=== dma_sample_writer ===
dma_sample_writer/port_nets.png
Scale: 2 px per µm.
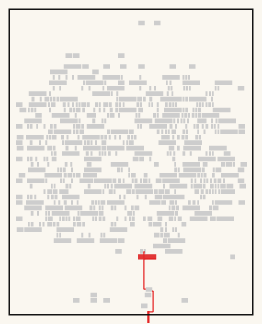
--- src/rtl/dma_sample_writer.sv ---
// DMA-side writer for the sample RAM: buffers up to two received samples and
// writes them into a circular region while the TDSP does not hold the bus.
module dma_sample_writer #(
  parameter logic [7:0]  BASE_ADDR = 8'h00,
  parameter int unsigned BUF_LEN   = 64,
  parameter int unsigned BLOCK_LEN = 8
) (
  input  logic        clk,
  input  logic        reset,
  input  logic        s_valid,
  input  logic [15:0] s_data,
  input  logic        t_grant,
  output logic        d_req,
  output logic [7:0]  d_addrs,
  output logic [15:0] d_datain,
  output logic        d_wr,
  output logic        blk_irq,
  input  logic        blk_ack,
  output logic        overrun,
  input  logic        ovr_clr
);

  localparam int unsigned AW = 8;
  localparam int unsigned DW = 16;

  localparam logic [1:0] S_IDLE  = 2'd0;
  localparam logic [1:0] S_WRITE = 2'd1;
  localparam logic [1:0] S_HOLD  = 2'd2;

  localparam logic [AW-1:0] LAST_OFF = AW'(BUF_LEN - 1);
  localparam logic [AW-1:0] LAST_BLK = AW'(BLOCK_LEN - 1);

  logic [1:0]    state_q, state_d;
  logic [DW-1:0] mem_q [2];
  logic [DW-1:0] mem_d [2];
  logic          rd_ptr_q, rd_ptr_d;
  logic          wr_ptr_q, wr_ptr_d;
  logic [1:0]    count_q, count_d;
  logic [AW-1:0] offset_q, offset_d;
  logic [AW-1:0] blk_cnt_q, blk_cnt_d;
  logic [AW-1:0] d_addrs_q, d_addrs_d;
  logic [DW-1:0] d_datain_q, d_datain_d;
  logic          d_wr_q, d_wr_d;
  logic          d_req_q, d_req_d;
  logic          blk_irq_q, blk_irq_d;
  logic          overrun_q, overrun_d;

  logic          push, pop, drop, blk_done;
  logic [AW-1:0] offset_nxt;

  // FIFO bookkeeping, write FSM and sticky status flags
  always_comb begin
    state_d    = state_q;
    mem_d      = mem_q;
    rd_ptr_d   = rd_ptr_q;
    wr_ptr_d   = wr_ptr_q;
    count_d    = count_q;
    offset_d   = offset_q;
    blk_cnt_d  = blk_cnt_q;
    d_addrs_d  = d_addrs_q;
    d_datain_d = d_datain_q;
    blk_done   = 1'b0;

    pop        = (state_q == S_WRITE) && !t_grant;
    push       = s_valid && ((count_q != 2'd2) || pop);
    drop       = s_valid && (count_q == 2'd2) && !pop;
    offset_nxt = (offset_q == LAST_OFF) ? '0 : offset_q + AW'(1);

    if (push) begin
      mem_d[wr_ptr_q] = s_data;
      wr_ptr_d        = ~wr_ptr_q;
    end
    if (pop) begin
      rd_ptr_d = ~rd_ptr_q;
    end
    case ({push, pop})
      2'b10:   count_d = count_q + 2'd1;
      2'b01:   count_d = count_q - 2'd1;
      default: count_d = count_q;
    endcase

    case (state_q)
      S_IDLE: begin
        if ((count_q != 2'd0) && !t_grant) begin
          d_addrs_d  = BASE_ADDR + offset_q;
          d_datain_d = mem_q[rd_ptr_q];
          state_d    = S_WRITE;
        end
      end
      S_WRITE: begin
        if (!t_grant) begin
          offset_d = offset_nxt;
          if (blk_cnt_q == LAST_BLK) begin
            blk_cnt_d = '0;
            blk_done  = 1'b1;
          end else begin
            blk_cnt_d = blk_cnt_q + AW'(1);
          end
          // Next head is the second stored entry, or the sample arriving now
          if (count_q == 2'd2) begin
            d_addrs_d  = BASE_ADDR + offset_nxt;
            d_datain_d = mem_q[~rd_ptr_q];
          end else if (push) begin
            d_addrs_d  = BASE_ADDR + offset_nxt;
            d_datain_d = s_data;
          end else begin
            state_d = S_IDLE;
          end
        end else begin
          state_d = S_HOLD;
        end
      end
      S_HOLD: begin
        if (!t_grant) begin
          state_d = S_WRITE;
        end
      end
      default: state_d = S_IDLE;
    endcase

    d_wr_d    = (state_d == S_WRITE);
    d_req_d   = (count_d != 2'd0);
    blk_irq_d = (blk_irq_q && !blk_ack) || blk_done;
    overrun_d = (overrun_q && !ovr_clr) || drop;
  end

  always_ff @(posedge clk or negedge reset) begin
    if (!reset) begin
      state_q    <= S_IDLE;
      mem_q[0]   <= '0;
      mem_q[1]   <= '0;
      rd_ptr_q   <= 1'b0;
      wr_ptr_q   <= 1'b0;
      count_q    <= 2'd0;
      offset_q   <= '0;
      blk_cnt_q  <= '0;
      d_addrs_q  <= BASE_ADDR;
      d_datain_q <= '0;
      d_wr_q     <= 1'b0;
      d_req_q    <= 1'b0;
      blk_irq_q  <= 1'b0;
      overrun_q  <= 1'b0;
    end else begin
      state_q    <= state_d;
      mem_q      <= mem_d;
      rd_ptr_q   <= rd_ptr_d;
      wr_ptr_q   <= wr_ptr_d;
      count_q    <= count_d;
      offset_q   <= offset_d;
      blk_cnt_q  <= blk_cnt_d;
      d_addrs_q  <= d_addrs_d;
      d_datain_q <= d_datain_d;
      d_wr_q     <= d_wr_d;
      d_req_q    <= d_req_d;
      blk_irq_q  <= blk_irq_d;
      overrun_q  <= overrun_d;
    end
  end

  assign d_req    = d_req_q;
  assign d_addrs  = d_addrs_q;
  assign d_datain = d_datain_q;
  assign d_wr     = d_wr_q;
  assign blk_irq  = blk_irq_q;
  assign overrun  = overrun_q;

endmodule

--- config.mk ---
export PLATFORM = sky130hd
export DESIGN_NAME = dma_sample_writer
export DESIGN_NICKNAME = d
export VERILOG_FILES = /design/src/rtl/dma_sample_writer.sv
export SDC_FILE = /design/constraint.sdc
export NUM_CORES = 1
export LEC_CHECK = 0
export ABC_AREA = 1
export CAP_MARGIN = 10
export CORE_AREA = 2 2 119 150
export CTS_CLUSTER_DIAMETER = 40
export DETAILED_ROUTE_END_ITERATION = 8
export DIE_AREA = 0 0 121 152
export SETUP_SLACK_MARGIN = 0.2
export SYNTH_ARGS = -nofsm -noshare
export SYNTH_HDL_FRONTEND = slang
export SYNTH_SLANG_ARGS = --single-unit
--- constraint.sdc ---
create_clock -name clk -period 2.74 [get_ports clk]
set_input_delay 0.822 -clock clk [delete_from_list [all_inputs] [get_ports clk]]
set_output_delay 0.822 -clock clk [all_outputs]
set_load 0.05 [all_outputs]
==> flow_summary.json <==
{
  "num_rows": 54,
  "pg_comb_w": 0.00317,
  "mux_share_pct": 0,
  "logic_gate_count": 357,
  "required_ns": 1.92,
  "status": "finished clean",
  "fin_ws_ns": 0.367,
  "grt_max_degree": 66,
  "lay_top_count": "nand2_1",
  "cts_made_buffers": 9,
  "top_layer": "met4",
  "fin_tns_setup_ns": 0,
  "max_slew_margin_pct": 60.3,
  "r2r-end": "d_req",
  "dr_wl_met2_um": 4910,
  "via_per_inst": 4.33,
  "postSynthAreaPerCell_um2": 7.86,
  "nNonClkBuffers": 65,
  "initial_core_util_pct": 24.3,
  "preCtsSetupSlack_ns": 0.0675,
  "ff2ff_setup_slack_ns": 0.90,
  "rsz0062_at_grt": "no",
  "largest_register_ffs": 32,
  "drt_pre_antenna_iters": 4,
  "ys_top_cells_by_count": "nand2_1, dfrtp_1, inv_1",
  "fmax_mhz": 421,
  "grt-busiest-layer": "met2",
  "cts_resized": 0
}
## Picture notes: dma_sample_writer/port_nets.png
`overrun` -> red  # bits 1, direction output, end cells 1, buffers 1, wire 39.8 µm
IO Port Bufs: 49
Boundary Pins: 50


=== memory_unit ===
memory_unit/final_placement.png
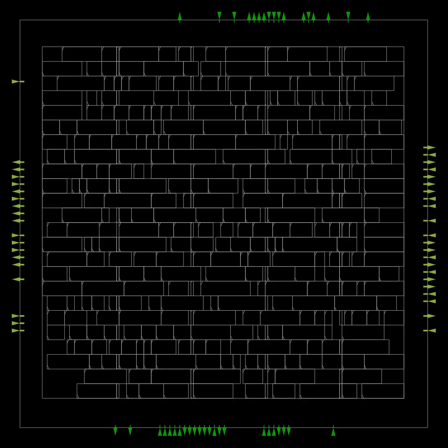
memory_unit/metal_stack.png
Scale: 4 px per µm. Two of the layers only.
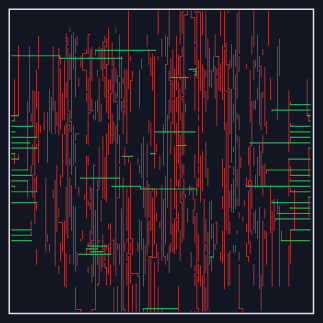
memory_unit/met2.png
Scale: 6 px per µm.
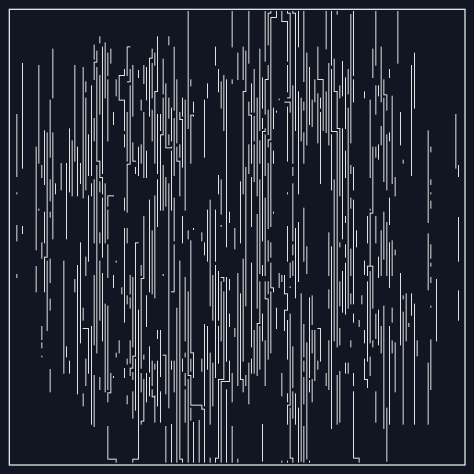
`src/rtl/memory_unit.sv`:
```
// memory_unit -- memory stage of the pipeline.
//
// Holds one instruction from execute, decodes it and, for a live load/store,
// runs a single data-memory access (IDLE -> ACCESS -> IDLE). While the access
// waits for mem_ack the upstream is stalled. A 16-cycle watchdog abandons a
// request that never acks and raises a sticky error.
//
// Ports
//   clk, rst      clock, synchronous active-high reset
//   instr_in      instruction from execute ([31:28] cond, [27:21] opcode, [15:12] rd)
//   branch_in     branch tag travelling with instr_in
//   branch_ref    current branch tag; mismatching held instructions are dead
//   sel_stall     downstream stall, blocks capture only
//   mem_ack       completion of the outstanding request
//   instr_output  held instruction to writeback
//   rd, rd_valid  held destination and liveness for forwarding
//   branch_value  held branch tag
//   mem_req/mem_we data memory request and direction (1 = store)
//   stall_out     upstream stall while an access is pending
//   ldr_wb_en     one-cycle pulse after a load completes
//   mem_err       sticky timeout flag
module memory_unit (
  input  logic        clk,
  input  logic        rst,
  input  logic [31:0] instr_in,
  input  logic        branch_in,
  input  logic        branch_ref,
  input  logic        sel_stall,
  input  logic        mem_ack,
  output logic [31:0] instr_output,
  output logic [3:0]  rd,
  output logic        rd_valid,
  output logic        branch_value,
  output logic        mem_req,
  output logic        mem_we,
  output logic        stall_out,
  output logic        ldr_wb_en,
  output logic        mem_err
);

  localparam logic S_IDLE   = 1'b0;
  localparam logic S_ACCESS = 1'b1;
  localparam logic [3:0] WAIT_MAX = 4'd15;

  logic        state;
  logic [3:0]  wait_cnt;
  logic [31:0] instr_q;
  logic        branch_q;

  logic        advance;
  logic        in_bubble, in_mem_op, start;
  logic        q_bubble, q_load;

  // Decode of the incoming instruction, used only at capture.
  assign in_bubble = (instr_in[31:28] == 4'hF) || (instr_in == 32'h0);
  assign in_mem_op = (instr_in[27:26] == 2'b11) || (instr_in[27:25] == 3'b100);
  assign start     = advance && !in_bubble && in_mem_op && (branch_in == branch_ref);

  // Decode of the held instruction.
  assign q_bubble = (instr_q[31:28] == 4'hF) || (instr_q == 32'h0);
  assign q_load   = (instr_q[27:25] == 3'b100) || instr_q[21];

  assign mem_req   = (state == S_ACCESS);
  assign mem_we    = mem_req && !q_load;
  assign stall_out = mem_req && !mem_ack;
  assign advance   = !sel_stall && !stall_out;

  assign instr_output = instr_q;
  assign rd           = instr_q[15:12];
  assign branch_value = branch_q;
  assign rd_valid     = !q_bubble && (branch_q == branch_ref);

  always_ff @(posedge clk) begin
    if (rst) begin
      state     <= S_IDLE;
      wait_cnt  <= 4'd0;
      instr_q   <= 32'h0;
      branch_q  <= 1'b0;
      ldr_wb_en <= 1'b0;
      mem_err   <= 1'b0;
    end else begin
      ldr_wb_en <= 1'b0;
      if (advance) begin
        instr_q  <= instr_in;
        branch_q <= branch_in;
      end
      case (state)
        S_IDLE: begin
          // mem_ack here belongs to nobody and is ignored.
          if (start) begin
            state    <= S_ACCESS;
            wait_cnt <= 4'd0;
          end
        end
        default: begin
          if (mem_ack) begin
            // Ack wins over timeout; the next op may start at the same edge.
            ldr_wb_en <= q_load;
            state     <= start ? S_ACCESS : S_IDLE;
            wait_cnt  <= 4'd0;
          end else if (wait_cnt == WAIT_MAX) begin
            state   <= S_IDLE;
            mem_err <= 1'b1;
          end else begin
            wait_cnt <= wait_cnt + 4'd1;
          end
        end
      endcase
    end
  end

endmodule

```
`config.mk`:
```
export PLATFORM = sky130hd
export DESIGN_NAME = memory_unit
export DESIGN_NICKNAME = d
export VERILOG_FILES = /design/src/rtl/memory_unit.sv
export SDC_FILE = /design/constraint.sdc
export NUM_CORES = 1
export LEC_CHECK = 0
export CAP_MARGIN = 20
export CORE_MARGIN = 4
export CORE_UTILIZATION = 35
export DETAILED_ROUTE_END_ITERATION = 10
export MAX_ROUTING_LAYER = met4
export PLACE_DENSITY_LB_ADDON = 0.08
export SYNTH_ARGS = -nofsm -noshare
export SYNTH_HDL_FRONTEND = slang
export SYNTH_SLANG_ARGS = --single-unit
```
`constraint.sdc`:
```
create_clock -name clk -period 1.3 [get_ports clk]
set_input_delay 0.26 -clock clk [delete_from_list [all_inputs] [get_ports clk]]
set_output_delay 0.26 -clock clk [all_outputs]
set_load 0.05 [all_outputs]
```
==> flow_summary.json <==
{
  "status": "finished with violations",
  "nNonClkBuffers": 136,
  "cts_tree": "done",
  "drive_above_1_share_pct": 65.1,
  "pg_clk_w": 0.000932,
  "finalClockPeriodUsage_pct": 143,
  "fin_ws_ns": -0.561,
  "final-nonclk-buf-share_pct": 45.5,
  "lay_top_cells": "buf_12, buf_4, nand2_1",
  "final_area_um2": 3910,
  "violations": "negative setup slack",
  "via_per_inst": 5.20,
  "netSwitchingFraction_pct": 31.9,
  "setup_viol_count_final": 9,
  "timing.max_cap.violations": 0,
  "dpl-instance-area_um2": 3250,
  "ys_area_um2": 1600,
  "edf_count": 0,
  "dp_cells": 365,
  "dieWidth_um": 75.7,
  "leakage_nw": 1.66,
  "irDropWorstVdd_mv": 0.634,
  "drt-met1-wl_um": 2720,
  "drt_iter0_drc": 88,
  "drt_pre_antenna_iters": 4,
  "clk_pin_slew_ns": 0.09,
  "p_sw_w": 0.00113,
  "r2r_start": "mem_req",
  "drc": 0,
  "fin_tns_setup_ns": -0.816,
  "hold_buffers": 0,
  "grt-busiest-layer": "met2"
}
## Picture notes: memory_unit/final_placement.png
CORE AREA: 4380 µm²
final non-filler cell total: 384
flop count: 40
final design utilization: 89.1%
cell row count: 24

## Picture notes: memory_unit/metal_stack.png
met2 -> red  # wire length 3,630 µm
met3 -> green  # wire length 328 µm
per-cell routed wire length: 17.7 µm
DRT Wirelength: 6780 µm

## Picture notes: memory_unit/met2.png
main direction = vertical
share of all routed wire = 54%
longest straight run = 37.4 µm
nets with wire on the layer = 345
met2 GRT Util: 33.1%
DR vias: 1,998


=== msg_tx ===
msg_tx/metal_stack.png
Scale: 3 px per µm. Two of the layers only.
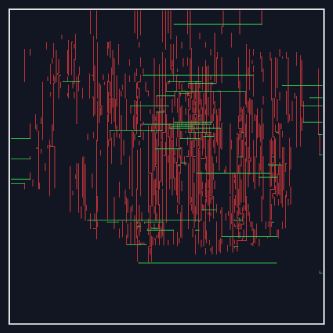
msg_tx/pins.png
Scale: 4 px per µm. Pins as bars across the die edge, other pins in gray.
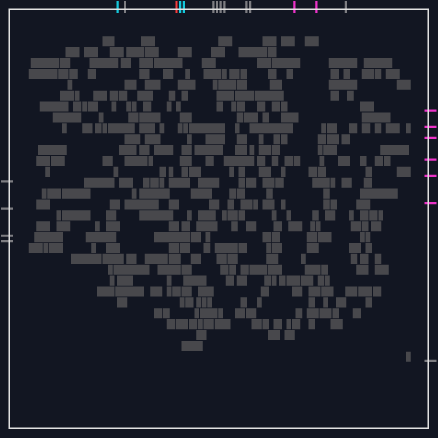
msg_tx/final_placement.png
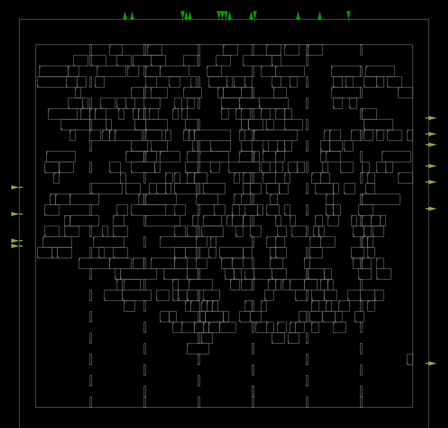
$ cat config.mk
export PLATFORM = sky130hd
export DESIGN_NAME = msg_tx
export DESIGN_NICKNAME = d
export VERILOG_FILES = /design/src/rtl/msg_tx.sv
export SDC_FILE = /design/constraint.sdc
export NUM_CORES = 1
export LEC_CHECK = 0
export CORE_MARGIN = 4
export CORE_UTILIZATION = 25
export DETAILED_ROUTE_END_ITERATION = 16
export MAX_ROUTING_LAYER = met4
export PLACE_DENSITY = 0.41
export SETUP_SLACK_MARGIN = 0.5
export SYNTH_ARGS = -nofsm -noshare
export SYNTH_HDL_FRONTEND = slang
export SYNTH_SLANG_ARGS = --single-unit
$ cat constraint.sdc
create_clock -name clk_50M -period 2.5 [get_ports clk_50M]
set_input_delay 0.5 -clock clk_50M [delete_from_list [all_inputs] [get_ports clk_50M]]
set_output_delay 0.5 -clock clk_50M [all_outputs]
set_load 0.05 [all_outputs]
$ cat src/rtl/msg_tx.sv
// msg_tx: formats bot status messages (mnemonic, '-' separated fields, '#' terminator)
// and feeds them one byte at a time to the UART TX engine. Define MSG_TX_NEWLINE_EN to append 0Ah.
module msg_tx #(
   parameter int GAP_CYCLES     = 0,
   parameter int TIMEOUT_CYCLES = 0
) (
   input  logic       clk_50M,
   input  logic       rst,
   input  logic       send_req,
   input  logic [1:0] msg_type,
   input  logic [1:0] unit_sel,
   input  logic [1:0] block_num,
   input  logic       tx_done,
   output logic [7:0] tx_data,
   output logic       tx_start,
   output logic       busy,
   output logic       msg_done,
   output logic       err,
   output logic [2:0] state_dbg
);

   // Byte handshake: tx_start pulses one cycle with tx_data valid; tx_data then holds
   // until the engine returns a one-cycle tx_done, honoured only in WAIT after the launch cycle.

   typedef enum logic [2:0] {
      S_IDLE  = 3'd0,
      S_WAIT  = 3'd1,
      S_GAP   = 3'd2,
      S_START = 3'd3,
      S_DONE  = 3'd4,
      S_ERR   = 3'd5
   } state_t;

   localparam int CNT_MAX = (GAP_CYCLES > TIMEOUT_CYCLES) ? GAP_CYCLES : TIMEOUT_CYCLES;
   localparam int CNT_W   = (CNT_MAX < 2) ? 1 : $clog2(CNT_MAX);
   localparam logic [CNT_W-1:0] TO_LAST  = CNT_W'(TIMEOUT_CYCLES - 1);
   localparam logic [CNT_W-1:0] GAP_LAST = CNT_W'(GAP_CYCLES - 2);

   function automatic logic [3:0] term_idx(input logic [1:0] t);
      logic [3:0] r;
      case (t)
         2'd0:       r = 4'd7;
         2'd1, 2'd2: r = 4'd10;
         default:    r = 4'd4;
      endcase
      return r;
   endfunction

   function automatic logic [3:0] last_idx(input logic [1:0] t);
      logic [3:0] r;
`ifdef MSG_TX_NEWLINE_EN
      r = term_idx(t) + 4'd1;
`else
      r = term_idx(t);
`endif
      return r;
   endfunction

   function automatic logic [7:0] unit_char(input logic [1:0] u);
      logic [7:0] r;
      case (u)
         2'd0:    r = 8'h45;
         2'd1:    r = 8'h43;
         2'd2:    r = 8'h52;
         default: r = 8'h53;
      endcase
      return r;
   endfunction

   // PBM and DBM share one layout; only the first mnemonic letter differs.
   function automatic logic [7:0] msg_byte(input logic [1:0] t, input logic [1:0] u,
                                           input logic [1:0] b, input logic [3:0] idx);
      logic [7:0] c;
      c = 8'h00;
      if (idx == term_idx(t)) c = 8'h23;
`ifdef MSG_TX_NEWLINE_EN
      else if (idx == term_idx(t) + 4'd1) c = 8'h0A;
`endif
      else if (t == 2'd3) begin
         case (idx)
            4'd0:    c = 8'h45;
            4'd1:    c = 8'h4E;
            4'd2:    c = 8'h44;
            4'd3:    c = 8'h2D;
            default: c = 8'h00;
         endcase
      end else begin
         case (idx)
            4'd0:    c = (t == 2'd0) ? 8'h49 : ((t == 2'd1) ? 8'h50 : 8'h44);
            4'd1:    c = (t == 2'd0) ? 8'h46 : 8'h42;
            4'd2:    c = 8'h4D;
            4'd3:    c = 8'h2D;
            4'd4:    c = unit_char(u);
            4'd5:    c = 8'h55;
            4'd6:    c = 8'h2D;
            4'd7:    c = 8'h42;
            4'd8:    c = 8'h31 + {6'd0, b};
            4'd9:    c = 8'h2D;
            default: c = 8'h00;
         endcase
      end
      return c;
   endfunction

   state_t           state_q, state_d;
   logic [3:0]       idx_q, idx_d;
   logic [CNT_W-1:0] cnt_q, cnt_d;
   logic [1:0]       type_q, type_d;
   logic [1:0]       unit_q, unit_d;
   logic [1:0]       blk_q, blk_d;
   logic [7:0]       tx_data_q, tx_data_d;
   logic             tx_start_q, tx_start_d;
   logic             busy_q, busy_d;
   logic             msg_done_q, msg_done_d;
   logic             err_q, err_d;

   always_comb begin
      state_d    = state_q;
      idx_d      = idx_q;
      cnt_d      = cnt_q;
      type_d     = type_q;
      unit_d     = unit_q;
      blk_d      = blk_q;
      tx_data_d  = tx_data_q;
      tx_start_d = 1'b0;
      busy_d     = busy_q;
      msg_done_d = 1'b0;
      err_d      = 1'b0;
      case (state_q)
         S_IDLE: begin
            if (send_req) begin
               type_d     = msg_type;
               unit_d     = unit_sel;
               blk_d      = block_num;
               idx_d      = 4'd0;
               cnt_d      = '0;
               tx_data_d  = msg_byte(msg_type, unit_sel, block_num, 4'd0);
               tx_start_d = 1'b1;
               busy_d     = 1'b1;
               state_d    = S_WAIT;
            end
         end
         S_WAIT: begin
            cnt_d = cnt_q + 1'b1;
            if (tx_done && !tx_start_q) begin
               if (idx_q == last_idx(type_q)) begin
                  msg_done_d = 1'b1;
                  state_d    = S_DONE;
               end else begin
                  idx_d = idx_q + 4'd1;
                  cnt_d = '0;
                  // With no gap the next byte launches straight from WAIT to keep M+1 latency.
                  if (GAP_CYCLES == 0) begin
                     tx_data_d  = msg_byte(type_q, unit_q, blk_q, idx_q + 4'd1);
                     tx_start_d = 1'b1;
                  end else if (GAP_CYCLES == 1) begin
                     state_d = S_START;
                  end else begin
                     state_d = S_GAP;
                  end
               end
            end else if ((TIMEOUT_CYCLES != 0) && (cnt_q == TO_LAST)) begin
               err_d   = 1'b1;
               state_d = S_ERR;
            end
         end
         S_GAP: begin
            cnt_d = cnt_q + 1'b1;
            if (cnt_q == GAP_LAST) state_d = S_START;
         end
         S_START: begin
            tx_data_d  = msg_byte(type_q, unit_q, blk_q, idx_q);
            tx_start_d = 1'b1;
            cnt_d      = '0;
            state_d    = S_WAIT;
         end
         S_DONE, S_ERR: begin
            busy_d  = 1'b0;
            state_d = S_IDLE;
         end
         default: begin
            busy_d  = 1'b0;
            state_d = S_IDLE;
         end
      endcase
   end

   always_ff @(posedge clk_50M) begin
      if (rst) begin
         state_q    <= S_IDLE;
         idx_q      <= 4'd0;
         cnt_q      <= '0;
         type_q     <= 2'd0;
         unit_q     <= 2'd0;
         blk_q      <= 2'd0;
         tx_data_q  <= 8'h00;
         tx_start_q <= 1'b0;
         busy_q     <= 1'b0;
         msg_done_q <= 1'b0;
         err_q      <= 1'b0;
      end else begin
         state_q    <= state_d;
         idx_q      <= idx_d;
         cnt_q      <= cnt_d;
         type_q     <= type_d;
         unit_q     <= unit_d;
         blk_q      <= blk_d;
         tx_data_q  <= tx_data_d;
         tx_start_q <= tx_start_d;
         busy_q     <= busy_d;
         msg_done_q <= msg_done_d;
         err_q      <= err_d;
      end
   end

   assign tx_data   = tx_data_q;
   assign tx_start  = tx_start_q;
   assign busy      = busy_q;
   assign msg_done  = msg_done_q;
   assign err       = err_q;
   assign state_dbg = state_q;

endmodule
==> flow_summary.json <==
{
  "grt_pass1_wl_um": 13800,
  "power.total_w": 0.00118,
  "p_sw_w": 0.000394,
  "crit_slowest_cell": "or3b_4",
  "drt_iter0_drc": 159,
  "critPathArrivalTime_ns": 2.30,
  "finalClockSkew_ns": 0.00741,
  "dpl-instance-area_um2": 2780,
  "clock_buffers": 3,
  "startpoint": "type_q[0]",
  "nFillCells": 954,
  "clkLatencyLatePin_ns": 0.27,
  "nNonClkBuffers": 60,
  "min_from": "busy",
  "ff_count": 24,
  "top_layer": "met4",
  "crit_path_max_fanout": 6,
  "antenna_found_initial": 0,
  "preCtsSetupSlack_ns": 0.0140,
  "drive_above_1_share_pct": 26.0,
  "fin_crit_ns": 2.09,
  "warnings": 39,
  "clockRootBuffer": "clkbuf_8",
  "hold_viol_final": 0,
  "fmax_mhz": 479,
  "crit_buf_inv": 3,
  "postSynthAreaPerCell_um2": 7.21,
  "ys_sh_adder_pct": 7.54,
  "startpoint_type": "flip-flop",
  "netSwitchingFraction_pct": 33.4,
  "status": "finished clean",
  "final_area_um2": 3190,
  "numSynthFlops": 24,
  "yosysUniqueCellTypes": 61,
  "logic_area_um2": 1920,
  "comb_power_share_pct": 34.1,
  "r2r_cells": 10,
  "fin_tns_setup_ns": 0,
  "cts_tree": "done",
  "clk_pin_slew_ns": 0.09,
  "ys_sh_xor_pct": 2.64
}
## Picture notes: msg_tx/metal_stack.png
met3 -> green  # wire length 477 µm
met2 -> red  # wire length 3,930 µm
DR vias: 2,551
per-cell routed wire length: 18.6 µm

## Picture notes: msg_tx/pins.png
`state_dbg` -> cyan  # pins 3, direction output, edge north
`send_req` -> red  # pins 1, direction input, edge north
`tx_data` -> magenta  # pins 8, direction output, edge 6 east, 2 north
IO Port Bufs: 22
Die X-Extent: 104 µm

## Picture notes: msg_tx/final_placement.png
TAP cells: 108
cell row count: 34
CORE AREA: 8890 µm²


=== fp_add_normalize_round_flat ===
fp_add_normalize_round_flat/final_placement.png
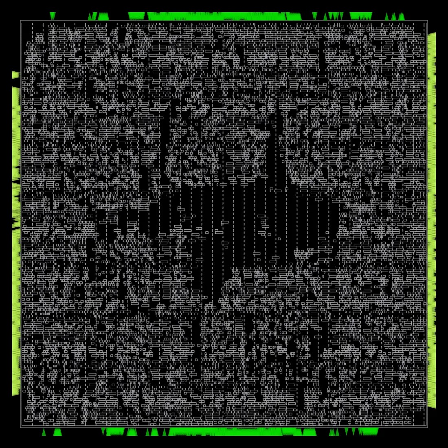
fp_add_normalize_round_flat/pins.png
Scale: 1 px per µm. Pins as bars across the die edge, other pins in gray.
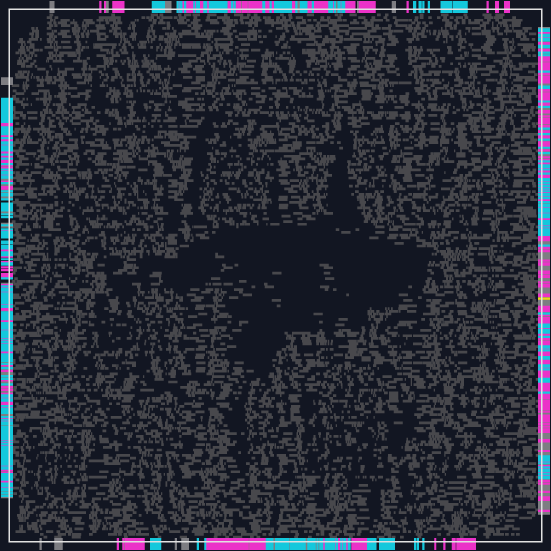
[config.mk]
export PLATFORM = sky130hd
export DESIGN_NAME = fp_add_normalize_round_flat
export DESIGN_NICKNAME = d
export VERILOG_FILES = /design/src/rtl/fp_add_normalize_round_if.sv /design/src/rtl/fp_add_normalize_round.sv /design/src/flat_wrapper.sv
export SDC_FILE = /design/constraint.sdc
export NUM_CORES = 2
export LEC_CHECK = 0
export CORE_MARGIN = 1.5
export CORE_UTILIZATION = 31
export CTS_CLUSTER_SIZE = 40
export DETAILED_ROUTE_END_ITERATION = 12
export PLACE_DENSITY = 0.46
export SYNTH_ARGS = -nofsm -noshare
export SYNTH_HDL_FRONTEND = slang
export SYNTH_SLANG_ARGS = --single-unit
[constraint.sdc]
create_clock -name clk -period 61.3 [get_ports clk]
set_clock_uncertainty 0.15 [all_clocks]
set_input_delay 15.325 -clock clk [delete_from_list [all_inputs] [get_ports clk]]
set_output_delay 15.325 -clock clk [all_outputs]
set_load 0.05 [all_outputs]
[src/rtl/fp_add_normalize_round_if.sv]
// Shared types and the lane bus for the floating-point add back end.
// The block drives the out_* half of the bus and consumes the in_* half.
package fp_add_pkg;
   typedef struct packed {
      logic [7:0] op;
      logic [5:0] dest_reg;
      logic       has_dest;
      logic       is_vector;
   } decoded_instruction_t;

   typedef logic [3:0] subcycle_t;
endpackage

interface fp_add_normalize_round_if #(
   parameter int LANES        = 16,
   parameter int THREAD_IDX_W = 2
);
   import fp_add_pkg::*;

   logic                          in_valid;
   decoded_instruction_t          in_instruction;
   logic [LANES-1:0]              in_mask;
   logic [THREAD_IDX_W-1:0]       in_thread_idx;
   subcycle_t                     in_subcycle;
   logic [LANES-1:0][27:0]        in_sum;
   logic [LANES-1:0][7:0]         in_exponent;
   logic [LANES-1:0]              in_result_sign;
   logic [LANES-1:0]              in_logical_subtract;

   logic                          out_valid;
   decoded_instruction_t          out_instruction;
   logic [LANES-1:0]              out_mask;
   logic [THREAD_IDX_W-1:0]       out_thread_idx;
   subcycle_t                     out_subcycle;
   logic [LANES-1:0][31:0]        out_result;

   modport master (
      output in_valid, in_instruction, in_mask, in_thread_idx, in_subcycle,
             in_sum, in_exponent, in_result_sign, in_logical_subtract,
      input  out_valid, out_instruction, out_mask, out_thread_idx, out_subcycle, out_result
   );

   modport slave (
      input  in_valid, in_instruction, in_mask, in_thread_idx, in_subcycle,
             in_sum, in_exponent, in_result_sign, in_logical_subtract,
      output out_valid, out_instruction, out_mask, out_thread_idx, out_subcycle, out_result
   );
endinterface

[src/rtl/fp_add_normalize_round.sv]
// Post-add normalize (stage A) and round-to-nearest-even pack (stage B) for
// every lane, with instruction sideband and rollback squash riding alongside.
module fp_add_normalize_round #(
   parameter int LANES        = 16,
   parameter int THREAD_IDX_W = 2
) (
   input  logic                    clk,
   input  logic                    reset,
   input  logic                    wb_rollback_en,
   input  logic [THREAD_IDX_W-1:0] wb_rollback_thread_idx,
   fp_add_normalize_round_if.slave bus
);
   import fp_add_pkg::*;

   typedef struct packed {
      logic [23:0] sig;
      logic [8:0]  exp;
      logic        g;
      logic        r;
      logic        s;
      logic        sign;
      logic        zero;
      logic        lsub;
   } norm_t;

   // A zero biased exponent is treated as 1 so subnormals keep their scale
   // and a carry into bit 23 naturally becomes the smallest normal.
   function automatic norm_t normalize(input logic [27:0] sum, input logic [7:0] exp,
                                       input logic sign, input logic lsub);
      norm_t       n;
      logic [8:0]  e_eff;
      logic [4:0]  lz;
      logic [4:0]  sh;
      logic [25:0] x;
      n     = '0;
      e_eff = (exp == 8'd0) ? 9'd1 : {1'b0, exp};
      lz    = 5'd24;
      for (int i = 0; i < 24; i++) begin
         if (sum[3+i]) lz = 5'(23 - i);
      end
      if (sum[27]) begin
         sh    = 5'd0;
         x     = 26'd0;
         n.sig = sum[27:4];
         n.g   = sum[3];
         n.r   = sum[2];
         n.s   = sum[1] | sum[0];
         n.exp = e_eff + 9'd1;
      end else begin
         if ({4'd0, lz} < (e_eff - 9'd1)) sh = lz;
         else                              sh = 5'(e_eff - 9'd1);
         x     = sum[26:1] << sh;
         n.sig = x[25:2];
         n.g   = x[1];
         n.r   = x[0];
         n.s   = sum[0];
         n.exp = e_eff - {4'd0, sh};
      end
      n.sign = sign;
      n.zero = (sum == 28'd0);
      n.lsub = lsub;
      return n;
   endfunction

   function automatic logic [31:0] round_pack(input norm_t n);
      logic        up;
      logic [24:0] rs;
      logic [23:0] sig;
      logic [8:0]  e;
      logic [31:0] res;
      up = n.g & (n.r | n.s | n.sig[0]);
      rs = {1'b0, n.sig} + {24'd0, up};
      if (rs[24]) begin
         sig = 24'h800000;
         e   = n.exp + 9'd1;
      end else begin
         sig = rs[23:0];
         e   = n.exp;
      end
      if (n.zero)              res = n.lsub ? 32'd0 : {n.sign, 31'd0};
      else if (e >= 9'd255)    res = {n.sign, 8'hFF, 23'd0};
      else if (!sig[23])       res = {n.sign, 8'd0, sig[22:0]};
      else                     res = {n.sign, e[7:0], sig[22:0]};
      return res;
   endfunction

   logic                    a_valid_r;
   decoded_instruction_t    a_instruction_r;
   logic [LANES-1:0]        a_mask_r;
   logic [THREAD_IDX_W-1:0] a_thread_idx_r;
   subcycle_t               a_subcycle_r;
   norm_t                   a_lane_r [LANES];

   logic in_squash_s;
   logic a_squash_s;

   assign in_squash_s = wb_rollback_en & (wb_rollback_thread_idx == bus.in_thread_idx);
   assign a_squash_s  = wb_rollback_en & (wb_rollback_thread_idx == a_thread_idx_r);

   // Stage A: normalize every lane and capture sideband; valid drops on a matching rollback.
   always_ff @(posedge clk or posedge reset) begin
      if (reset) begin
         a_valid_r       <= 1'b0;
         a_instruction_r <= '0;
         a_mask_r        <= '0;
         a_thread_idx_r  <= '0;
         a_subcycle_r    <= '0;
         for (int i = 0; i < LANES; i++) a_lane_r[i] <= '0;
      end else begin
         a_valid_r       <= bus.in_valid & ~in_squash_s;
         a_instruction_r <= bus.in_instruction;
         a_mask_r        <= bus.in_mask;
         a_thread_idx_r  <= bus.in_thread_idx;
         a_subcycle_r    <= bus.in_subcycle;
         for (int i = 0; i < LANES; i++) begin
            a_lane_r[i] <= normalize(bus.in_sum[i], bus.in_exponent[i],
                                     bus.in_result_sign[i], bus.in_logical_subtract[i]);
         end
      end
   end

   // Stage B: round and pack into the output registers; stage-A work for a rolled-back thread is dropped.
   always_ff @(posedge clk or posedge reset) begin
      if (reset) begin
         bus.out_valid       <= 1'b0;
         bus.out_instruction <= '0;
         bus.out_mask        <= '0;
         bus.out_thread_idx  <= '0;
         bus.out_subcycle    <= '0;
         for (int i = 0; i < LANES; i++) bus.out_result[i] <= 32'd0;
      end else begin
         bus.out_valid       <= a_valid_r & ~a_squash_s;
         bus.out_instruction <= a_instruction_r;
         bus.out_mask        <= a_mask_r;
         bus.out_thread_idx  <= a_thread_idx_r;
         bus.out_subcycle    <= a_subcycle_r;
         for (int i = 0; i < LANES; i++) bus.out_result[i] <= round_pack(a_lane_r[i]);
      end
   end
endmodule

[src/flat_wrapper.sv]
// flat-port wrapper written by rule: the top's interface ports become plain ports
module fp_add_normalize_round_flat import fp_add_pkg::*;
#(
   parameter int LANES        = 16,
   parameter int THREAD_IDX_W = 2
)
  (clk, reset, wb_rollback_en, wb_rollback_thread_idx, bus_in_valid, bus_in_instruction, bus_in_mask, bus_in_thread_idx, bus_in_subcycle, bus_in_sum, bus_in_exponent, bus_in_result_sign, bus_in_logical_subtract, bus_out_valid, bus_out_instruction, bus_out_mask, bus_out_thread_idx, bus_out_subcycle, bus_out_result);
  fp_add_normalize_round_if #(.LANES(LANES), .THREAD_IDX_W(THREAD_IDX_W)) bus_i ();
  input  logic clk;
  input  logic reset;
  input  logic wb_rollback_en;
  input  logic [THREAD_IDX_W-1:0] wb_rollback_thread_idx;
  input wire logic [$bits(bus_i.in_valid)-1:0] bus_in_valid;
  input wire logic [$bits(bus_i.in_instruction)-1:0] bus_in_instruction;
  input wire logic [$bits(bus_i.in_mask)-1:0] bus_in_mask;
  input wire logic [$bits(bus_i.in_thread_idx)-1:0] bus_in_thread_idx;
  input wire logic [$bits(bus_i.in_subcycle)-1:0] bus_in_subcycle;
  input wire logic [$bits(bus_i.in_sum)-1:0] bus_in_sum;
  input wire logic [$bits(bus_i.in_exponent)-1:0] bus_in_exponent;
  input wire logic [$bits(bus_i.in_result_sign)-1:0] bus_in_result_sign;
  input wire logic [$bits(bus_i.in_logical_subtract)-1:0] bus_in_logical_subtract;
  output wire logic [$bits(bus_i.out_valid)-1:0] bus_out_valid;
  output wire logic [$bits(bus_i.out_instruction)-1:0] bus_out_instruction;
  output wire logic [$bits(bus_i.out_mask)-1:0] bus_out_mask;
  output wire logic [$bits(bus_i.out_thread_idx)-1:0] bus_out_thread_idx;
  output wire logic [$bits(bus_i.out_subcycle)-1:0] bus_out_subcycle;
  output wire logic [$bits(bus_i.out_result)-1:0] bus_out_result;
  assign bus_i.in_valid = bus_in_valid;
  assign bus_i.in_instruction = bus_in_instruction;
  assign bus_i.in_mask = bus_in_mask;
  assign bus_i.in_thread_idx = bus_in_thread_idx;
  assign bus_i.in_subcycle = bus_in_subcycle;
  assign bus_i.in_sum = bus_in_sum;
  assign bus_i.in_exponent = bus_in_exponent;
  assign bus_i.in_result_sign = bus_in_result_sign;
  assign bus_i.in_logical_subtract = bus_in_logical_subtract;
  assign bus_out_valid = bus_i.out_valid;
  assign bus_out_instruction = bus_i.out_instruction;
  assign bus_out_mask = bus_i.out_mask;
  assign bus_out_thread_idx = bus_i.out_thread_idx;
  assign bus_out_subcycle = bus_i.out_subcycle;
  assign bus_out_result = bus_i.out_result;
  fp_add_normalize_round #(.LANES(LANES), .THREAD_IDX_W(THREAD_IDX_W)) u_core (.clk(clk), .reset(reset), .wb_rollback_en(wb_rollback_en), .wb_rollback_thread_idx(wb_rollback_thread_idx), .bus(bus_i));
endmodule
==> flow_summary.json <==
{
  "critPathArrivalTime_ns": 22.84,
  "routabilityCongestion": 0.946,
  "p_int_w": 0.00190,
  "clockRootBuffer": "clkbuf_16",
  "yosys.area_share.aoi_pct": 18.8,
  "ff_type": "dfrtp_1",
  "netlist_instances": 9972,
  "pg_comb_w": 0.00113,
  "grt_pass1_vias": 81400,
  "netSwitchingFraction_pct": 39.5,
  "status": "finished clean",
  "final-nonclk-buf-share_pct": 12.0,
  "slew_violations": 0,
  "fin_ws_ns": 39.05,
  "end_kind": "flip-flop",
  "worst_pin_slew_ns": 1.18,
  "ys_cells": 9972,
  "crit_slowest_cell": "xnor2_1",
  "clockPowerShare_pct": 30.8,
  "io_pins": 1203,
  "grt_max_degree": 83,
  "clkLatencyLatePin_ns": 0.83,
  "preCtsSetupSlack_ns": 38.31,
  "grt_pass1_wl_um": 549000,
  "fin_tns_setup_ns": 0,
  "max_slew_margin_pct": 19.3,
  "pg_clk_w": 0.000968
}
About fp_add_normalize_round_flat/final_placement.png:
Seq area share: 28.4%
final design utilization: 38.6%
final non-filler cell total: 14,695
flop count: 1,214

About fp_add_normalize_round_flat/pins.png:
`bus_in_sum` -> cyan  # pins 448, direction input, edge 171 west, 101 north, 92 south, 84 east
`bus_in_valid` -> yellow  # pins 1, direction input, edge east
`bus_out_result` -> magenta  # pins 512, direction output, edge 175 east, 139 north, 130 south, 68 west
all pins by edge = 358 east, 289 north, 279 west, 277 south


=== relu_stage_flat ===
relu_stage_flat/port_nets.png
Scale: 2 px per µm.
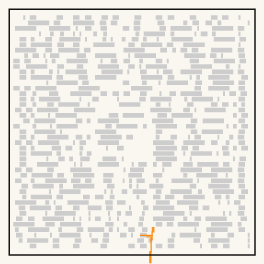
relu_stage_flat/final_placement.png
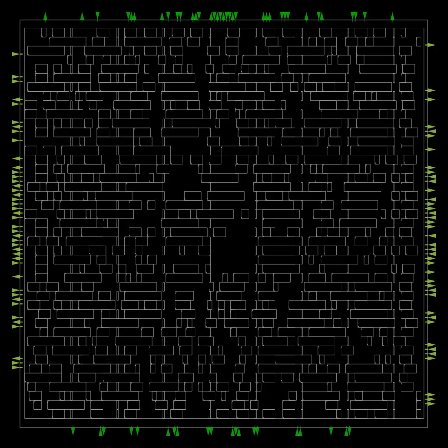
relu_stage_flat/met2.png
Scale: 4 px per µm.
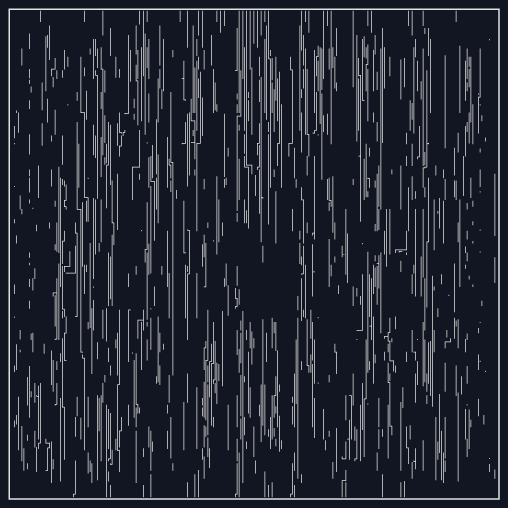
<file path="src/rtl/relu_stage_if.sv">
// Chunk stream bundle for relu_stage: upstream chunk handshake, downstream
// chunk handshake with vector framing, and the busy status flag.
// master = the environment around the stage, slave = the stage itself.
interface relu_stage_if #(
  parameter int WorkingRegs = 8
);
  logic                        in_chunk_valid;
  logic [WorkingRegs-1:0][7:0] in_data;
  logic                        in_chunk_ready;
  logic [WorkingRegs-1:0][7:0] out_data;
  logic                        out_chunk_valid;
  logic                        out_chunk_ready;
  logic                        out_last;
  logic                        out_vector_valid;
  logic                        busy;

  modport master (
    output in_chunk_valid, in_data, out_chunk_ready,
    input  in_chunk_ready, out_data, out_chunk_valid, out_last,
           out_vector_valid, busy
  );

  modport slave (
    input  in_chunk_valid, in_data, out_chunk_ready,
    output in_chunk_ready, out_data, out_chunk_valid, out_last,
           out_vector_valid, busy
  );
endinterface

</file>
<file path="src/rtl/relu_stage.sv">
// relu_stage: per-lane int8 ReLU on a chunked vector stream.
// Each accepted chunk is activated on the way in and parked in a 2-entry
// FIFO together with a last-of-vector flag; the FIFO head drives the output.
// Optional feature: define RELU_LEAKY_EN to turn negative lanes into
// x >>> LeakShift (leaky ReLU) instead of 0.
// Lane i of in_data/out_data occupies bits [8*i+7 : 8*i].
module relu_stage #(
  parameter int InVecLength = 64,
  parameter int WorkingRegs = 8,
  parameter int LeakShift   = 3
) (
  input logic         clk_in,
  input logic         rst_in,
  relu_stage_if.slave bus
);
  localparam int ChunksPerVec = InVecLength / WorkingRegs;
  localparam int IdxW         = (ChunksPerVec > 1) ? $clog2(ChunksPerVec) : 1;
  localparam int DataW        = WorkingRegs * 8;
  localparam int EntryW       = DataW + 1;  // {last, data}
  localparam logic [IdxW-1:0] LastIdx = IdxW'(ChunksPerVec - 1);

  localparam logic [1:0] IDLE   = 2'd0;
  localparam logic [1:0] STREAM = 2'd1;
  localparam logic [1:0] DRAIN  = 2'd2;

  // Reject configurations that cannot split a vector into whole chunks.
  generate
    if ((InVecLength % WorkingRegs) != 0 || LeakShift < 0) begin : g_cfg_err
      $error("relu_stage: InVecLength must be a multiple of WorkingRegs and LeakShift >= 0");
    end
  endgenerate

  // Per-lane activation of the incoming chunk.
  logic [WorkingRegs-1:0][7:0] act_data;

  generate
    for (genvar gi = 0; gi < WorkingRegs; gi++) begin : g_lane
      logic signed [7:0] x;
      assign x = bus.in_data[gi];
`ifdef RELU_LEAKY_EN
      // Arithmetic shift rounds toward -inf, so small negatives settle at -1.
      assign act_data[gi] = x[7] ? 8'(x >>> LeakShift) : x;
`else
      assign act_data[gi] = x[7] ? 8'd0 : x;
`endif
    end
  endgenerate

  logic [1:0]        count_q, count_d;
  logic              head_q, head_d;
  logic [IdxW-1:0]   in_idx_q, in_idx_d;
  logic [1:0]        state_q, state_d;
  logic [EntryW-1:0] mem_q [2];
  logic [EntryW-1:0] mem_d [2];

  logic              in_ready;
  logic              push;
  logic              pop;
  logic              in_last;
  logic              wr_ptr;
  logic [EntryW-1:0] head_entry;

  // Handshakes: ready depends only on registered occupancy (and reset).
  always_comb begin
    in_ready   = !rst_in && (count_q != 2'd2);
    push       = bus.in_chunk_valid && in_ready;
    pop        = (count_q != 2'd0) && bus.out_chunk_ready;
    in_last    = (in_idx_q == LastIdx);
    wr_ptr     = head_q ^ (count_q == 2'd1);
    head_entry = mem_q[head_q];
  end

  // Next-state for FIFO storage, pointers, chunk index and input FSM.
  always_comb begin
    mem_d    = mem_q;
    head_d   = head_q;
    count_d  = count_q;
    in_idx_d = in_idx_q;
    state_d  = state_q;

    if (push) begin
      mem_d[wr_ptr] = {in_last, act_data};
      in_idx_d      = in_last ? '0 : in_idx_q + IdxW'(1);
    end

    if (pop) begin
      head_d = ~head_q;
    end

    case ({push, pop})
      2'b10:   count_d = count_q + 2'd1;
      2'b01:   count_d = count_q - 2'd1;
      default: count_d = count_q;
    endcase

    case (state_q)
      IDLE: begin
        if (push) state_d = in_last ? DRAIN : STREAM;
      end
      STREAM: begin
        if (push && in_last) state_d = DRAIN;
      end
      DRAIN: begin
        if (push)                  state_d = in_last ? DRAIN : STREAM;
        else if (count_d == 2'd0)  state_d = IDLE;
      end
      default: state_d = IDLE;
    endcase
  end

  // Control state: reset discards anything buffered or partially received.
  always_ff @(posedge clk_in) begin
    if (rst_in) begin
      count_q  <= 2'd0;
      head_q   <= 1'b0;
      in_idx_q <= '0;
      state_q  <= IDLE;
    end else begin
      count_q  <= count_d;
      head_q   <= head_d;
      in_idx_q <= in_idx_d;
      state_q  <= state_d;
    end
  end

  // FIFO payload needs no reset; outputs are masked while the FIFO is empty.
  always_ff @(posedge clk_in) begin
    mem_q <= mem_d;
  end

  // Output side driven purely from the head entry and registered state.
  always_comb begin
    bus.in_chunk_ready   = in_ready;
    bus.out_chunk_valid  = (count_q != 2'd0);
    bus.out_data         = (count_q != 2'd0) ? head_entry[DataW-1:0] : '0;
    bus.out_last         = (count_q != 2'd0) && head_entry[DataW];
    bus.out_vector_valid = pop && head_entry[DataW];
    bus.busy             = (state_q != IDLE) || (count_q != 2'd0);
  end
endmodule

</file>
<file path="src/flat_wrapper.sv">
// flat-port wrapper written by rule: the top's interface ports become plain ports
module relu_stage_flat 
#(
  parameter int InVecLength = 64,
  parameter int WorkingRegs = 8,
  parameter int LeakShift   = 3
)
  (clk_in, rst_in, bus_in_chunk_valid, bus_in_data, bus_out_chunk_ready, bus_in_chunk_ready, bus_out_data, bus_out_chunk_valid, bus_out_last, bus_out_vector_valid, bus_busy);
  relu_stage_if #(.WorkingRegs(WorkingRegs)) bus_i ();
  input logic clk_in;
  input logic rst_in;
  input wire logic [$bits(bus_i.in_chunk_valid)-1:0] bus_in_chunk_valid;
  input wire logic [$bits(bus_i.in_data)-1:0] bus_in_data;
  input wire logic [$bits(bus_i.out_chunk_ready)-1:0] bus_out_chunk_ready;
  output wire logic [$bits(bus_i.in_chunk_ready)-1:0] bus_in_chunk_ready;
  output wire logic [$bits(bus_i.out_data)-1:0] bus_out_data;
  output wire logic [$bits(bus_i.out_chunk_valid)-1:0] bus_out_chunk_valid;
  output wire logic [$bits(bus_i.out_last)-1:0] bus_out_last;
  output wire logic [$bits(bus_i.out_vector_valid)-1:0] bus_out_vector_valid;
  output wire logic [$bits(bus_i.busy)-1:0] bus_busy;
  assign bus_i.in_chunk_valid = bus_in_chunk_valid;
  assign bus_i.in_data = bus_in_data;
  assign bus_i.out_chunk_ready = bus_out_chunk_ready;
  assign bus_in_chunk_ready = bus_i.in_chunk_ready;
  assign bus_out_data = bus_i.out_data;
  assign bus_out_chunk_valid = bus_i.out_chunk_valid;
  assign bus_out_last = bus_i.out_last;
  assign bus_out_vector_valid = bus_i.out_vector_valid;
  assign bus_busy = bus_i.busy;
  relu_stage #(.InVecLength(InVecLength), .WorkingRegs(WorkingRegs), .LeakShift(LeakShift)) u_core (.clk_in(clk_in), .rst_in(rst_in), .bus(bus_i));
endmodule
</file>
<file path="config.mk">
export PLATFORM = sky130hd
export DESIGN_NAME = relu_stage_flat
export DESIGN_NICKNAME = d
export VERILOG_FILES = /design/src/rtl/relu_stage_if.sv /design/src/rtl/relu_stage.sv /design/src/flat_wrapper.sv
export SDC_FILE = /design/constraint.sdc
export NUM_CORES = 1
export LEC_CHECK = 0
export CAP_MARGIN = 20
export CELL_PAD_IN_SITES_DETAIL_PLACEMENT = 2
export CELL_PAD_IN_SITES_GLOBAL_PLACEMENT = 2
export CORE_UTILIZATION = 36
export CTS_BUF_LIST = sky130_fd_sc_hd__clkbuf_8
export DETAILED_ROUTE_END_ITERATION = 16
export PLACE_DENSITY_LB_ADDON = 0.1
export RECOVER_POWER = 25
export SLEW_MARGIN = 20
export SYNTH_ARGS = -nofsm -noshare
export SYNTH_HDL_FRONTEND = slang
export SYNTH_SLANG_ARGS = --single-unit
</file>
<file path="constraint.sdc">
create_clock -name clk_in -period 13.2 [get_ports clk_in]
set_input_delay 3.3 -clock clk_in [delete_from_list [all_inputs] [get_ports clk_in]]
set_output_delay 3.3 -clock clk_in [all_outputs]
set_load 0.01 [all_outputs]
</file>
==> flow_summary.json <==
{
  "crit_chain": "dlygate4sd3_1 > and2_1 > clkdlybuf4s50_1",
  "clkLatencyLatePin_ns": 0.43,
  "grt_pass1_vias": 3565,
  "edf_count": 114,
  "cts_max_path_buffers": 2,
  "r2r_cells": 3,
  "path_class": "in2out",
  "hold_buffers": 0,
  "ys_cells": 363,
  "crit_buf_inv": 2,
  "top_logic_kind": "simple AND/OR/NAND/NOR gates",
  "finalClockSkew_ns": 0.00781,
  "dr_wl_met2_um": 6020,
  "clock_sinks": 122,
  "path_depth": 3,
  "h-tree-depth": 4,
  "p_sw_w": 0.000185,
  "non_clock_inverter_count": 6,
  "lay_top_count": "clkdlybuf4s50_1",
  "ys_sh_simple_pct": 12.6,
  "warnings": 29,
  "power.total_w": 0.000849,
  "clockPowerShare_pct": 37.4,
  "logic_gate_count": 220,
  "postSynthAreaPerCell_um2": 14.3,
  "pg_comb_w": 0.0000828,
  "grt-busiest-layer": "met2",
  "largest_register_ffs": 114,
  "pg_clk_w": 0.000318,
  "worst_pin_slew_ns": 1.06,
  "cts_made_buffers": 17,
  "r2r_start": "u_core.head_q",
  "status": "finished clean",
  "worstHoldPathCells": 2,
  "clk_pin_slew_ns": 0.06,
  "syn_area_um2": 5190
}
## Picture notes: relu_stage_flat/port_nets.png
`bus_out_last` -> orange  # bits 1, direction output, end cells 1, buffers 1, wire 22.4 µm

## Picture notes: relu_stage_flat/final_placement.png
final design utilization: 50.1%
Fillers: 1,366
flop count: 122
CORE AREA: 14,000 µm²

## Picture notes: relu_stage_flat/met2.png
nets with wire on the layer = 524
longest straight run = 53.2 µm
wire length on this layer = 6,020 µm
met2 GRT Util: 28.8%
DR vias: 3,277


=== registro_banderas ===
**src/rtl/banderas_pkg.sv**
```systemverilog
// Shared types for the NZCV status unit: condition codes, flag indices and flag struct.
package banderas_pkg;

  typedef enum logic [3:0] {
    EQ = 4'd0,  NE = 4'd1,  CS = 4'd2,  CC = 4'd3,
    MI = 4'd4,  PL = 4'd5,  VS = 4'd6,  VC = 4'd7,
    HI = 4'd8,  LS = 4'd9,  GE = 4'd10, LT = 4'd11,
    GT = 4'd12, LE = 4'd13, AL = 4'd14, NV = 4'd15
  } cond_e;

  localparam int unsigned IDX_N = 3;
  localparam int unsigned IDX_Z = 2;
  localparam int unsigned IDX_C = 1;
  localparam int unsigned IDX_V = 0;

  // Field order gives n at bit 3 down to v at bit 0, matching the IDX_* positions.
  typedef struct packed {
    logic n;
    logic z;
    logic c;
    logic v;
  } flags_t;

endpackage

```
**src/rtl/registro_banderas_evaluador.sv**
```systemverilog
// Combinational condition-code evaluator over a held NZCV set; shared with the branch unit.
module evaluador_condicion
  import banderas_pkg::*;
(
  input  flags_t flags,
  input  cond_e  cond,
  output logic   cond_true
);

  always_comb begin
    cond_true = 1'b0;
    case (cond)
      EQ: cond_true = flags.z;
      NE: cond_true = !flags.z;
      CS: cond_true = flags.c;
      CC: cond_true = !flags.c;
      MI: cond_true = flags.n;
      PL: cond_true = !flags.n;
      VS: cond_true = flags.v;
      VC: cond_true = !flags.v;
      HI: cond_true = flags.c && !flags.z;
      LS: cond_true = !flags.c || flags.z;
      GE: cond_true = (flags.n == flags.v);
      LT: cond_true = (flags.n != flags.v);
      GT: cond_true = !flags.z && (flags.n == flags.v);
      LE: cond_true = flags.z || (flags.n != flags.v);
      AL: cond_true = 1'b1;
      NV: cond_true = 1'b0;
      default: cond_true = 1'b0;
    endcase
  end

endmodule

```
**src/rtl/registro_banderas.sv**
```systemverilog
// Registered NZCV flags with per-flag update mask, direct write path,
// sticky overflow, saturating overflow-event counter and condition evaluation.
module registro_banderas
  import banderas_pkg::*;
#(
  parameter int unsigned ANCHO      = 4,
  parameter int unsigned CONT_ANCHO = 8
) (
  input  logic                  clk,
  input  logic                  rst_n,
  input  logic                  valid_i,
  input  logic [ANCHO-1:0]      resultado_i,
  input  logic                  carry_i,
  input  logic                  overflow_i,
  input  logic [3:0]            mask_i,
  input  logic                  flags_we,
  input  logic [3:0]            flags_wdata,
  input  logic                  clr_sticky,
  input  logic [3:0]            cond_i,
  output logic                  N,
  output logic                  Z,
  output logic                  C,
  output logic                  V,
  output logic                  flags_valid,
  output logic                  v_sticky,
  output logic [CONT_ANCHO-1:0] ovf_count,
  output logic                  cond_true
);

  flags_t flags_q;
  flags_t derivadas;
  flags_t siguiente;

  always_comb begin
    derivadas.n = resultado_i[ANCHO-1];
    derivadas.z = (resultado_i == '0);
    derivadas.c = carry_i;
    derivadas.v = overflow_i;
  end

  // Direct write overrides everything; otherwise each flag loads only under its mask bit.
  always_comb begin
    siguiente = flags_q;
    if (flags_we) begin
      siguiente = flags_t'(flags_wdata);
    end else if (valid_i) begin
      for (int unsigned i = 0; i < 4; i++) begin
        if (mask_i[i]) siguiente[i] = derivadas[i];
      end
    end
  end

  always_ff @(posedge clk or negedge rst_n) begin
    if (!rst_n) begin
      flags_q     <= '0;
      flags_valid <= 1'b0;
      v_sticky    <= 1'b0;
      ovf_count   <= '0;
    end else begin
      flags_q     <= siguiente;
      flags_valid <= flags_we || valid_i;
      // Clear beats a coincident overflow event, which is then lost.
      if (clr_sticky) begin
        v_sticky  <= 1'b0;
        ovf_count <= '0;
      end else if (valid_i && overflow_i) begin
        v_sticky <= 1'b1;
        if (ovf_count != '1) ovf_count <= ovf_count + CONT_ANCHO'(1);
      end
    end
  end

  assign N = flags_q.n;
  assign Z = flags_q.z;
  assign C = flags_q.c;
  assign V = flags_q.v;

  evaluador_condicion u_evaluador (
    .flags     (flags_q),
    .cond      (cond_e'(cond_i)),
    .cond_true (cond_true)
  );

endmodule

```
**config.mk**
```make
export PLATFORM = sky130hd
export DESIGN_NAME = registro_banderas
export DESIGN_NICKNAME = d
export VERILOG_FILES = /design/src/rtl/banderas_pkg.sv /design/src/rtl/registro_banderas_evaluador.sv /design/src/rtl/registro_banderas.sv
export SDC_FILE = /design/constraint.sdc
export NUM_CORES = 1
export LEC_CHECK = 0
export CAP_MARGIN = 25
export CORE_MARGIN = 4
export CORE_UTILIZATION = 45
export CTS_BUF_LIST = sky130_fd_sc_hd__clkbuf_4
export CTS_CLUSTER_DIAMETER = 150
export DETAILED_ROUTE_END_ITERATION = 7
export PLACE_DENSITY_LB_ADDON = 0.2
export SYNTH_ARGS = -nofsm -noshare
export SYNTH_HDL_FRONTEND = slang
export SYNTH_HIERARCHICAL = 1
export SYNTH_SLANG_ARGS = --single-unit
export TNS_END_PERCENT = 20
```
**constraint.sdc**
```tcl
create_clock -name clk -period 4.9 [get_ports clk]
set_clock_uncertainty 0.1 [all_clocks]
set_input_delay 0.735 -clock clk [delete_from_list [all_inputs] [get_ports clk]]
set_output_delay 0.735 -clock clk [all_outputs]
set_load 0.01 [all_outputs]
```
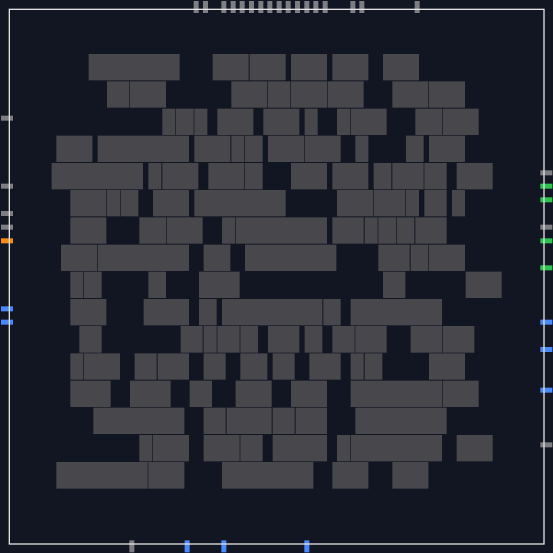
registro_banderas/pins.png
Scale: 10 px per µm. Pins as bars across the die edge, other pins in gray.
`v_sticky` -> orange  # pins 1, direction output, edge west
`cond_i` -> green  # pins 4, direction input, edge east
`ovf_count` -> blue  # pins 8, direction output, edge 3 south, 3 east, 2 west
all pins by edge = 17 north, 10 east, 7 west, 4 south
die height: 53.3 µm
Die X-Extent: 53.3 µm

==> flow_summary.json <==
{
  "status": "finished clean",
  "startpoint_type": "primary input",
  "grt_pass1_wl_um": 3760,
  "taps": 27,
  "ys_top_cells_by_count": "dfrtp_1, nand2_1, a21oi_1, mux2i_1, nor2_1",
  "ys_sh_xor_pct": 3.79,
  "power.total_w": 0.000264,
  "nets": 157,
  "top_layer": "met4",
  "postSynthAreaPerCell_um2": 9.44,
  "critical_path.top_delay_family": "buffers and inverters",
  "io_pins": 38,
  "ys_sh_adder_pct": 1.35,
  "top_logic_kind": "simple AND/OR/NAND/NOR gates",
  "cts_made_buffers": 3,
  "clockRootBuffer": "clkbuf_4",
  "sh_seq_area_pct": 26.6,
  "top_cell": "dfrtp_1",
  "cts_tree": "done",
  "min_from": "v_sticky",
  "grt_max_degree": 15,
  "slowest_delay_ns": 0.65,
  "hold_buffers": 0,
  "ys_area_um2": 925,
  "clock_buffers": 3,
  "clk_pin_slew_ns": 0.08
}

=== mem_io_bus_ctrl ===
[src/rtl/mem_io_bus_ctrl.sv]
// mem_io_bus_ctrl: memory-mapped fabric between processor, synchronous RAM, output registers and switch input.
// Reads return on DIN one cycle after the address, for every region alike.
module mem_io_bus_ctrl #(
    parameter int DW        = 9,
    parameter int AW        = 9,
    parameter int RAM_AW    = 7,
    parameter int N_OUT     = 2,
    parameter int RUN_DELAY = 2
) (
    input  logic                Clock,
    input  logic                Reset,
    input  logic                Run,
    output logic                Run_proc,
    input  logic [AW-1:0]       ADDR,
    input  logic [DW-1:0]       DOUT,
    input  logic                W,
    output logic [DW-1:0]       DIN,
    output logic [RAM_AW-1:0]   ram_addr,
    output logic [DW-1:0]       ram_wdata,
    output logic                ram_wren,
    input  logic [DW-1:0]       ram_q,
    input  logic [DW-1:0]       SW,
    output logic [N_OUT*DW-1:0] out_regs,
    input  logic                err_clr,
    output logic                bus_err
);
    localparam int OIW = N_OUT > 1 ? $clog2(N_OUT) : 1;
    logic [1:0] region, sel_q;
    logic [OIW-1:0] idx;
    logic out_ok, illegal;
    logic [DW-1:0] regs [N_OUT];
    logic [DW-1:0] sw_m, sw_s, rd_q, rd_d;
    logic [RUN_DELAY-1:0] run_sr;
    always_comb begin
        region = ADDR[AW-1:AW-2];
        idx = ADDR[OIW-1:0];
        out_ok = 32'(idx) < N_OUT;
        illegal = (W & region[1]) | (region == 2'b01 & !out_ok);
        rd_d = (region == 2'b01 && out_ok) ? regs[idx] : region == 2'b10 ? sw_s : '0;
    end
    assign ram_addr = ADDR[RAM_AW-1:0];
    assign ram_wdata = DOUT;
    assign ram_wren = W & (region == 2'b00);
    assign DIN = sel_q == 2'b00 ? ram_q : rd_q;
    assign Run_proc = run_sr[RUN_DELAY-1];
    for (genvar k = 0; k < N_OUT; k++) begin : g_out
        assign out_regs[k*DW +: DW] = regs[k];
    end
    always_ff @(posedge Clock or posedge Reset) begin
        if (Reset) begin
            for (int k = 0; k < N_OUT; k++) regs[k] <= '0;
            sw_m <= '0;
            sw_s <= '0;
            sel_q <= 2'b00;
            rd_q <= '0;
            bus_err <= 1'b0;
            run_sr <= '0;
        end else begin
            if (W && region == 2'b01 && out_ok) regs[idx] <= DOUT;
            sw_m <= SW;
            sw_s <= sw_m;
            sel_q <= region;
            rd_q <= rd_d;
            // a new illegal access outranks a clear in the same cycle
            bus_err <= illegal ? 1'b1 : err_clr ? 1'b0 : bus_err;
            run_sr <= RUN_DELAY'({run_sr, Run});
        end
    end
endmodule

[config.mk]
export PLATFORM = sky130hd
export DESIGN_NAME = mem_io_bus_ctrl
export DESIGN_NICKNAME = d
export VERILOG_FILES = /design/src/rtl/mem_io_bus_ctrl.sv
export SDC_FILE = /design/constraint.sdc
export NUM_CORES = 1
export LEC_CHECK = 0
export CAP_MARGIN = 20
export CORE_MARGIN = 5
export CORE_UTILIZATION = 25
export CTS_BUF_LIST = sky130_fd_sc_hd__clkbuf_4 sky130_fd_sc_hd__clkbuf_8
export CTS_CLUSTER_DIAMETER = 40
export DETAILED_ROUTE_END_ITERATION = 10
export GPL_TIMING_DRIVEN = 1
export SLEW_MARGIN = 10
export SYNTH_ARGS = -nofsm -noshare
export SYNTH_HDL_FRONTEND = slang
export SYNTH_SLANG_ARGS = --single-unit
[constraint.sdc]
create_clock -name Clock -period 1.7 [get_ports Clock]
set_input_delay 0.17 -clock Clock [delete_from_list [all_inputs] [get_ports Clock]]
set_output_delay 0.17 -clock Clock [all_outputs]
set_load 0.02 [all_outputs]
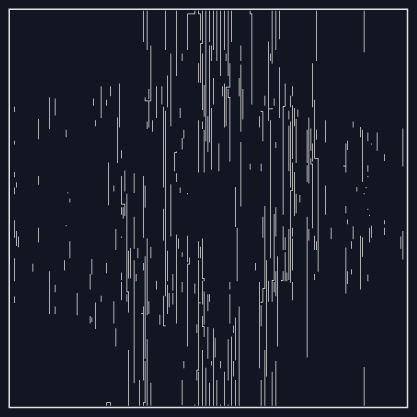
mem_io_bus_ctrl/met2.png
Scale: 4 px per µm.
nets with wire on the layer = 214
share of all routed wire = 50%
main direction = vertical
wire length on this layer = 2,220 µm

==> flow_summary.json <==
{
  "n_antenna_cell": 0,
  "critPathArrivalTime_ns": 1.47,
  "holdCritPathClass": "in2async",
  "ys_sh_xor_pct": 0,
  "logic_area_um2": 579,
  "grt_usage_pct": 9.43,
  "dominant_cells": "registers",
  "drt_iter0_drc": 35,
  "mux_share_pct": 21.5,
  "use_met1_pct": 11.7,
  "yosys.area_share.aoi_pct": 4.28,
  "dp_cells": 293,
  "comb_power_share_pct": 26.1,
  "ys_sh_simple_pct": 3.33,
  "ys_area_um2": 1990,
  "io_buffers": 74,
  "fin_tns_setup_ns": 0,
  "ff2ff_setup_slack_ns": 0.77,
  "status": "finished clean"
}
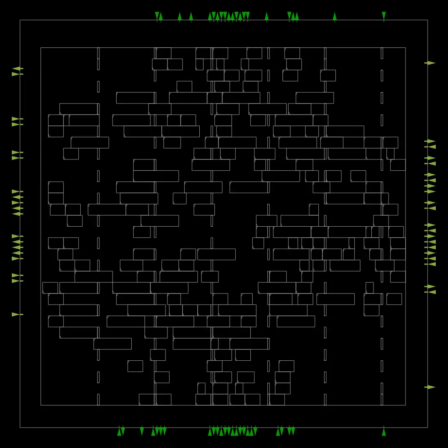
mem_io_bus_ctrl/final_placement.png
flop count: 50
final design utilization: 37.5%
TAP cells: 102
Fillers: 740


=== uart_echo_core ===
uart_echo_core/final_placement.png
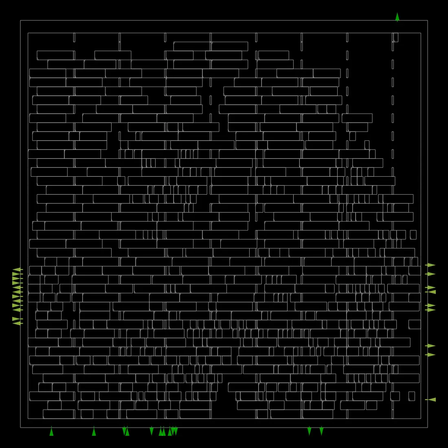
uart_echo_core/port_nets.png
Scale: 2 px per µm.
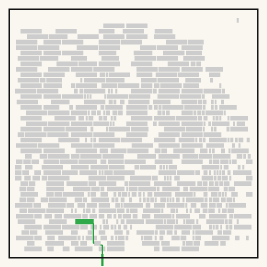
## config.mk

```make
export PLATFORM = sky130hd
export DESIGN_NAME = uart_echo_core
export DESIGN_NICKNAME = d
export VERILOG_FILES = /design/src/rtl/uart_echo_core.sv
export SDC_FILE = /design/constraint.sdc
export NUM_CORES = 1
export LEC_CHECK = 0
export CAP_MARGIN = 20
export CORE_MARGIN = 2
export CORE_UTILIZATION = 60
export DETAILED_ROUTE_END_ITERATION = 16
export PLACE_DENSITY = 0.79
export SYNTH_ARGS = -nofsm -noshare
export SYNTH_HDL_FRONTEND = slang
export SYNTH_SLANG_ARGS = --single-unit
export TNS_END_PERCENT = 5
```

## constraint.sdc

```tcl
create_clock -name clk -period 3.4 [get_ports clk]
set_clock_uncertainty 0.1 [all_clocks]
set_input_delay 0.68 -clock clk [delete_from_list [all_inputs] [get_ports clk]]
set_output_delay 0.68 -clock clk [all_outputs]
set_load 0.005 [all_outputs]
```

## src/rtl/uart_echo_core.sv

```systemverilog
// UART transceiver: baud tick, 16x RX, TX, RX->TX FIFO.
// Ports: clk/rst, rxd/txd line, echo_en, host tx_data/tx_wr,
// rx_data/rx_valid/rx_err, fifo_count/fifo_full, ovf/ovf_clr,
// send_over.
module uart_echo_core #(
  parameter int CLK_HZ     = 59000000,
  parameter int BAUD       = 115200,
  parameter int DATA_BITS  = 8,
  parameter int PARITY     = 0,
  parameter int FIFO_DEPTH = 16,
  parameter int AW         = 4
) (
  input  logic                 clk,
  input  logic                 rst,
  input  logic                 rxd,
  output logic                 txd,
  input  logic                 echo_en,
  input  logic [DATA_BITS-1:0] tx_data,
  input  logic                 tx_wr,
  output logic [DATA_BITS-1:0] rx_data,
  output logic                 rx_valid,
  output logic [1:0]           rx_err,
  output logic [AW:0]          fifo_count,
  output logic                 fifo_full,
  output logic                 ovf,
  input  logic                 ovf_clr,
  output logic                 send_over
);

  localparam int DIV_RAW = (CLK_HZ + 8*BAUD) / (16*BAUD);
  localparam int DIV = (DIV_RAW < 1) ? 1 : DIV_RAW;
  localparam int CW = (DIV > 1) ? $clog2(DIV) : 1;
  localparam logic [CW-1:0] TMAX = CW'(DIV-1);
  localparam logic [3:0] LAST = 4'(DATA_BITS-1);
  localparam logic [AW:0] DEPTH = (AW+1)'(FIFO_DEPTH);

  typedef enum logic [2:0] {
    RX_IDLE, RX_START, RX_DATA, RX_PAR, RX_STOP
  } rx_st_t;
  typedef enum logic [2:0] {
    TX_IDLE, TX_START, TX_DATA, TX_PAR, TX_STOP
  } tx_st_t;

  function automatic logic f_par(
    input logic [DATA_BITS-1:0] d
  );
    return (PARITY == 1) ? ~^d : ^d;
  endfunction

  // baud tick
  logic [CW-1:0] r_tcnt;
  logic          w_tick;
  assign w_tick = (r_tcnt == TMAX);

  always_ff @(posedge clk or negedge rst) begin
    if (!rst)        r_tcnt <= '0;
    else if (w_tick) r_tcnt <= '0;
    else             r_tcnt <= r_tcnt + CW'(1);
  end

  // receiver
  rx_st_t               r_rx_st, w_rx_nxt;
  logic                 r_rx_s1, r_rx_s2, r_rx_wait;
  logic [3:0]           r_rx_os, w_rx_os_n;
  logic [3:0]           r_rx_bit, w_rx_bit_n;
  logic [DATA_BITS-1:0] r_rx_sh, w_rx_sh_n;
  logic                 r_rx_par, w_rx_par_n;
  logic                 w_rx_done, w_perr;
  logic                 r_rx_valid;
  logic [1:0]           r_rx_err;
  logic [DATA_BITS-1:0] r_rx_data;

  assign w_perr = (PARITY != 0) &&
                  (r_rx_par != f_par(r_rx_sh));

  always_comb begin
    w_rx_nxt   = r_rx_st;
    w_rx_os_n  = r_rx_os;
    w_rx_bit_n = r_rx_bit;
    w_rx_sh_n  = r_rx_sh;
    w_rx_par_n = r_rx_par;
    w_rx_done  = 1'b0;
    if (w_tick) begin
      unique case (r_rx_st)
        RX_IDLE: begin
          if (!r_rx_s2 && !r_rx_wait) begin
            w_rx_nxt  = RX_START;
            w_rx_os_n = '0;
          end
        end
        RX_START: begin
          if (r_rx_os == 4'd7) begin
            w_rx_os_n  = '0;
            w_rx_bit_n = '0;
            w_rx_nxt   = r_rx_s2 ? RX_IDLE : RX_DATA;
          end else begin
            w_rx_os_n = r_rx_os + 4'd1;
          end
        end
        RX_DATA: begin
          if (r_rx_os == 4'd15) begin
            w_rx_os_n = '0;
            w_rx_sh_n = {r_rx_s2,
                         r_rx_sh[DATA_BITS-1:1]};
            if (r_rx_bit == LAST) begin
              w_rx_bit_n = '0;
              w_rx_nxt = (PARITY == 0) ?
                         RX_STOP : RX_PAR;
            end else begin
              w_rx_bit_n = r_rx_bit + 4'd1;
            end
          end else begin
            w_rx_os_n = r_rx_os + 4'd1;
          end
        end
        RX_PAR: begin
          if (r_rx_os == 4'd15) begin
            w_rx_os_n  = '0;
            w_rx_par_n = r_rx_s2;
            w_rx_nxt   = RX_STOP;
          end else begin
            w_rx_os_n = r_rx_os + 4'd1;
          end
        end
        RX_STOP: begin
          if (r_rx_os == 4'd15) begin
            w_rx_os_n = '0;
            w_rx_done = 1'b1;
            w_rx_nxt  = RX_IDLE;
          end else begin
            w_rx_os_n = r_rx_os + 4'd1;
          end
        end
        default: w_rx_nxt = RX_IDLE;
      endcase
    end
  end

  always_ff @(posedge clk or negedge rst) begin
    if (!rst) begin
      r_rx_st    <= RX_IDLE;
      r_rx_s1    <= 1'b1;
      r_rx_s2    <= 1'b1;
      r_rx_wait  <= 1'b0;
      r_rx_os    <= '0;
      r_rx_bit   <= '0;
      r_rx_sh    <= '0;
      r_rx_par   <= 1'b0;
      r_rx_valid <= 1'b0;
      r_rx_err   <= '0;
      r_rx_data  <= '0;
    end else begin
      r_rx_st    <= w_rx_nxt;
      r_rx_s1    <= rxd;
      r_rx_s2    <= r_rx_s1;
      r_rx_os    <= w_rx_os_n;
      r_rx_bit   <= w_rx_bit_n;
      r_rx_sh    <= w_rx_sh_n;
      r_rx_par   <= w_rx_par_n;
      r_rx_valid <= w_rx_done;
      // a low stop bit blocks start detection
      // until the line has returned high
      if (w_rx_done && !r_rx_s2) r_rx_wait <= 1'b1;
      else if (r_rx_s2)          r_rx_wait <= 1'b0;
      if (w_rx_done) begin
        r_rx_data <= r_rx_sh;
        r_rx_err  <= {~r_rx_s2, w_perr};
      end
    end
  end

  // fifo
  logic [DATA_BITS-1:0] r_mem [FIFO_DEPTH];
  logic [AW-1:0]        r_wp, r_rp;
  logic [AW:0]          r_cnt;
  logic                 r_ovf;
  logic                 w_pop, w_full;
  logic                 w_wr_req, w_wr_ok, w_ovf_set;
  logic [DATA_BITS-1:0] w_wr_data, w_rd_data;

  assign w_wr_req  = echo_en ?
                     (r_rx_valid && (r_rx_err == 2'b00)) :
                     tx_wr;
  assign w_wr_data = echo_en ? r_rx_data : tx_data;
  assign w_full    = (r_cnt == DEPTH);
  // a pop in the same cycle frees the slot
  assign w_wr_ok   = w_wr_req && (!w_full || w_pop);
  assign w_ovf_set = w_wr_req && w_full && !w_pop;
  assign w_rd_data = r_mem[r_rp];

  always_ff @(posedge clk) begin
    if (w_wr_ok) r_mem[r_wp] <= w_wr_data;
  end

  always_ff @(posedge clk or negedge rst) begin
    if (!rst) begin
      r_wp  <= '0;
      r_rp  <= '0;
      r_cnt <= '0;
      r_ovf <= 1'b0;
    end else begin
      if (w_wr_ok) r_wp <= r_wp + AW'(1);
      if (w_pop)   r_rp <= r_rp + AW'(1);
      r_cnt <= r_cnt + {{AW{1'b0}}, w_wr_ok}
                     - {{AW{1'b0}}, w_pop};
      if (w_ovf_set)    r_ovf <= 1'b1;
      else if (ovf_clr) r_ovf <= 1'b0;
    end
  end

  // transmitter
  tx_st_t               r_tx_st, w_tx_nxt;
  logic                 r_txd, w_txd_n;
  logic [3:0]           r_tx_os, w_tx_os_n;
  logic [3:0]           r_tx_bit, w_tx_bit_n;
  logic [DATA_BITS-1:0] r_tx_sh, w_tx_sh_n;
  logic                 r_tx_par, w_tx_par_n;
  logic                 w_tx_done, r_send_over;

  always_comb begin
    w_tx_nxt   = r_tx_st;
    w_txd_n    = r_txd;
    w_tx_os_n  = r_tx_os;
    w_tx_bit_n = r_tx_bit;
    w_tx_sh_n  = r_tx_sh;
    w_tx_par_n = r_tx_par;
    w_pop      = 1'b0;
    w_tx_done  = 1'b0;
    unique case (r_tx_st)
      TX_IDLE: begin
        if (r_cnt != '0) begin
          w_pop      = 1'b1;
          w_tx_sh_n  = w_rd_data;
          w_tx_par_n = f_par(w_rd_data);
          w_tx_os_n  = '0;
          w_tx_bit_n = '0;
          w_tx_nxt   = TX_START;
        end
      end
      TX_START: begin
        // txd still high: this tick opens the start bit
        if (w_tick) begin
          if (r_txd) begin
            w_txd_n = 1'b0;
          end else if (r_tx_os == 4'd15) begin
            w_tx_os_n = '0;
            w_txd_n   = r_tx_sh[0];
            w_tx_nxt  = TX_DATA;
          end else begin
            w_tx_os_n = r_tx_os + 4'd1;
          end
        end
      end
      TX_DATA: begin
        if (w_tick) begin
          if (r_tx_os == 4'd15) begin
            w_tx_os_n = '0;
            if (r_tx_bit == LAST) begin
              w_tx_bit_n = '0;
              w_tx_nxt = (PARITY == 0) ?
                         TX_STOP : TX_PAR;
              w_txd_n  = (PARITY == 0) ?
                         1'b1 : r_tx_par;
            end else begin
              w_tx_bit_n = r_tx_bit + 4'd1;
              w_tx_sh_n  = {1'b0,
                            r_tx_sh[DATA_BITS-1:1]};
              w_txd_n    = r_tx_sh[1];
            end
          end else begin
            w_tx_os_n = r_tx_os + 4'd1;
          end
        end
      end
      TX_PAR: begin
        if (w_tick) begin
          if (r_tx_os == 4'd15) begin
            w_tx_os_n = '0;
            w_txd_n   = 1'b1;
            w_tx_nxt  = TX_STOP;
          end else begin
            w_tx_os_n = r_tx_os + 4'd1;
          end
        end
      end
      TX_STOP: begin
        if (w_tick) begin
          if (r_tx_os == 4'd15) begin
            w_tx_os_n = '0;
            w_tx_done = 1'b1;
            w_tx_nxt  = TX_IDLE;
          end else begin
            w_tx_os_n = r_tx_os + 4'd1;
          end
        end
      end
      default: begin
        w_tx_nxt = TX_IDLE;
        w_txd_n  = 1'b1;
      end
    endcase
  end

  always_ff @(posedge clk or negedge rst) begin
    if (!rst) begin
      r_tx_st     <= TX_IDLE;
      r_txd       <= 1'b1;
      r_tx_os     <= '0;
      r_tx_bit    <= '0;
      r_tx_sh     <= '0;
      r_tx_par    <= 1'b0;
      r_send_over <= 1'b0;
    end else begin
      r_tx_st     <= w_tx_nxt;
      r_txd       <= w_txd_n;
      r_tx_os     <= w_tx_os_n;
      r_tx_bit    <= w_tx_bit_n;
      r_tx_sh     <= w_tx_sh_n;
      r_tx_par    <= w_tx_par_n;
      r_send_over <= w_tx_done;
    end
  end

  assign txd        = r_txd;
  assign rx_data    = r_rx_data;
  assign rx_valid   = r_rx_valid;
  assign rx_err     = r_rx_err;
  assign fifo_count = r_cnt;
  assign fifo_full  = w_full;
  assign ovf        = r_ovf;
  assign send_over  = r_send_over;

endmodule

```

==> flow_summary.json <==
{
  "status": "finished clean",
  "drc": 0,
  "die_h_um": 124,
  "dieArea_um2": 15300,
  "clkLatencyLatePin_ns": 0.44,
  "grt-busiest-layer": "met2",
  "wl_met3_um": 1040,
  "nNonClkBuffers": 48,
  "power-top-group": "registers",
  "yosys.area_share.aoi_pct": 6.16,
  "nets": 630,
  "numSynthFlops": 200,
  "use_met1_pct": 33.3,
  "top_layer": "met4",
  "n_antenna_cell": 0,
  "grt_remaining_overflow": 0,
  "ff_count": 200
}
Notes on uart_echo_core/final_placement.png above:
cell row count: 43
final non-filler cell total: 792
Seq area share: 58.0%
final design utilization: 69.9%

Notes on uart_echo_core/port_nets.png above:
`rx_valid` -> green  # bits 1, direction output, end cells 1, buffers 1, wire 16.9 µm


=== adder_sequencer ===
`src/rtl/attention_ctrl_pkg.sv`:
```
// rtl/attention_ctrl_pkg.sv - shared types and constants for the attention sequencers
package attention_ctrl_pkg;

  typedef enum logic [2:0] {
    IDLE,
    ISSUE,
    WAIT,
    ADD,
    RESULT,
    DONE
  } seq_state_t;

  localparam logic MODE_FRAC  = 1'b0;
  localparam logic MODE_VALUE = 1'b1;

  localparam int DEFAULT_MUL_LAT = 2;

endpackage

```
`src/rtl/latency_timer.sv`:
```
// rtl/latency_timer.sv - loadable down-counter with a zero flag
module latency_timer #(
  parameter int W = 2
) (
  input  logic         clk,
  input  logic         _reset,
  input  logic         load,
  input  logic [W-1:0] load_value,
  input  logic         dec,
  output logic         zero
);

  logic [W-1:0] count;

  // Saturates at zero so a stray dec can never wrap into a long wait.
  always_ff @(posedge clk) begin
    if (_reset) begin
      count <= '0;
    end else if (load) begin
      count <= load_value;
    end else if (dec && (count != '0)) begin
      count <= count - W'(1);
    end
  end

  assign zero = (count == '0);

endmodule

```
`src/rtl/adder_sequencer.sv`:
```
// rtl/adder_sequencer.sv - tile sequencer for the multiplier array and 16-lane adder stage
module adder_sequencer
  import attention_ctrl_pkg::*;
#(
  parameter int MUL_LAT = DEFAULT_MUL_LAT,
  parameter int CNT_W   = 8
) (
  input  logic             clk,
  input  logic             _reset,
  input  logic             start,
  input  logic             mode,
  input  logic [CNT_W-1:0] tile_count,
  output logic             busy,
  output logic             mul_start,
  output logic [CNT_W-1:0] tile_idx,
  output logic             adder_enable,
  output logic             MulFractionsFlag,
  output logic             MulValueFlag,
  output logic             res_valid,
  input  logic             res_ready,
  output logic             done
);

  localparam int TMR_W    = (MUL_LAT > 1) ? $clog2(MUL_LAT) : 1;
  localparam int TMR_LOAD = (MUL_LAT > 0) ? (MUL_LAT - 1) : 0;

  seq_state_t       state, state_n;
  logic             mode_q;
  logic [CNT_W-1:0] count_q;
  logic             last_tile;
  logic             accept;
  logic             tmr_load, tmr_dec, tmr_zero;

  latency_timer #(.W(TMR_W)) u_timer (
    .clk        (clk),
    ._reset     (_reset),
    .load       (tmr_load),
    .load_value (TMR_W'(TMR_LOAD)),
    .dec        (tmr_dec),
    .zero       (tmr_zero)
  );

  // count_q is at least 1 whenever RESULT is reachable, so the subtraction cannot wrap.
  assign last_tile = (tile_idx == (count_q - CNT_W'(1)));
  assign accept    = (state == RESULT) && res_ready;

  always_ff @(posedge clk) begin
    if (_reset) begin
      state    <= IDLE;
      mode_q   <= MODE_FRAC;
      count_q  <= '0;
      tile_idx <= '0;
    end else begin
      state <= state_n;
      if ((state == IDLE) && start) begin
        mode_q   <= mode;
        count_q  <= tile_count;
        tile_idx <= '0;
      end else if (accept && !last_tile) begin
        tile_idx <= tile_idx + CNT_W'(1);
      end
    end
  end

  always_comb begin
    state_n      = state;
    mul_start    = 1'b0;
    adder_enable = 1'b0;
    res_valid    = 1'b0;
    done         = 1'b0;
    tmr_load     = 1'b0;
    tmr_dec      = 1'b0;
    case (state)
      IDLE: begin
        if (start) begin
          state_n = (tile_count == '0) ? DONE : ISSUE;
        end
      end
      ISSUE: begin
        mul_start = 1'b1;
        if (MUL_LAT == 0) begin
          state_n = ADD;
        end else begin
          tmr_load = 1'b1;
          state_n  = WAIT;
        end
      end
      WAIT: begin
        if (tmr_zero) begin
          state_n = ADD;
        end else begin
          tmr_dec = 1'b1;
        end
      end
      ADD: begin
        adder_enable = 1'b1;
        state_n      = RESULT;
      end
      RESULT: begin
        res_valid = 1'b1;
        if (res_ready) begin
          state_n = last_tile ? DONE : ISSUE;
        end
      end
      DONE: begin
        done    = 1'b1;
        state_n = IDLE;
      end
      default: state_n = IDLE;
    endcase
  end

  // Flags come from the latched mode, so they cannot move mid-job.
  assign busy             = (state != IDLE);
  assign MulFractionsFlag = busy && (mode_q == MODE_FRAC);
  assign MulValueFlag     = busy && (mode_q == MODE_VALUE);

endmodule

```
`config.mk`:
```
export PLATFORM = sky130hd
export DESIGN_NAME = adder_sequencer
export DESIGN_NICKNAME = d
export VERILOG_FILES = /design/src/rtl/attention_ctrl_pkg.sv /design/src/rtl/latency_timer.sv /design/src/rtl/adder_sequencer.sv
export SDC_FILE = /design/constraint.sdc
export NUM_CORES = 1
export LEC_CHECK = 0
export CORE_MARGIN = 2
export CORE_UTILIZATION = 45
export DETAILED_ROUTE_END_ITERATION = 8
export PLACE_DENSITY_LB_ADDON = 0.12
export SLEW_MARGIN = 20
export SYNTH_ARGS = -nofsm -noshare
export SYNTH_HDL_FRONTEND = slang
export SYNTH_SLANG_ARGS = --single-unit
```
`constraint.sdc`:
```
create_clock -name clk -period 2.1 [get_ports clk]
set_clock_uncertainty 0.05 [all_clocks]
set_input_delay 0.315 -clock clk [delete_from_list [all_inputs] [get_ports clk]]
set_output_delay 0.315 -clock clk [all_outputs]
set_load 0.1 [all_outputs]
```
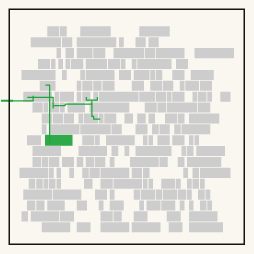
adder_sequencer/port_nets.png
Scale: 4 px per µm.
`res_valid` -> green  # bits 1, direction output, end cells 1, buffers 2, wire 52.1 µm

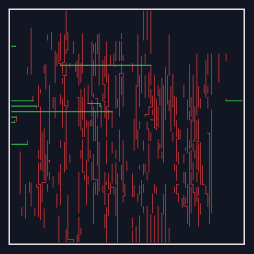
adder_sequencer/metal_stack.png
Scale: 4 px per µm. Two of the layers only.
met3 -> green  # wire length 73.6 µm
met2 -> red  # wire length 1,560 µm
DR vias: 1,230
total track usage: 19.8%
DRT Wirelength: 3040 µm

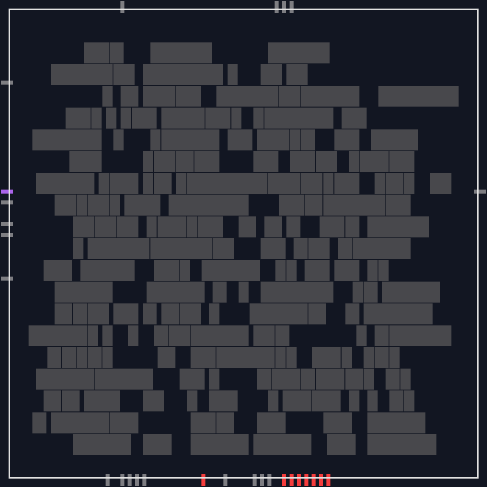
adder_sequencer/pins.png
Scale: 8 px per µm. Pins as bars across the die edge, other pins in gray.
`res_valid` -> purple  # pins 1, direction output, edge west
`tile_count` -> red  # pins 8, direction input, edge south
all pins by edge = 17 south, 6 west, 4 north, 1 east
Die X-Extent: 58.4 µm
IO Port Bufs: 27

==> flow_summary.json <==
{
  "status": "finished clean",
  "edf_count": 0,
  "nNonClkBuffers": 35,
  "grt_remaining_overflow": 0,
  "end_kind": "flip-flop",
  "r2r_start": "count_q[0]",
  "path_class": "reg2reg",
  "fin_hold_ws_ns": 0.450,
  "mux_share_pct": 2.26,
  "reg.largest.list": "count_q (8), tile_idx (8), state (3)",
  "lay_top_count": "nand2_1",
  "leakage_nw": 0.699,
  "warnings": 28,
  "p_int_w": 0.000742,
  "comb_area_share_pct": 50.1,
  "clock_sinks": 21,
  "area_delta_synth_final_pct": 41.0,
  "dp_cells": 220,
  "cts_made_buffers": 3,
  "ys_seq_share_pct": 31.6,
  "hold_viol_final": 0,
  "clkLatencyLatePin_ns": 0.31,
  "dieArea_um2": 3410,
  "clock_area_share_pct": 1.53,
  "yosysTopAreaCell": "dfxtp_1",
  "nets": 210,
  "hold_buffers": 0,
  "cts_setup_buffers": 0,
  "taps": 31,
  "drc": 0,
  "dominant_cells": "multi-input combinational cells",
  "cts_max_path_buffers": 2,
  "clockPowerShare_pct": 16.2,
  "nFillCells": 219,
  "preCtsSetupSlack_ns": 0.0168
}

=== pc_sequencer ===
pc_sequencer/met2.png
Scale: 3 px per µm.
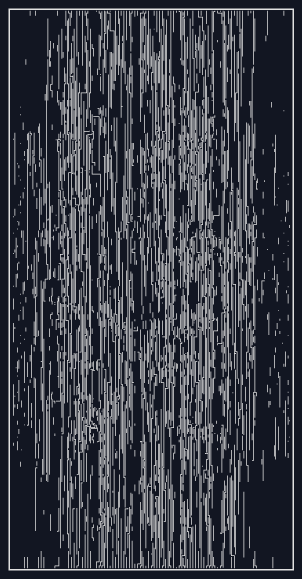
pc_sequencer/pins.png
Scale: 3 px per µm. Pins as bars across the die edge, other pins in gray.
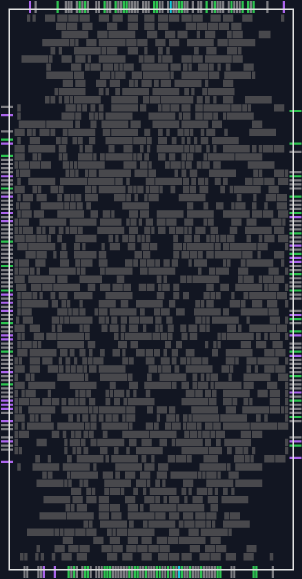
--- config.mk ---
export PLATFORM = sky130hd
export DESIGN_NAME = pc_sequencer
export DESIGN_NICKNAME = d
export VERILOG_FILES = /design/src/rtl/pc_sequencer.sv
export SDC_FILE = /design/constraint.sdc
export NUM_CORES = 1
export LEC_CHECK = 0
export ABC_AREA = 0
export ABC_CLOCK_PERIOD_IN_PS = 2800
export CORE_ASPECT_RATIO = 2
export CORE_UTILIZATION = 47
export DETAILED_ROUTE_END_ITERATION = 8
export GPL_ROUTABILITY_DRIVEN = 0
export PLACE_DENSITY_LB_ADDON = 0.2
export SYNTH_ARGS = -nofsm -noshare
export SYNTH_HDL_FRONTEND = slang
export SYNTH_SLANG_ARGS = --single-unit
--- constraint.sdc ---
create_clock -name clk_i -period 2.8 [get_ports clk_i]
set_input_delay 0.42 -clock clk_i [delete_from_list [all_inputs] [get_ports clk_i]]
set_output_delay 0.42 -clock clk_i [all_outputs]
set_load 0.03 [all_outputs]
--- src/rtl/pc_sequencer.sv ---
// Fetch-stage program-counter sequencer: valid/ready PC offer, redirects, traps, halt/resume.
// Optional performance counters are built when PC_PERF_EN is defined.
module pc_sequencer #(
  parameter int unsigned        PC_W        = 64,
  parameter int unsigned        INSTR_BYTES = 4,
  parameter logic [PC_W-1:0]    RESET_VEC   = '0,
  parameter logic [PC_W-1:0]    TRAP_VEC    = PC_W'('h100)
) (
  input  logic            clk_i,
  input  logic            rst_i,
  output logic            fetch_valid_o,
  input  logic            fetch_ready_i,
  output logic [PC_W-1:0] pc_o,
  input  logic            redirect_i,
  input  logic [PC_W-1:0] redirect_pc_i,
  input  logic            trap_i,
  input  logic            halt_i,
  input  logic            resume_i,
  output logic [PC_W-1:0] epc_o,
  output logic [1:0]      cause_o,
  output logic [31:0]     fetch_cnt_o,
  output logic [31:0]     stall_cnt_o
);

  localparam int unsigned     CNT_W      = 32;
  localparam int unsigned     CAUSE_W    = 2;
  localparam logic [PC_W-1:0] PC_INC     = PC_W'(INSTR_BYTES);
  localparam logic [PC_W-1:0] ALIGN_MASK = PC_W'(INSTR_BYTES - 1);

  localparam logic [CAUSE_W-1:0] CAUSE_NONE = CAUSE_W'(0);
  localparam logic [CAUSE_W-1:0] CAUSE_EXT  = CAUSE_W'(1);
  localparam logic [CAUSE_W-1:0] CAUSE_MIS  = CAUSE_W'(2);

  typedef enum logic [1:0] {
    ST_BOOT   = 2'd0,
    ST_RUN    = 2'd1,
    ST_HALTED = 2'd2
  } state_e;

  state_e               state_q, state_d;
  logic [PC_W-1:0]      pc_q, pc_d;
  logic [PC_W-1:0]      epc_q, epc_d;
  logic [CAUSE_W-1:0]   cause_q, cause_d;
  logic                 valid_q, valid_d;

  logic fire;
  logic mis;

  assign fire = valid_q & fetch_ready_i;
  assign mis  = redirect_i & ((redirect_pc_i & ALIGN_MASK) != '0);

  // Next-state: trap beats misaligned redirect beats redirect beats sequential advance.
  always_comb begin
    state_d = state_q;
    pc_d    = pc_q;
    epc_d   = epc_q;
    cause_d = cause_q;
    case (state_q)
      ST_BOOT: state_d = ST_RUN;
      ST_RUN, ST_HALTED: begin
        if (trap_i) begin
          pc_d    = TRAP_VEC;
          epc_d   = pc_q;
          cause_d = CAUSE_EXT;
          state_d = ST_RUN;
        end else if (mis) begin
          pc_d    = TRAP_VEC;
          epc_d   = redirect_pc_i;
          cause_d = CAUSE_MIS;
          state_d = ST_RUN;
        end else begin
          if (redirect_i) begin
            pc_d = redirect_pc_i;
          end else if (fire) begin
            pc_d = pc_q + PC_INC;
          end
          if (state_q == ST_RUN) begin
            if (halt_i) state_d = ST_HALTED;
          end else if (resume_i) begin
            state_d = ST_RUN;
          end
        end
      end
      default: state_d = ST_BOOT;
    endcase
    valid_d = (state_d == ST_RUN);
  end

  always_ff @(posedge clk_i or negedge rst_i) begin
    if (!rst_i) begin
      state_q <= ST_BOOT;
      pc_q    <= RESET_VEC;
      epc_q   <= '0;
      cause_q <= CAUSE_NONE;
      valid_q <= 1'b0;
    end else begin
      state_q <= state_d;
      pc_q    <= pc_d;
      epc_q   <= epc_d;
      cause_q <= cause_d;
      valid_q <= valid_d;
    end
  end

  assign fetch_valid_o = valid_q;
  assign pc_o          = pc_q;
  assign epc_o         = epc_q;
  assign cause_o       = cause_q;

`ifdef PC_PERF_EN
  logic [CNT_W-1:0] fetch_cnt_q, fetch_cnt_d;
  logic [CNT_W-1:0] stall_cnt_q, stall_cnt_d;

  // Free-running wrap-around counters of accepted fetches and back-pressured cycles.
  always_comb begin
    fetch_cnt_d = fetch_cnt_q;
    stall_cnt_d = stall_cnt_q;
    if (fire) fetch_cnt_d = fetch_cnt_q + CNT_W'(1);
    if (valid_q & ~fetch_ready_i) stall_cnt_d = stall_cnt_q + CNT_W'(1);
  end

  always_ff @(posedge clk_i or negedge rst_i) begin
    if (!rst_i) begin
      fetch_cnt_q <= '0;
      stall_cnt_q <= '0;
    end else begin
      fetch_cnt_q <= fetch_cnt_d;
      stall_cnt_q <= stall_cnt_d;
    end
  end

  assign fetch_cnt_o = fetch_cnt_q;
  assign stall_cnt_o = stall_cnt_q;
`else
  assign fetch_cnt_o = CNT_W'(0);
  assign stall_cnt_o = CNT_W'(0);
`endif

endmodule
==> flow_summary.json <==
{
  "hold_viol_final": 23,
  "io_pins": 266,
  "via_per_inst": 5.90,
  "crit_chain": "nand4_1 > nor3_2 > nand4_1 > or4_1 > nand3_1",
  "sh_seq_area_pct": 31.1,
  "ys_top_cells_by_area": "dfrtp_1, mux2i_1, nand2_1, buf_4, o21ai_0",
  "clockRootBuffer": "clkbuf_16",
  "power_sequential_w": 0.00335,
  "initial_core_util_pct": 47.9,
  "r2r_cells": 5,
  "status": "finished with violations",
  "fin_hold_ws_ns": -0.0242,
  "fin_ws_ns": 0.319,
  "synth_top_area_share_pct": 41.7,
  "dr_wl_met2_um": 13700,
  "required_ns": 3.16,
  "yosys.area_share.aoi_pct": 15.6,
  "violations": "negative hold slack",
  "cts_tree": "done"
}
Notes on pc_sequencer/met2.png above:
longest straight run = 59.8 µm
nets with wire on the layer = 1,022
met2 GRT Util: 53.6%
DRT Wirelength: 25,800 µm
DR vias: 7,830

Notes on pc_sequencer/pins.png above:
`fetch_cnt_o` -> purple  # pins 32, direction output, edge 18 west, 10 east, 2 south, 2 north
`cause_o` -> cyan  # pins 2, direction output, edge 1 north, 1 south
`epc_o` -> green  # pins 64, direction output, edge 22 south, 17 north, 16 east, 9 west
all pins by edge = 77 west, 65 south, 64 east, 60 north


=== err_stat_accum ===
err_stat_accum/metal_stack.png
Scale: 1.5 px per µm. Two of the layers only.
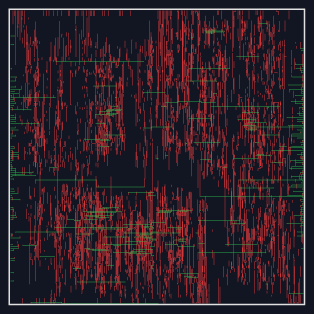
err_stat_accum/final_placement.png
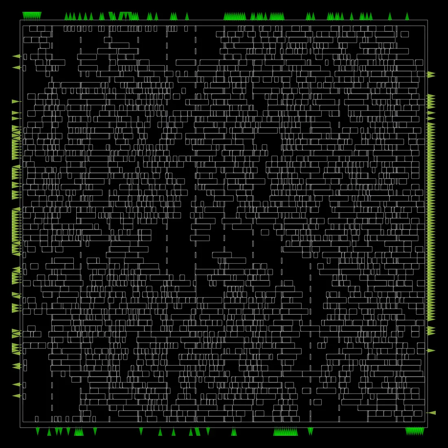
===== src/rtl/err_stat_accum.sv =====
// -----------------------------------------------------------------------------
// err_stat_accum
//
// Purpose:
//   Measures the error statistics of an N-bit adder under test. A run starts
//   with a start pulse and collects a fixed number of samples. Each sample is
//   a pair of operands (a, b) and the sum s produced by the adder under test.
//   The block compares s against the exact sum a+b. It counts the samples and
//   the erroneous samples. It also tracks the largest error distance and
//   keeps a saturating sum of the error distances.
//
//   Pipeline:
//     stage 1 : register s and exact = a+b (N+1 bits)
//     stage 2 : register ed = |s-exact| (and the signed difference)
//     retire  : fold stage-2 results into the statistics
//   A sample accepted at edge t is visible in the statistics after edge t+2.
//   done rises one cycle after the last sample retires.
//
// Configuration macro:
//   ERR_BIAS_EN - when defined, bias_sum accumulates the signed error (s-exact)
//                 in two's complement, wrapping. When undefined, bias_sum is
//                 tied to 0 and no bias logic exists.
//
// Parameters:
//   N      operand width of the adder under test
//   CNT_W  width of the sample/error counters and of cfg_samples
//   ACC_W  width of the error-distance accumulator
//
// Ports:
//   clk          in   rising-edge clock
//   rst_n        in   asynchronous active-low reset
//   start        in   pulse, begins a run (honoured in IDLE/DONE only)
//   clear        in   synchronous abort and zero, wins over start
//   cfg_samples  in   samples per run, latched on an accepted start
//   in_valid     in   sample present
//   in_ready     out  sample accepted when in_valid && in_ready
//   a, b         in   operands
//   s            in   sum from the adder under test (N+1 bits)
//   busy         out  run in progress (RUN or DRAIN)
//   done         out  run complete, results stable
//   samp_cnt     out  samples retired
//   err_cnt      out  samples with s != a+b
//   max_ed       out  largest |s-(a+b)|
//   sum_ed       out  accumulated |s-(a+b)|, saturating
//   sat          out  sum_ed has saturated
//   bias_sum     out  signed sum of s-(a+b) (0 unless ERR_BIAS_EN)
// -----------------------------------------------------------------------------
module err_stat_accum #(
  parameter int N     = 16,
  parameter int CNT_W = 32,
  parameter int ACC_W = 48
) (
  input  logic             clk,
  input  logic             rst_n,
  input  logic             start,
  input  logic             clear,
  input  logic [CNT_W-1:0] cfg_samples,
  input  logic             in_valid,
  output logic             in_ready,
  input  logic [N-1:0]     a,
  input  logic [N-1:0]     b,
  input  logic [N:0]       s,
  output logic             busy,
  output logic             done,
  output logic [CNT_W-1:0] samp_cnt,
  output logic [CNT_W-1:0] err_cnt,
  output logic [N:0]       max_ed,
  output logic [ACC_W-1:0] sum_ed,
  output logic             sat,
  output logic [ACC_W-1:0] bias_sum
);

  localparam logic [1:0] IDLE  = 2'd0;
  localparam logic [1:0] RUN   = 2'd1;
  localparam logic [1:0] DRAIN = 2'd2;
  localparam logic [1:0] DONE  = 2'd3;

  // ---------------------------------------------------------------------------
  // Control
  // ---------------------------------------------------------------------------
  logic [1:0]       stateReg;
  logic [CNT_W-1:0] cfgReg;
  logic [CNT_W-1:0] acceptCnt;

  logic             accept;
  logic             lastAccept;
  logic             startOk;
  logic             pipeEmpty;

  logic             s1Valid;
  logic             s2Valid;

  assign in_ready   = (stateReg == RUN) && (acceptCnt < cfgReg);
  assign accept     = in_valid && in_ready;
  assign lastAccept = accept && ((acceptCnt + CNT_W'(1)) == cfgReg);
  // clear outranks start everywhere, so fold it into the start qualifier.
  assign startOk    = start && !clear && ((stateReg == IDLE) || (stateReg == DONE));
  assign pipeEmpty  = !s1Valid && !s2Valid;

  assign busy = (stateReg == RUN) || (stateReg == DRAIN);
  assign done = (stateReg == DONE);

  always_ff @(posedge clk or negedge rst_n) begin
    if (!rst_n) begin
      stateReg  <= IDLE;
      cfgReg    <= '0;
      acceptCnt <= '0;
    end else if (clear) begin
      stateReg  <= IDLE;
      acceptCnt <= '0;
    end else begin
      case (stateReg)
        IDLE, DONE: begin
          if (startOk) begin
            cfgReg    <= cfg_samples;
            acceptCnt <= '0;
            // An empty run has nothing to collect: finish at once.
            stateReg  <= (cfg_samples == '0) ? DONE : RUN;
          end
        end
        RUN: begin
          if (accept) begin
            acceptCnt <= acceptCnt + CNT_W'(1);
            if (lastAccept) begin
              stateReg <= DRAIN;
            end
          end
        end
        DRAIN: begin
          // No new samples enter in DRAIN, so an empty pipeline means the
          // final sample has already been folded into the statistics.
          if (pipeEmpty) begin
            stateReg <= DONE;
          end
        end
        default: stateReg <= IDLE;
      endcase
    end
  end

  // ---------------------------------------------------------------------------
  // Stage 1: capture the observed sum and the exact reference sum.
  // The operands are only needed to build exact, so they are folded into it
  // at capture time instead of being carried separately.
  // ---------------------------------------------------------------------------
  logic [N:0] exactComb;
  logic [N:0] s1S;
  logic [N:0] s1Exact;

  assign exactComb = {1'b0, a} + {1'b0, b};

  always_ff @(posedge clk or negedge rst_n) begin
    if (!rst_n) begin
      s1Valid <= 1'b0;
      s1S     <= '0;
      s1Exact <= '0;
    end else if (clear || startOk) begin
      s1Valid <= 1'b0;
    end else begin
      s1Valid <= accept;
      if (accept) begin
        s1S     <= s;
        s1Exact <= exactComb;
      end
    end
  end

  // ---------------------------------------------------------------------------
  // Stage 2: error distance (and signed error when bias tracking is built).
  // ---------------------------------------------------------------------------
  logic [N:0] edComb;
  logic [N:0] s2Ed;

  // Subtract the smaller from the larger so the magnitude never wraps.
  assign edComb = (s1S >= s1Exact) ? (s1S - s1Exact) : (s1Exact - s1S);

  always_ff @(posedge clk or negedge rst_n) begin
    if (!rst_n) begin
      s2Valid <= 1'b0;
      s2Ed    <= '0;
    end else if (clear || startOk) begin
      s2Valid <= 1'b0;
    end else begin
      s2Valid <= s1Valid;
      if (s1Valid) begin
        s2Ed <= edComb;
      end
    end
  end

  // ---------------------------------------------------------------------------
  // Statistics
  // ---------------------------------------------------------------------------
  logic [CNT_W-1:0] sampReg;
  logic [CNT_W-1:0] errReg;
  logic [N:0]       maxReg;
  logic [ACC_W-1:0] sumReg;
  logic             satReg;

  // One extra bit catches the carry that signals saturation.
  logic [ACC_W:0]   sumWide;
  assign sumWide = {1'b0, sumReg} + (ACC_W+1)'(s2Ed);

  always_ff @(posedge clk or negedge rst_n) begin
    if (!rst_n) begin
      sampReg <= '0;
      errReg  <= '0;
      maxReg  <= '0;
      sumReg  <= '0;
      satReg  <= 1'b0;
    end else if (clear || startOk) begin
      sampReg <= '0;
      errReg  <= '0;
      maxReg  <= '0;
      sumReg  <= '0;
      satReg  <= 1'b0;
    end else if (s2Valid) begin
      sampReg <= sampReg + CNT_W'(1);
      if (s2Ed != '0) begin
        errReg <= errReg + CNT_W'(1);
      end
      if (s2Ed > maxReg) begin
        maxReg <= s2Ed;
      end
      if (sumWide[ACC_W]) begin
        sumReg <= '1;
        satReg <= 1'b1;
      end else begin
        sumReg <= sumWide[ACC_W-1:0];
      end
    end
  end

  assign samp_cnt = sampReg;
  assign err_cnt  = errReg;
  assign max_ed   = maxReg;
  assign sum_ed   = sumReg;
  assign sat      = satReg;

  // ---------------------------------------------------------------------------
  // Optional signed bias accumulator
  // ---------------------------------------------------------------------------
`ifdef ERR_BIAS_EN
  // One bit wider than s so the signed difference of two N+1-bit values fits.
  logic signed [N+1:0] diffComb;
  logic signed [N+1:0] s2Diff;
  logic [ACC_W-1:0]    biasReg;

  assign diffComb = $signed({1'b0, s1S}) - $signed({1'b0, s1Exact});

  always_ff @(posedge clk or negedge rst_n) begin
    if (!rst_n) begin
      s2Diff <= '0;
    end else if (s1Valid && !clear && !startOk) begin
      s2Diff <= diffComb;
    end
  end

  always_ff @(posedge clk or negedge rst_n) begin
    if (!rst_n) begin
      biasReg <= '0;
    end else if (clear || startOk) begin
      biasReg <= '0;
    end else if (s2Valid) begin
      // Sign-extending cast, then a plain wrapping add.
      biasReg <= biasReg + ACC_W'(s2Diff);
    end
  end

  assign bias_sum = biasReg;
`else
  assign bias_sum = '0;
`endif

endmodule

===== config.mk =====
export PLATFORM = sky130hd
export DESIGN_NAME = err_stat_accum
export DESIGN_NICKNAME = d
export VERILOG_FILES = /design/src/rtl/err_stat_accum.sv
export SDC_FILE = /design/constraint.sdc
export NUM_CORES = 1
export LEC_CHECK = 0
export ABC_CLOCK_PERIOD_IN_PS = 8950
export CAP_MARGIN = 20
export CORE_UTILIZATION = 44
export CTS_CLUSTER_DIAMETER = 50
export DETAILED_ROUTE_END_ITERATION = 10
export PLACE_DENSITY_LB_ADDON = 0.2
export SLEW_MARGIN = 30
export SYNTH_ARGS = -nofsm -noshare
export SYNTH_HDL_FRONTEND = slang
export SYNTH_SLANG_ARGS = --single-unit

===== constraint.sdc =====
create_clock -name clk -period 8.95 [get_ports clk]
set_clock_uncertainty 0.1 [all_clocks]
set_input_delay 1.3425 -clock clk [delete_from_list [all_inputs] [get_ports clk]]
set_output_delay 1.3425 -clock clk [all_outputs]
set_load 0.005 [all_outputs]

==> flow_summary.json <==
{
  "status": "finished clean",
  "crit_buf_inv": 1,
  "largest_register_ffs": 48,
  "edf_count": 0,
  "dp_cells": 2484,
  "max_slew_margin_pct": 39.8,
  "end_kind": "output port",
  "critical_path.top_delay_family": "AND-OR/OR-AND gates",
  "ys_sh_xor_pct": 8.26,
  "cts_resized": 0,
  "fmax_mhz": 217,
  "clockRootBuffer": "clkbuf_16",
  "worstHoldPathCells": 2,
  "fin_hold_ws_ns": 0.388,
  "wl_met3_um": 2290,
  "dieWidth_um": 196,
  "taps": 468,
  "nNonClkBuffers": 232,
  "hold_viol_final": 0,
  "syn_area_um2": 16500
}
## Picture notes: err_stat_accum/metal_stack.png
met3 -> green  # wire length 2,290 µm
met2 -> red  # wire length 18,600 µm

## Picture notes: err_stat_accum/final_placement.png
final design utilization: 55.0%
CORE AREA: 36,800 µm²


=== vc_link_scheduler_flat ===
vc_link_scheduler_flat/final_placement.png
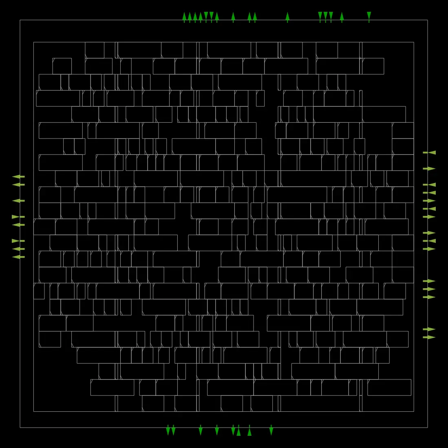
vc_link_scheduler_flat/port_nets.png
Scale: 4 px per µm.
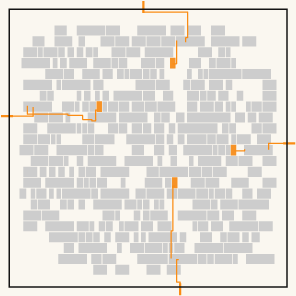
**src/rtl/vc_link_if.sv**
```systemverilog
// Bundle between the VC buffers of one output port, the link stage and the
// scheduler that shares the link among the virtual channels.
interface vc_link_if #(
  parameter int NUM_VCS = 4,
  parameter int CW      = 5,
  parameter int VCW     = 2
);
  logic                   link_ready;
  logic [NUM_VCS-1:0]     vc_empty;
  logic [NUM_VCS-1:0]     vc_tail;
  logic [NUM_VCS-1:0]     vc_rd_en;
  logic                   out_valid;
  logic [VCW-1:0]         out_vc;
  logic                   out_tail;
  logic [NUM_VCS-1:0]     credit_ret;
  logic [NUM_VCS*CW-1:0]  credit_cnt;
  logic                   locked;
  logic [VCW-1:0]         lock_vc;
  logic                   credit_err;

  modport slave (
    input  link_ready, vc_empty, vc_tail, credit_ret,
    output vc_rd_en, out_valid, out_vc, out_tail, credit_cnt, locked, lock_vc, credit_err
  );

  modport master (
    output link_ready, vc_empty, vc_tail, credit_ret,
    input  vc_rd_en, out_valid, out_vc, out_tail, credit_cnt, locked, lock_vc, credit_err
  );
endinterface

```
**src/rtl/vc_link_scheduler.sv**
```systemverilog
// Round-robin, credit-aware link scheduler: pops one VC buffer per cycle and
// holds the grant on a VC from head flit to tail flit.
module vc_link_scheduler #(
  parameter int NUM_VCS      = 4,
  parameter int CREDIT_DEPTH = 16,
  parameter int CW           = 5,
  parameter int VCW          = 2
) (
  input logic     clk,
  input logic     rst,
  vc_link_if.slave lnk
);

  typedef enum logic {IDLE = 1'b0, LOCKED = 1'b1} state_e;

  localparam logic [CW-1:0]  CRED_MAX = CW'(CREDIT_DEPTH);
  localparam logic [VCW-1:0] LAST_VC  = VCW'(NUM_VCS - 1);

  function automatic logic [VCW-1:0] rr_idx(input logic [VCW-1:0] base, input int k);
    return VCW'((int'(base) + k) % NUM_VCS);
  endfunction

  // Saturating credit update; a simultaneous issue and return cancel out.
  function automatic logic [CW-1:0] credit_upd(input logic [CW-1:0] cur,
                                               input logic inc, input logic dec);
    logic [CW-1:0] nxt;
    nxt = cur;
    if (inc && !dec && (cur != CRED_MAX)) nxt = cur + CW'(1);
    else if (dec && !inc)                 nxt = cur - CW'(1);
    return nxt;
  endfunction

  state_e             state_q, state_d;
  logic [VCW-1:0]     last_grant_q, last_grant_d;
  logic [CW-1:0]      credit_q [NUM_VCS];
  logic [CW-1:0]      credit_d [NUM_VCS];
  logic               credit_err_q, credit_err_d;
  logic               out_valid_q;
  logic [VCW-1:0]     out_vc_q;
  logic               out_tail_q;

  logic [NUM_VCS-1:0] eligible;
  logic [NUM_VCS-1:0] rd_en;
  logic               grant_vld;
  logic [VCW-1:0]     grant_idx;
  logic               issue;
  logic [VCW-1:0]     issue_vc;

  always_comb begin
    eligible = '0;
    for (int i = 0; i < NUM_VCS; i++) begin
      eligible[i] = !lnk.vc_empty[i] && (credit_q[i] != '0);
    end
  end

  // Scan farthest-first so the nearest eligible VC after last_grant wins.
  always_comb begin
    grant_vld = 1'b0;
    grant_idx = last_grant_q;
    for (int k = NUM_VCS; k >= 1; k--) begin
      if (eligible[rr_idx(last_grant_q, k)]) begin
        grant_vld = 1'b1;
        grant_idx = rr_idx(last_grant_q, k);
      end
    end
  end

  always_comb begin
    state_d      = state_q;
    issue        = 1'b0;
    issue_vc     = last_grant_q;
    rd_en        = '0;
    if (!rst && lnk.link_ready) begin
      unique case (state_q)
        IDLE: begin
          if (grant_vld) begin
            issue    = 1'b1;
            issue_vc = grant_idx;
            if (!lnk.vc_tail[grant_idx]) state_d = LOCKED;
          end
        end
        LOCKED: begin
          if (eligible[last_grant_q]) begin
            issue = 1'b1;
            if (lnk.vc_tail[last_grant_q]) state_d = IDLE;
          end
        end
      endcase
    end
    last_grant_d = issue_vc;
    if (issue) rd_en = NUM_VCS'(1) << issue_vc;
  end

  always_comb begin
    credit_err_d = credit_err_q;
    for (int i = 0; i < NUM_VCS; i++) begin
      credit_d[i] = credit_upd(credit_q[i], lnk.credit_ret[i], rd_en[i]);
      if (lnk.credit_ret[i] && !rd_en[i] && (credit_q[i] == CRED_MAX)) credit_err_d = 1'b1;
    end
  end

  // Registered stage: state, credits and the flit tag aligned with rd_data.
  always_ff @(posedge clk) begin
    if (rst) begin
      state_q      <= IDLE;
      last_grant_q <= LAST_VC;
      credit_err_q <= 1'b0;
      out_valid_q  <= 1'b0;
      out_vc_q     <= '0;
      out_tail_q   <= 1'b0;
      for (int i = 0; i < NUM_VCS; i++) credit_q[i] <= CRED_MAX;
    end else begin
      state_q      <= state_d;
      last_grant_q <= last_grant_d;
      credit_err_q <= credit_err_d;
      out_valid_q  <= issue;
      if (issue) begin
        out_vc_q   <= issue_vc;
        out_tail_q <= lnk.vc_tail[issue_vc];
      end
      for (int i = 0; i < NUM_VCS; i++) credit_q[i] <= credit_d[i];
    end
  end

  for (genvar gi = 0; gi < NUM_VCS; gi++) begin : g_cnt
    assign lnk.credit_cnt[gi*CW +: CW] = credit_q[gi];
  end

  assign lnk.vc_rd_en   = rd_en;
  assign lnk.out_valid  = out_valid_q;
  assign lnk.out_vc     = out_vc_q;
  assign lnk.out_tail   = out_tail_q;
  assign lnk.locked     = (state_q == LOCKED);
  assign lnk.lock_vc    = last_grant_q;
  assign lnk.credit_err = credit_err_q;

endmodule

```
**src/flat_wrapper.sv**
```systemverilog
// flat-port wrapper written by rule: the top's interface ports become plain ports
module vc_link_scheduler_flat 
#(
  parameter int NUM_VCS      = 4,
  parameter int CREDIT_DEPTH = 16,
  parameter int CW           = 5,
  parameter int VCW          = 2
)
  (clk, rst, lnk_link_ready, lnk_vc_empty, lnk_vc_tail, lnk_credit_ret, lnk_vc_rd_en, lnk_out_valid, lnk_out_vc, lnk_out_tail, lnk_credit_cnt, lnk_locked, lnk_lock_vc, lnk_credit_err);
  vc_link_if #(.NUM_VCS(NUM_VCS), .CW(CW), .VCW(VCW)) lnk_i ();
  input logic clk;
  input logic rst;
  input wire logic [$bits(lnk_i.link_ready)-1:0] lnk_link_ready;
  input wire logic [$bits(lnk_i.vc_empty)-1:0] lnk_vc_empty;
  input wire logic [$bits(lnk_i.vc_tail)-1:0] lnk_vc_tail;
  input wire logic [$bits(lnk_i.credit_ret)-1:0] lnk_credit_ret;
  output wire logic [$bits(lnk_i.vc_rd_en)-1:0] lnk_vc_rd_en;
  output wire logic [$bits(lnk_i.out_valid)-1:0] lnk_out_valid;
  output wire logic [$bits(lnk_i.out_vc)-1:0] lnk_out_vc;
  output wire logic [$bits(lnk_i.out_tail)-1:0] lnk_out_tail;
  output wire logic [$bits(lnk_i.credit_cnt)-1:0] lnk_credit_cnt;
  output wire logic [$bits(lnk_i.locked)-1:0] lnk_locked;
  output wire logic [$bits(lnk_i.lock_vc)-1:0] lnk_lock_vc;
  output wire logic [$bits(lnk_i.credit_err)-1:0] lnk_credit_err;
  assign lnk_i.link_ready = lnk_link_ready;
  assign lnk_i.vc_empty = lnk_vc_empty;
  assign lnk_i.vc_tail = lnk_vc_tail;
  assign lnk_i.credit_ret = lnk_credit_ret;
  assign lnk_vc_rd_en = lnk_i.vc_rd_en;
  assign lnk_out_valid = lnk_i.out_valid;
  assign lnk_out_vc = lnk_i.out_vc;
  assign lnk_out_tail = lnk_i.out_tail;
  assign lnk_credit_cnt = lnk_i.credit_cnt;
  assign lnk_locked = lnk_i.locked;
  assign lnk_lock_vc = lnk_i.lock_vc;
  assign lnk_credit_err = lnk_i.credit_err;
  vc_link_scheduler #(.NUM_VCS(NUM_VCS), .CREDIT_DEPTH(CREDIT_DEPTH), .CW(CW), .VCW(VCW)) u_core (.clk(clk), .rst(rst), .lnk(lnk_i));
endmodule
```
**config.mk**
```make
export PLATFORM = sky130hd
export DESIGN_NAME = vc_link_scheduler_flat
export DESIGN_NICKNAME = d
export VERILOG_FILES = /design/src/rtl/vc_link_if.sv /design/src/rtl/vc_link_scheduler.sv /design/src/flat_wrapper.sv
export SDC_FILE = /design/constraint.sdc
export NUM_CORES = 1
export LEC_CHECK = 0
export CAP_MARGIN = 20
export CORE_MARGIN = 2
export CORE_UTILIZATION = 51
export DETAILED_ROUTE_END_ITERATION = 7
export PLACE_DENSITY = 0.8
export SLEW_MARGIN = 20
export SYNTH_ARGS = -nofsm -noshare
export SYNTH_HDL_FRONTEND = slang
export SYNTH_SLANG_ARGS = --single-unit
```
**constraint.sdc**
```tcl
create_clock -name clk -period 4.45 [get_ports clk]
set_input_delay 0.89 -clock clk [delete_from_list [all_inputs] [get_ports clk]]
set_output_delay 0.89 -clock clk [all_outputs]
set_load 0.05 [all_outputs]
```
==> flow_summary.json <==
{
  "regMostFlops": "u_core.credit_q",
  "required_ns": 3.56,
  "pg_comb_w": 0.00141,
  "grt_pass1_vias": 1986,
  "power_frac_seq_pct": 22.4,
  "drt_wl_total_um": 5400,
  "ff_type": "dfxtp_1",
  "top_layer": "met4",
  "num_rows": 23,
  "cp-endpoint": "lnk_vc_rd_en[0]",
  "cts_resized": 0,
  "ys_sh_adder_pct": 12.4,
  "crit_chain": "clkdlybuf4s50_1 > a21oi_1 > mux2i_1 > a221o_1 > inv_1 > o211ai_1 > nor2_1 > buf_12",
  "synthesis.nets": 288,
  "hold_buffers": 0,
  "power_sequential_w": 0.000466,
  "dp_hpwl_um": 3980,
  "pg_clk_w": 0.000208,
  "top_logic_kind": "AND-OR/OR-AND gates",
  "io_pins": 47,
  "numSynthFlops": 28,
  "drc": 0,
  "ys_top_cells_by_count": "dfxtp_1, a21oi_1, inv_1",
  "r2r_cells": 13,
  "setup_viol_count_final": 0,
  "dieArea_um2": 4770,
  "postSynthAreaPerCell_um2": 8.49,
  "initial_core_util_pct": 53.5,
  "dominant_cells": "multi-input combinational cells",
  "status": "finished clean",
  "power-top-group": "combinational cells",
  "stdcell_count": 354,
  "dpl-instance-area_um2": 2750,
  "yosys_warnings": 0,
  "synth_top_area_share_pct": 26.0,
  "io_buffers": 46,
  "p_sw_w": 0.00104,
  "mux_share_pct": 6.61,
  "yosysUniqueCellTypes": 49
}
About vc_link_scheduler_flat/final_placement.png:
Seq area share: 19.9%
flop count: 28
final design utilization: 70.0%
TAP cells: 50
Fillers: 342

About vc_link_scheduler_flat/port_nets.png:
`lnk_vc_rd_en` -> orange  # bits 4, direction output, end cells 4, buffers 4, wire 92.3 µm


=== mmio_timer ===
mmio_timer/met2.png
Scale: 4 px per µm.
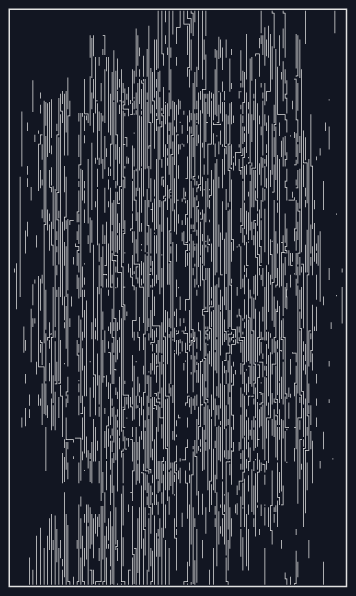
mmio_timer/final_placement.png
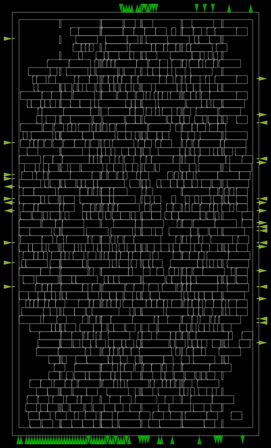
mmio_timer/metal_stack.png
Scale: 2 px per µm. Two of the layers only.
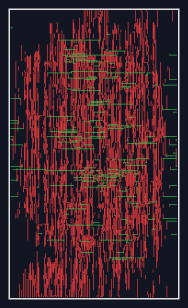
$ cat src/rtl/mmio_timer_pkg.sv
// mmio_timer_pkg: shared constants for the memory-mapped timer.
// Register offsets are word indices taken from address[4:2].
package mmio_timer_pkg;

  // Default window base; the window covers BASE..BASE+0x1F.
  localparam logic [31:0] DEFAULT_BASE_ADDR = 32'hFFFF_FF00;

  // Word-index offsets inside the 32-byte window.
  localparam logic [2:0] OFF_CTRL     = 3'd0;
  localparam logic [2:0] OFF_COUNT    = 3'd1;
  localparam logic [2:0] OFF_COMPARE  = 3'd2;
  localparam logic [2:0] OFF_STATUS   = 3'd3;
  localparam logic [2:0] OFF_PRESCALE = 3'd4;

  // CTRL register layout.
  localparam int CTRL_W  = 3;
  localparam int CTRL_EN = 0;
  localparam int CTRL_AR = 1;
  localparam int CTRL_IE = 2;

  // STATUS register layout.
  localparam int STATUS_MATCH = 0;

endpackage

$ cat src/rtl/mmio_timer_tick.sv
// tick_gen: prescaler for the timer. Produces a one-cycle tick every
// (divisor + 1) enabled cycles. A load_clear restarts the division so a
// new divisor always starts from a clean phase.
module tick_gen #(
  parameter int PRESCALE_W = 16
) (
  input  logic                  clk,
  input  logic                  reset,
  input  logic                  en,
  input  logic [PRESCALE_W-1:0] divisor,
  input  logic                  load_clear,
  output logic                  tick
);

  logic [PRESCALE_W-1:0] pcnt;

  // The tick is a pure function of the current count and divisor, so the
  // counting logic in the top sees it in the same cycle the wrap happens.
  assign tick = en && (pcnt == divisor);

  // Prescaler counter: holds while disabled, wraps to zero on a tick.
  always_ff @(posedge clk) begin
    if (reset) begin
      pcnt <= '0;
    end else if (load_clear) begin
      pcnt <= '0;
    end else if (en) begin
      if (pcnt == divisor) begin
        pcnt <= '0;
      end else begin
        pcnt <= pcnt + PRESCALE_W'(1);
      end
    end
  end

endmodule

$ cat src/rtl/mmio_timer.sv
// mmio_timer: memory-mapped 32-bit timer living beside Memoria on the CPU
// data port. Decodes a 32-byte window, returns registered read data with
// a matching hit flag one cycle later, and raises a level interrupt when
// the counter matches COMPARE and interrupts are enabled.
module mmio_timer
  import mmio_timer_pkg::*;
#(
  parameter logic [31:0] BASE_ADDR  = DEFAULT_BASE_ADDR,
  parameter int          PRESCALE_W = 16
) (
  input  logic        clk,
  input  logic        reset,
  input  logic [31:0] address,
  input  logic        wr,
  input  logic [31:0] wdata,
  output logic [31:0] rdata,
  output logic        hit,
  output logic        irq
);

  // Decode signals
  logic       in_win;
  logic [2:0] offset;
  logic       wr_en;
  logic       wr_ctrl;
  logic       wr_count;
  logic       wr_compare;
  logic       wr_status;
  logic       wr_prescale;
  logic       unused_addr_lsbs;

  // Architectural state
  logic [CTRL_W-1:0]     ctrl;
  logic [31:0]           count;
  logic [31:0]           compare;
  logic                  match_flag;
  logic [PRESCALE_W-1:0] prescale;

  // Timer datapath
  logic        tick;
  logic        count_eq;
  logic        match_set;
  logic [31:0] count_next_tick;
  logic [31:0] read_mux;

  // Word accesses only; the byte lane bits carry no meaning here.
  assign unused_addr_lsbs = ^address[1:0];

  assign in_win = (address[31:5] == BASE_ADDR[31:5]);
  assign offset = address[4:2];
  assign wr_en  = wr && in_win;

  assign wr_ctrl     = wr_en && (offset == OFF_CTRL);
  assign wr_count    = wr_en && (offset == OFF_COUNT);
  assign wr_compare  = wr_en && (offset == OFF_COMPARE);
  assign wr_status   = wr_en && (offset == OFF_STATUS);
  assign wr_prescale = wr_en && (offset == OFF_PRESCALE);

  // A CPU write to COUNT replaces the old value entirely, so a match
  // against that stale value must not be flagged in the same cycle.
  assign count_eq  = (count == compare);
  assign match_set = tick && !wr_count && count_eq;

  // Value COUNT takes on a tick: reload to zero only on a match with
  // auto_reload set, otherwise a plain increment that wraps naturally.
  assign count_next_tick = (count_eq && ctrl[CTRL_AR]) ? 32'd0 : (count + 32'd1);

  // Interrupt depends on registered state only.
  assign irq = match_flag && ctrl[CTRL_IE];

  tick_gen #(
    .PRESCALE_W(PRESCALE_W)
  ) u_tick_gen (
    .clk       (clk),
    .reset     (reset),
    .en        (ctrl[CTRL_EN]),
    .divisor   (prescale),
    .load_clear(wr_prescale),
    .tick      (tick)
  );

  // CTRL register: only the defined bits are stored.
  always_ff @(posedge clk) begin
    if (reset) begin
      ctrl <= '0;
    end else if (wr_ctrl) begin
      ctrl <= wdata[CTRL_W-1:0];
    end
  end

  // COUNT register: CPU write has priority over the tick update.
  always_ff @(posedge clk) begin
    if (reset) begin
      count <= 32'd0;
    end else if (wr_count) begin
      count <= wdata;
    end else if (tick) begin
      count <= count_next_tick;
    end
  end

  // COMPARE register: resets to all ones so a fresh timer never matches early.
  always_ff @(posedge clk) begin
    if (reset) begin
      compare <= 32'hFFFF_FFFF;
    end else if (wr_compare) begin
      compare <= wdata;
    end
  end

  // Sticky match flag: a new match beats a simultaneous write-1-to-clear.
  always_ff @(posedge clk) begin
    if (reset) begin
      match_flag <= 1'b0;
    end else if (match_set) begin
      match_flag <= 1'b1;
    end else if (wr_status && wdata[STATUS_MATCH]) begin
      match_flag <= 1'b0;
    end
  end

  // PRESCALE register; the prescaler phase is cleared by the same write.
  always_ff @(posedge clk) begin
    if (reset) begin
      prescale <= '0;
    end else if (wr_prescale) begin
      prescale <= wdata[PRESCALE_W-1:0];
    end
  end

  // Read mux over current state, so a write cycle returns the old value.
  always_comb begin
    read_mux = 32'd0;
    if (in_win) begin
      case (offset)
        OFF_CTRL:     read_mux = 32'(ctrl);
        OFF_COUNT:    read_mux = count;
        OFF_COMPARE:  read_mux = compare;
        OFF_STATUS:   read_mux = 32'(match_flag);
        OFF_PRESCALE: read_mux = 32'(prescale);
        default:      read_mux = 32'd0;
      endcase
    end
  end

  // Registered read port with the same one-cycle latency as Memoria.
  always_ff @(posedge clk) begin
    if (reset) begin
      rdata <= 32'd0;
      hit   <= 1'b0;
    end else begin
      rdata <= read_mux;
      hit   <= in_win;
    end
  end

endmodule

$ cat config.mk
export PLATFORM = sky130hd
export DESIGN_NAME = mmio_timer
export DESIGN_NICKNAME = d
export VERILOG_FILES = /design/src/rtl/mmio_timer_pkg.sv /design/src/rtl/mmio_timer_tick.sv /design/src/rtl/mmio_timer.sv
export SDC_FILE = /design/constraint.sdc
export NUM_CORES = 1
export LEC_CHECK = 0
export CORE_ASPECT_RATIO = 1.75
export CORE_MARGIN = 2
export CORE_UTILIZATION = 59
export CTS_CLUSTER_SIZE = 25
export DETAILED_ROUTE_END_ITERATION = 16
export PLACE_DENSITY_LB_ADDON = 0.25
export SYNTH_ARGS = -nofsm -noshare
export SYNTH_HDL_FRONTEND = slang
export SYNTH_SLANG_ARGS = --single-unit
$ cat constraint.sdc
create_clock -name clk -period 6.8 [get_ports clk]
set_clock_uncertainty 0.15 [all_clocks]
set_input_delay 1.36 -clock clk [delete_from_list [all_inputs] [get_ports clk]]
set_output_delay 1.36 -clock clk [all_outputs]
set_load 0.05 [all_outputs]
==> flow_summary.json <==
{
  "power_sequential_w": 0.000779,
  "grt_pass1_vias": 6154,
  "fin_crit_ns": 4.23,
  "rsz0062_at_grt": "no",
  "routabilityCongestion": 0.903,
  "grt_remaining_overflow": 0,
  "cts_setup_buffers": 0,
  "dieArea_um2": 12100,
  "lay_top_cells": "nor2_1, dfxtp_1, clkdlybuf4s50_1",
  "ff_count": 133,
  "core_um2": 11000,
  "dp_hpwl_um": 12500,
  "pg_clk_w": 0.000904,
  "grt_max_degree": 87,
  "cts_resized": 0,
  "crit_chain": "clkdlybuf4s50_1 > nor2b_1 > nor2b_1 > buf_4 > nor2b_2 > buf_4 > nand2_1 > nand3b_1",
  "status": "finished clean",
  "clock_sinks": 133,
  "holdCritPathClass": "reg2reg"
}
Notes on mmio_timer/met2.png above:
share of all routed wire = 52%
longest straight run = 53.0 µm
nets with wire on the layer = 803
met2 GRT Util: 55.3%
DRT Wirelength: 18,600 µm
DR vias: 6,258

Notes on mmio_timer/final_placement.png above:
Seq area share: 32.8%
Fillers: 834

Notes on mmio_timer/metal_stack.png above:
met3 -> green  # wire length 995 µm
met2 -> red  # wire length 9,720 µm


=== rr_tree_arbiter ===
rr_tree_arbiter/metal_stack.png
Scale: 4 px per µm. Two of the layers only.
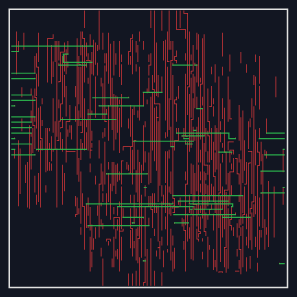
rr_tree_arbiter/final_placement.png
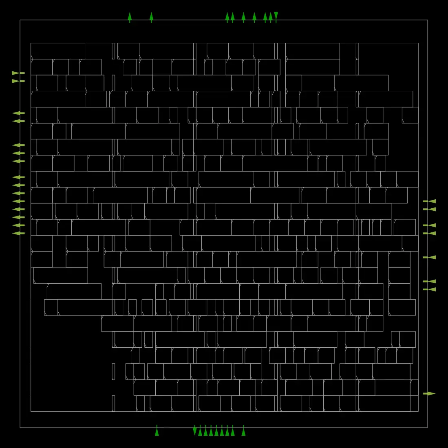
===== config.mk =====
export PLATFORM = sky130hd
export DESIGN_NAME = rr_tree_arbiter
export DESIGN_NICKNAME = d
export VERILOG_FILES = /design/src/rtl/arb_pkg.sv /design/src/rtl/rr_pick16.sv /design/src/rtl/rr_tree_arbiter.sv
export SDC_FILE = /design/constraint.sdc
export NUM_CORES = 1
export LEC_CHECK = 0
export CORE_MARGIN = 1.5
export CORE_UTILIZATION = 47
export CTS_CLUSTER_DIAMETER = 150
export DETAILED_ROUTE_END_ITERATION = 16
export PLACE_DENSITY = 0.75
export SYNTH_ARGS = -nofsm -noshare
export SYNTH_HDL_FRONTEND = slang
export SYNTH_SLANG_ARGS = --single-unit

===== constraint.sdc =====
create_clock -name CLK -period 2.9 [get_ports CLK]
set_input_delay 0.725 -clock CLK [delete_from_list [all_inputs] [get_ports CLK]]
set_output_delay 0.725 -clock CLK [all_outputs]
set_load 0.01 [all_outputs]

===== src/rtl/arb_pkg.sv =====
// Shared definitions for the round-robin tree arbiter: sizes, FSM states
// and a one-hot to binary index helper.
package arb_pkg;

  localparam int ARB_NUM_REQ = 16;
  localparam int ARB_ID_W    = 4;

  typedef enum logic [1:0] {
    ARB_IDLE,
    ARB_OWNED,
    ARB_GAP
  } arb_state_t;

  // OR-combine the indices of set bits; exact for a one-hot (or zero) input.
  function automatic logic [ARB_ID_W-1:0] onehot_to_idx(input logic [ARB_NUM_REQ-1:0] oh);
    logic [ARB_ID_W-1:0] idx;
    idx = '0;
    for (int i = 0; i < ARB_NUM_REQ; i++) begin
      if (oh[i]) idx = idx | ARB_ID_W'(i);
    end
    return idx;
  endfunction

endpackage


===== src/rtl/rr_pick16.sv =====
// Combinational rotating-priority pick over 16 requesters.
// Requests below the pointer are masked off; a masked and an unmasked 4x4
// priority tree run in parallel and the masked result wins when non-empty,
// which gives "first set bit at or after ptr, wrapping 15 -> 0".
module rr_pick16
  import arb_pkg::*;
(
  input  logic [ARB_NUM_REQ-1:0] req,
  input  logic [ARB_ID_W-1:0]    ptr,
  output logic [ARB_ID_W-1:0]    pick,
  output logic                   valid
);

  // Lowest-index-first priority encoder for one 4-input cell.
  function automatic logic [1:0] pri4(input logic [3:0] v);
    logic [1:0] r;
    casez (v)
      4'b???1: r = 2'd0;
      4'b??10: r = 2'd1;
      4'b?100: r = 2'd2;
      default: r = 2'd3;
    endcase
    return r;
  endfunction

  logic [ARB_NUM_REQ-1:0] mask;
  logic [ARB_NUM_REQ-1:0] req_m;
  logic [3:0]             grp_v_m;
  logic [3:0]             grp_v_u;
  logic [1:0]             grp_i_m [4];
  logic [1:0]             grp_i_u [4];
  logic [1:0]             top_m;
  logic [1:0]             top_u;

  // Keep only requesters at index >= ptr.
  always_comb begin
    mask = ~((16'd1 << ptr) - 16'd1);
  end

  assign req_m = req & mask;

  // Leaf level: four 4-input cells for each of the two trees.
  for (genvar gi = 0; gi < 4; gi++) begin : g_leaf
    assign grp_v_m[gi] = |req_m[4*gi +: 4];
    assign grp_v_u[gi] = |req[4*gi +: 4];
    assign grp_i_m[gi] = pri4(req_m[4*gi +: 4]);
    assign grp_i_u[gi] = pri4(req[4*gi +: 4]);
  end

  // Root level picks the winning group, leaf index supplies the low bits.
  assign top_m = pri4(grp_v_m);
  assign top_u = pri4(grp_v_u);
  assign valid = |grp_v_u;
  assign pick  = (|grp_v_m) ? {top_m, grp_i_m[top_m]} : {top_u, grp_i_u[top_u]};

endmodule


===== src/rtl/rr_tree_arbiter.sv =====
// Sequential round-robin arbiter for 16 requesters with held grants.
// IDLE picks an owner, OWNED holds the grant until release or owner drop,
// GAP inserts one dead turnaround cycle. The pointer moves past the owner
// only when a tenure ends.
// Optional macro ARB_TIMEOUT_EN bounds each tenure to MAX_TENURE cycles and
// pulses Preempt_OUT when a tenure is force-ended.
module rr_tree_arbiter
  import arb_pkg::*;
#(
  parameter int NUM_REQ    = ARB_NUM_REQ,
  parameter int ID_W       = ARB_ID_W,
  parameter int MAX_TENURE = 64
) (
  input  logic               CLK,
  input  logic               RESET_N,
  input  logic [NUM_REQ-1:0] Request_IN,
  input  logic               Release_IN,
  output logic [NUM_REQ-1:0] Grant_OUT,
  output logic               Grant_Valid_OUT,
  output logic [ID_W-1:0]    Grant_Id_OUT,
  output logic               Request_OUT,
  output logic               Preempt_OUT
);

  arb_state_t         state_q, state_d;
  logic [NUM_REQ-1:0] grant_q, grant_d;
  logic [ID_W-1:0]    id_q, id_d;
  logic [ID_W-1:0]    ptr_q, ptr_d;
  logic               preempt_q, preempt_d;

  logic [ID_W-1:0]    pick;
  logic               pick_valid;
  logic               rel;
  logic               timeout;

  rr_pick16 u_pick (
    .req   (Request_IN),
    .ptr   (ptr_q),
    .pick  (pick),
    .valid (pick_valid)
  );

  // Tenure ends when the owner says so or stops requesting.
  assign rel = Release_IN | ~Request_IN[id_q];

`ifdef ARB_TIMEOUT_EN
  logic [15:0] tenure_q, tenure_d;

  assign timeout = (tenure_q == 16'(MAX_TENURE - 1));

  // Tenure counter: parked at zero outside OWNED, counts each owned cycle.
  always_comb begin
    tenure_d = '0;
    if (state_q == ARB_OWNED) tenure_d = tenure_q + 16'd1;
  end

  // Tenure counter register.
  always_ff @(posedge CLK or negedge RESET_N) begin
    if (!RESET_N) tenure_q <= '0;
    else          tenure_q <= tenure_d;
  end
`else
  logic unused_max_tenure;
  assign unused_max_tenure = (MAX_TENURE > 1);
  assign timeout           = 1'b0;
`endif

  // Next-state and next-grant logic of the IDLE / OWNED / GAP machine.
  always_comb begin
    state_d   = state_q;
    grant_d   = grant_q;
    id_d      = id_q;
    ptr_d     = ptr_q;
    preempt_d = 1'b0;
    case (state_q)
      ARB_IDLE: begin
        if (pick_valid) begin
          grant_d = NUM_REQ'(1) << pick;
          id_d    = onehot_to_idx(grant_d);
          state_d = ARB_OWNED;
        end
      end
      ARB_OWNED: begin
        if (rel || timeout) begin
          grant_d   = '0;
          ptr_d     = id_q + 1'b1;
          preempt_d = ~rel;
          state_d   = ARB_GAP;
        end
      end
      ARB_GAP: begin
        state_d = ARB_IDLE;
      end
      default: begin
        grant_d = '0;
        state_d = ARB_IDLE;
      end
    endcase
  end

  // State, grant, owner id, pointer and preempt registers.
  always_ff @(posedge CLK or negedge RESET_N) begin
    if (!RESET_N) begin
      state_q   <= ARB_IDLE;
      grant_q   <= '0;
      id_q      <= '0;
      ptr_q     <= '0;
      preempt_q <= 1'b0;
    end else begin
      state_q   <= state_d;
      grant_q   <= grant_d;
      id_q      <= id_d;
      ptr_q     <= ptr_d;
      preempt_q <= preempt_d;
    end
  end

  assign Grant_OUT       = grant_q;
  assign Grant_Valid_OUT = |grant_q;
  assign Grant_Id_OUT    = id_q;
  assign Request_OUT     = |Request_IN;
  assign Preempt_OUT     = preempt_q;

endmodule


==> flow_summary.json <==
{
  "ys_top_cells_by_count": "dfrtp_1, nand2_1, nor2_1",
  "ys_sh_adder_pct": 1.22,
  "num_rows": 23,
  "end_kind": "flip-flop",
  "io_buffers": 40,
  "clk_pin_slew_ns": 0.09,
  "antenna_found_initial": 0,
  "io_pins": 42,
  "crit_chain": "inv_2 > nand3_2 > ha_4 > or3b_4 > o221a_4 > a211oi_4 > o21ai_2 > a211oi_2 > o32a_1 > buf_12 > a32o_1",
  "die_h_um": 69.2,
  "hold_buffers": 0,
  "crit_buf_inv": 2,
  "max_slew_margin_pct": 56.4,
  "irDropWorstVdd_mv": 1.03,
  "warnings": 27,
  "slew_violations": 0,
  "power.total_w": 0.00352,
  "fin_ws_ns": -0.0105,
  "use_met3_pct": 5.09,
  "status": "finished with violations",
  "drt_iter0_drc": 154,
  "hold-path-endpoint": "state_q[0]",
  "worstHoldPathCells": 1,
  "cts_tree": "done",
  "netSwitchingFraction_pct": 44.3,
  "required_ns": 3.11,
  "lay_top_cells": "buf_4, clkdlybuf4s50_1, dfrtp_1",
  "final_area_um2": 3070,
  "stdcell_count": 344,
  "grt_remaining_overflow": 0,
  "dieWidth_um": 69.2,
  "syn_area_um2": 2060,
  "initial_core_util_pct": 50.0,
  "comb_power_share_pct": 72.5,
  "path_depth": 11,
  "finalClockSkew_ns": 0.00497,
  "setup_viol_count_final": 1,
  "cts_made_buffers": 3,
  "power.density_nw_per_um2": 1150,
  "violations": "negative setup slack"
}
Notes on rr_tree_arbiter/metal_stack.png above:
met2 -> red  # wire length 3,120 µm
met3 -> green  # wire length 374 µm
DR vias: 2,134
DRT Wirelength: 6310 µm
total track usage: 25.4%

Notes on rr_tree_arbiter/final_placement.png above:
final design utilization: 74.7%
flop count: 26
Fillers: 288


=== stopwatch_ctrl ===
<file path="src/rtl/stopwatch_ctrl.sv">
// Stopwatch control: button sync/debounce, run/lap/pause FSM,
// count-enable gating, clear pulse and lap latch.
module stopwatch_ctrl #(
  parameter int N               = 12,
  parameter int MAX_COUNT       = 999,
  parameter int DEBOUNCE_CYCLES = 1000000
) (
  input  logic         clk100MHz,
  input  logic         rst,
  input  logic         tick_100hz,
  input  logic         btn_start,
  input  logic         btn_stop,
  input  logic         btn_lap,
  input  logic         btn_clr,
  input  logic [N-1:0] counter_value,
  output logic         cnt_en,
  output logic         cnt_clr,
  output logic [N-1:0] disp_value,
  output logic [N-1:0] lap_value,
  output logic         running,
  output logic         ovf
);

  localparam int CW =
    (DEBOUNCE_CYCLES > 1) ? $clog2(DEBOUNCE_CYCLES) : 1;
  localparam logic [CW-1:0] DB_LAST = CW'(DEBOUNCE_CYCLES - 1);
  localparam logic [N-1:0]  MAX_V   = N'(MAX_COUNT);

  typedef enum logic [1:0] {
    IDLE,
    RUN,
    LAP,
    PAUSED
  } state_e;

  // bit 0 start, 1 stop, 2 lap, 3 clr
  logic [3:0]    btn_raw;
  logic [3:0]    sync1_q;
  logic [3:0]    sync2_q;
  logic [3:0]    db_q;
  logic [3:0]    db_prev_q;
  logic [CW-1:0] dbc_q [4];
  logic [3:0]    press;

  assign btn_raw = {btn_clr, btn_lap, btn_stop, btn_start};
  assign press   = db_q & ~db_prev_q;

  always_ff @(posedge clk100MHz or posedge rst) begin
    if (rst) begin
      sync1_q   <= '0;
      sync2_q   <= '0;
      db_q      <= '0;
      db_prev_q <= '0;
      for (int i = 0; i < 4; i++) begin
        dbc_q[i] <= '0;
      end
    end else begin
      sync1_q   <= btn_raw;
      sync2_q   <= sync1_q;
      db_prev_q <= db_q;
      for (int i = 0; i < 4; i++) begin
        if (sync2_q[i] == db_q[i]) begin
          dbc_q[i] <= '0;
        end else if (dbc_q[i] == DB_LAST) begin
          db_q[i]  <= sync2_q[i];
          dbc_q[i] <= '0;
        end else begin
          dbc_q[i] <= dbc_q[i] + 1'b1;
        end
      end
    end
  end

  logic p_clr;
  logic p_stop;
  logic p_start;
  logic p_lap;

  // One winner per cycle: clr > stop > start > lap
  always_comb begin
    p_clr   = 1'b0;
    p_stop  = 1'b0;
    p_start = 1'b0;
    p_lap   = 1'b0;
    priority case (1'b1)
      press[3]: p_clr   = 1'b1;
      press[1]: p_stop  = 1'b1;
      press[0]: p_start = 1'b1;
      press[2]: p_lap   = 1'b1;
      default: ;
    endcase
  end

  state_e       state_q;
  logic         cnt_clr_q;
  logic         ovf_q;
  logic         hold_q;
  logic [N-1:0] lap_q;
  logic         counting;
  logic         at_max;
  logic         sat;

  assign counting = (state_q == RUN) || (state_q == LAP);
  assign at_max   = (counter_value == MAX_V);
  assign sat      = tick_100hz & counting & at_max;

  always_ff @(posedge clk100MHz or posedge rst) begin
    if (rst) begin
      state_q   <= IDLE;
      cnt_clr_q <= 1'b0;
      ovf_q     <= 1'b0;
      hold_q    <= 1'b0;
      lap_q     <= '0;
    end else begin
      cnt_clr_q <= 1'b0;
      if (p_clr) begin
        state_q   <= IDLE;
        cnt_clr_q <= 1'b1;
        ovf_q     <= 1'b0;
        hold_q    <= 1'b0;
        lap_q     <= '0;
      end else if (sat) begin
        state_q <= PAUSED;
        ovf_q   <= 1'b1;
        hold_q  <= 1'b0;
      end else begin
        unique case (state_q)
          IDLE: begin
            if (p_start) state_q <= RUN;
          end
          RUN: begin
            if (p_stop) begin
              state_q <= PAUSED;
            end else if (p_lap) begin
              state_q <= LAP;
              lap_q   <= counter_value;
              hold_q  <= 1'b1;
            end
          end
          LAP: begin
            if (p_stop) begin
              state_q <= PAUSED;
              hold_q  <= 1'b0;
            end else if (p_lap) begin
              state_q <= RUN;
              hold_q  <= 1'b0;
            end
          end
          PAUSED: begin
            if (p_start && !ovf_q) state_q <= RUN;
          end
          default: state_q <= IDLE;
        endcase
      end
    end
  end

  assign cnt_en     = tick_100hz & counting & ~at_max;
  assign cnt_clr    = cnt_clr_q;
  assign lap_value  = lap_q;
  assign disp_value = hold_q ? lap_q : counter_value;
  assign running    = counting;
  assign ovf        = ovf_q;

endmodule

</file>
<file path="config.mk">
export PLATFORM = sky130hd
export DESIGN_NAME = stopwatch_ctrl
export DESIGN_NICKNAME = d
export VERILOG_FILES = /design/src/rtl/stopwatch_ctrl.sv
export SDC_FILE = /design/constraint.sdc
export NUM_CORES = 1
export LEC_CHECK = 0
export CAP_MARGIN = 20
export CORE_ASPECT_RATIO = 1.75
export CORE_MARGIN = 3
export CORE_UTILIZATION = 60
export DETAILED_ROUTE_END_ITERATION = 10
export PLACE_DENSITY = 0.82
export RECOVER_POWER = 25
export SLEW_MARGIN = 20
export SYNTH_ARGS = -nofsm -noshare
export SYNTH_HDL_FRONTEND = slang
export SYNTH_SLANG_ARGS = --single-unit
export TNS_END_PERCENT = 30
</file>
<file path="constraint.sdc">
create_clock -name clk100MHz -period 6.6 [get_ports clk100MHz]
set_input_delay 1.32 -clock clk100MHz [delete_from_list [all_inputs] [get_ports clk100MHz]]
set_output_delay 1.32 -clock clk100MHz [all_outputs]
set_load 0.01 [all_outputs]
</file>
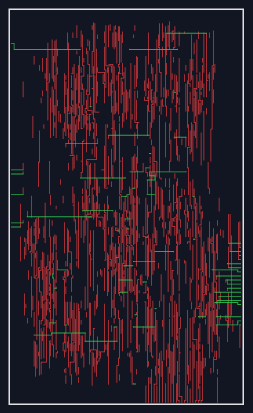
stopwatch_ctrl/metal_stack.png
Scale: 3 px per µm. Two of the layers only.
met3 -> green  # wire length 352 µm
met2 -> red  # wire length 5,940 µm

==> flow_summary.json <==
{
  "finalClockPeriodUsage_pct": 62.2,
  "nFillCells": 629,
  "clockRootBuffer": "clkbuf_16",
  "drt_pre_antenna_iters": 5,
  "grt_usage_pct": 23.0,
  "worstHoldPathCells": 0,
  "fin_tns_setup_ns": 0,
  "taps": 117,
  "timing.max_cap.violations": 1,
  "drc": 0,
  "crit_buf_inv": 2,
  "violations": "max-capacitance violations, max-slew violations",
  "status": "finished with violations",
  "drt_iter0_drc": 171,
  "clock_sinks": 113,
  "yosysTopAreaCell": "dfrtp_1",
  "slew_violations": 60,
  "clock_buffers": 21,
  "cts_setup_buffers": 0,
  "r2r_start": "dbc_q[40]"
}

=== multicycle_control_fsm ===
==> src/rtl/multicycle_control_fsm.sv <==
// ---------------------------------------------------------------------------
// multicycle_control_fsm
//
// Control sequencer for the multi-cycle RV32I core. It steps each instruction
// through FETCH / DECODE / EXECUTE / MEMORY / WRITEBACK and uses a ready
// handshake to talk to memory. It drives the datapath enables, the mux selects
// and the ALU op-mode. Illegal opcodes and memory timeouts send it to TRAP,
// and only reset leaves TRAP.
//
// Parameters
//   MEM_TIMEOUT    : number of wait cycles allowed on a memory request before
//                    the core faults. 0 disables the timeout.
//   SUPPORT_AUIPC  : 1 makes AUIPC a legal opcode. 0 decodes it as illegal.
//
// Ports
//   clk_i          in   clock; all state changes on the rising edge
//   rst_i          in   synchronous active-high reset
//   opcode_i[6:0]  in   instr[6:0] from the IR; sampled only in DECODE
//   mem_ready_i    in   memory completes the current imem/dmem request
//   branch_taken_i in   branch compare result; valid in EXECUTE
//   imem_req_o     out  instruction fetch request
//   ir_write_o     out  load the IR and the PC+4 link register
//   pc_write_o     out  update the PC
//   pc_src_o[1:0]  out  00=PC+4, 01=PC+imm, 10=(rs1+imm)&~1
//   alu_a_pc_o     out  ALU operand A = PC (AUIPC), otherwise rs1
//   alu_src_o      out  ALU operand B: 0=rs2, 1=immediate
//   alu_opmode_o   out  00=ADD, 01=SUB, 10=R-type, 11=I-type
//   dmem_read_o    out  data load request
//   dmem_write_o   out  data store request
//   reg_write_o    out  register file write enable
//   wb_sel_o[1:0]  out  00=ALU, 01=memory data, 10=link (PC+4)
//   retire_o       out  one-cycle pulse when an instruction completes
//   illegal_o      out  sticky: the trap was caused by an illegal opcode
//   fault_o        out  sticky: the core is halted in TRAP
//   state_o[2:0]   out  current state encoding (debug)
// ---------------------------------------------------------------------------
module multicycle_control_fsm #(
    parameter int unsigned MEM_TIMEOUT   = 15,
    parameter bit          SUPPORT_AUIPC = 1'b1
) (
    input  logic       clk_i,
    input  logic       rst_i,
    input  logic [6:0] opcode_i,
    input  logic       mem_ready_i,
    input  logic       branch_taken_i,
    output logic       imem_req_o,
    output logic       ir_write_o,
    output logic       pc_write_o,
    output logic [1:0] pc_src_o,
    output logic       alu_a_pc_o,
    output logic       alu_src_o,
    output logic [1:0] alu_opmode_o,
    output logic       dmem_read_o,
    output logic       dmem_write_o,
    output logic       reg_write_o,
    output logic [1:0] wb_sel_o,
    output logic       retire_o,
    output logic       illegal_o,
    output logic       fault_o,
    output logic [2:0] state_o
);

    // RV32I major opcodes
    localparam logic [6:0] OP_R      = 7'b0110011;
    localparam logic [6:0] OP_I      = 7'b0010011;
    localparam logic [6:0] OP_LOAD   = 7'b0000011;
    localparam logic [6:0] OP_STORE  = 7'b0100011;
    localparam logic [6:0] OP_BRANCH = 7'b1100011;
    localparam logic [6:0] OP_JAL    = 7'b1101111;
    localparam logic [6:0] OP_JALR   = 7'b1100111;
    localparam logic [6:0] OP_LUI    = 7'b0110111;
    localparam logic [6:0] OP_AUIPC  = 7'b0010111;

    // The counter only has to reach MEM_TIMEOUT-1. When that value is
    // reached the FSM traps, so the counter never needs to go higher.
    localparam int CNT_W = (MEM_TIMEOUT > 1) ? $clog2(MEM_TIMEOUT) : 1;

    typedef enum logic [2:0] {
        ST_FETCH     = 3'd0,
        ST_DECODE    = 3'd1,
        ST_EXECUTE   = 3'd2,
        ST_MEMORY    = 3'd3,
        ST_WRITEBACK = 3'd4,
        ST_TRAP      = 3'd5
    } state_t;

    state_t           state_reg,   state_next;
    logic [6:0]       op_reg,      op_next;
    logic [CNT_W-1:0] cnt_reg,     cnt_next;
    logic             illegal_reg, illegal_next;
    logic             fault_reg,   fault_next;

    // Raw decoded controls. They are gated by reset at the ports.
    logic       imem_req_c;
    logic       ir_write_c;
    logic       pc_write_c;
    logic [1:0] pc_src_c;
    logic       alu_a_pc_c;
    logic       alu_src_c;
    logic [1:0] alu_opmode_c;
    logic       dmem_read_c;
    logic       dmem_write_c;
    logic       reg_write_c;
    logic [1:0] wb_sel_c;
    logic       retire_c;

    logic       opcode_legal;
    logic       timeout_hit;

    // ------------------------------------------------------------------
    // State register
    // ------------------------------------------------------------------
    always_ff @(posedge clk_i) begin
        if (rst_i) begin
            state_reg   <= ST_FETCH;
            op_reg      <= 7'd0;
            cnt_reg     <= '0;
            illegal_reg <= 1'b0;
            fault_reg   <= 1'b0;
        end else begin
            state_reg   <= state_next;
            op_reg      <= op_next;
            cnt_reg     <= cnt_next;
            illegal_reg <= illegal_next;
            fault_reg   <= fault_next;
        end
    end

    // ------------------------------------------------------------------
    // Opcode legality, evaluated on the live IR opcode in DECODE
    // ------------------------------------------------------------------
    always_comb begin
        opcode_legal = 1'b0;
        case (opcode_i)
            OP_R, OP_I, OP_LOAD, OP_STORE, OP_BRANCH,
            OP_JAL, OP_JALR, OP_LUI:  opcode_legal = 1'b1;
            OP_AUIPC:                 opcode_legal = SUPPORT_AUIPC;
            default:                  opcode_legal = 1'b0;
        endcase
    end

    // This is high on the last wait cycle allowed. A ready in that same
    // cycle still takes priority, because the ready branches are tested first.
    assign timeout_hit = (MEM_TIMEOUT != 0) &&
                         ((32'(cnt_reg) + 32'd1) >= MEM_TIMEOUT);

    // ------------------------------------------------------------------
    // Next-state and output decode
    // ------------------------------------------------------------------
    always_comb begin
        state_next   = state_reg;
        op_next      = op_reg;
        cnt_next     = cnt_reg;
        illegal_next = illegal_reg;
        fault_next   = fault_reg;

        imem_req_c   = 1'b0;
        ir_write_c   = 1'b0;
        pc_write_c   = 1'b0;
        pc_src_c     = 2'b00;
        alu_a_pc_c   = 1'b0;
        alu_src_c    = 1'b0;
        alu_opmode_c = 2'b00;
        dmem_read_c  = 1'b0;
        dmem_write_c = 1'b0;
        reg_write_c  = 1'b0;
        wb_sel_c     = 2'b00;
        retire_c     = 1'b0;

        case (state_reg)
            ST_FETCH: begin
                imem_req_c = 1'b1;
                if (mem_ready_i) begin
                    ir_write_c = 1'b1;
                    pc_write_c = 1'b1;
                    pc_src_c   = 2'b00;
                    state_next = ST_DECODE;
                end else if (timeout_hit) begin
                    state_next = ST_TRAP;
                    fault_next = 1'b1;
                end else begin
                    cnt_next = cnt_reg + CNT_W'(1);
                end
            end

            ST_DECODE: begin
                op_next = opcode_i;
                if (opcode_legal) begin
                    state_next = ST_EXECUTE;
                end else begin
                    state_next   = ST_TRAP;
                    illegal_next = 1'b1;
                    fault_next   = 1'b1;
                end
            end

            ST_EXECUTE: begin
                case (op_reg)
                    OP_R: begin
                        alu_opmode_c = 2'b10;
                        state_next   = ST_WRITEBACK;
                    end
                    OP_I: begin
                        alu_src_c    = 1'b1;
                        alu_opmode_c = 2'b11;
                        state_next   = ST_WRITEBACK;
                    end
                    OP_LUI: begin
                        alu_src_c  = 1'b1;
                        state_next = ST_WRITEBACK;
                    end
                    OP_AUIPC: begin
                        alu_a_pc_c = 1'b1;
                        alu_src_c  = 1'b1;
                        state_next = ST_WRITEBACK;
                    end
                    OP_LOAD, OP_STORE: begin
                        // The ALU forms the effective address rs1+imm.
                        alu_src_c  = 1'b1;
                        state_next = ST_MEMORY;
                    end
                    OP_BRANCH: begin
                        // A branch has no writeback, so it retires here.
                        alu_opmode_c = 2'b01;
                        if (branch_taken_i) begin
                            pc_write_c = 1'b1;
                            pc_src_c   = 2'b01;
                        end
                        retire_c   = 1'b1;
                        state_next = ST_FETCH;
                    end
                    OP_JAL: begin
                        pc_write_c = 1'b1;
                        pc_src_c   = 2'b01;
                        state_next = ST_WRITEBACK;
                    end
                    OP_JALR: begin
                        alu_src_c  = 1'b1;
                        pc_write_c = 1'b1;
                        pc_src_c   = 2'b10;
                        state_next = ST_WRITEBACK;
                    end
                    default: begin
                        // op_reg is only loaded with legal opcodes, so this
                        // branch means the state is corrupted. Halt the core.
                        state_next = ST_TRAP;
                        fault_next = 1'b1;
                    end
                endcase
            end

            ST_MEMORY: begin
                if (op_reg == OP_STORE) begin
                    dmem_write_c = 1'b1;
                end else begin
                    dmem_read_c = 1'b1;
                end
                if (mem_ready_i) begin
                    if (op_reg == OP_STORE) begin
                        retire_c   = 1'b1;
                        state_next = ST_FETCH;
                    end else begin
                        state_next = ST_WRITEBACK;
                    end
                end else if (timeout_hit) begin
                    state_next = ST_TRAP;
                    fault_next = 1'b1;
                end else begin
                    cnt_next = cnt_reg + CNT_W'(1);
                end
            end

            ST_WRITEBACK: begin
                reg_write_c = 1'b1;
                retire_c    = 1'b1;
                case (op_reg)
                    OP_LOAD:          wb_sel_c = 2'b01;
                    OP_JAL, OP_JALR:  wb_sel_c = 2'b10;
                    default:          wb_sel_c = 2'b00;
                endcase
                state_next = ST_FETCH;
            end

            ST_TRAP: begin
                // The core stays halted here. All requests and writes stay low.
                state_next = ST_TRAP;
            end

            default: begin
                state_next = ST_TRAP;
                fault_next = 1'b1;
            end
        endcase

        // Each request that waits on memory starts its count from zero.
        // A ready from memory also resets the count.
        if (mem_ready_i ||
            ((state_next != state_reg) &&
             ((state_next == ST_FETCH) || (state_next == ST_MEMORY)))) begin
            cnt_next = '0;
        end
    end

    // ------------------------------------------------------------------
    // Outputs are forced low while reset is asserted. This covers the first
    // reset cycle, when the state register still holds its old value, so an
    // interrupted request or retire never reaches the datapath.
    // ------------------------------------------------------------------
    assign imem_req_o   = imem_req_c   & ~rst_i;
    assign ir_write_o   = ir_write_c   & ~rst_i;
    assign pc_write_o   = pc_write_c   & ~rst_i;
    assign pc_src_o     = rst_i ? 2'b00 : pc_src_c;
    assign alu_a_pc_o   = alu_a_pc_c   & ~rst_i;
    assign alu_src_o    = alu_src_c    & ~rst_i;
    assign alu_opmode_o = rst_i ? 2'b00 : alu_opmode_c;
    assign dmem_read_o  = dmem_read_c  & ~rst_i;
    assign dmem_write_o = dmem_write_c & ~rst_i;
    assign reg_write_o  = reg_write_c  & ~rst_i;
    assign wb_sel_o     = rst_i ? 2'b00 : wb_sel_c;
    assign retire_o     = retire_c     & ~rst_i;
    assign illegal_o    = illegal_reg  & ~rst_i;
    assign fault_o      = fault_reg    & ~rst_i;
    assign state_o      = rst_i ? 3'd0 : state_reg;

endmodule

==> config.mk <==
export PLATFORM = sky130hd
export DESIGN_NAME = multicycle_control_fsm
export DESIGN_NICKNAME = d
export VERILOG_FILES = /design/src/rtl/multicycle_control_fsm.sv
export SDC_FILE = /design/constraint.sdc
export NUM_CORES = 1
export LEC_CHECK = 0
export ABC_AREA = 0
export CAP_MARGIN = 20
export CORE_ASPECT_RATIO = 1.75
export CORE_MARGIN = 2
export CORE_UTILIZATION = 48
export CTS_CLUSTER_DIAMETER = 80
export DETAILED_ROUTE_END_ITERATION = 10
export PLACE_DENSITY = 0.76
export SETUP_SLACK_MARGIN = 0.02
export SLEW_MARGIN = 40
export SYNTH_ARGS = -nofsm -noshare
export SYNTH_HDL_FRONTEND = slang
export SYNTH_SLANG_ARGS = --single-unit
==> constraint.sdc <==
create_clock -name clk_i -period 2 [get_ports clk_i]
set_input_delay 0.4 -clock clk_i [delete_from_list [all_inputs] [get_ports clk_i]]
set_output_delay 0.4 -clock clk_i [all_outputs]
set_load 0.02 [all_outputs]
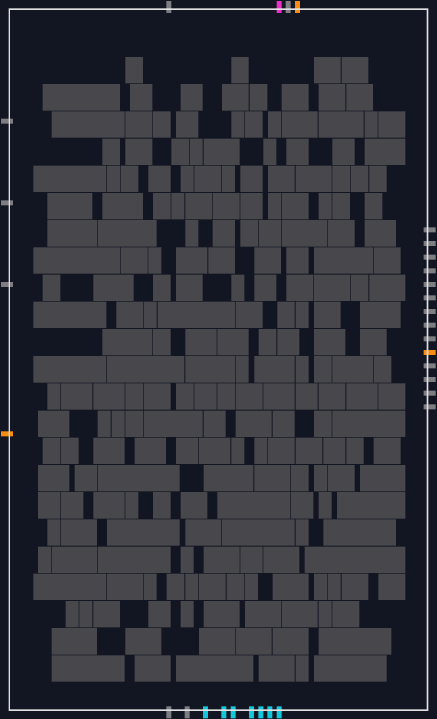
multicycle_control_fsm/pins.png
Scale: 10 px per µm. Pins as bars across the die edge, other pins in gray.
`dmem_write_o` -> magenta  # pins 1, direction output, edge north
`opcode_i` -> cyan  # pins 7, direction input, edge south
`state_o` -> orange  # pins 3, direction output, edge 1 west, 1 north, 1 east

==> flow_summary.json <==
{
  "status": "finished with violations",
  "violations": "negative setup slack",
  "antenna_left": 0,
  "ff_count": 16,
  "pg_clk_w": 0.000291,
  "comb_area_share_pct": 49.1,
  "pg_comb_w": 0.000331,
  "r2r_start": "cnt_reg[0]",
  "setup_viol_count_final": 2,
  "dpl-instance-area_um2": 1760,
  "crit_slowest_cell": "dfxtp_2",
  "ff2ff_setup_slack_ns": 0.21,
  "timing.max_cap.violations": 0,
  "regArea_um2": 323,
  "clock_area_share_pct": 2.96,
  "slowest_delay_ns": 0.34,
  "ff_type": "dfxtp_1",
  "fin_ws_ns": -0.0199,
  "leakage_nw": 0.780,
  "netlist_instances": 156,
  "die_h_um": 69.9,
  "slew_violations": 0,
  "via_per_inst": 5.76,
  "drt_pre_antenna_iters": 4,
  "required_ns": 1.60,
  "nets": 231,
  "final-nonclk-buf-share_pct": 27.3,
  "finalClockSkew_ns": 0.00447,
  "initial_core_util_pct": 51.2,
  "syn_area_um2": 1190,
  "crit_chain": "nor4b_4 > nand3_1 > or2_4 > nor2_4 > or3_4 > buf_6",
  "nFillCells": 160,
  "ys_top_cells_by_count": "nor2_1, dfxtp_1, a21oi_1, nand2_1",
  "crit_path_max_fanout": 3,
  "io_pins": 31
}
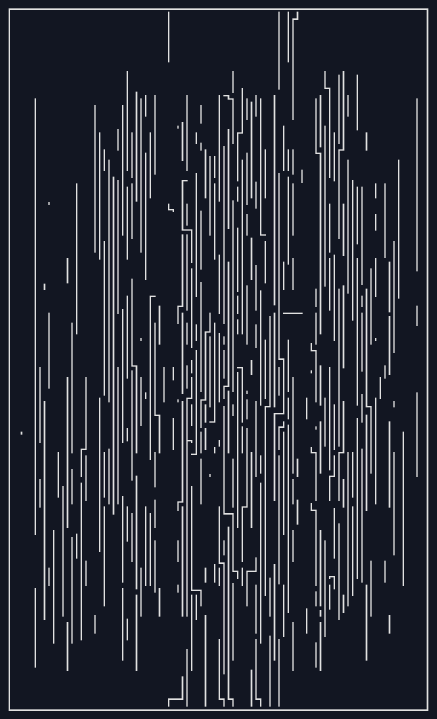
multicycle_control_fsm/met2.png
Scale: 10 px per µm.
wire length on this layer = 2,150 µm
nets with wire on the layer = 204
share of all routed wire = 56%
main direction = vertical
met2 GRT Util: 51.9%
DR vias: 1,394
DRT Wirelength: 3860 µm


=== multicycle_control ===
`src/rtl/multicycle_control.sv`:
```
// multicycle_control
//   Moore control FSM for a multi-cycle MIPS datapath with one shared memory
//   port, one ALU, IR/PC registers and a register file. Each state drives the
//   mux selects and write enables for that step of the instruction. The FSM
//   stalls in FETCH, MEMRD and MEMWR until the memory reports mem_ready.
//
//   Optional build macro: ILLEGAL_TRAP_EN
//     defined   : an unknown opcode parks the FSM in TRAP until reset, and the
//                 illegal_op output is present.
//     undefined : an unknown opcode completes as a two-cycle NOP.
//
// Ports
//   clk        in   rising-edge clock
//   reset      in   asynchronous, active-high; forces state FETCH, outputs 0
//   Opcode     in   IR[31:26], looked at only in DECODE and MEMADR
//   mem_ready  in   memory finishes the current access this cycle
//   mem_req    out  memory access requested
//   IorD       out  memory address: 0=PC, 1=ALUOut
//   MemWrite   out  memory write strobe
//   IRWrite    out  instruction register load
//   PCWrite    out  unconditional PC load
//   Branch     out  conditional PC load (ANDed with zero in the datapath)
//   PCSrc      out  00=ALU result, 01=ALUOut, 10=jump target
//   ALUSrcA    out  0=PC, 1=rs
//   ALUSrcB    out  00=rt, 01=4, 10=sign-ext imm, 11=sign-ext imm<<2
//   ALUOp      out  00=add, 01=sub, 10=funct, 11=immediate op
//   RegDst     out  0=rt, 1=rd
//   MemtoReg   out  0=ALUOut, 1=memory data register
//   RegWrite   out  register file write
//   instr_done out  pulse in the last cycle of every instruction
//   state      out  current state encoding (debug)
//   illegal_op out  high while in TRAP (ILLEGAL_TRAP_EN builds only)

module multicycle_control (
  input  logic       clk,
  input  logic       reset,
  input  logic [5:0] Opcode,
  input  logic       mem_ready,
  output logic       mem_req,
  output logic       IorD,
  output logic       MemWrite,
  output logic       IRWrite,
  output logic       PCWrite,
  output logic       Branch,
  output logic [1:0] PCSrc,
  output logic       ALUSrcA,
  output logic [1:0] ALUSrcB,
  output logic [1:0] ALUOp,
  output logic       RegDst,
  output logic       MemtoReg,
  output logic       RegWrite,
  output logic       instr_done,
  output logic [3:0] state
`ifdef ILLEGAL_TRAP_EN
  ,
  output logic       illegal_op
`endif
);

  typedef enum logic [3:0] {
    S_FETCH   = 4'd0,
    S_DECODE  = 4'd1,
    S_MEMADR  = 4'd2,
    S_MEMRD   = 4'd3,
    S_MEMWB   = 4'd4,
    S_MEMWR   = 4'd5,
    S_EXECUTE = 4'd6,
    S_ALUWB   = 4'd7,
    S_BRANCH  = 4'd8,
    S_JUMP    = 4'd9,
    S_IMMEX   = 4'd10,
    S_IMMWB   = 4'd11,
    S_TRAP    = 4'd12
  } state_t;

  localparam logic [5:0] OP_RTYPE = 6'b000000;
  localparam logic [5:0] OP_LW    = 6'b100011;
  localparam logic [5:0] OP_SW    = 6'b101011;
  localparam logic [5:0] OP_BEQ   = 6'b000100;
  localparam logic [5:0] OP_J     = 6'b000010;
  localparam logic [5:0] OP_ADDI  = 6'b001000;
  localparam logic [5:0] OP_ORI   = 6'b001101;

  state_t r_state;

  // Opcode belongs to the supported set; anything else is a NOP or a trap.
  logic w_known;
  assign w_known = Opcode inside {OP_RTYPE, OP_LW, OP_SW, OP_BEQ, OP_J,
                                  OP_ADDI, OP_ORI};

  // ---------------------------------------------------------------------
  // State register and transitions
  // ---------------------------------------------------------------------
  always_ff @(posedge clk or posedge reset) begin
    if (reset) begin
      r_state <= S_FETCH;
    end else begin
      case (r_state)
        S_FETCH:   if (mem_ready) r_state <= S_DECODE;
        S_DECODE: begin
          case (Opcode)
            OP_LW, OP_SW:     r_state <= S_MEMADR;
            OP_RTYPE:         r_state <= S_EXECUTE;
            OP_BEQ:           r_state <= S_BRANCH;
            OP_J:             r_state <= S_JUMP;
            OP_ADDI, OP_ORI:  r_state <= S_IMMEX;
`ifdef ILLEGAL_TRAP_EN
            default:          r_state <= S_TRAP;
`else
            default:          r_state <= S_FETCH;
`endif
          endcase
        end
        // Opcode is re-examined here to pick the read or write path. If IR
        // somehow no longer holds a load/store, abandon the instruction
        // rather than touch memory.
        S_MEMADR: begin
          if (Opcode == OP_LW)      r_state <= S_MEMRD;
          else if (Opcode == OP_SW) r_state <= S_MEMWR;
          else                      r_state <= S_FETCH;
        end
        S_MEMRD:   if (mem_ready) r_state <= S_MEMWB;
        S_MEMWB:   r_state <= S_FETCH;
        S_MEMWR:   if (mem_ready) r_state <= S_FETCH;
        S_EXECUTE: r_state <= S_ALUWB;
        S_ALUWB:   r_state <= S_FETCH;
        S_BRANCH:  r_state <= S_FETCH;
        S_JUMP:    r_state <= S_FETCH;
        S_IMMEX:   r_state <= S_IMMWB;
        S_IMMWB:   r_state <= S_FETCH;
`ifdef ILLEGAL_TRAP_EN
        S_TRAP:    r_state <= S_TRAP;   // only reset leaves TRAP
`endif
        // Unused encodings (and TRAP when the trap feature is absent)
        // recover to FETCH.
        default:   r_state <= S_FETCH;
      endcase
    end
  end

  // ---------------------------------------------------------------------
  // Per-state output decode (Moore, plus mem_ready in the stall states)
  // ---------------------------------------------------------------------
  logic       w_mem_req, w_iord, w_memwrite, w_irwrite, w_pcwrite, w_branch;
  logic [1:0] w_pcsrc, w_alusrcb, w_aluop;
  logic       w_alusrca, w_regdst, w_memtoreg, w_regwrite, w_instr_done;

  always_comb begin
    w_mem_req    = 1'b0;
    w_iord       = 1'b0;
    w_memwrite   = 1'b0;
    w_irwrite    = 1'b0;
    w_pcwrite    = 1'b0;
    w_branch     = 1'b0;
    w_pcsrc      = 2'b00;
    w_alusrca    = 1'b0;
    w_alusrcb    = 2'b00;
    w_aluop      = 2'b00;
    w_regdst     = 1'b0;
    w_memtoreg   = 1'b0;
    w_regwrite   = 1'b0;
    w_instr_done = 1'b0;
    case (r_state)
      S_FETCH: begin
        // PC+4 is computed every FETCH cycle, but IR and PC only load on the
        // cycle the memory actually returns the instruction.
        w_mem_req = 1'b1;
        w_alusrcb = 2'b01;
        w_irwrite = mem_ready;
        w_pcwrite = mem_ready;
      end
      S_DECODE: begin
        // Branch target PC + (imm<<2) is precomputed into ALUOut.
        w_alusrcb = 2'b11;
`ifndef ILLEGAL_TRAP_EN
        w_instr_done = ~w_known;
`endif
      end
      S_MEMADR: begin
        w_alusrca = 1'b1;
        w_alusrcb = 2'b10;
      end
      S_MEMRD: begin
        w_mem_req = 1'b1;
        w_iord    = 1'b1;
      end
      S_MEMWB: begin
        w_memtoreg   = 1'b1;
        w_regwrite   = 1'b1;
        w_instr_done = 1'b1;
      end
      S_MEMWR: begin
        // Write strobe held for the whole stall; memory commits on ready.
        w_mem_req    = 1'b1;
        w_iord       = 1'b1;
        w_memwrite   = 1'b1;
        w_instr_done = mem_ready;
      end
      S_EXECUTE: begin
        w_alusrca = 1'b1;
        w_aluop   = 2'b10;
      end
      S_ALUWB: begin
        w_regdst     = 1'b1;
        w_regwrite   = 1'b1;
        w_instr_done = 1'b1;
      end
      S_BRANCH: begin
        w_alusrca    = 1'b1;
        w_aluop      = 2'b01;
        w_branch     = 1'b1;
        w_pcsrc      = 2'b01;
        w_instr_done = 1'b1;
      end
      S_JUMP: begin
        w_pcwrite    = 1'b1;
        w_pcsrc      = 2'b10;
        w_instr_done = 1'b1;
      end
      S_IMMEX: begin
        w_alusrca = 1'b1;
        w_alusrcb = 2'b10;
        w_aluop   = 2'b11;
      end
      S_IMMWB: begin
        w_regwrite   = 1'b1;
        w_instr_done = 1'b1;
      end
      default: ;  // TRAP and unused encodings: everything stays 0
    endcase
  end

`ifdef ILLEGAL_TRAP_EN
  // In trap builds the unknown-opcode flag only steers the DECODE transition.
  logic w_unused_known;
  assign w_unused_known = w_known;
`endif

  // Reset gates every output combinationally so an in-flight access or write
  // is dropped the instant reset rises, not at the next clock edge.
  assign mem_req    = w_mem_req    & ~reset;
  assign IorD       = w_iord       & ~reset;
  assign MemWrite   = w_memwrite   & ~reset;
  assign IRWrite    = w_irwrite    & ~reset;
  assign PCWrite    = w_pcwrite    & ~reset;
  assign Branch     = w_branch     & ~reset;
  assign PCSrc      = reset ? 2'b00 : w_pcsrc;
  assign ALUSrcA    = w_alusrca    & ~reset;
  assign ALUSrcB    = reset ? 2'b00 : w_alusrcb;
  assign ALUOp      = reset ? 2'b00 : w_aluop;
  assign RegDst     = w_regdst     & ~reset;
  assign MemtoReg   = w_memtoreg   & ~reset;
  assign RegWrite   = w_regwrite   & ~reset;
  assign instr_done = w_instr_done & ~reset;
  assign state      = reset ? 4'd0 : r_state;

`ifdef ILLEGAL_TRAP_EN
  assign illegal_op = (r_state == S_TRAP) & ~reset;
`endif

endmodule
```
`config.mk`:
```
export PLATFORM = sky130hd
export DESIGN_NAME = multicycle_control
export DESIGN_NICKNAME = d
export VERILOG_FILES = /design/src/rtl/multicycle_control.sv
export SDC_FILE = /design/constraint.sdc
export NUM_CORES = 1
export LEC_CHECK = 0
export CORE_MARGIN = 5
export CORE_UTILIZATION = 40
export DETAILED_ROUTE_END_ITERATION = 12
export PLACE_DENSITY = 0.78
export SKIP_CTS_REPAIR_TIMING = 1
export SLEW_MARGIN = 40
export SYNTH_ARGS = -nofsm -noshare
export SYNTH_HDL_FRONTEND = slang
export SYNTH_SLANG_ARGS = --single-unit
```
`constraint.sdc`:
```
create_clock -name clk -period 2.95 [get_ports clk]
set_input_delay 0.885 -clock clk [delete_from_list [all_inputs] [get_ports clk]]
set_output_delay 0.885 -clock clk [all_outputs]
set_load 0.02 [all_outputs]
```
==> flow_summary.json <==
{
  "status": "finished with violations",
  "irDropWorstVdd_mv": 0.249,
  "fin_hold_ws_ns": 0.620,
  "power_sequential_w": 0.0000987,
  "grt-busiest-layer": "met2",
  "max_slew_margin_pct": 76.4,
  "ys_sh_simple_pct": 50.2,
  "fin_ws_ns": -0.229,
  "grt_max_degree": 18,
  "power_frac_seq_pct": 16.0,
  "io_pins": 30,
  "taps": 16,
  "clockRootBuffer": "clkbuf_4",
  "stdcell_count": 149,
  "power.total_w": 0.000618,
  "nFillCells": 121,
  "yosys.area_share.aoi_pct": 19.1,
  "ys_top_cells_by_count": "nor2_1, nand2_1, nor3_1",
  "fmax_mhz": 315,
  "r2r-end": "r_state[2]",
  "h-tree-depth": 1,
  "setup_viol_count_final": 1,
  "crit_chain": "clkdlybuf4s50_1 > or4_1 > o211ai_1 > o211ai_1 > buf_2",
  "use_met1_pct": 20.3,
  "violations": "negative setup slack",
  "slowest_delay_ns": 0.54,
  "numSynthFlops": 4,
  "worstHoldPathCells": 1,
  "finalClockSkew_ns": 0.0128,
  "fin_crit_ns": 3.18,
  "cts_max_path_buffers": 2,
  "hold_viol_final": 0,
  "dieWidth_um": 50.5,
  "end_kind": "output port",
  "finalClockPeriodUsage_pct": 108,
  "postSynthAreaPerCell_um2": 7.28,
  "clkLatencyLatePin_ns": 0.25,
  "r2r_start": "r_state[2]",
  "ys_cells": 90,
  "dp_hpwl_um": 1670,
  "preCtsSetupSlack_ns": -0.608,
  "edf_count": 0,
  "core_um2": 1520,
  "cts_tree": "done",
  "fin_tns_setup_ns": -0.229
}
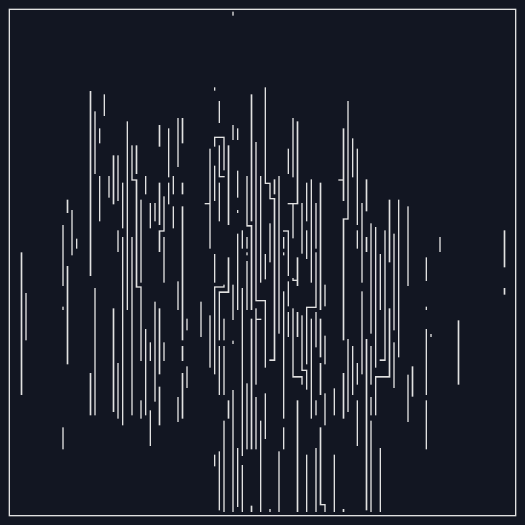
multicycle_control/met2.png
Scale: 10 px per µm.
nets with wire on the layer = 127
main direction = vertical
wire length on this layer = 1,090 µm
share of all routed wire = 51%
longest straight run = 18.7 µm
DRT Wirelength: 2130 µm
DR vias: 860
met2 GRT Util: 28.9%

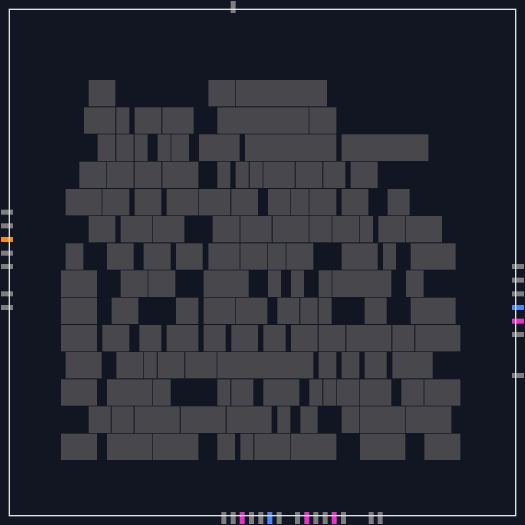
multicycle_control/pins.png
Scale: 10 px per µm. Pins as bars across the die edge, other pins in gray.
`state` -> magenta  # pins 4, direction output, edge 3 south, 1 east
`PCSrc` -> blue  # pins 2, direction output, edge 1 south, 1 east
`instr_done` -> orange  # pins 1, direction output, edge west
all pins by edge = 15 south, 7 east, 7 west, 1 north


=== inst_sram_like_responder ===
inst_sram_like_responder/final_placement.png
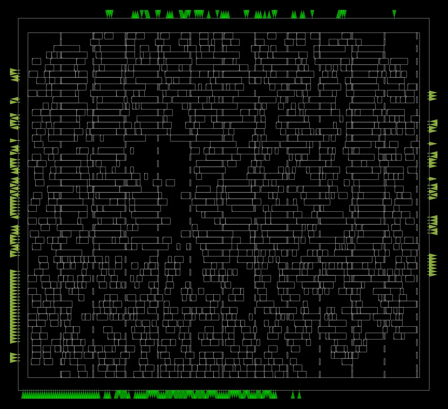
inst_sram_like_responder/pins.png
Scale: 3 px per µm. Pins as bars across the die edge, other pins in gray.
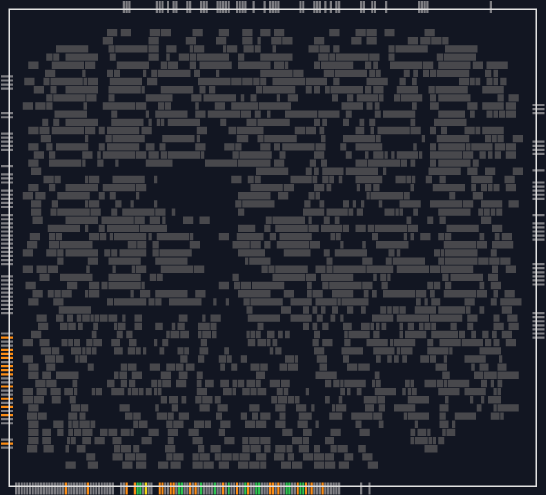
inst_sram_like_responder/port_nets.png
Scale: 1.5 px per µm.
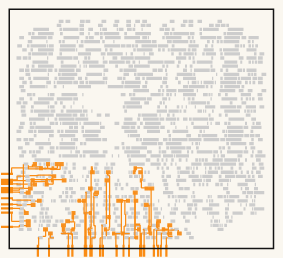
--- src/rtl/inst_sram_like_responder.sv ---
// Responder end of the dual-fetch SRAM-like instruction interface.
// Serves in-order, fixed-latency fetches from a synchronous dual-read-port RAM.
module inst_sram_like_responder #(
  parameter int unsigned ADDR_W          = 14,
  parameter int unsigned LATENCY         = 2,
  parameter int unsigned MAX_OUTSTANDING = 2,
  parameter int unsigned LINE_WORDS      = 8
) (
  input  logic              clk,
  input  logic              resetn,
  input  logic              inst_req_1,
  input  logic              inst_req_2,
  input  logic              inst_wr,
  input  logic [1:0]        inst_size,
  input  logic [31:0]       inst_addr_1,
  input  logic [31:0]       inst_addr_2,
  input  logic [31:0]       inst_wdata,
  output logic              inst_addr_ok,
  output logic              inst_data_ok,
  output logic              second_data_ok,
  output logic [31:0]       inst_rdata_1,
  output logic [31:0]       inst_rdata_2,
  output logic              mem_en,
  output logic [ADDR_W-1:0] mem_addr_1,
  output logic [ADDR_W-1:0] mem_addr_2,
  input  logic [31:0]       mem_rdata_1,
  input  logic [31:0]       mem_rdata_2
);

  localparam int unsigned PtrW  = (MAX_OUTSTANDING > 1) ? $clog2(MAX_OUTSTANDING) : 1;
  localparam int unsigned Depth = 2 ** PtrW;
  localparam int unsigned CntW  = $clog2(MAX_OUTSTANDING + 1);
  localparam logic [PtrW-1:0] PtrLast  = PtrW'(MAX_OUTSTANDING - 1);
  localparam logic [CntW-1:0] CntMax   = CntW'(MAX_OUTSTANDING);
  localparam logic [3:0]      AgeSat   = 4'(LATENCY);
  localparam logic [3:0]      AgeDue   = 4'(LATENCY - 1);
  localparam logic [31:0]     LineLast = 32'(LINE_WORDS - 1);
  localparam bit              Bypass   = (LATENCY == 1);

  logic [Depth-1:0] r_valid;
  logic [Depth-1:0] r_pair;
  logic [Depth-1:0] r_wr;
  logic [3:0]       r_age   [Depth];
  logic [31:0]      r_data1 [Depth];
  logic [31:0]      r_data2 [Depth];
  logic [PtrW-1:0]  r_head;
  logic [PtrW-1:0]  r_tail;
  logic [PtrW-1:0]  r_cap_idx;
  logic             r_cap;
  logic [CntW-1:0]  r_count;
  logic [31:0]      r_hold_1;

  logic             w_pop;
  logic             w_accept;
  logic             w_pair;
  logic [31:0]      w_offset;
  logic [31:0]      w_head_d1;
  logic [31:0]      w_head_d2;
  logic             w_unused;

  assign w_unused = ^{inst_size, inst_wdata};

  function automatic logic [PtrW-1:0] ptr_inc(input logic [PtrW-1:0] p);
    return (p == PtrLast) ? '0 : p + 1'b1;
  endfunction

  // Constant latency and in-order issue mean only the head can ever be due.
  assign w_pop    = resetn && r_valid[r_head] && (r_age[r_head] == AgeDue);
  assign w_accept = resetn && inst_req_1 && ((r_count < CntMax) || w_pop);
  assign w_offset = (inst_addr_1 >> 2) & LineLast;
  assign w_pair   = inst_req_2 && !inst_wr && (inst_addr_2 == inst_addr_1 + 32'd4) &&
                    (w_offset != LineLast);

  assign w_head_d1 = Bypass ? mem_rdata_1 : r_data1[r_head];
  assign w_head_d2 = Bypass ? mem_rdata_2 : r_data2[r_head];

  assign inst_addr_ok   = w_accept;
  assign inst_data_ok   = w_pop;
  assign second_data_ok = w_pop && r_pair[r_head];
  assign inst_rdata_1   = !resetn ? '0 :
                          w_pop   ? (r_wr[r_head] ? '0 : w_head_d1) : r_hold_1;
  assign inst_rdata_2   = second_data_ok ? w_head_d2 : '0;

  assign mem_en     = w_accept;
  assign mem_addr_1 = w_accept ? inst_addr_1[ADDR_W+1:2] : '0;
  assign mem_addr_2 = w_accept ? inst_addr_2[ADDR_W+1:2] : '0;

  always_ff @(posedge clk) begin
    if (!resetn) begin
      r_valid   <= '0;
      r_pair    <= '0;
      r_wr      <= '0;
      r_head    <= '0;
      r_tail    <= '0;
      r_cap     <= 1'b0;
      r_cap_idx <= '0;
      r_count   <= '0;
      r_hold_1  <= '0;
      for (int i = 0; i < Depth; i++) begin
        r_age[i]   <= '0;
        r_data1[i] <= '0;
        r_data2[i] <= '0;
      end
    end else begin
      for (int i = 0; i < Depth; i++) begin
        if (r_valid[i] && (r_age[i] != AgeSat)) r_age[i] <= r_age[i] + 4'd1;
      end
      // RAM data arrives the cycle after the accept that addressed it.
      if (r_cap) begin
        r_data1[r_cap_idx] <= mem_rdata_1;
        r_data2[r_cap_idx] <= mem_rdata_2;
      end
      r_cap     <= w_accept;
      r_cap_idx <= r_tail;
      if (w_pop) begin
        r_valid[r_head] <= 1'b0;
        r_head          <= ptr_inc(r_head);
        r_hold_1        <= inst_rdata_1;
      end
      if (w_accept) begin
        r_valid[r_tail] <= 1'b1;
        r_pair[r_tail]  <= w_pair;
        r_wr[r_tail]    <= inst_wr;
        r_age[r_tail]   <= '0;
        r_tail          <= ptr_inc(r_tail);
      end
      if (w_accept && !w_pop) begin
        r_count <= r_count + 1'b1;
      end else if (!w_accept && w_pop) begin
        r_count <= r_count - 1'b1;
      end
    end
  end

endmodule
--- config.mk ---
export PLATFORM = sky130hd
export DESIGN_NAME = inst_sram_like_responder
export DESIGN_NICKNAME = d
export VERILOG_FILES = /design/src/rtl/inst_sram_like_responder.sv
export SDC_FILE = /design/constraint.sdc
export NUM_CORES = 1
export LEC_CHECK = 0
export CAP_MARGIN = 20
export CELL_PAD_IN_SITES_DETAIL_PLACEMENT = 0
export CELL_PAD_IN_SITES_GLOBAL_PLACEMENT = 1
export CORE_ASPECT_RATIO = 0.9
export CORE_MARGIN = 4
export CORE_UTILIZATION = 37
export CTS_CLUSTER_SIZE = 20
export DETAILED_ROUTE_END_ITERATION = 12
export GPL_TIMING_DRIVEN = 0
export HOLD_SLACK_MARGIN = 0.03
export PLACE_DENSITY_LB_ADDON = 0.1
export RECOVER_POWER = 100
export SYNTH_ARGS = -nofsm -noshare
export SYNTH_HDL_FRONTEND = slang
export SYNTH_SLANG_ARGS = --single-unit
--- constraint.sdc ---
create_clock -name clk -period 8.01 [get_ports clk]
set_input_delay 0.801 -clock clk [delete_from_list [all_inputs] [get_ports clk]]
set_output_delay 0.801 -clock clk [all_outputs]
set_load 0.05 [all_outputs]
==> flow_summary.json <==
{
  "cts_max_path_buffers": 2,
  "logic_gate_count": 631,
  "drive_above_1_share_pct": 4.39,
  "drc": 0,
  "final-nonclk-buf-share_pct": 20.0,
  "top_logic_kind": "simple AND/OR/NAND/NOR gates",
  "warnings": 62,
  "ff_type": "edfxtp_1",
  "power.total_w": 0.00211,
  "lay_top_cells": "clkdlybuf4s50_1, edfxtp_1, and2_1",
  "crit_buf_inv": 5,
  "finalClockPeriodUsage_pct": 63.3,
  "grt_remaining_overflow": 0,
  "timing.max_cap.violations": 2,
  "startpoint": "resetn",
  "status": "finished with violations",
  "end_kind": "flip-flop",
  "hold_viol_final": 0,
  "setup_viol_count_final": 0,
  "dieArea_um2": 27800,
  "holdCritPathClass": "reg2reg",
  "pg_comb_w": 0.000265,
  "grt_pass1_vias": 7102,
  "violations": "max-capacitance violations, max-slew violations",
  "slew_violations": 58,
  "cts_tree": "done",
  "edf_count": 128,
  "dp_hpwl_um": 18400,
  "clkLatencyLatePin_ns": 0.43,
  "clk_pin_slew_ns": 0.07
}
About inst_sram_like_responder/final_placement.png:
final non-filler cell total: 1,474
final design utilization: 51.3%
TAP cells: 336
Fillers: 2,319

About inst_sram_like_responder/pins.png:
`inst_addr_ok` -> yellow  # pins 1, direction output, edge south
`mem_addr_2` -> green  # pins 14, direction output, edge south
`inst_addr_2` -> orange  # pins 32, direction input, edge 20 south, 12 west
Die X-Extent: 175 µm
IO Port Bufs: 226
die height: 158 µm

About inst_sram_like_responder/port_nets.png:
`inst_addr_2` -> orange  # bits 32, direction input, end cells 65, buffers 32, wire 978 µm


=== oled_spi_rx ===
oled_spi_rx/metal_stack.png
Scale: 2 px per µm. Two of the layers only.
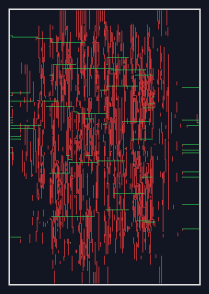
oled_spi_rx/port_nets.png
Scale: 2 px per µm.
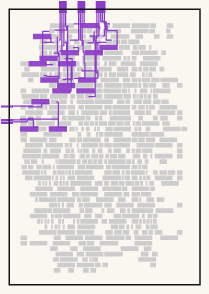
File: config.mk
export PLATFORM = sky130hd
export DESIGN_NAME = oled_spi_rx
export DESIGN_NICKNAME = d
export VERILOG_FILES = /design/src/rtl/oled_spi_pkg.sv /design/src/rtl/oled_spi_rx_byte_rx.sv /design/src/rtl/oled_spi_rx.sv
export SDC_FILE = /design/constraint.sdc
export NUM_CORES = 1
export LEC_CHECK = 0
export CAP_MARGIN = 20
export CORE_ASPECT_RATIO = 1.5
export CORE_MARGIN = 5
export CORE_UTILIZATION = 53
export CTS_BUF_LIST = sky130_fd_sc_hd__clkbuf_2
export CTS_CLUSTER_DIAMETER = 50
export DETAILED_ROUTE_END_ITERATION = 10
export PLACE_DENSITY = 0.84
export SLEW_MARGIN = 40
export SYNTH_ARGS = -nofsm -noshare
export SYNTH_HDL_FRONTEND = slang
export SYNTH_SLANG_ARGS = --single-unit
export TNS_END_PERCENT = 1
File: constraint.sdc
create_clock -name clk -period 1.8 [get_ports clk]
set_input_delay 0.27 -clock clk [delete_from_list [all_inputs] [get_ports clk]]
set_output_delay 0.27 -clock clk [all_outputs]
set_load 0.01 [all_outputs]
File: src/rtl/oled_spi_pkg.sv
// Shared SSD1351 opcodes, receive-decoder states and coordinate width helper.
package oled_spi_pkg;

  localparam logic [7:0] c_opc_col  = 8'h15;
  localparam logic [7:0] c_opc_row  = 8'h75;
  localparam logic [7:0] c_opc_wram = 8'h5C;

  typedef enum logic [2:0] {
    ST_IDLE,
    ST_COL_A,
    ST_COL_B,
    ST_ROW_A,
    ST_ROW_B,
    ST_WRAM
  } dec_state_e;

  // Bits needed to address 'size' positions; never less than one.
  function automatic int unsigned coord_bits(input int unsigned size);
    return (size > 1) ? $clog2(size) : 1;
  endfunction

endpackage

File: src/rtl/oled_spi_rx_byte_rx.sv
// SPI byte deserializer: pin synchronizers, sample-edge detect, bit counter
// and a one-cycle strobe carrying each completed byte with its dc flag.
module spi_byte_rx #(
  parameter logic c_clk_polarity = 1'b1
) (
  input  logic       clk,
  input  logic       resetn,
  input  logic       spi_csn,
  input  logic       spi_clk,
  input  logic       spi_mosi,
  input  logic       spi_dc,
  output logic       byte_valid,
  output logic [7:0] byte_data,
  output logic       byte_dc,
  output logic       cs_idle
);

  logic [1:0] csn_q;
  logic [2:0] sclk_q;
  logic [1:0] mosi_q;
  logic [1:0] dc_q;
  logic       armed;
  logic [2:0] bit_cnt;
  logic [6:0] shreg;
  logic       sample_c;

  // Nothing is accepted until csn has been seen high once after reset.
  assign sample_c = armed && !csn_q[1] &&
                    (sclk_q[2] == c_clk_polarity) && (sclk_q[1] != c_clk_polarity);
  assign cs_idle  = csn_q[1];

  always_ff @(posedge clk or negedge resetn) begin
    if (!resetn) begin
      csn_q  <= 2'b00;
      sclk_q <= {3{c_clk_polarity}};
      mosi_q <= 2'b00;
      dc_q   <= 2'b00;
    end else begin
      csn_q  <= {csn_q[0], spi_csn};
      sclk_q <= {sclk_q[1:0], spi_clk};
      mosi_q <= {mosi_q[0], spi_mosi};
      dc_q   <= {dc_q[0], spi_dc};
    end
  end

  always_ff @(posedge clk or negedge resetn) begin
    if (!resetn) begin
      armed      <= 1'b0;
      bit_cnt    <= 3'd0;
      shreg      <= 7'd0;
      byte_valid <= 1'b0;
      byte_data  <= 8'd0;
      byte_dc    <= 1'b0;
    end else begin
      byte_valid <= 1'b0;
      if (csn_q[1]) begin
        armed   <= 1'b1;
        bit_cnt <= 3'd0;
        shreg   <= 7'd0;
      end else if (sample_c) begin
        shreg   <= {shreg[5:0], mosi_q[1]};
        bit_cnt <= bit_cnt + 3'd1;
        if (bit_cnt == 3'd7) begin
          byte_valid <= 1'b1;
          byte_data  <= {shreg, mosi_q[1]};
          byte_dc    <= dc_q[1];
        end
      end
    end
  end

endmodule

File: src/rtl/oled_spi_rx.sv
// Passive SSD1351 SPI decoder: reports commands, arguments and addressed
// pixel writes following the column/row window programmed on the bus.
module oled_spi_rx
  import oled_spi_pkg::*;
#(
  parameter int unsigned c_x_size       = 128,
  parameter int unsigned c_y_size       = 128,
  parameter int unsigned c_color_bits   = 16,
  parameter logic        c_clk_polarity = 1'b1,
  parameter logic [7:0]  c_cmd_col      = c_opc_col,
  parameter logic [7:0]  c_cmd_row      = c_opc_row,
  parameter logic [7:0]  c_cmd_wram     = c_opc_wram
) (
  input  logic                            clk,
  input  logic                            resetn,
  input  logic                            spi_csn,
  input  logic                            spi_clk,
  input  logic                            spi_mosi,
  input  logic                            spi_dc,
  output logic                            cmd_valid,
  output logic [7:0]                      cmd_byte,
  output logic                            arg_valid,
  output logic [7:0]                      arg_byte,
  output logic                            pixel_valid,
  output logic [coord_bits(c_x_size)-1:0] pixel_x,
  output logic [coord_bits(c_y_size)-1:0] pixel_y,
  output logic [c_color_bits-1:0]         pixel_color,
  output logic                            frame_end
);

  localparam int unsigned xw = coord_bits(c_x_size);
  localparam int unsigned yw = coord_bits(c_y_size);
  localparam int unsigned cw = c_color_bits;

  logic       rx_valid;
  logic [7:0] rx_data;
  logic       rx_dc;
  logic       cs_idle;

  spi_byte_rx #(
    .c_clk_polarity(c_clk_polarity)
  ) u_byte_rx (
    .clk       (clk),
    .resetn    (resetn),
    .spi_csn   (spi_csn),
    .spi_clk   (spi_clk),
    .spi_mosi  (spi_mosi),
    .spi_dc    (spi_dc),
    .byte_valid(rx_valid),
    .byte_data (rx_data),
    .byte_dc   (rx_dc),
    .cs_idle   (cs_idle)
  );

  dec_state_e    state, state_d;
  logic [xw-1:0] col_start, col_start_d, col_end, col_end_d, x_cnt, x_cnt_d;
  logic [yw-1:0] row_start, row_start_d, row_end, row_end_d, y_cnt, y_cnt_d;
  logic          half, half_d;
  logic [7:0]    hi_byte, hi_byte_d;
  logic          cmd_valid_d, arg_valid_d, pixel_valid_d, frame_end_d;
  logic [7:0]    cmd_byte_d, arg_byte_d;
  logic [xw-1:0] pixel_x_d;
  logic [yw-1:0] pixel_y_d;
  logic [cw-1:0] pixel_color_d;

  always_ff @(posedge clk or negedge resetn) begin
    if (!resetn) state <= ST_IDLE;
    else         state <= state_d;
  end

  always_comb begin
    state_d       = state;
    col_start_d   = col_start;
    col_end_d     = col_end;
    row_start_d   = row_start;
    row_end_d     = row_end;
    x_cnt_d       = x_cnt;
    y_cnt_d       = y_cnt;
    half_d        = half;
    hi_byte_d     = hi_byte;
    cmd_valid_d   = 1'b0;
    cmd_byte_d    = cmd_byte;
    arg_valid_d   = 1'b0;
    arg_byte_d    = arg_byte;
    pixel_valid_d = 1'b0;
    pixel_x_d     = pixel_x;
    pixel_y_d     = pixel_y;
    pixel_color_d = pixel_color;
    frame_end_d   = 1'b0;

    // Deselect drops any half-assembled pixel.
    if (cs_idle) half_d = 1'b0;

    if (rx_valid) begin
      if (!rx_dc) begin
        cmd_valid_d = 1'b1;
        cmd_byte_d  = rx_data;
        half_d      = 1'b0;
        if (rx_data == c_cmd_col)       state_d = ST_COL_A;
        else if (rx_data == c_cmd_row)  state_d = ST_ROW_A;
        else if (rx_data == c_cmd_wram) state_d = ST_WRAM;
        else                            state_d = ST_IDLE;
      end else begin
        unique case (state)
          ST_COL_A: begin
            arg_valid_d = 1'b1;
            arg_byte_d  = rx_data;
            col_start_d = xw'(rx_data);
            state_d     = ST_COL_B;
          end
          ST_COL_B: begin
            arg_valid_d = 1'b1;
            arg_byte_d  = rx_data;
            col_end_d   = xw'(rx_data);
            x_cnt_d     = col_start;
            state_d     = ST_IDLE;
          end
          ST_ROW_A: begin
            arg_valid_d = 1'b1;
            arg_byte_d  = rx_data;
            row_start_d = yw'(rx_data);
            state_d     = ST_ROW_B;
          end
          ST_ROW_B: begin
            arg_valid_d = 1'b1;
            arg_byte_d  = rx_data;
            row_end_d   = yw'(rx_data);
            y_cnt_d     = row_start;
            state_d     = ST_IDLE;
          end
          ST_WRAM: begin
            if (cw == 16 && !half) begin
              half_d    = 1'b1;
              hi_byte_d = rx_data;
            end else begin
              half_d        = 1'b0;
              pixel_valid_d = 1'b1;
              pixel_x_d     = x_cnt;
              pixel_y_d     = y_cnt;
              pixel_color_d = cw'({hi_byte, rx_data});
              frame_end_d   = (x_cnt == col_end) && (y_cnt == row_end);
              // Raster advance inside the programmed window.
              if (x_cnt == col_end) begin
                x_cnt_d = col_start;
                y_cnt_d = (y_cnt == row_end) ? row_start : y_cnt + yw'(1);
              end else begin
                x_cnt_d = x_cnt + xw'(1);
              end
            end
          end
          default: begin
            arg_valid_d = 1'b1;
            arg_byte_d  = rx_data;
          end
        endcase
      end
    end
  end

  always_ff @(posedge clk or negedge resetn) begin
    if (!resetn) begin
      col_start   <= '0;
      col_end     <= xw'(c_x_size - 1);
      row_start   <= '0;
      row_end     <= yw'(c_y_size - 1);
      x_cnt       <= '0;
      y_cnt       <= '0;
      half        <= 1'b0;
      hi_byte     <= 8'd0;
      cmd_valid   <= 1'b0;
      cmd_byte    <= 8'd0;
      arg_valid   <= 1'b0;
      arg_byte    <= 8'd0;
      pixel_valid <= 1'b0;
      pixel_x     <= '0;
      pixel_y     <= '0;
      pixel_color <= '0;
      frame_end   <= 1'b0;
    end else begin
      col_start   <= col_start_d;
      col_end     <= col_end_d;
      row_start   <= row_start_d;
      row_end     <= row_end_d;
      x_cnt       <= x_cnt_d;
      y_cnt       <= y_cnt_d;
      half        <= half_d;
      hi_byte     <= hi_byte_d;
      cmd_valid   <= cmd_valid_d;
      cmd_byte    <= cmd_byte_d;
      arg_valid   <= arg_valid_d;
      arg_byte    <= arg_byte_d;
      pixel_valid <= pixel_valid_d;
      pixel_x     <= pixel_x_d;
      pixel_y     <= pixel_y_d;
      pixel_color <= pixel_color_d;
      frame_end   <= frame_end_d;
    end
  end

endmodule
==> flow_summary.json <==
{
  "status": "finished with violations",
  "violations": "negative setup slack",
  "comb_power_share_pct": 2.1,
  "core_um2": 10500,
  "clockPowerShare_pct": 36.6,
  "netlist_instances": 418,
  "pg_comb_w": 0.000104,
  "r2r_cells": 7,
  "syn_area_um2": 5700,
  "nFillCells": 768,
  "ys_seq_share_pct": 59.2,
  "max_slew_margin_pct": 62.7,
  "crit_slowest_cell": "dfstp_2",
  "timing.max_cap.violations": 0,
  "dpl-instance-area_um2": 6670,
  "fin_ws_ns": -0.151,
  "antenna_found_initial": 0,
  "cts_resized": 60,
  "lay_top_cells": "dfrtp_1, mux2_2, dlygate4sd2_1",
  "cts_setup_buffers": 2,
  "ys_top_cells_by_count": "dfrtp_1, mux2_2, nand2_1",
  "met2_usage_pct": 35.3,
  "p_int_w": 0.00383,
  "startpoint": "col_end[6]",
  "top_layer": "met4",
  "comb_area_share_pct": 32.0,
  "power_sequential_w": 0.00304,
  "drt_iter0_drc": 146,
  "setup_viol_count_final": 13
}
## Picture notes: oled_spi_rx/metal_stack.png
met2 -> red  # wire length 6,360 µm
met3 -> green  # wire length 464 µm

## Picture notes: oled_spi_rx/port_nets.png
`pixel_color` -> purple  # bits 16, direction output, end cells 16, buffers 16, wire 590 µm
IO Port Bufs: 55
Boundary Pins: 56


=== imem_loader ===
imem_loader/metal_stack.png
Scale: 1.5 px per µm. Two of the layers only.
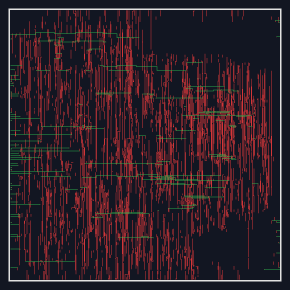
imem_loader/final_placement.png
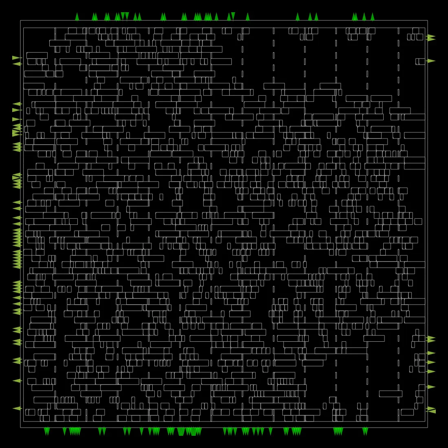
### src/rtl/imem_loader.sv
// Byte-stream program loader: takes a 4-byte big-endian length header followed by
// the image bytes, and emits big-endian 32-bit word writes to the instruction memory.
module imem_loader #(
  parameter int unsigned MEM_SIZE  = 4095,
  parameter logic [63:0] BASE_ADDR = 64'h0
) (
  input  logic        clk,
  input  logic        reset,
  input  logic        start,
  input  logic [7:0]  in_byte,
  input  logic        in_valid,
  output logic        in_ready,
  output logic        wr_en,
  output logic [63:0] wr_addr,
  output logic [31:0] wr_data,
  output logic        busy,
  output logic        done,
  output logic        error,
  output logic [31:0] words_written
);

  typedef enum logic [1:0] {IDLE, HDR, DATA, DONE} state_t;

  state_t      state_reg, state_next;
  logic [31:0] len_reg, len_next;
  logic [31:0] cnt_reg, cnt_next;
  logic [31:0] buf_reg, buf_next;
  logic        wr_en_reg, wr_en_next;
  logic [63:0] wr_addr_reg, wr_addr_next;
  logic [31:0] wr_data_reg, wr_data_next;
  logic [31:0] words_reg, words_next;
  logic        done_reg, done_next;
  logic        error_reg, error_next;

  logic        xfer;
  logic [1:0]  lane_idx;
  logic [31:0] merged_word;
  logic [31:0] hdr_len;
  logic        last_byte;

  // lane_idx = 3 - k; lanes other than the one being filled keep the buffer,
  // except on the first byte of a word where they are cleared.
  assign lane_idx = ~cnt_reg[1:0];

  genvar gi;
  generate
    for (gi = 0; gi < 4; gi++) begin : g_lane
      assign merged_word[8*gi +: 8] = (lane_idx == 2'(gi)) ? in_byte :
                                      (cnt_reg[1:0] == 2'd0) ? 8'h00 : buf_reg[8*gi +: 8];
    end
  endgenerate

  assign in_ready  = (state_reg == HDR) || (state_reg == DATA);
  assign xfer      = in_valid && in_ready;
  assign hdr_len   = {len_reg[23:0], in_byte};
  assign last_byte = (cnt_reg == len_reg - 32'd1);

  always_comb begin
    state_next   = state_reg;
    len_next     = len_reg;
    cnt_next     = cnt_reg;
    buf_next     = buf_reg;
    wr_en_next   = 1'b0;
    wr_addr_next = wr_addr_reg;
    wr_data_next = wr_data_reg;
    words_next   = words_reg;
    done_next    = done_reg;
    error_next   = error_reg;

    case (state_reg)
      IDLE, DONE: begin
        if (start) begin
          state_next = HDR;
          len_next   = 32'd0;
          cnt_next   = 32'd0;
          words_next = 32'd0;
          done_next  = 1'b0;
          error_next = 1'b0;
        end
      end
      HDR: begin
        if (xfer) begin
          len_next = hdr_len;
          cnt_next = cnt_reg + 32'd1;
          if (cnt_reg[1:0] == 2'd3) begin
            cnt_next = 32'd0;
            if (hdr_len == 32'd0) begin
              state_next = DONE;
              done_next  = 1'b1;
            end else if (hdr_len > MEM_SIZE) begin
              state_next = DONE;
              done_next  = 1'b1;
              error_next = 1'b1;
            end else begin
              state_next = DATA;
            end
          end
        end
      end
      DATA: begin
        if (xfer) begin
          buf_next = merged_word;
          cnt_next = cnt_reg + 32'd1;
          if (cnt_reg[1:0] == 2'd3 || last_byte) begin
            wr_en_next   = 1'b1;
            wr_addr_next = BASE_ADDR + {words_reg[29:0], 2'b00} + {32'd0, words_reg[31:30] & 2'b00, 30'd0};
            wr_data_next = merged_word;
            words_next   = words_reg + 32'd1;
          end
          if (last_byte) begin
            state_next = DONE;
            done_next  = 1'b1;
          end
        end
      end
      default: state_next = IDLE;
    endcase
  end

  always_ff @(posedge clk or negedge reset) begin
    if (!reset) begin
      state_reg   <= IDLE;
      len_reg     <= 32'd0;
      cnt_reg     <= 32'd0;
      buf_reg     <= 32'd0;
      wr_en_reg   <= 1'b0;
      wr_addr_reg <= 64'd0;
      wr_data_reg <= 32'd0;
      words_reg   <= 32'd0;
      done_reg    <= 1'b0;
      error_reg   <= 1'b0;
    end else begin
      state_reg   <= state_next;
      len_reg     <= len_next;
      cnt_reg     <= cnt_next;
      buf_reg     <= buf_next;
      wr_en_reg   <= wr_en_next;
      wr_addr_reg <= wr_addr_next;
      wr_data_reg <= wr_data_next;
      words_reg   <= words_next;
      done_reg    <= done_next;
      error_reg   <= error_next;
    end
  end

  // The final word's write lands in the first DONE cycle, so busy covers it.
  assign busy          = in_ready || wr_en_reg;
  assign wr_en         = wr_en_reg;
  assign wr_addr       = wr_addr_reg;
  assign wr_data       = wr_data_reg;
  assign done          = done_reg;
  assign error         = error_reg;
  assign words_written = words_reg;

endmodule

### config.mk
export PLATFORM = sky130hd
export DESIGN_NAME = imem_loader
export DESIGN_NICKNAME = d
export VERILOG_FILES = /design/src/rtl/imem_loader.sv
export SDC_FILE = /design/constraint.sdc
export NUM_CORES = 1
export LEC_CHECK = 0
export CORE_UTILIZATION = 33
export DETAILED_ROUTE_END_ITERATION = 10
export GPL_TIMING_DRIVEN = 0
export PLACE_DENSITY_LB_ADDON = 0.08
export SLEW_MARGIN = 20
export SYNTH_ARGS = -nofsm -noshare
export SYNTH_HDL_FRONTEND = slang
export SYNTH_SLANG_ARGS = --single-unit
### constraint.sdc
create_clock -name clk -period 9.6 [get_ports clk]
set_clock_uncertainty 0.05 [all_clocks]
set_input_delay 0.96 -clock clk [delete_from_list [all_inputs] [get_ports clk]]
set_output_delay 0.96 -clock clk [all_outputs]
set_load 0.01 [all_outputs]
==> flow_summary.json <==
{
  "cp-endpoint": "wr_data[27]",
  "slew_violations": 0,
  "clockPowerShare_pct": 21.5,
  "path_depth": 14,
  "io_pins": 145,
  "power-top-group": "combinational cells",
  "ff2ff_setup_slack_ns": 4.28,
  "status": "finished clean",
  "power_sequential_w": 0.00100,
  "use_met1_pct": 29.1,
  "ff_count": 195,
  "ys_sh_xor_pct": 4.85,
  "grt_pass1_vias": 8714,
  "regArea_um2": 4880,
  "nNonClkBuffers": 216,
  "p_sw_w": 0.00152,
  "clkLatencyLatePin_ns": 0.46,
  "ys_sh_simple_pct": 20.8,
  "antenna_found_initial": 0,
  "r2r_start": "len_reg[0]",
  "cts_made_buffers": 17,
  "nets": 1312,
  "ys_cells": 1135,
  "clock_area_share_pct": 4.52,
  "power.density_nw_per_um2": 265,
  "power.total_w": 0.00337
}
Notes on imem_loader/metal_stack.png above:
met3 -> green  # wire length 1,640 µm
met2 -> red  # wire length 15,200 µm

Notes on imem_loader/final_placement.png above:
final non-filler cell total: 1,698
cell row count: 64
TAP cells: 396
final design utilization: 41.2%


=== remote_frame_decoder ===
File: config.mk
export PLATFORM = sky130hd
export DESIGN_NAME = remote_frame_decoder
export DESIGN_NICKNAME = d
export VERILOG_FILES = /design/src/rtl/remote_frame_decoder.sv
export SDC_FILE = /design/constraint.sdc
export NUM_CORES = 1
export LEC_CHECK = 0
export ABC_AREA = 1
export ABC_CLOCK_PERIOD_IN_PS = 2160
export CORE_UTILIZATION = 39
export CTS_CLUSTER_DIAMETER = 120
export CTS_CLUSTER_SIZE = 8
export DETAILED_ROUTE_END_ITERATION = 8
export GPL_TIMING_DRIVEN = 0
export PLACE_DENSITY = 0.59
export SLEW_MARGIN = 20
export SYNTH_ARGS = -nofsm -noshare
export SYNTH_HDL_FRONTEND = slang
export SYNTH_SLANG_ARGS = --single-unit
File: constraint.sdc
create_clock -name i_clk -period 2.16 [get_ports i_clk]
set_input_delay 0.54 -clock i_clk [delete_from_list [all_inputs] [get_ports i_clk]]
set_output_delay 0.54 -clock i_clk [all_outputs]
set_load 0.03 [all_outputs]
File: src/rtl/remote_frame_decoder.sv
// -----------------------------------------------------------------------------
// remote_frame_decoder
//
// Receives the raw remote-control line, synchronises and glitch-filters it,
// measures the interval between filtered edges and rebuilds the half-bit
// symbol stream of a biphase-mark (FM0) frame. A frame is
// {payload, reserved, parity}, sent MSB first, with odd overall parity. An
// accepted frame updates the payload, pulses o_valid and raises o_active.
// After a long quiet period the momentary-button bits (CLEAR_MASK) are
// dropped and o_active falls. The other payload bits keep their value.
//
// Ports
//   i_clk          system clock
//   i_reset        synchronous, active-high reset
//   i_input        asynchronous remote line
//   o_payload      last accepted payload (PAYLOAD_W bits)
//   o_valid        one-cycle strobe per accepted frame
//   o_active       high from an accepted frame until the inactivity timeout
//   o_error_count  rejected-frame count, saturating at 255
//
// Optional feature: define REMOTE_ERROR_COUNT_EN to build the rejected-frame
// counter. Without it, o_error_count is tied to 0.
// -----------------------------------------------------------------------------
module remote_frame_decoder #(
    parameter int                   COUNT_W    = 16,
    parameter int                   PAYLOAD_W  = 12,
    parameter int                   RESERVED_W = 3,
    parameter int                   TIMEOUT_W  = 25,
    parameter int                   FILTER_LEN = 4,
    parameter logic [PAYLOAD_W-1:0] CLEAR_MASK = 12'hF00
) (
    input  logic                 i_clk,
    input  logic                 i_reset,
    input  logic                 i_input,
    output logic [PAYLOAD_W-1:0] o_payload,
    output logic                 o_valid,
    output logic                 o_active,
    output logic [7:0]           o_error_count
);

    localparam int FRAME_W  = PAYLOAD_W + RESERVED_W + 1;
    localparam int STREAM_W = 2 * FRAME_W + 4;

    // Count values at or above this mark a long (two half-bit) interval.
    localparam logic [COUNT_W-1:0]   CNT_LONG = {1'b1, {(COUNT_W-1){1'b0}}};
    // One below all-ones: the next increment saturates the timeout.
    localparam logic [TIMEOUT_W-1:0] TMO_PRE  = {{(TIMEOUT_W-1){1'b1}}, 1'b0};
    localparam logic [3:0]           FLT_LAST = 4'(FILTER_LEN - 1);

    // ---------------------------------------------------------------- input path
    logic [1:0]  r_sync;
    logic        r_level;
    logic        r_level_q;
    logic [3:0]  r_flt_cnt;

    always_ff @(posedge i_clk) begin
        if (i_reset) begin
            r_sync    <= '0;
            r_level   <= 1'b0;
            r_level_q <= 1'b0;
            r_flt_cnt <= '0;
        end else begin
            r_sync    <= {r_sync[0], i_input};
            r_level_q <= r_level;
            // Level follows only after FILTER_LEN disagreeing samples in a row;
            // a single agreeing sample restarts the run.
            if (r_sync[1] != r_level) begin
                if (r_flt_cnt == FLT_LAST) begin
                    r_level   <= r_sync[1];
                    r_flt_cnt <= '0;
                end else begin
                    r_flt_cnt <= r_flt_cnt + 4'd1;
                end
            end else begin
                r_flt_cnt <= '0;
            end
        end
    end

    logic w_edge;
    logic w_old;
    assign w_edge = r_level ^ r_level_q;
    assign w_old  = r_level_q;

    // ------------------------------------------------------- interval / stream
    logic [COUNT_W-1:0]  r_count;
    logic [STREAM_W-1:0] r_stream;
    logic                r_shifted;
    logic                w_sat;
    logic                w_long;

    assign w_sat  = (r_count == '1);
    assign w_long = (r_count >= CNT_LONG);

    always_ff @(posedge i_clk) begin
        if (i_reset) begin
            r_count   <= '0;
            r_stream  <= '0;
            r_shifted <= 1'b0;
        end else begin
            r_shifted <= w_edge && !w_sat;
            if (w_edge) begin
                r_count <= '0;
                if (w_sat)
                    r_stream <= '0;                            // sync gap
                else if (w_long)
                    r_stream <= {r_stream[STREAM_W-3:0], w_old, w_old};
                else
                    r_stream <= {r_stream[STREAM_W-2:0], w_old};
            end else if (!w_sat) begin
                r_count <= r_count + COUNT_W'(1);
            end
        end
    end

    // ------------------------------------------------------------ frame check
    logic [FRAME_W-1:0] w_decoded;
    logic [FRAME_W-1:0] w_bounds;
    logic               w_accept;

    // Decoded bit = the two half-bit symbols differ (mid-bit transition).
    // Boundary bit = a transition between this bit and the older neighbour.
    always_comb begin
        w_decoded = '0;
        w_bounds  = '0;
        for (int j = 0; j < FRAME_W; j++) begin
            w_decoded[j] = r_stream[2*j]   ^ r_stream[2*j+1];
            w_bounds[j]  = r_stream[2*j+1] ^ r_stream[2*j+2];
        end
    end

    assign w_accept = r_shifted
                   && (r_stream[STREAM_W-1 -: 4] == 4'd0)
                   && (&w_bounds)
                   && (w_decoded[RESERVED_W:1] == '0)
                   && (^w_decoded);

    // --------------------------------------------------- timeout and outputs
    logic [TIMEOUT_W-1:0] r_tmo;
    logic                 w_tmo_hit;

    // A Level edge in the saturating cycle wins: no clear happens.
    assign w_tmo_hit = !w_edge && (r_tmo == TMO_PRE);

    always_ff @(posedge i_clk) begin
        if (i_reset) begin
            r_tmo     <= '0;
            o_payload <= '0;
            o_valid   <= 1'b0;
            o_active  <= 1'b0;
        end else begin
            if (w_edge)
                r_tmo <= '0;
            else if (r_tmo != '1)
                r_tmo <= r_tmo + TIMEOUT_W'(1);

            o_valid <= w_accept;
            if (w_accept) begin
                o_payload <= w_decoded[FRAME_W-1 -: PAYLOAD_W];
                o_active  <= 1'b1;
            end else if (w_tmo_hit) begin
                o_payload <= o_payload & ~CLEAR_MASK;
                o_active  <= 1'b0;
            end
        end
    end

    // ----------------------------------------------------- rejected frames
`ifdef REMOTE_ERROR_COUNT_EN
    logic       r_frame_seen;
    logic [7:0] r_err;

    // A sync gap that throws away a non-empty stream without an accepted
    // frame since the previous gap counts as one rejected frame.
    always_ff @(posedge i_clk) begin
        if (i_reset) begin
            r_frame_seen <= 1'b0;
            r_err        <= '0;
        end else if (w_edge && w_sat) begin
            if ((r_stream != '0) && !r_frame_seen && (r_err != 8'hFF))
                r_err <= r_err + 8'd1;
            r_frame_seen <= 1'b0;
        end else if (w_accept) begin
            r_frame_seen <= 1'b1;
        end
    end

    assign o_error_count = r_err;
`else
    assign o_error_count = 8'h00;
`endif

endmodule
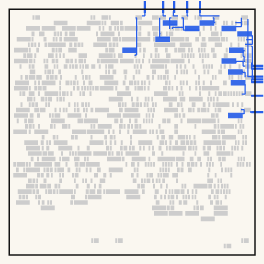
remote_frame_decoder/port_nets.png
Scale: 2 px per µm.
`o_payload` -> blue  # bits 12, direction output, end cells 12, buffers 12, wire 210 µm

==> flow_summary.json <==
{
  "status": "finished clean",
  "reg.largest.list": "r_stream (36), r_tmo (25), r_count (16)",
  "regArea_um2": 2000,
  "yosys_warnings": 0,
  "path_class": "reg2reg",
  "startpoint": "r_level",
  "cts_resized": 0,
  "r2r_cells": 6,
  "r2r-end": "r_tmo[1]",
  "vias": 5225,
  "crit_path_max_fanout": 10,
  "wl_met3_um": 373,
  "grt_usage_pct": 18.5,
  "antenna_found_initial": 0,
  "nets": 902,
  "finalClockPeriodUsage_pct": 89.7,
  "cts_made_buffers": 9,
  "cts_tree": "done",
  "met2_usage_pct": 31.8,
  "pg_clk_w": 0.00165,
  "power.density_nw_per_um2": 572,
  "power-top-group": "registers",
  "area_delta_synth_final_pct": 12.6,
  "hold-path-endpoint": "r_sync[1]",
  "worstHoldPathCells": 2,
  "sh_seq_area_pct": 31.6,
  "syn_area_um2": 5620,
  "pg_comb_w": 0.000105,
  "ys_sh_adder_pct": 1.11,
  "use_met1_pct": 22.7,
  "r2r_start": "r_level",
  "crit_slowest_cell": "nor2_2",
  "top_layer": "met4",
  "drive_above_1_share_pct": 10.7,
  "dieArea_um2": 14900,
  "leakage_nw": 2.65,
  "ys_sh_simple_pct": 35.5,
  "grt_max_degree": 18,
  "timing.max_cap.violations": 0,
  "slew_violations": 0,
  "numSynthFlops": 100,
  "fin_crit_ns": 1.94
}

=== led_pulse_stretcher ===
==> config.mk <==
export PLATFORM = sky130hd
export DESIGN_NAME = led_pulse_stretcher
export DESIGN_NICKNAME = d
export VERILOG_FILES = /design/src/rtl/led_pulse_stretcher.sv
export SDC_FILE = /design/constraint.sdc
export NUM_CORES = 1
export LEC_CHECK = 0
export ABC_CLOCK_PERIOD_IN_PS = 2600
export CAP_MARGIN = 10
export CORE_UTILIZATION = 55
export DETAILED_ROUTE_END_ITERATION = 6
export PLACE_DENSITY = 0.78
export SKIP_LAST_GASP = 1
export SLEW_MARGIN = 20
export SYNTH_ARGS = -nofsm -noshare
export SYNTH_HDL_FRONTEND = slang
export SYNTH_SLANG_ARGS = --single-unit
==> constraint.sdc <==
create_clock -name clock_100mhz -period 2.6 [get_ports clock_100mhz]
set_input_delay 0.26 -clock clock_100mhz [delete_from_list [all_inputs] [get_ports clock_100mhz]]
set_output_delay 0.26 -clock clock_100mhz [all_outputs]
set_load 0.005 [all_outputs]
==> src/rtl/led_pulse_stretcher.sv <==
// Per-channel LED pulse stretcher: each trigger produces an ON_CYCLES blink followed
// by a forced GAP_CYCLES off time. Define LED_PULSE_RETRIGGER_EN to extend a blink on retrigger.
module led_pulse_stretcher #(
    parameter int unsigned CHANNELS   = 4,
    parameter int unsigned ON_CYCLES  = 5_000_000,
    parameter int unsigned GAP_CYCLES = 2_000_000
) (
    input  logic                clock_100mhz,
    input  logic                reset,
    input  logic [CHANNELS-1:0] trigger,
    output logic [CHANNELS-1:0] led,
    output logic [CHANNELS-1:0] busy
);

    localparam int unsigned CNT_MAX = (ON_CYCLES > GAP_CYCLES) ? ON_CYCLES : GAP_CYCLES;
    localparam int unsigned CW      = $clog2(CNT_MAX + 1);

    localparam logic [CW-1:0] ON_LOAD  = CW'(ON_CYCLES);
    localparam logic [CW-1:0] GAP_LOAD = CW'(GAP_CYCLES);
    localparam logic [CW-1:0] CNT_ONE  = CW'(1);

    typedef enum logic [1:0] {
        ST_IDLE = 2'd0,
        ST_ON   = 2'd1,
        ST_GAP  = 2'd2
    } state_t;

    for (genvar g = 0; g < CHANNELS; g++) begin : g_ch
        state_t        state_q, state_d;
        logic          pend_q,  pend_d;
        logic [CW-1:0] cnt_q,   cnt_d;
        logic          led_q,   led_d;
        logic          busy_q,  busy_d;

        always_comb begin
            state_d = state_q;
            pend_d  = pend_q;
            cnt_d   = cnt_q;

            case (state_q)
                ST_IDLE: begin
                    if (trigger[g]) begin
                        state_d = ST_ON;
                        cnt_d   = ON_LOAD;
                    end
                end

                ST_ON: begin
`ifdef LED_PULSE_RETRIGGER_EN
                    if (trigger[g]) begin
                        cnt_d = ON_LOAD;
                    end else if (cnt_q == CNT_ONE) begin
                        state_d = ST_GAP;
                        cnt_d   = GAP_LOAD;
                    end else begin
                        cnt_d = cnt_q - CNT_ONE;
                    end
`else
                    if (trigger[g]) begin
                        pend_d = 1'b1;
                    end
                    if (cnt_q == CNT_ONE) begin
                        state_d = ST_GAP;
                        cnt_d   = GAP_LOAD;
                    end else begin
                        cnt_d = cnt_q - CNT_ONE;
                    end
`endif
                end

                ST_GAP: begin
                    // A trigger in the last gap cycle counts as pending for this expiry.
                    if (cnt_q == CNT_ONE) begin
                        if (pend_q || trigger[g]) begin
                            state_d = ST_ON;
                            cnt_d   = ON_LOAD;
                            pend_d  = 1'b0;
                        end else begin
                            state_d = ST_IDLE;
                            cnt_d   = '0;
                        end
                    end else begin
                        cnt_d = cnt_q - CNT_ONE;
                        if (trigger[g]) begin
                            pend_d = 1'b1;
                        end
                    end
                end

                default: begin
                    state_d = ST_IDLE;
                    pend_d  = 1'b0;
                    cnt_d   = '0;
                end
            endcase

            led_d  = (state_d == ST_ON);
            busy_d = (state_d != ST_IDLE) || pend_d;
        end

        always_ff @(posedge clock_100mhz) begin
            if (reset) begin
                state_q <= ST_IDLE;
                pend_q  <= 1'b0;
                cnt_q   <= '0;
                led_q   <= 1'b0;
                busy_q  <= 1'b0;
            end else begin
                state_q <= state_d;
                pend_q  <= pend_d;
                cnt_q   <= cnt_d;
                led_q   <= led_d;
                busy_q  <= busy_d;
            end
        end

        assign led[g]  = led_q;
        assign busy[g] = busy_q;
    end

endmodule

==> flow_summary.json <==
{
  "drc": 0,
  "max_slew_margin_pct": 41.9,
  "irDropWorstVdd_mv": 0.445,
  "status": "finished clean",
  "yosys_warnings": 0,
  "yosys.area_share.aoi_pct": 22.3,
  "antenna_found_initial": 0,
  "ff2ff_setup_slack_ns": 0.13,
  "top_logic_kind": "simple AND/OR/NAND/NOR gates",
  "ys_sh_simple_pct": 30.7,
  "preCtsSetupSlack_ns": 0.0827,
  "min_from": "reset",
  "via_per_inst": 6.51,
  "ff_type": "dfxtp_1",
  "initial_core_util_pct": 56.5,
  "grt_pass1_vias": 6027,
  "power.total_w": 0.00478,
  "hold_viol_final": 0,
  "power_frac_seq_pct": 43.4,
  "top_cell": "dfxtp_1",
  "reg.largest.list": "g_ch.cnt_q (92), g_ch.state_q (8)",
  "die_h_um": 111,
  "clockRootBuffer": "clkbuf_16",
  "drive_above_1_share_pct": 9.79,
  "postSynthAreaPerCell_um2": 7.70,
  "r2r_cells": 6,
  "setup_viol_count_final": 0,
  "stdcell_count": 1001,
  "drt_iter0_drc": 717,
  "cts_max_path_buffers": 2,
  "dieArea_um2": 12200,
  "power_sequential_w": 0.00207,
  "routabilityCongestion": 0.937,
  "numSynthFlops": 112
}
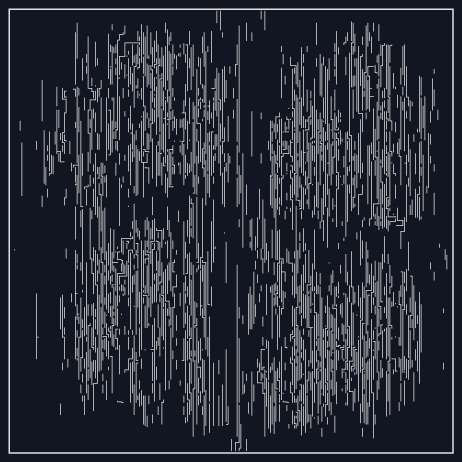
led_pulse_stretcher/met2.png
Scale: 4 px per µm.
main direction = vertical
nets with wire on the layer = 717
longest straight run = 42.8 µm

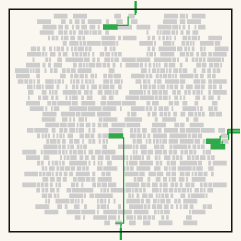
led_pulse_stretcher/port_nets.png
Scale: 2 px per µm.
`led` -> green  # bits 4, direction output, end cells 4, buffers 4, wire 76.7 µm

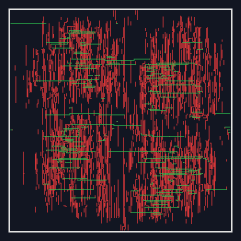
led_pulse_stretcher/metal_stack.png
Scale: 2 px per µm. Two of the layers only.
met2 -> red  # wire length 7,670 µm
met3 -> green  # wire length 1,170 µm
total track usage: 27.5%
per-cell routed wire length: 16.5 µm
DR vias: 6,519


=== pvt_ts_sequencer ===
[src/rtl/pvt_ts_sequencer.sv]
//------------------------------------------------------------------------------
// pvt_ts_sequencer
//
// Sequences the PVT temperature/voltage sensor macro: powers it up, waits for
// the analog front end to settle, then walks the enabled SEL codes issuing a
// start-of-conversion pulse per channel and capturing each 12-bit result on
// the end-of-conversion event. A channel whose EOC never arrives is skipped
// with a timeout pulse. Optionally wraps around for continuous scanning.
//
// Ports:
//   i_clk           sequencer clock (same clock as the sensor CLK_TS)
//   i_rst_n         asynchronous active-low reset
//   i_start         one-cycle scan request (ignored while busy or mask = 0)
//   i_abort         stop the scan on the next edge
//   i_continuous    wrap to the first channel after the last one
//   i_ch_mask       bit n enables SEL code n (0 = temperature, 1..14 = VOL_TS)
//   i_ts_eoc        sensor end-of-conversion, asynchronous to i_clk
//   i_ts_data       sensor 12-bit result
//   o_ts_en         sensor EN_TS / EN_ADC_TS
//   o_ts_soc        sensor SOC_TS
//   o_ts_sel        sensor SEL_TS
//   o_busy          scan in progress
//   o_sample_valid  one-cycle result strobe
//   o_sample_ch     SEL code of the strobed result
//   o_sample_data   captured result
//   o_timeout       one-cycle pulse when a channel is skipped
//------------------------------------------------------------------------------
module pvt_ts_sequencer #(
   parameter int SETTLE_CYCLES = 64,
   parameter int SOC_CYCLES    = 2,
   parameter int EOC_TIMEOUT   = 4096
) (
   input  logic        i_clk,
   input  logic        i_rst_n,
   input  logic        i_start,
   input  logic        i_abort,
   input  logic        i_continuous,
   input  logic [14:0] i_ch_mask,
   input  logic        i_ts_eoc,
   input  logic [11:0] i_ts_data,
   output logic        o_ts_en,
   output logic        o_ts_soc,
   output logic [3:0]  o_ts_sel,
   output logic        o_busy,
   output logic        o_sample_valid,
   output logic [3:0]  o_sample_ch,
   output logic [11:0] o_sample_data,
   output logic        o_timeout
);

   localparam logic [2:0] ST_IDLE     = 3'd0;
   localparam logic [2:0] ST_SETTLE   = 3'd1;
   localparam logic [2:0] ST_SOC      = 3'd2;
   localparam logic [2:0] ST_WAIT_EOC = 3'd3;
   localparam logic [2:0] ST_NEXT     = 3'd4;

   // One shared counter serves settle, SOC width and EOC timeout.
   localparam int CNT_MAX_A = (SETTLE_CYCLES > SOC_CYCLES) ? SETTLE_CYCLES : SOC_CYCLES;
   localparam int CNT_MAX   = (CNT_MAX_A > EOC_TIMEOUT) ? CNT_MAX_A : EOC_TIMEOUT;
   localparam int CNT_W     = $clog2(CNT_MAX + 1);

   localparam logic [CNT_W-1:0] SETTLE_LAST  = CNT_W'(SETTLE_CYCLES - 1);
   localparam logic [CNT_W-1:0] SOC_LAST     = CNT_W'(SOC_CYCLES - 1);
   localparam logic [CNT_W-1:0] TIMEOUT_LAST = CNT_W'(EOC_TIMEOUT - 1);

   // SEL code 15 does not exist in a 15-bit mask, so it marks "no higher bit".
   localparam logic [3:0] NO_BIT = 4'hF;

   logic [2:0]       state;
   logic [CNT_W-1:0] cnt;
   logic [14:0]      mask_r;
   logic             wrap_r;
   logic             eoc_meta;
   logic             eoc_sync;
   logic             eoc_prev;
   logic             eoc_event;
   logic [3:0]       lowest_sel;
   logic [3:0]       higher_sel;

   function automatic logic [3:0] lowest_bit(input logic [14:0] m);
      lowest_bit = 4'd0;
      for (int i = 14; i >= 0; i--)
         if (m[i]) lowest_bit = 4'(i);
   endfunction

   function automatic logic [3:0] next_bit(input logic [14:0] m, input logic [3:0] cur);
      next_bit = NO_BIT;
      for (int i = 14; i >= 0; i--)
         if (m[i] && (4'(i) > cur)) next_bit = 4'(i);
   endfunction

   assign lowest_sel = lowest_bit(mask_r);
   assign higher_sel = next_bit(mask_r, o_ts_sel);
   assign eoc_event  = eoc_sync & ~eoc_prev;
   assign o_busy     = (state != ST_IDLE);

   // EOC comes from the sensor's conversion logic and is treated as
   // asynchronous: two flops for metastability, a third for edge detect.
   always_ff @(posedge i_clk or negedge i_rst_n) begin
      if (!i_rst_n) begin
         eoc_meta <= 1'b0;
         eoc_sync <= 1'b0;
         eoc_prev <= 1'b0;
      end else begin
         eoc_meta <= i_ts_eoc;
         eoc_sync <= eoc_meta;
         eoc_prev <= eoc_sync;
      end
   end

   // NOTE: sequential state uses non-blocking assignments so every flop samples
   // the pre-edge values; blocking here would create order-dependent races.
   always_ff @(posedge i_clk or negedge i_rst_n) begin
      if (!i_rst_n) begin
         state          <= ST_IDLE;
         cnt            <= '0;
         mask_r         <= '0;
         wrap_r         <= 1'b0;
         o_ts_en        <= 1'b0;
         o_ts_soc       <= 1'b0;
         o_ts_sel       <= '0;
         o_sample_valid <= 1'b0;
         o_sample_ch    <= '0;
         o_sample_data  <= '0;
         o_timeout      <= 1'b0;
      end else begin
         // Strobes default low so each is a single-cycle pulse.
         o_sample_valid <= 1'b0;
         o_timeout      <= 1'b0;

         if (state != ST_IDLE && i_abort) begin
            // Abort outranks an EOC event or timeout in the same cycle.
            state    <= ST_IDLE;
            cnt      <= '0;
            o_ts_en  <= 1'b0;
            o_ts_soc <= 1'b0;
         end else begin
            case (state)
               ST_IDLE: begin
                  if (i_start && (i_ch_mask != '0)) begin
                     mask_r   <= i_ch_mask;
                     o_ts_sel <= lowest_bit(i_ch_mask);
                     o_ts_en  <= 1'b1;
                     cnt      <= '0;
                     state    <= ST_SETTLE;
                  end
               end
               ST_SETTLE: begin
                  if (cnt == SETTLE_LAST) begin
                     cnt      <= '0;
                     o_ts_soc <= 1'b1;
                     state    <= ST_SOC;
                  end else begin
                     cnt <= cnt + 1'b1;
                  end
               end
               ST_SOC: begin
                  if (cnt == SOC_LAST) begin
                     cnt      <= '0;
                     o_ts_soc <= 1'b0;
                     state    <= ST_WAIT_EOC;
                  end else begin
                     cnt <= cnt + 1'b1;
                  end
               end
               ST_WAIT_EOC: begin
                  if (eoc_event || cnt == TIMEOUT_LAST) begin
                     if (eoc_event) begin
                        o_sample_data  <= i_ts_data;
                        o_sample_ch    <= o_ts_sel;
                        o_sample_valid <= 1'b1;
                     end else begin
                        o_timeout <= 1'b1;
                     end
                     // SEL advances on leaving WAIT_EOC so that it has been
                     // stable for the whole NEXT cycle before SOC rises.
                     cnt      <= '0;
                     wrap_r   <= (higher_sel == NO_BIT);
                     o_ts_sel <= (higher_sel == NO_BIT) ? lowest_sel : higher_sel;
                     state    <= ST_NEXT;
                  end else begin
                     cnt <= cnt + 1'b1;
                  end
               end
               ST_NEXT: begin
                  if (wrap_r && !i_continuous) begin
                     o_ts_en <= 1'b0;
                     state   <= ST_IDLE;
                  end else begin
                     cnt      <= '0;
                     o_ts_soc <= 1'b1;
                     state    <= ST_SOC;
                  end
               end
               default: state <= ST_IDLE;
            endcase
         end
      end
   end

endmodule

[config.mk]
export PLATFORM = sky130hd
export DESIGN_NAME = pvt_ts_sequencer
export DESIGN_NICKNAME = d
export VERILOG_FILES = /design/src/rtl/pvt_ts_sequencer.sv
export SDC_FILE = /design/constraint.sdc
export NUM_CORES = 1
export LEC_CHECK = 0
export ABC_AREA = 1
export CORE_UTILIZATION = 57
export DETAILED_ROUTE_END_ITERATION = 10
export PLACE_DENSITY = 0.85
export REMOVE_ABC_BUFFERS = 1
export SKIP_CTS_REPAIR_TIMING = 1
export SYNTH_ARGS = -nofsm -noshare
export SYNTH_HDL_FRONTEND = slang
export SYNTH_SLANG_ARGS = --single-unit
export TNS_END_PERCENT = 30
[constraint.sdc]
create_clock -name i_clk -period 3.6 [get_ports i_clk]
set_input_delay 0.72 -clock i_clk [delete_from_list [all_inputs] [get_ports i_clk]]
set_output_delay 0.72 -clock i_clk [all_outputs]
set_load 0.01 [all_outputs]
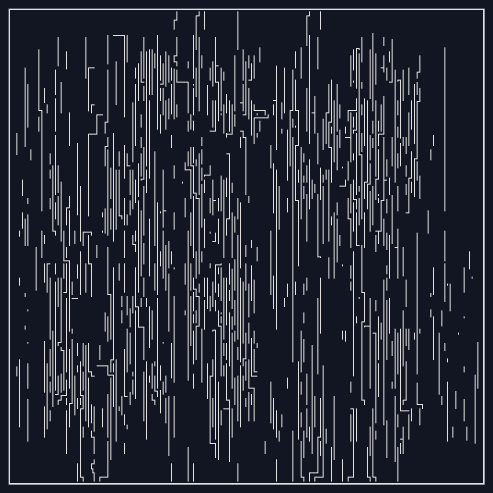
pvt_ts_sequencer/met2.png
Scale: 6 px per µm.
share of all routed wire = 48%
main direction = vertical
nets with wire on the layer = 459
wire length on this layer = 3,700 µm
DRT Wirelength: 7770 µm
met2 GRT Util: 46.2%

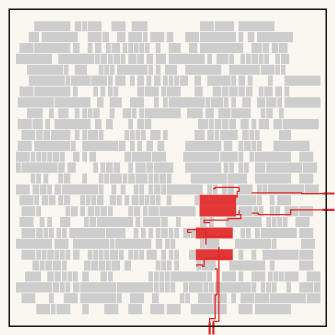
pvt_ts_sequencer/port_nets.png
Scale: 4 px per µm.
`o_sample_ch` -> red  # bits 4, direction output, end cells 4, buffers 4, wire 128 µm
Boundary Pins: 58
IO Port Bufs: 57

==> flow_summary.json <==
{
  "grt_pass1_wl_um": 13500,
  "ff2ff_setup_slack_ns": 1.20,
  "netSwitchingFraction_pct": 42.5,
  "warnings": 26,
  "num_rows": 27,
  "status": "finished clean",
  "regArea_um2": 1480,
  "ys_top_cells_by_count": "nand2_1, inv_1, dfrtp_1",
  "worst_pin_slew_ns": 0.953,
  "drc": 0,
  "numSynthFlops": 59,
  "synth_top_area_share_pct": 43.8,
  "dpl-instance-area_um2": 4000,
  "ys_sh_adder_pct": 0.743,
  "drt-met1-wl_um": 3530,
  "leakage_nw": 2.00
}
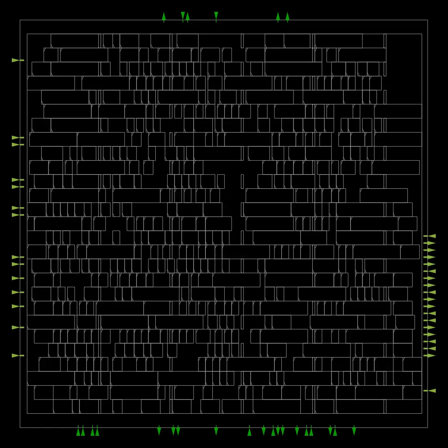
pvt_ts_sequencer/final_placement.png
final non-filler cell total: 592
Fillers: 454
flop count: 59
CORE AREA: 5610 µm²


=== dsp_mac_sequencer_flat ===
dsp_mac_sequencer_flat/met2.png
Scale: 4 px per µm.
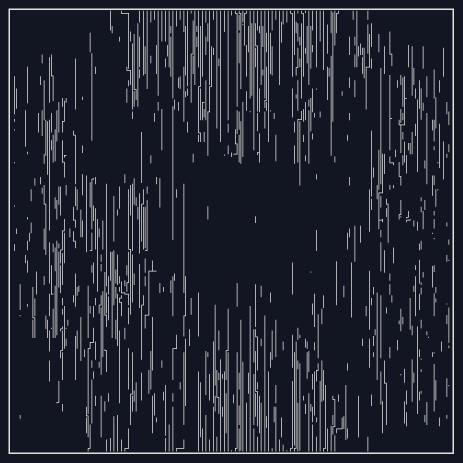
dsp_mac_sequencer_flat/port_nets.png
Scale: 2 px per µm.
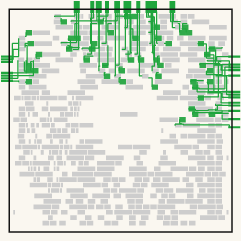
$ cat src/rtl/dsp_mac_sequencer_pkg.sv
// rtl/dsp_mac_sequencer_pkg.sv - shared types and OPMODE constants for the DSP MAC sequencer
package dsp_seq_pkg;

    typedef enum logic [1:0] {IDLE, RUN, DRAIN, DONE} state_t;

    localparam logic [7:0] OPM_FIRST = 8'b0000_0001;
    localparam logic [7:0] OPM_ACC   = 8'b0000_1001;
    localparam logic [7:0] OPM_CLR   = 8'b0000_0000;
    localparam logic [7:0] OPM_HOLD  = 8'b0000_1000;

    localparam int P_LAT_DEF = 3;

    // A slot with no beat must leave P untouched once the job has produced a product.
    function automatic logic [7:0] slot_opmode(input logic fire, input logic started);
        if (fire) return started ? OPM_ACC : OPM_FIRST;
        return started ? OPM_HOLD : OPM_CLR;
    endfunction

endpackage

$ cat src/rtl/dsp_mac_sequencer_if.sv
// rtl/dsp_mac_sequencer_if.sv - operand stream and result handshake bundle
interface dsp_mac_sequencer_if;
    logic               s_valid;
    logic               s_ready;
    logic signed [17:0] s_a;
    logic signed [17:0] s_b;
    logic               r_valid;
    logic               r_ready;
    logic signed [47:0] r_p;

    modport slave  (input  s_valid, s_a, s_b, r_ready, output s_ready, r_valid, r_p);
    modport master (output s_valid, s_a, s_b, r_ready, input  s_ready, r_valid, r_p);
endinterface

$ cat src/rtl/dsp_mac_sequencer_rst_sync.sv
// rtl/dsp_mac_sequencer_rst_sync.sv - async-assert, sync-release reset for the DSP slice
module dsp_rst_sync #(
    parameter int HOLD = 2
) (
    input  logic clk_i,
    input  logic rst_ni,
    output logic dsp_rst_o
);

    logic [HOLD-1:0] sr_q;

    always_ff @(posedge clk_i or negedge rst_ni) begin
        if (!rst_ni) sr_q <= '1;
        else         sr_q <= sr_q << 1;
    end

    assign dsp_rst_o = sr_q[HOLD-1];

endmodule

$ cat src/rtl/dsp_mac_sequencer.sv
// rtl/dsp_mac_sequencer.sv - drives one DSP48A1 slice to compute a signed dot product
module dsp_mac_sequencer
    import dsp_seq_pkg::*;
#(
    parameter int LEN_W    = 8,
    parameter int P_LAT    = P_LAT_DEF,
    parameter int RST_HOLD = 2
) (
    input  logic               clk_i,
    input  logic               rst_ni,
    input  logic               start_i,
    input  logic [LEN_W-1:0]   len_i,
    dsp_mac_sequencer_if.slave bus,
    output logic               busy_o,
    output logic signed [17:0] dsp_a_o,
    output logic signed [17:0] dsp_b_o,
    output logic [7:0]         dsp_opmode_o,
    output logic               dsp_rst_o,
    input  logic signed [47:0] dsp_p_i
);

    localparam int DW = (P_LAT < 1) ? 1 : $clog2(P_LAT + 1);

    state_t             state_q, state_d;
    logic [LEN_W-1:0]   rem_q, rem_d;
    logic [DW-1:0]      drain_q, drain_d;
    logic               started_q, started_d;
    logic [7:0]         opm_tag_q, opm_tag_d;
    logic [7:0]         opmode_q, opmode_d;
    logic signed [17:0] a_q, a_d, b_q, b_d;
    logic               r_valid_q, r_valid_d;
    logic signed [47:0] r_p_q, r_p_d;
    logic               s_ready;
    logic               fire;

    dsp_rst_sync #(.HOLD(RST_HOLD)) u_rst_sync (
        .clk_i     (clk_i),
        .rst_ni    (rst_ni),
        .dsp_rst_o (dsp_rst_o)
    );

    assign s_ready = (state_q == RUN);
    assign fire    = bus.s_valid && s_ready;

    always_ff @(posedge clk_i or negedge rst_ni) begin
        if (!rst_ni) begin
            state_q   <= IDLE;
            rem_q     <= '0;
            drain_q   <= '0;
            started_q <= 1'b0;
            opm_tag_q <= OPM_CLR;
            opmode_q  <= OPM_CLR;
            a_q       <= '0;
            b_q       <= '0;
            r_valid_q <= 1'b0;
            r_p_q     <= '0;
        end else begin
            state_q   <= state_d;
            rem_q     <= rem_d;
            drain_q   <= drain_d;
            started_q <= started_d;
            opm_tag_q <= opm_tag_d;
            opmode_q  <= opmode_d;
            a_q       <= a_d;
            b_q       <= b_d;
            r_valid_q <= r_valid_d;
            r_p_q     <= r_p_d;
        end
    end

    always_comb begin
        state_d   = state_q;
        rem_d     = rem_q;
        drain_d   = drain_q;
        started_d = started_q;
        a_d       = a_q;
        b_d       = b_q;
        r_valid_d = r_valid_q;
        r_p_d     = r_p_q;
        // The tag lags the operands by one edge so the DSP OPMODE register lines up with M.
        opm_tag_d = slot_opmode(fire, started_q);
        opmode_d  = opm_tag_q;

        if (fire) begin
            a_d       = bus.s_a;
            b_d       = bus.s_b;
            started_d = 1'b1;
            rem_d     = rem_q - 1'b1;
        end

        unique case (state_q)
            IDLE: begin
                started_d = 1'b0;
                if (start_i) begin
                    if (len_i == '0) begin
                        r_p_d     = '0;
                        r_valid_d = 1'b1;
                        state_d   = DONE;
                    end else begin
                        rem_d   = len_i;
                        state_d = RUN;
                    end
                end
            end
            RUN: begin
                if (fire && rem_q == LEN_W'(1)) begin
                    drain_d = DW'(P_LAT);
                    state_d = DRAIN;
                end
            end
            DRAIN: begin
                if (drain_q == '0) begin
                    r_p_d     = dsp_p_i;
                    r_valid_d = 1'b1;
                    state_d   = DONE;
                end else begin
                    drain_d = drain_q - 1'b1;
                end
            end
            DONE: begin
                if (bus.r_ready) begin
                    r_valid_d = 1'b0;
                    state_d   = IDLE;
                end
            end
            default: state_d = IDLE;
        endcase
    end

    assign bus.s_ready   = s_ready;
    assign bus.r_valid   = r_valid_q;
    assign bus.r_p       = r_p_q;
    assign busy_o        = (state_q != IDLE);
    assign dsp_a_o       = a_q;
    assign dsp_b_o       = b_q;
    assign dsp_opmode_o  = opmode_q;

endmodule

$ cat src/flat_wrapper.sv
// flat-port wrapper written by rule: the top's interface ports become plain ports
module dsp_mac_sequencer_flat import dsp_seq_pkg::*;
#(
    parameter int LEN_W    = 8,
    parameter int P_LAT    = P_LAT_DEF,
    parameter int RST_HOLD = 2
)
  (clk_i, rst_ni, start_i, len_i, busy_o, dsp_a_o, dsp_b_o, dsp_opmode_o, dsp_rst_o, dsp_p_i, bus_s_valid, bus_s_a, bus_s_b, bus_r_ready, bus_s_ready, bus_r_valid, bus_r_p);
  dsp_mac_sequencer_if bus_i ();
  input  logic clk_i;
  input  logic rst_ni;
  input  logic start_i;
  input  logic [LEN_W-1:0] len_i;
  output logic busy_o;
  output logic signed [17:0] dsp_a_o;
  output logic signed [17:0] dsp_b_o;
  output logic [7:0] dsp_opmode_o;
  output logic dsp_rst_o;
  input  logic signed [47:0] dsp_p_i;
  input wire logic [$bits(bus_i.s_valid)-1:0] bus_s_valid;
  input wire logic [$bits(bus_i.s_a)-1:0] bus_s_a;
  input wire logic [$bits(bus_i.s_b)-1:0] bus_s_b;
  input wire logic [$bits(bus_i.r_ready)-1:0] bus_r_ready;
  output wire logic [$bits(bus_i.s_ready)-1:0] bus_s_ready;
  output wire logic [$bits(bus_i.r_valid)-1:0] bus_r_valid;
  output wire logic [$bits(bus_i.r_p)-1:0] bus_r_p;
  assign bus_i.s_valid = bus_s_valid;
  assign bus_i.s_a = bus_s_a;
  assign bus_i.s_b = bus_s_b;
  assign bus_i.r_ready = bus_r_ready;
  assign bus_s_ready = bus_i.s_ready;
  assign bus_r_valid = bus_i.r_valid;
  assign bus_r_p = bus_i.r_p;
  dsp_mac_sequencer #(.LEN_W(LEN_W), .P_LAT(P_LAT), .RST_HOLD(RST_HOLD)) u_core (.clk_i(clk_i), .rst_ni(rst_ni), .start_i(start_i), .len_i(len_i), .bus(bus_i), .busy_o(busy_o), .dsp_a_o(dsp_a_o), .dsp_b_o(dsp_b_o), .dsp_opmode_o(dsp_opmode_o), .dsp_rst_o(dsp_rst_o), .dsp_p_i(dsp_p_i));
endmodule
$ cat config.mk
export PLATFORM = sky130hd
export DESIGN_NAME = dsp_mac_sequencer_flat
export DESIGN_NICKNAME = d
export VERILOG_FILES = /design/src/rtl/dsp_mac_sequencer_pkg.sv /design/src/rtl/dsp_mac_sequencer_if.sv /design/src/rtl/dsp_mac_sequencer_rst_sync.sv /design/src/rtl/dsp_mac_sequencer.sv /design/src/flat_wrapper.sv
export SDC_FILE = /design/constraint.sdc
export NUM_CORES = 1
export LEC_CHECK = 0
export CORE_MARGIN = 1
export CORE_UTILIZATION = 35
export CTS_CLUSTER_DIAMETER = 40
export DETAILED_ROUTE_END_ITERATION = 12
export PLACE_DENSITY = 0.72
export SYNTH_ARGS = -nofsm -noshare
export SYNTH_HDL_FRONTEND = slang
export SYNTH_HIERARCHICAL = 1
export SYNTH_SLANG_ARGS = --single-unit
$ cat constraint.sdc
create_clock -name clk_i -period 2.57 [get_ports clk_i]
set_input_delay 0.514 -clock clk_i [delete_from_list [all_inputs] [get_ports clk_i]]
set_output_delay 0.514 -clock clk_i [all_outputs]
set_load 0.01 [all_outputs]
==> flow_summary.json <==
{
  "status": "finished clean",
  "vias": 3039,
  "cts_setup_buffers": 0,
  "ys_top_cells_by_count": "dfrtp_1, a22o_1, mux2_2",
  "n_antenna_cell": 0,
  "crit_path_frequent_cell": "inv_1",
  "power-top-group": "combinational cells",
  "area_delta_synth_final_pct": 57.1,
  "dp_cells": 617,
  "regArea_um2": 2610,
  "nFillCells": 981,
  "grt-busiest-layer": "met2",
  "critPathArrivalTime_ns": 1.85,
  "grt_usage_pct": 16.5,
  "end_kind": "output port"
}
About dsp_mac_sequencer_flat/met2.png:
nets with wire on the layer = 529
share of all routed wire = 51%
wire length on this layer = 4,860 µm

About dsp_mac_sequencer_flat/port_nets.png:
`dsp_p_i` -> green  # bits 48, direction input, end cells 48, buffers 48, wire 1,180 µm
IO Port Bufs: 186
Boundary Pins: 193


=== handshake_ctrl ===
handshake_ctrl/port_nets.png
Scale: 2 px per µm.
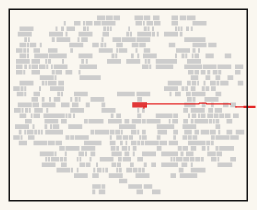
handshake_ctrl/final_placement.png
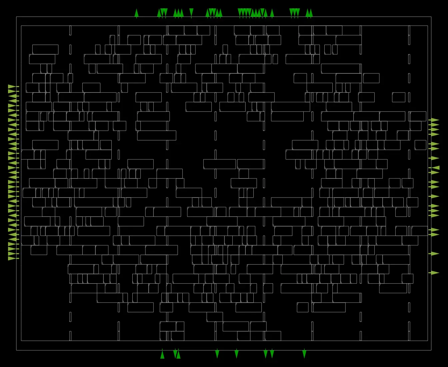
File: src/rtl/handshake_ctrl_pkg.sv
// Shared types for the 4-phase bundled-data stage controller.
// FSM encoding, registered control bundle and watchdog sizing.
package handshake_ctrl_pkg;

  typedef enum logic [2:0] {
    ST_FLUSH,
    ST_IDLE,
    ST_LAUNCH,
    ST_PRESENT,
    ST_RETURN
  } state_t;

  typedef struct packed {
    logic ack_in;
    logic dly_req;
    logic dly_en;
    logic req_out;
    logic err;
    logic busy;
  } ctl_t;

  localparam ctl_t CTL_RST = '{
    ack_in:  1'b0,
    dly_req: 1'b0,
    dly_en:  1'b0,
    req_out: 1'b0,
    err:     1'b0,
    busy:    1'b1
  };

  function automatic int wd_width(
    input int timeout
  );
    return (timeout < 2) ? 1 : $clog2(timeout);
  endfunction

endpackage

File: src/rtl/handshake_ctrl_sync_bit.sv
// Flop-chain synchronizer for one asynchronous control bit.
// Clears to 0 on reset so stale levels never leak into the FSM.
module sync_bit #(
  parameter int STAGES = 2
) (
  input  logic clk,
  input  logic reset,
  input  logic d,
  output logic q
);

  logic [STAGES-1:0] chain;

  always_ff @(posedge clk) begin
    if (reset) begin
      chain <= '0;
    end else begin
      chain <= {chain[STAGES-2:0], d};
    end
  end

  assign q = chain[STAGES-1];

endmodule

File: src/rtl/handshake_ctrl.sv
// Clocked 4-phase bundled-data stage controller in front of a delay line.
// FSM, watchdog, data latch and completed-transfer counter.
module handshake_ctrl
  import handshake_ctrl_pkg::*;
#(
  parameter int WIDTH       = 32,
  parameter int SYNC_STAGES = 2,
  parameter int TIMEOUT     = 64,
  parameter int CNT_W       = 16
) (
  input  logic             clk,
  input  logic             reset,
  input  logic             req_in,
  input  logic [WIDTH-1:0] data_in,
  output logic             ack_in,
  output logic             dly_req,
  output logic             dly_en,
  input  logic             dly_done,
  output logic             req_out,
  output logic [WIDTH-1:0] data_out,
  input  logic             ack_out,
  input  logic             err_clr,
  output logic             err,
  output logic             busy,
  output logic [CNT_W-1:0] xfer_count
);

  localparam int TW = wd_width(TIMEOUT);
  localparam logic [TW-1:0] WD_LAST = TW'(TIMEOUT - 1);
  localparam logic [TW-1:0] WD_ONE = TW'(1);
  localparam logic [CNT_W-1:0] CNT_ONE = CNT_W'(1);

  logic req_s;
  logic ack_s;
  logic done_s;

  sync_bit #(.STAGES(SYNC_STAGES)) u_sync_req (
    .clk   (clk),
    .reset (reset),
    .d     (req_in),
    .q     (req_s)
  );

  sync_bit #(.STAGES(SYNC_STAGES)) u_sync_ack (
    .clk   (clk),
    .reset (reset),
    .d     (ack_out),
    .q     (ack_s)
  );

  sync_bit #(.STAGES(SYNC_STAGES)) u_sync_done (
    .clk   (clk),
    .reset (reset),
    .d     (dly_done),
    .q     (done_s)
  );

  state_t state_q, state_d;
  ctl_t ctl_q, ctl_d;
  logic [TW-1:0] wd_q, wd_d;
  logic [WIDTH-1:0] data_q;
  logic [CNT_W-1:0] cnt_q, cnt_d;
  logic load;
  logic abort;
  logic wd_hit;

  assign wd_hit = (wd_q == WD_LAST);

  always_comb begin
    state_d = state_q;
    ctl_d = ctl_q;
    ctl_d.err = ctl_q.err & ~err_clr;
    wd_d = '0;
    cnt_d = cnt_q;
    load = 1'b0;
    abort = 1'b0;
    unique case (state_q)
      ST_FLUSH: begin
        ctl_d.dly_req = 1'b0;
        ctl_d.dly_en = 1'b0;
        if (!done_s) begin
          ctl_d.dly_en = 1'b1;
          state_d = ST_IDLE;
        end
      end
      ST_IDLE: begin
        if (req_s) begin
          load = 1'b1;
          ctl_d.dly_req = 1'b1;
          state_d = ST_LAUNCH;
        end
      end
      ST_LAUNCH: begin
        if (done_s) begin
          ctl_d.ack_in = 1'b1;
          ctl_d.req_out = 1'b1;
          state_d = ST_PRESENT;
        end else if (wd_hit) begin
          abort = 1'b1;
        end else begin
          wd_d = wd_q + WD_ONE;
        end
      end
      ST_PRESENT: begin
        if (ack_s && !req_s) begin
          ctl_d.ack_in = 1'b0;
          ctl_d.req_out = 1'b0;
          ctl_d.dly_req = 1'b0;
          cnt_d = cnt_q + CNT_ONE;
          state_d = ST_RETURN;
        end
      end
      ST_RETURN: begin
        if (!done_s && !ack_s) begin
          state_d = ST_IDLE;
        end else if (wd_hit) begin
          abort = 1'b1;
        end else begin
          wd_d = wd_q + WD_ONE;
        end
      end
      default: begin
        ctl_d.ack_in = 1'b0;
        ctl_d.req_out = 1'b0;
        ctl_d.dly_req = 1'b0;
        ctl_d.dly_en = 1'b0;
        state_d = ST_FLUSH;
      end
    endcase
    // Timeout drops the transfer and kills the delay line
    if (abort) begin
      ctl_d.ack_in = 1'b0;
      ctl_d.req_out = 1'b0;
      ctl_d.dly_req = 1'b0;
      ctl_d.dly_en = 1'b0;
      ctl_d.err = 1'b1;
      state_d = ST_FLUSH;
    end
    ctl_d.busy = (state_d != ST_IDLE);
  end

  always_ff @(posedge clk) begin
    if (reset) begin
      state_q <= ST_FLUSH;
      ctl_q <= CTL_RST;
      wd_q <= '0;
      data_q <= '0;
      cnt_q <= '0;
    end else begin
      state_q <= state_d;
      ctl_q <= ctl_d;
      wd_q <= wd_d;
      cnt_q <= cnt_d;
      if (load) begin
        data_q <= data_in;
      end
    end
  end

  assign ack_in = ctl_q.ack_in;
  assign dly_req = ctl_q.dly_req;
  assign dly_en = ctl_q.dly_en;
  assign req_out = ctl_q.req_out;
  assign err = ctl_q.err;
  assign busy = ctl_q.busy;
  assign data_out = data_q;
  assign xfer_count = cnt_q;

endmodule
File: config.mk
export PLATFORM = sky130hd
export DESIGN_NAME = handshake_ctrl
export DESIGN_NICKNAME = d
export VERILOG_FILES = /design/src/rtl/handshake_ctrl_pkg.sv /design/src/rtl/handshake_ctrl_sync_bit.sv /design/src/rtl/handshake_ctrl.sv
export SDC_FILE = /design/constraint.sdc
export NUM_CORES = 1
export LEC_CHECK = 0
export CAP_MARGIN = 5
export CORE_ASPECT_RATIO = 0.8
export CORE_UTILIZATION = 25
export DETAILED_ROUTE_END_ITERATION = 8
export PLACE_DENSITY = 0.49
export SLEW_MARGIN = 20
export SYNTH_ARGS = -nofsm -noshare
export SYNTH_HDL_FRONTEND = slang
export SYNTH_SLANG_ARGS = --single-unit
File: constraint.sdc
create_clock -name clk -period 1.6 [get_ports clk]
set_clock_uncertainty 0.05 [all_clocks]
set_input_delay 0.24 -clock clk [delete_from_list [all_inputs] [get_ports clk]]
set_output_delay 0.24 -clock clk [all_outputs]
set_load 0.02 [all_outputs]
==> flow_summary.json <==
{
  "violations": "negative setup slack",
  "drive_above_1_share_pct": 17.6,
  "max_slew_margin_pct": 73.5,
  "grt-busiest-layer": "met2",
  "dpl-instance-area_um2": 3970,
  "top_logic_kind": "simple AND/OR/NAND/NOR gates",
  "timing.max_cap.violations": 0,
  "h-tree-depth": 3,
  "ys_sh_xor_pct": 4.53,
  "non_clock_inverter_count": 4,
  "ys_cells": 323,
  "ys_async_sr_fraction_pct": 0,
  "cts_resized": 18,
  "crit_chain": "ha_4 > nand4b_1 > or3_4 > or4_1 > a21oi_1",
  "netlist_instances": 323,
  "leakage_nw": 2.03,
  "dominant_cells": "registers",
  "clockRootBuffer": "clkbuf_16",
  "hold_buffers": 0,
  "ys_seq_share_pct": 50.3,
  "synth_top_area_share_pct": 50.3,
  "cts_max_path_buffers": 2,
  "setup_viol_count_final": 2,
  "pg_clk_w": 0.00246,
  "area_delta_synth_final_pct": 66.6,
  "antenna_left": 0,
  "drt-met1-wl_um": 3430,
  "status": "finished with violations",
  "ys_area_um2": 2710,
  "pg_comb_w": 0.000351,
  "edf_count": 0,
  "synthesis.nets": 363,
  "yosys_warnings": 0,
  "power.density_nw_per_um2": 1010,
  "top_cell": "nand2_1",
  "via_per_inst": 4.42,
  "fin_ws_ns": -0.0875,
  "nNonClkBuffers": 122,
  "dr_wl_met2_um": 3130,
  "hold_viol_final": 0,
  "clock_sinks": 68,
  "cts_made_buffers": 9
}
Notes on handshake_ctrl/port_nets.png above:
`dly_req` -> red  # bits 1, direction output, end cells 1, buffers 1, wire 50.4 µm

Notes on handshake_ctrl/final_placement.png above:
Fillers: 1,047
TAP cells: 140
CORE AREA: 10,400 µm²
final design utilization: 43.3%


=== imem_boot_loader_flat ===
imem_boot_loader_flat/pins.png
Scale: 6 px per µm. Pins as bars across the die edge, other pins in gray.
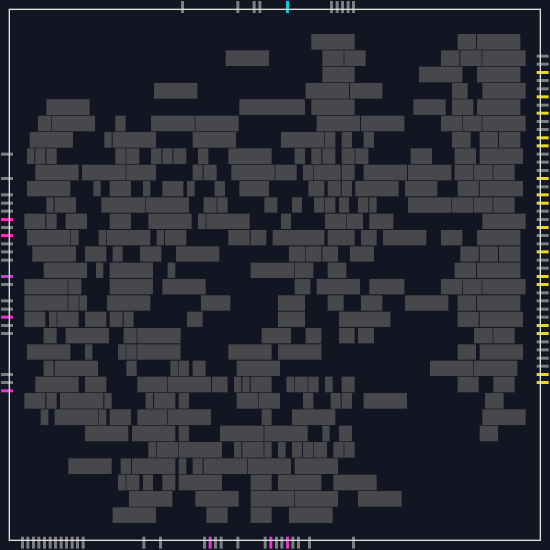
imem_boot_loader_flat/met2.png
Scale: 6 px per µm.
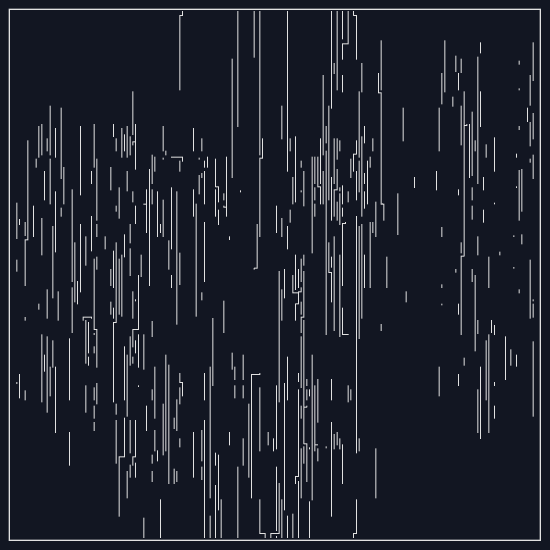
imem_boot_loader_flat/port_nets.png
Scale: 3 px per µm.
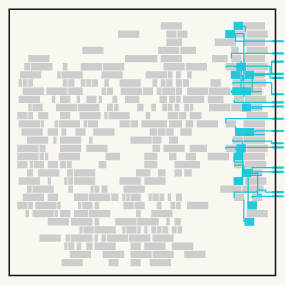
[src/rtl/imem_boot_loader_pkg.sv]
// ---------------------------------------------------------------------------
// imem_boot_loader_pkg
//   Shared definitions for the instruction-memory boot loader:
//   - state_t   : loader FSM state encoding (3-bit)
//   - NOP_INSTR : instruction presented to the CPU while it is held
// ---------------------------------------------------------------------------
package imem_boot_loader_pkg;

  typedef enum logic [2:0] {
    IDLE    = 3'd0,
    LOAD_LO = 3'd1,
    LOAD_HI = 3'd2,
    WRITE   = 3'd3,
    RUN     = 3'd4
  } state_t;

  localparam logic [15:0] NOP_INSTR = 16'h0000;

endpackage

[src/rtl/imem_boot_loader_if.sv]
// ---------------------------------------------------------------------------
// imem_boot_loader_if
//   Bundles the host byte link and the instruction-RAM port of the loader.
//   Signals:
//     rx_data/rx_valid/rx_ready : byte stream from the host (ready/valid)
//     imem_addr/imem_wdata/imem_we/imem_rdata : instruction RAM port
//   Modports:
//     slave  : the loader (consumes bytes, drives the RAM port)
//     master : the environment (host link source + RAM)
// ---------------------------------------------------------------------------
interface imem_boot_loader_if #(
  parameter int ADDR_W = 4
);

  logic [7:0]        rx_data;
  logic              rx_valid;
  logic              rx_ready;
  logic [ADDR_W-1:0] imem_addr;
  logic [15:0]       imem_wdata;
  logic              imem_we;
  logic [15:0]       imem_rdata;

  modport slave (
    input  rx_data, rx_valid, imem_rdata,
    output rx_ready, imem_addr, imem_wdata, imem_we
  );

  modport master (
    output rx_data, rx_valid, imem_rdata,
    input  rx_ready, imem_addr, imem_wdata, imem_we
  );

endinterface

[src/rtl/imem_boot_loader.sv]
// ---------------------------------------------------------------------------
// imem_boot_loader
//   Loads a PROG_WORDS x 16-bit program image into the instruction RAM from a
//   byte stream (low byte first), holding the CPU until the image is complete.
//   After loading, the RAM address follows the CPU program counter and the
//   RAM read data is forwarded combinationally as the fetched instruction.
//
//   Ports:
//     clk, rst     : clock, synchronous active-high reset
//     start        : 1-cycle pulse, begin (re)load of the image
//     pc           : CPU byte-address program counter (pc[0] ignored)
//     instruction  : fetched instruction, NOP_INSTR while the CPU is held
//     cpu_hold     : CPU stall/reset request, low only when running
//     load_done    : image fully loaded
//     checksum     : XOR of all words written during the current load
//     bus (slave)  : host byte link + instruction RAM port
// ---------------------------------------------------------------------------
module imem_boot_loader
  import imem_boot_loader_pkg::*;
#(
  parameter int ADDR_W     = 4,
  parameter int PROG_WORDS = 16
) (
  input  logic                clk,
  input  logic                rst,
  input  logic                start,
  input  logic [15:0]         pc,
  output logic [15:0]         instruction,
  output logic                cpu_hold,
  output logic                load_done,
  output logic [15:0]         checksum,
  imem_boot_loader_if.slave   bus
);

  localparam logic [ADDR_W-1:0] LAST_WORD = ADDR_W'(PROG_WORDS - 1);

  state_t            state,    state_nxt;
  logic [ADDR_W-1:0] word_cnt, word_cnt_nxt;
  logic [7:0]        lo_byte,  lo_byte_nxt;
  logic [7:0]        hi_byte,  hi_byte_nxt;
  logic [15:0]       checksum_nxt;
  logic              rx_ready;
  logic              imem_we;

  always_ff @(posedge clk) begin
    // NOTE: state registers use non-blocking assignments so every flop
    // samples the pre-edge values, independent of statement order.
    if (rst) begin
      state    <= IDLE;
      word_cnt <= '0;
      lo_byte  <= '0;
      hi_byte  <= '0;
      checksum <= '0;
    end else begin
      state    <= state_nxt;
      word_cnt <= word_cnt_nxt;
      lo_byte  <= lo_byte_nxt;
      hi_byte  <= hi_byte_nxt;
      checksum <= checksum_nxt;
    end
  end

  always_comb begin
    // NOTE: every output of this block gets a default first; a path that
    // leaves one unassigned would infer a latch.
    state_nxt    = state;
    word_cnt_nxt = word_cnt;
    lo_byte_nxt  = lo_byte;
    hi_byte_nxt  = hi_byte;
    checksum_nxt = checksum;
    rx_ready     = 1'b0;
    imem_we      = 1'b0;

    case (state)
      IDLE: ;
      LOAD_LO: begin
        rx_ready = 1'b1;
        if (bus.rx_valid) begin
          lo_byte_nxt = bus.rx_data;
          state_nxt   = LOAD_HI;
        end
      end
      LOAD_HI: begin
        rx_ready = 1'b1;
        if (bus.rx_valid) begin
          hi_byte_nxt = bus.rx_data;
          state_nxt   = WRITE;
        end
      end
      WRITE: begin
        imem_we      = 1'b1;
        checksum_nxt = checksum ^ {hi_byte, lo_byte};
        if (word_cnt == LAST_WORD) begin
          state_nxt = RUN;
        end else begin
          word_cnt_nxt = word_cnt + ADDR_W'(1);
          state_nxt    = LOAD_LO;
        end
      end
      RUN: ;
      default: state_nxt = IDLE;
    endcase

    // start wins over any in-flight progress; a write already decoded from
    // WRITE above is still issued this cycle, only its checksum is dropped.
    if (start) begin
      state_nxt    = LOAD_LO;
      word_cnt_nxt = '0;
      lo_byte_nxt  = '0;
      checksum_nxt = '0;
    end
  end

  // Status flags decode directly from the state register, so they change
  // on the clock edge that enters or leaves RUN.
  assign cpu_hold  = (state != RUN);
  assign load_done = (state == RUN);

  assign bus.rx_ready   = rx_ready;
  assign bus.imem_we    = imem_we;
  assign bus.imem_wdata = {hi_byte, lo_byte};
  // pc is a byte address: drop bit 0, upper bits wrap within the RAM.
  assign bus.imem_addr  = (state == RUN) ? pc[ADDR_W:1] : word_cnt;
  assign instruction    = (state == RUN) ? bus.imem_rdata : NOP_INSTR;

endmodule
[src/flat_wrapper.sv]
// flat-port wrapper written by rule: the top's interface ports become plain ports
module imem_boot_loader_flat import imem_boot_loader_pkg::*;
#(
  parameter int ADDR_W     = 4,
  parameter int PROG_WORDS = 16
)
  (clk, rst, start, pc, instruction, cpu_hold, load_done, checksum, bus_rx_data, bus_rx_valid, bus_imem_rdata, bus_rx_ready, bus_imem_addr, bus_imem_wdata, bus_imem_we);
  imem_boot_loader_if #(.ADDR_W(ADDR_W)) bus_i ();
  input  logic clk;
  input  logic rst;
  input  logic start;
  input  logic [15:0] pc;
  output logic [15:0] instruction;
  output logic cpu_hold;
  output logic load_done;
  output logic [15:0] checksum;
  input wire logic [$bits(bus_i.rx_data)-1:0] bus_rx_data;
  input wire logic [$bits(bus_i.rx_valid)-1:0] bus_rx_valid;
  input wire logic [$bits(bus_i.imem_rdata)-1:0] bus_imem_rdata;
  output wire logic [$bits(bus_i.rx_ready)-1:0] bus_rx_ready;
  output wire logic [$bits(bus_i.imem_addr)-1:0] bus_imem_addr;
  output wire logic [$bits(bus_i.imem_wdata)-1:0] bus_imem_wdata;
  output wire logic [$bits(bus_i.imem_we)-1:0] bus_imem_we;
  assign bus_i.rx_data = bus_rx_data;
  assign bus_i.rx_valid = bus_rx_valid;
  assign bus_i.imem_rdata = bus_imem_rdata;
  assign bus_rx_ready = bus_i.rx_ready;
  assign bus_imem_addr = bus_i.imem_addr;
  assign bus_imem_wdata = bus_i.imem_wdata;
  assign bus_imem_we = bus_i.imem_we;
  imem_boot_loader #(.ADDR_W(ADDR_W), .PROG_WORDS(PROG_WORDS)) u_core (.clk(clk), .rst(rst), .start(start), .pc(pc), .instruction(instruction), .cpu_hold(cpu_hold), .load_done(load_done), .checksum(checksum), .bus(bus_i));
endmodule
[config.mk]
export PLATFORM = sky130hd
export DESIGN_NAME = imem_boot_loader_flat
export DESIGN_NICKNAME = d
export VERILOG_FILES = /design/src/rtl/imem_boot_loader_pkg.sv /design/src/rtl/imem_boot_loader_if.sv /design/src/rtl/imem_boot_loader.sv /design/src/flat_wrapper.sv
export SDC_FILE = /design/constraint.sdc
export NUM_CORES = 1
export LEC_CHECK = 0
export CAP_MARGIN = 5
export CORE_MARGIN = 2
export CORE_UTILIZATION = 25
export DETAILED_ROUTE_END_ITERATION = 8
export HOLD_SLACK_MARGIN = 0.12
export PLACE_DENSITY = 0.68
export REMOVE_ABC_BUFFERS = 1
export SETUP_SLACK_MARGIN = 0.1
export SYNTH_ARGS = -nofsm -noshare
export SYNTH_HDL_FRONTEND = slang
export SYNTH_SLANG_ARGS = --single-unit
[constraint.sdc]
create_clock -name clk -period 1.8 [get_ports clk]
set_input_delay 0.36 -clock clk [delete_from_list [all_inputs] [get_ports clk]]
set_output_delay 0.36 -clock clk [all_outputs]
set_load 0.1 [all_outputs]
==> flow_summary.json <==
{
  "drc": 0,
  "die_h_um": 88.3,
  "dp_hpwl_um": 3790,
  "n_antenna_cell": 0,
  "fin_ws_ns": -0.0564,
  "clock_sinks": 39,
  "nNonClkBuffers": 101,
  "r2r_start": "u_core.state[2]",
  "area_delta_synth_final_pct": 104,
  "fin_hold_ws_ns": 0.524,
  "dominant_cells": "non-clock buffers",
  "edf_count": 0,
  "status": "finished with violations",
  "dr_wl_met2_um": 2360,
  "violations": "negative setup slack",
  "r2r-end": "u_core.checksum[1]",
  "hold_buffers": 0,
  "critPathArrivalTime_ns": 1.50,
  "routabilityCongestion": 0.734,
  "yosys_warnings": 0,
  "wl_met3_um": 556,
  "path_depth": 4,
  "nFillCells": 603,
  "clk_pin_slew_ns": 0.07,
  "setup_viol_count_final": 20,
  "netSwitchingFraction_pct": 22.4,
  "cp-endpoint": "bus_imem_addr[3]",
  "ys_area_um2": 1780,
  "numSynthFlops": 39
}
## Picture notes: imem_boot_loader_flat/pins.png
`bus_rx_data` -> magenta  # pins 8, direction input, edge 5 west, 3 south
`bus_imem_rdata` -> yellow  # pins 16, direction input, edge east
`start` -> cyan  # pins 1, direction input, edge north

## Picture notes: imem_boot_loader_flat/met2.png
main direction = vertical
longest straight run = 39.4 µm
share of all routed wire = 48%
nets with wire on the layer = 293

## Picture notes: imem_boot_loader_flat/port_nets.png
`bus_imem_rdata` -> cyan  # bits 16, direction input, end cells 16, buffers 16, wire 355 µm
Boundary Pins: 100
IO Port Bufs: 87



## Gallery

Placed standard cells.
shot_01.png
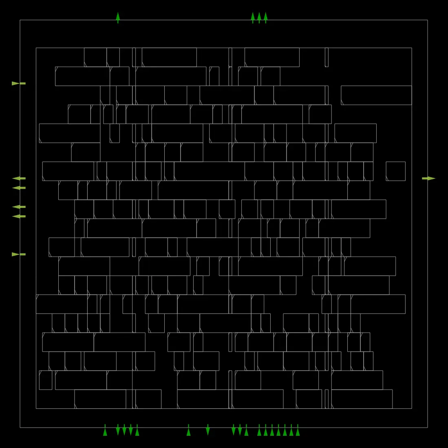
shot_02.png
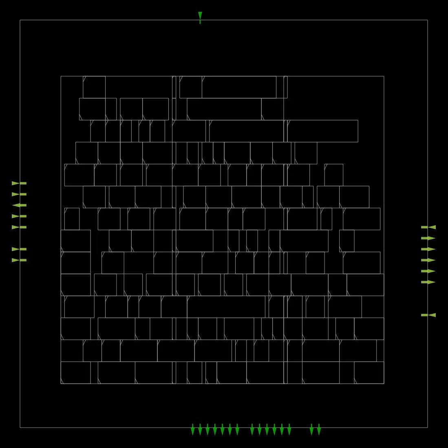
shot_03.png
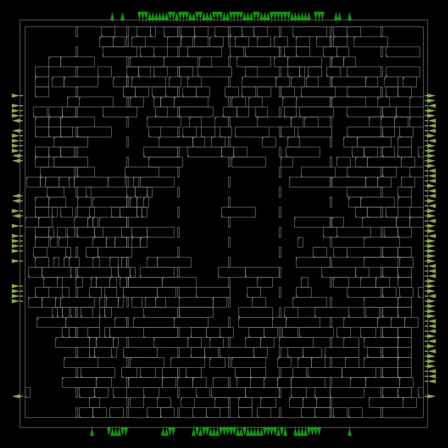
shot_04.png
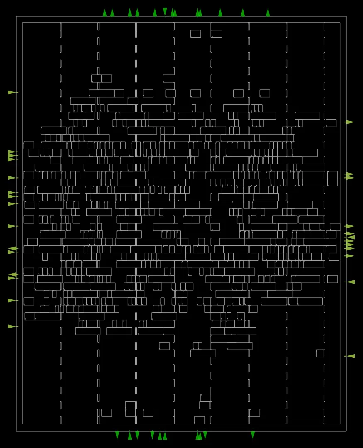
shot_05.png
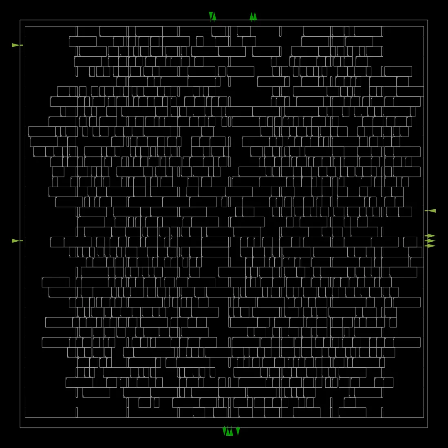
shot_06.png
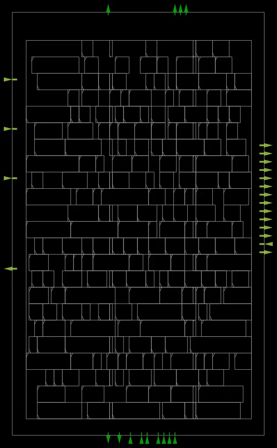
For dma_sample_writer, see shot_04.png.
For dsp_mac_sequencer_flat, see shot_03.png.
For multicycle_control, see shot_02.png.
For multicycle_control_fsm, see shot_06.png.
For led_pulse_stretcher, see shot_05.png.
For adder_sequencer, see shot_01.png.
The one with the lowest utilization is shot_04.png.


==> notes/layouts.md <==
Pictures saved along the way, in no particular order.

Pin map.
(a)
Scale: 4 px per µm. Pins as bars across the die edge, other pins in gray.
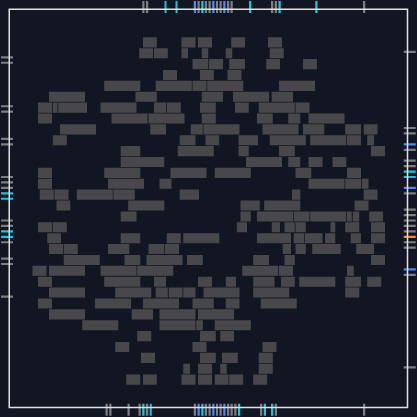
(b)
Scale: 2 px per µm. Pins as bars across the die edge, other pins in gray.
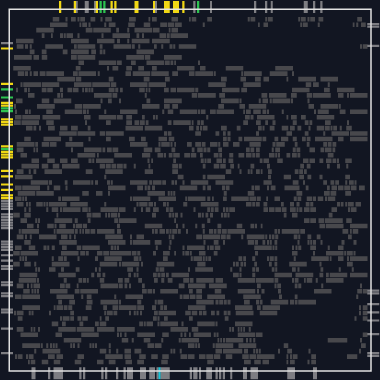
(c)
Scale: 4 px per µm. Pins as bars across the die edge, other pins in gray.
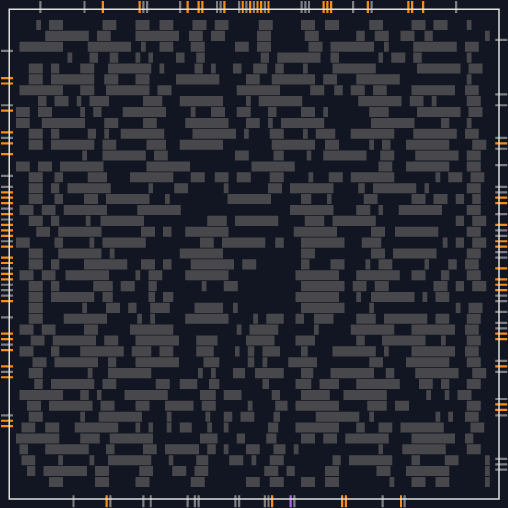
(d)
Scale: 6 px per µm. Pins as bars across the die edge, other pins in gray.
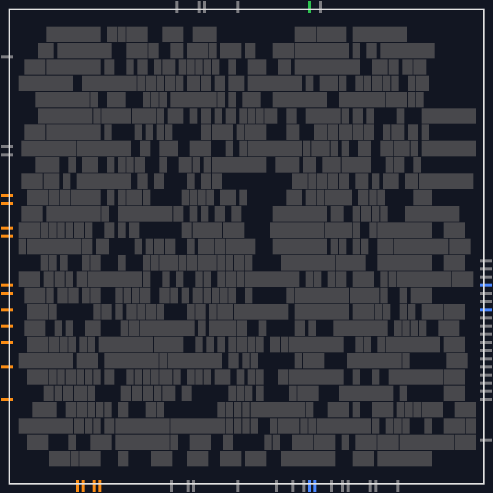
(e)
Scale: 4 px per µm. Pins as bars across the die edge, other pins in gray.
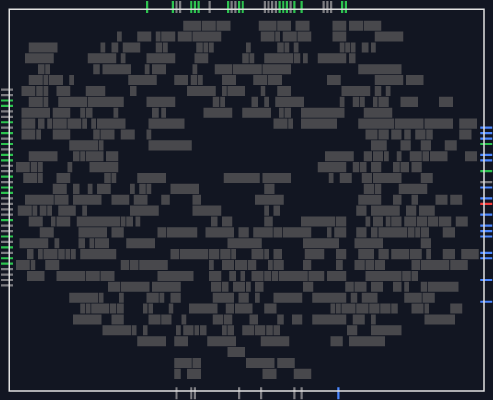
(f)
Scale: 2 px per µm. Pins as bars across the die edge, other pins in gray.
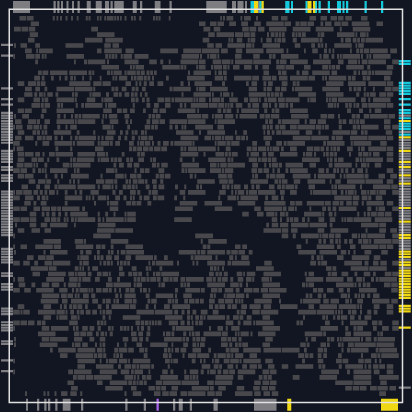
- most pins: (f)
- smallest die: (d)
For pvt_ts_sequencer, see (d).
For relu_stage_flat, see (c).
For err_stat_accum, see (f).
For imem_loader, see (b).
For mem_io_bus_ctrl, see (a).
For handshake_ctrl, see (e).

Power and IR drop assume default switching activity.
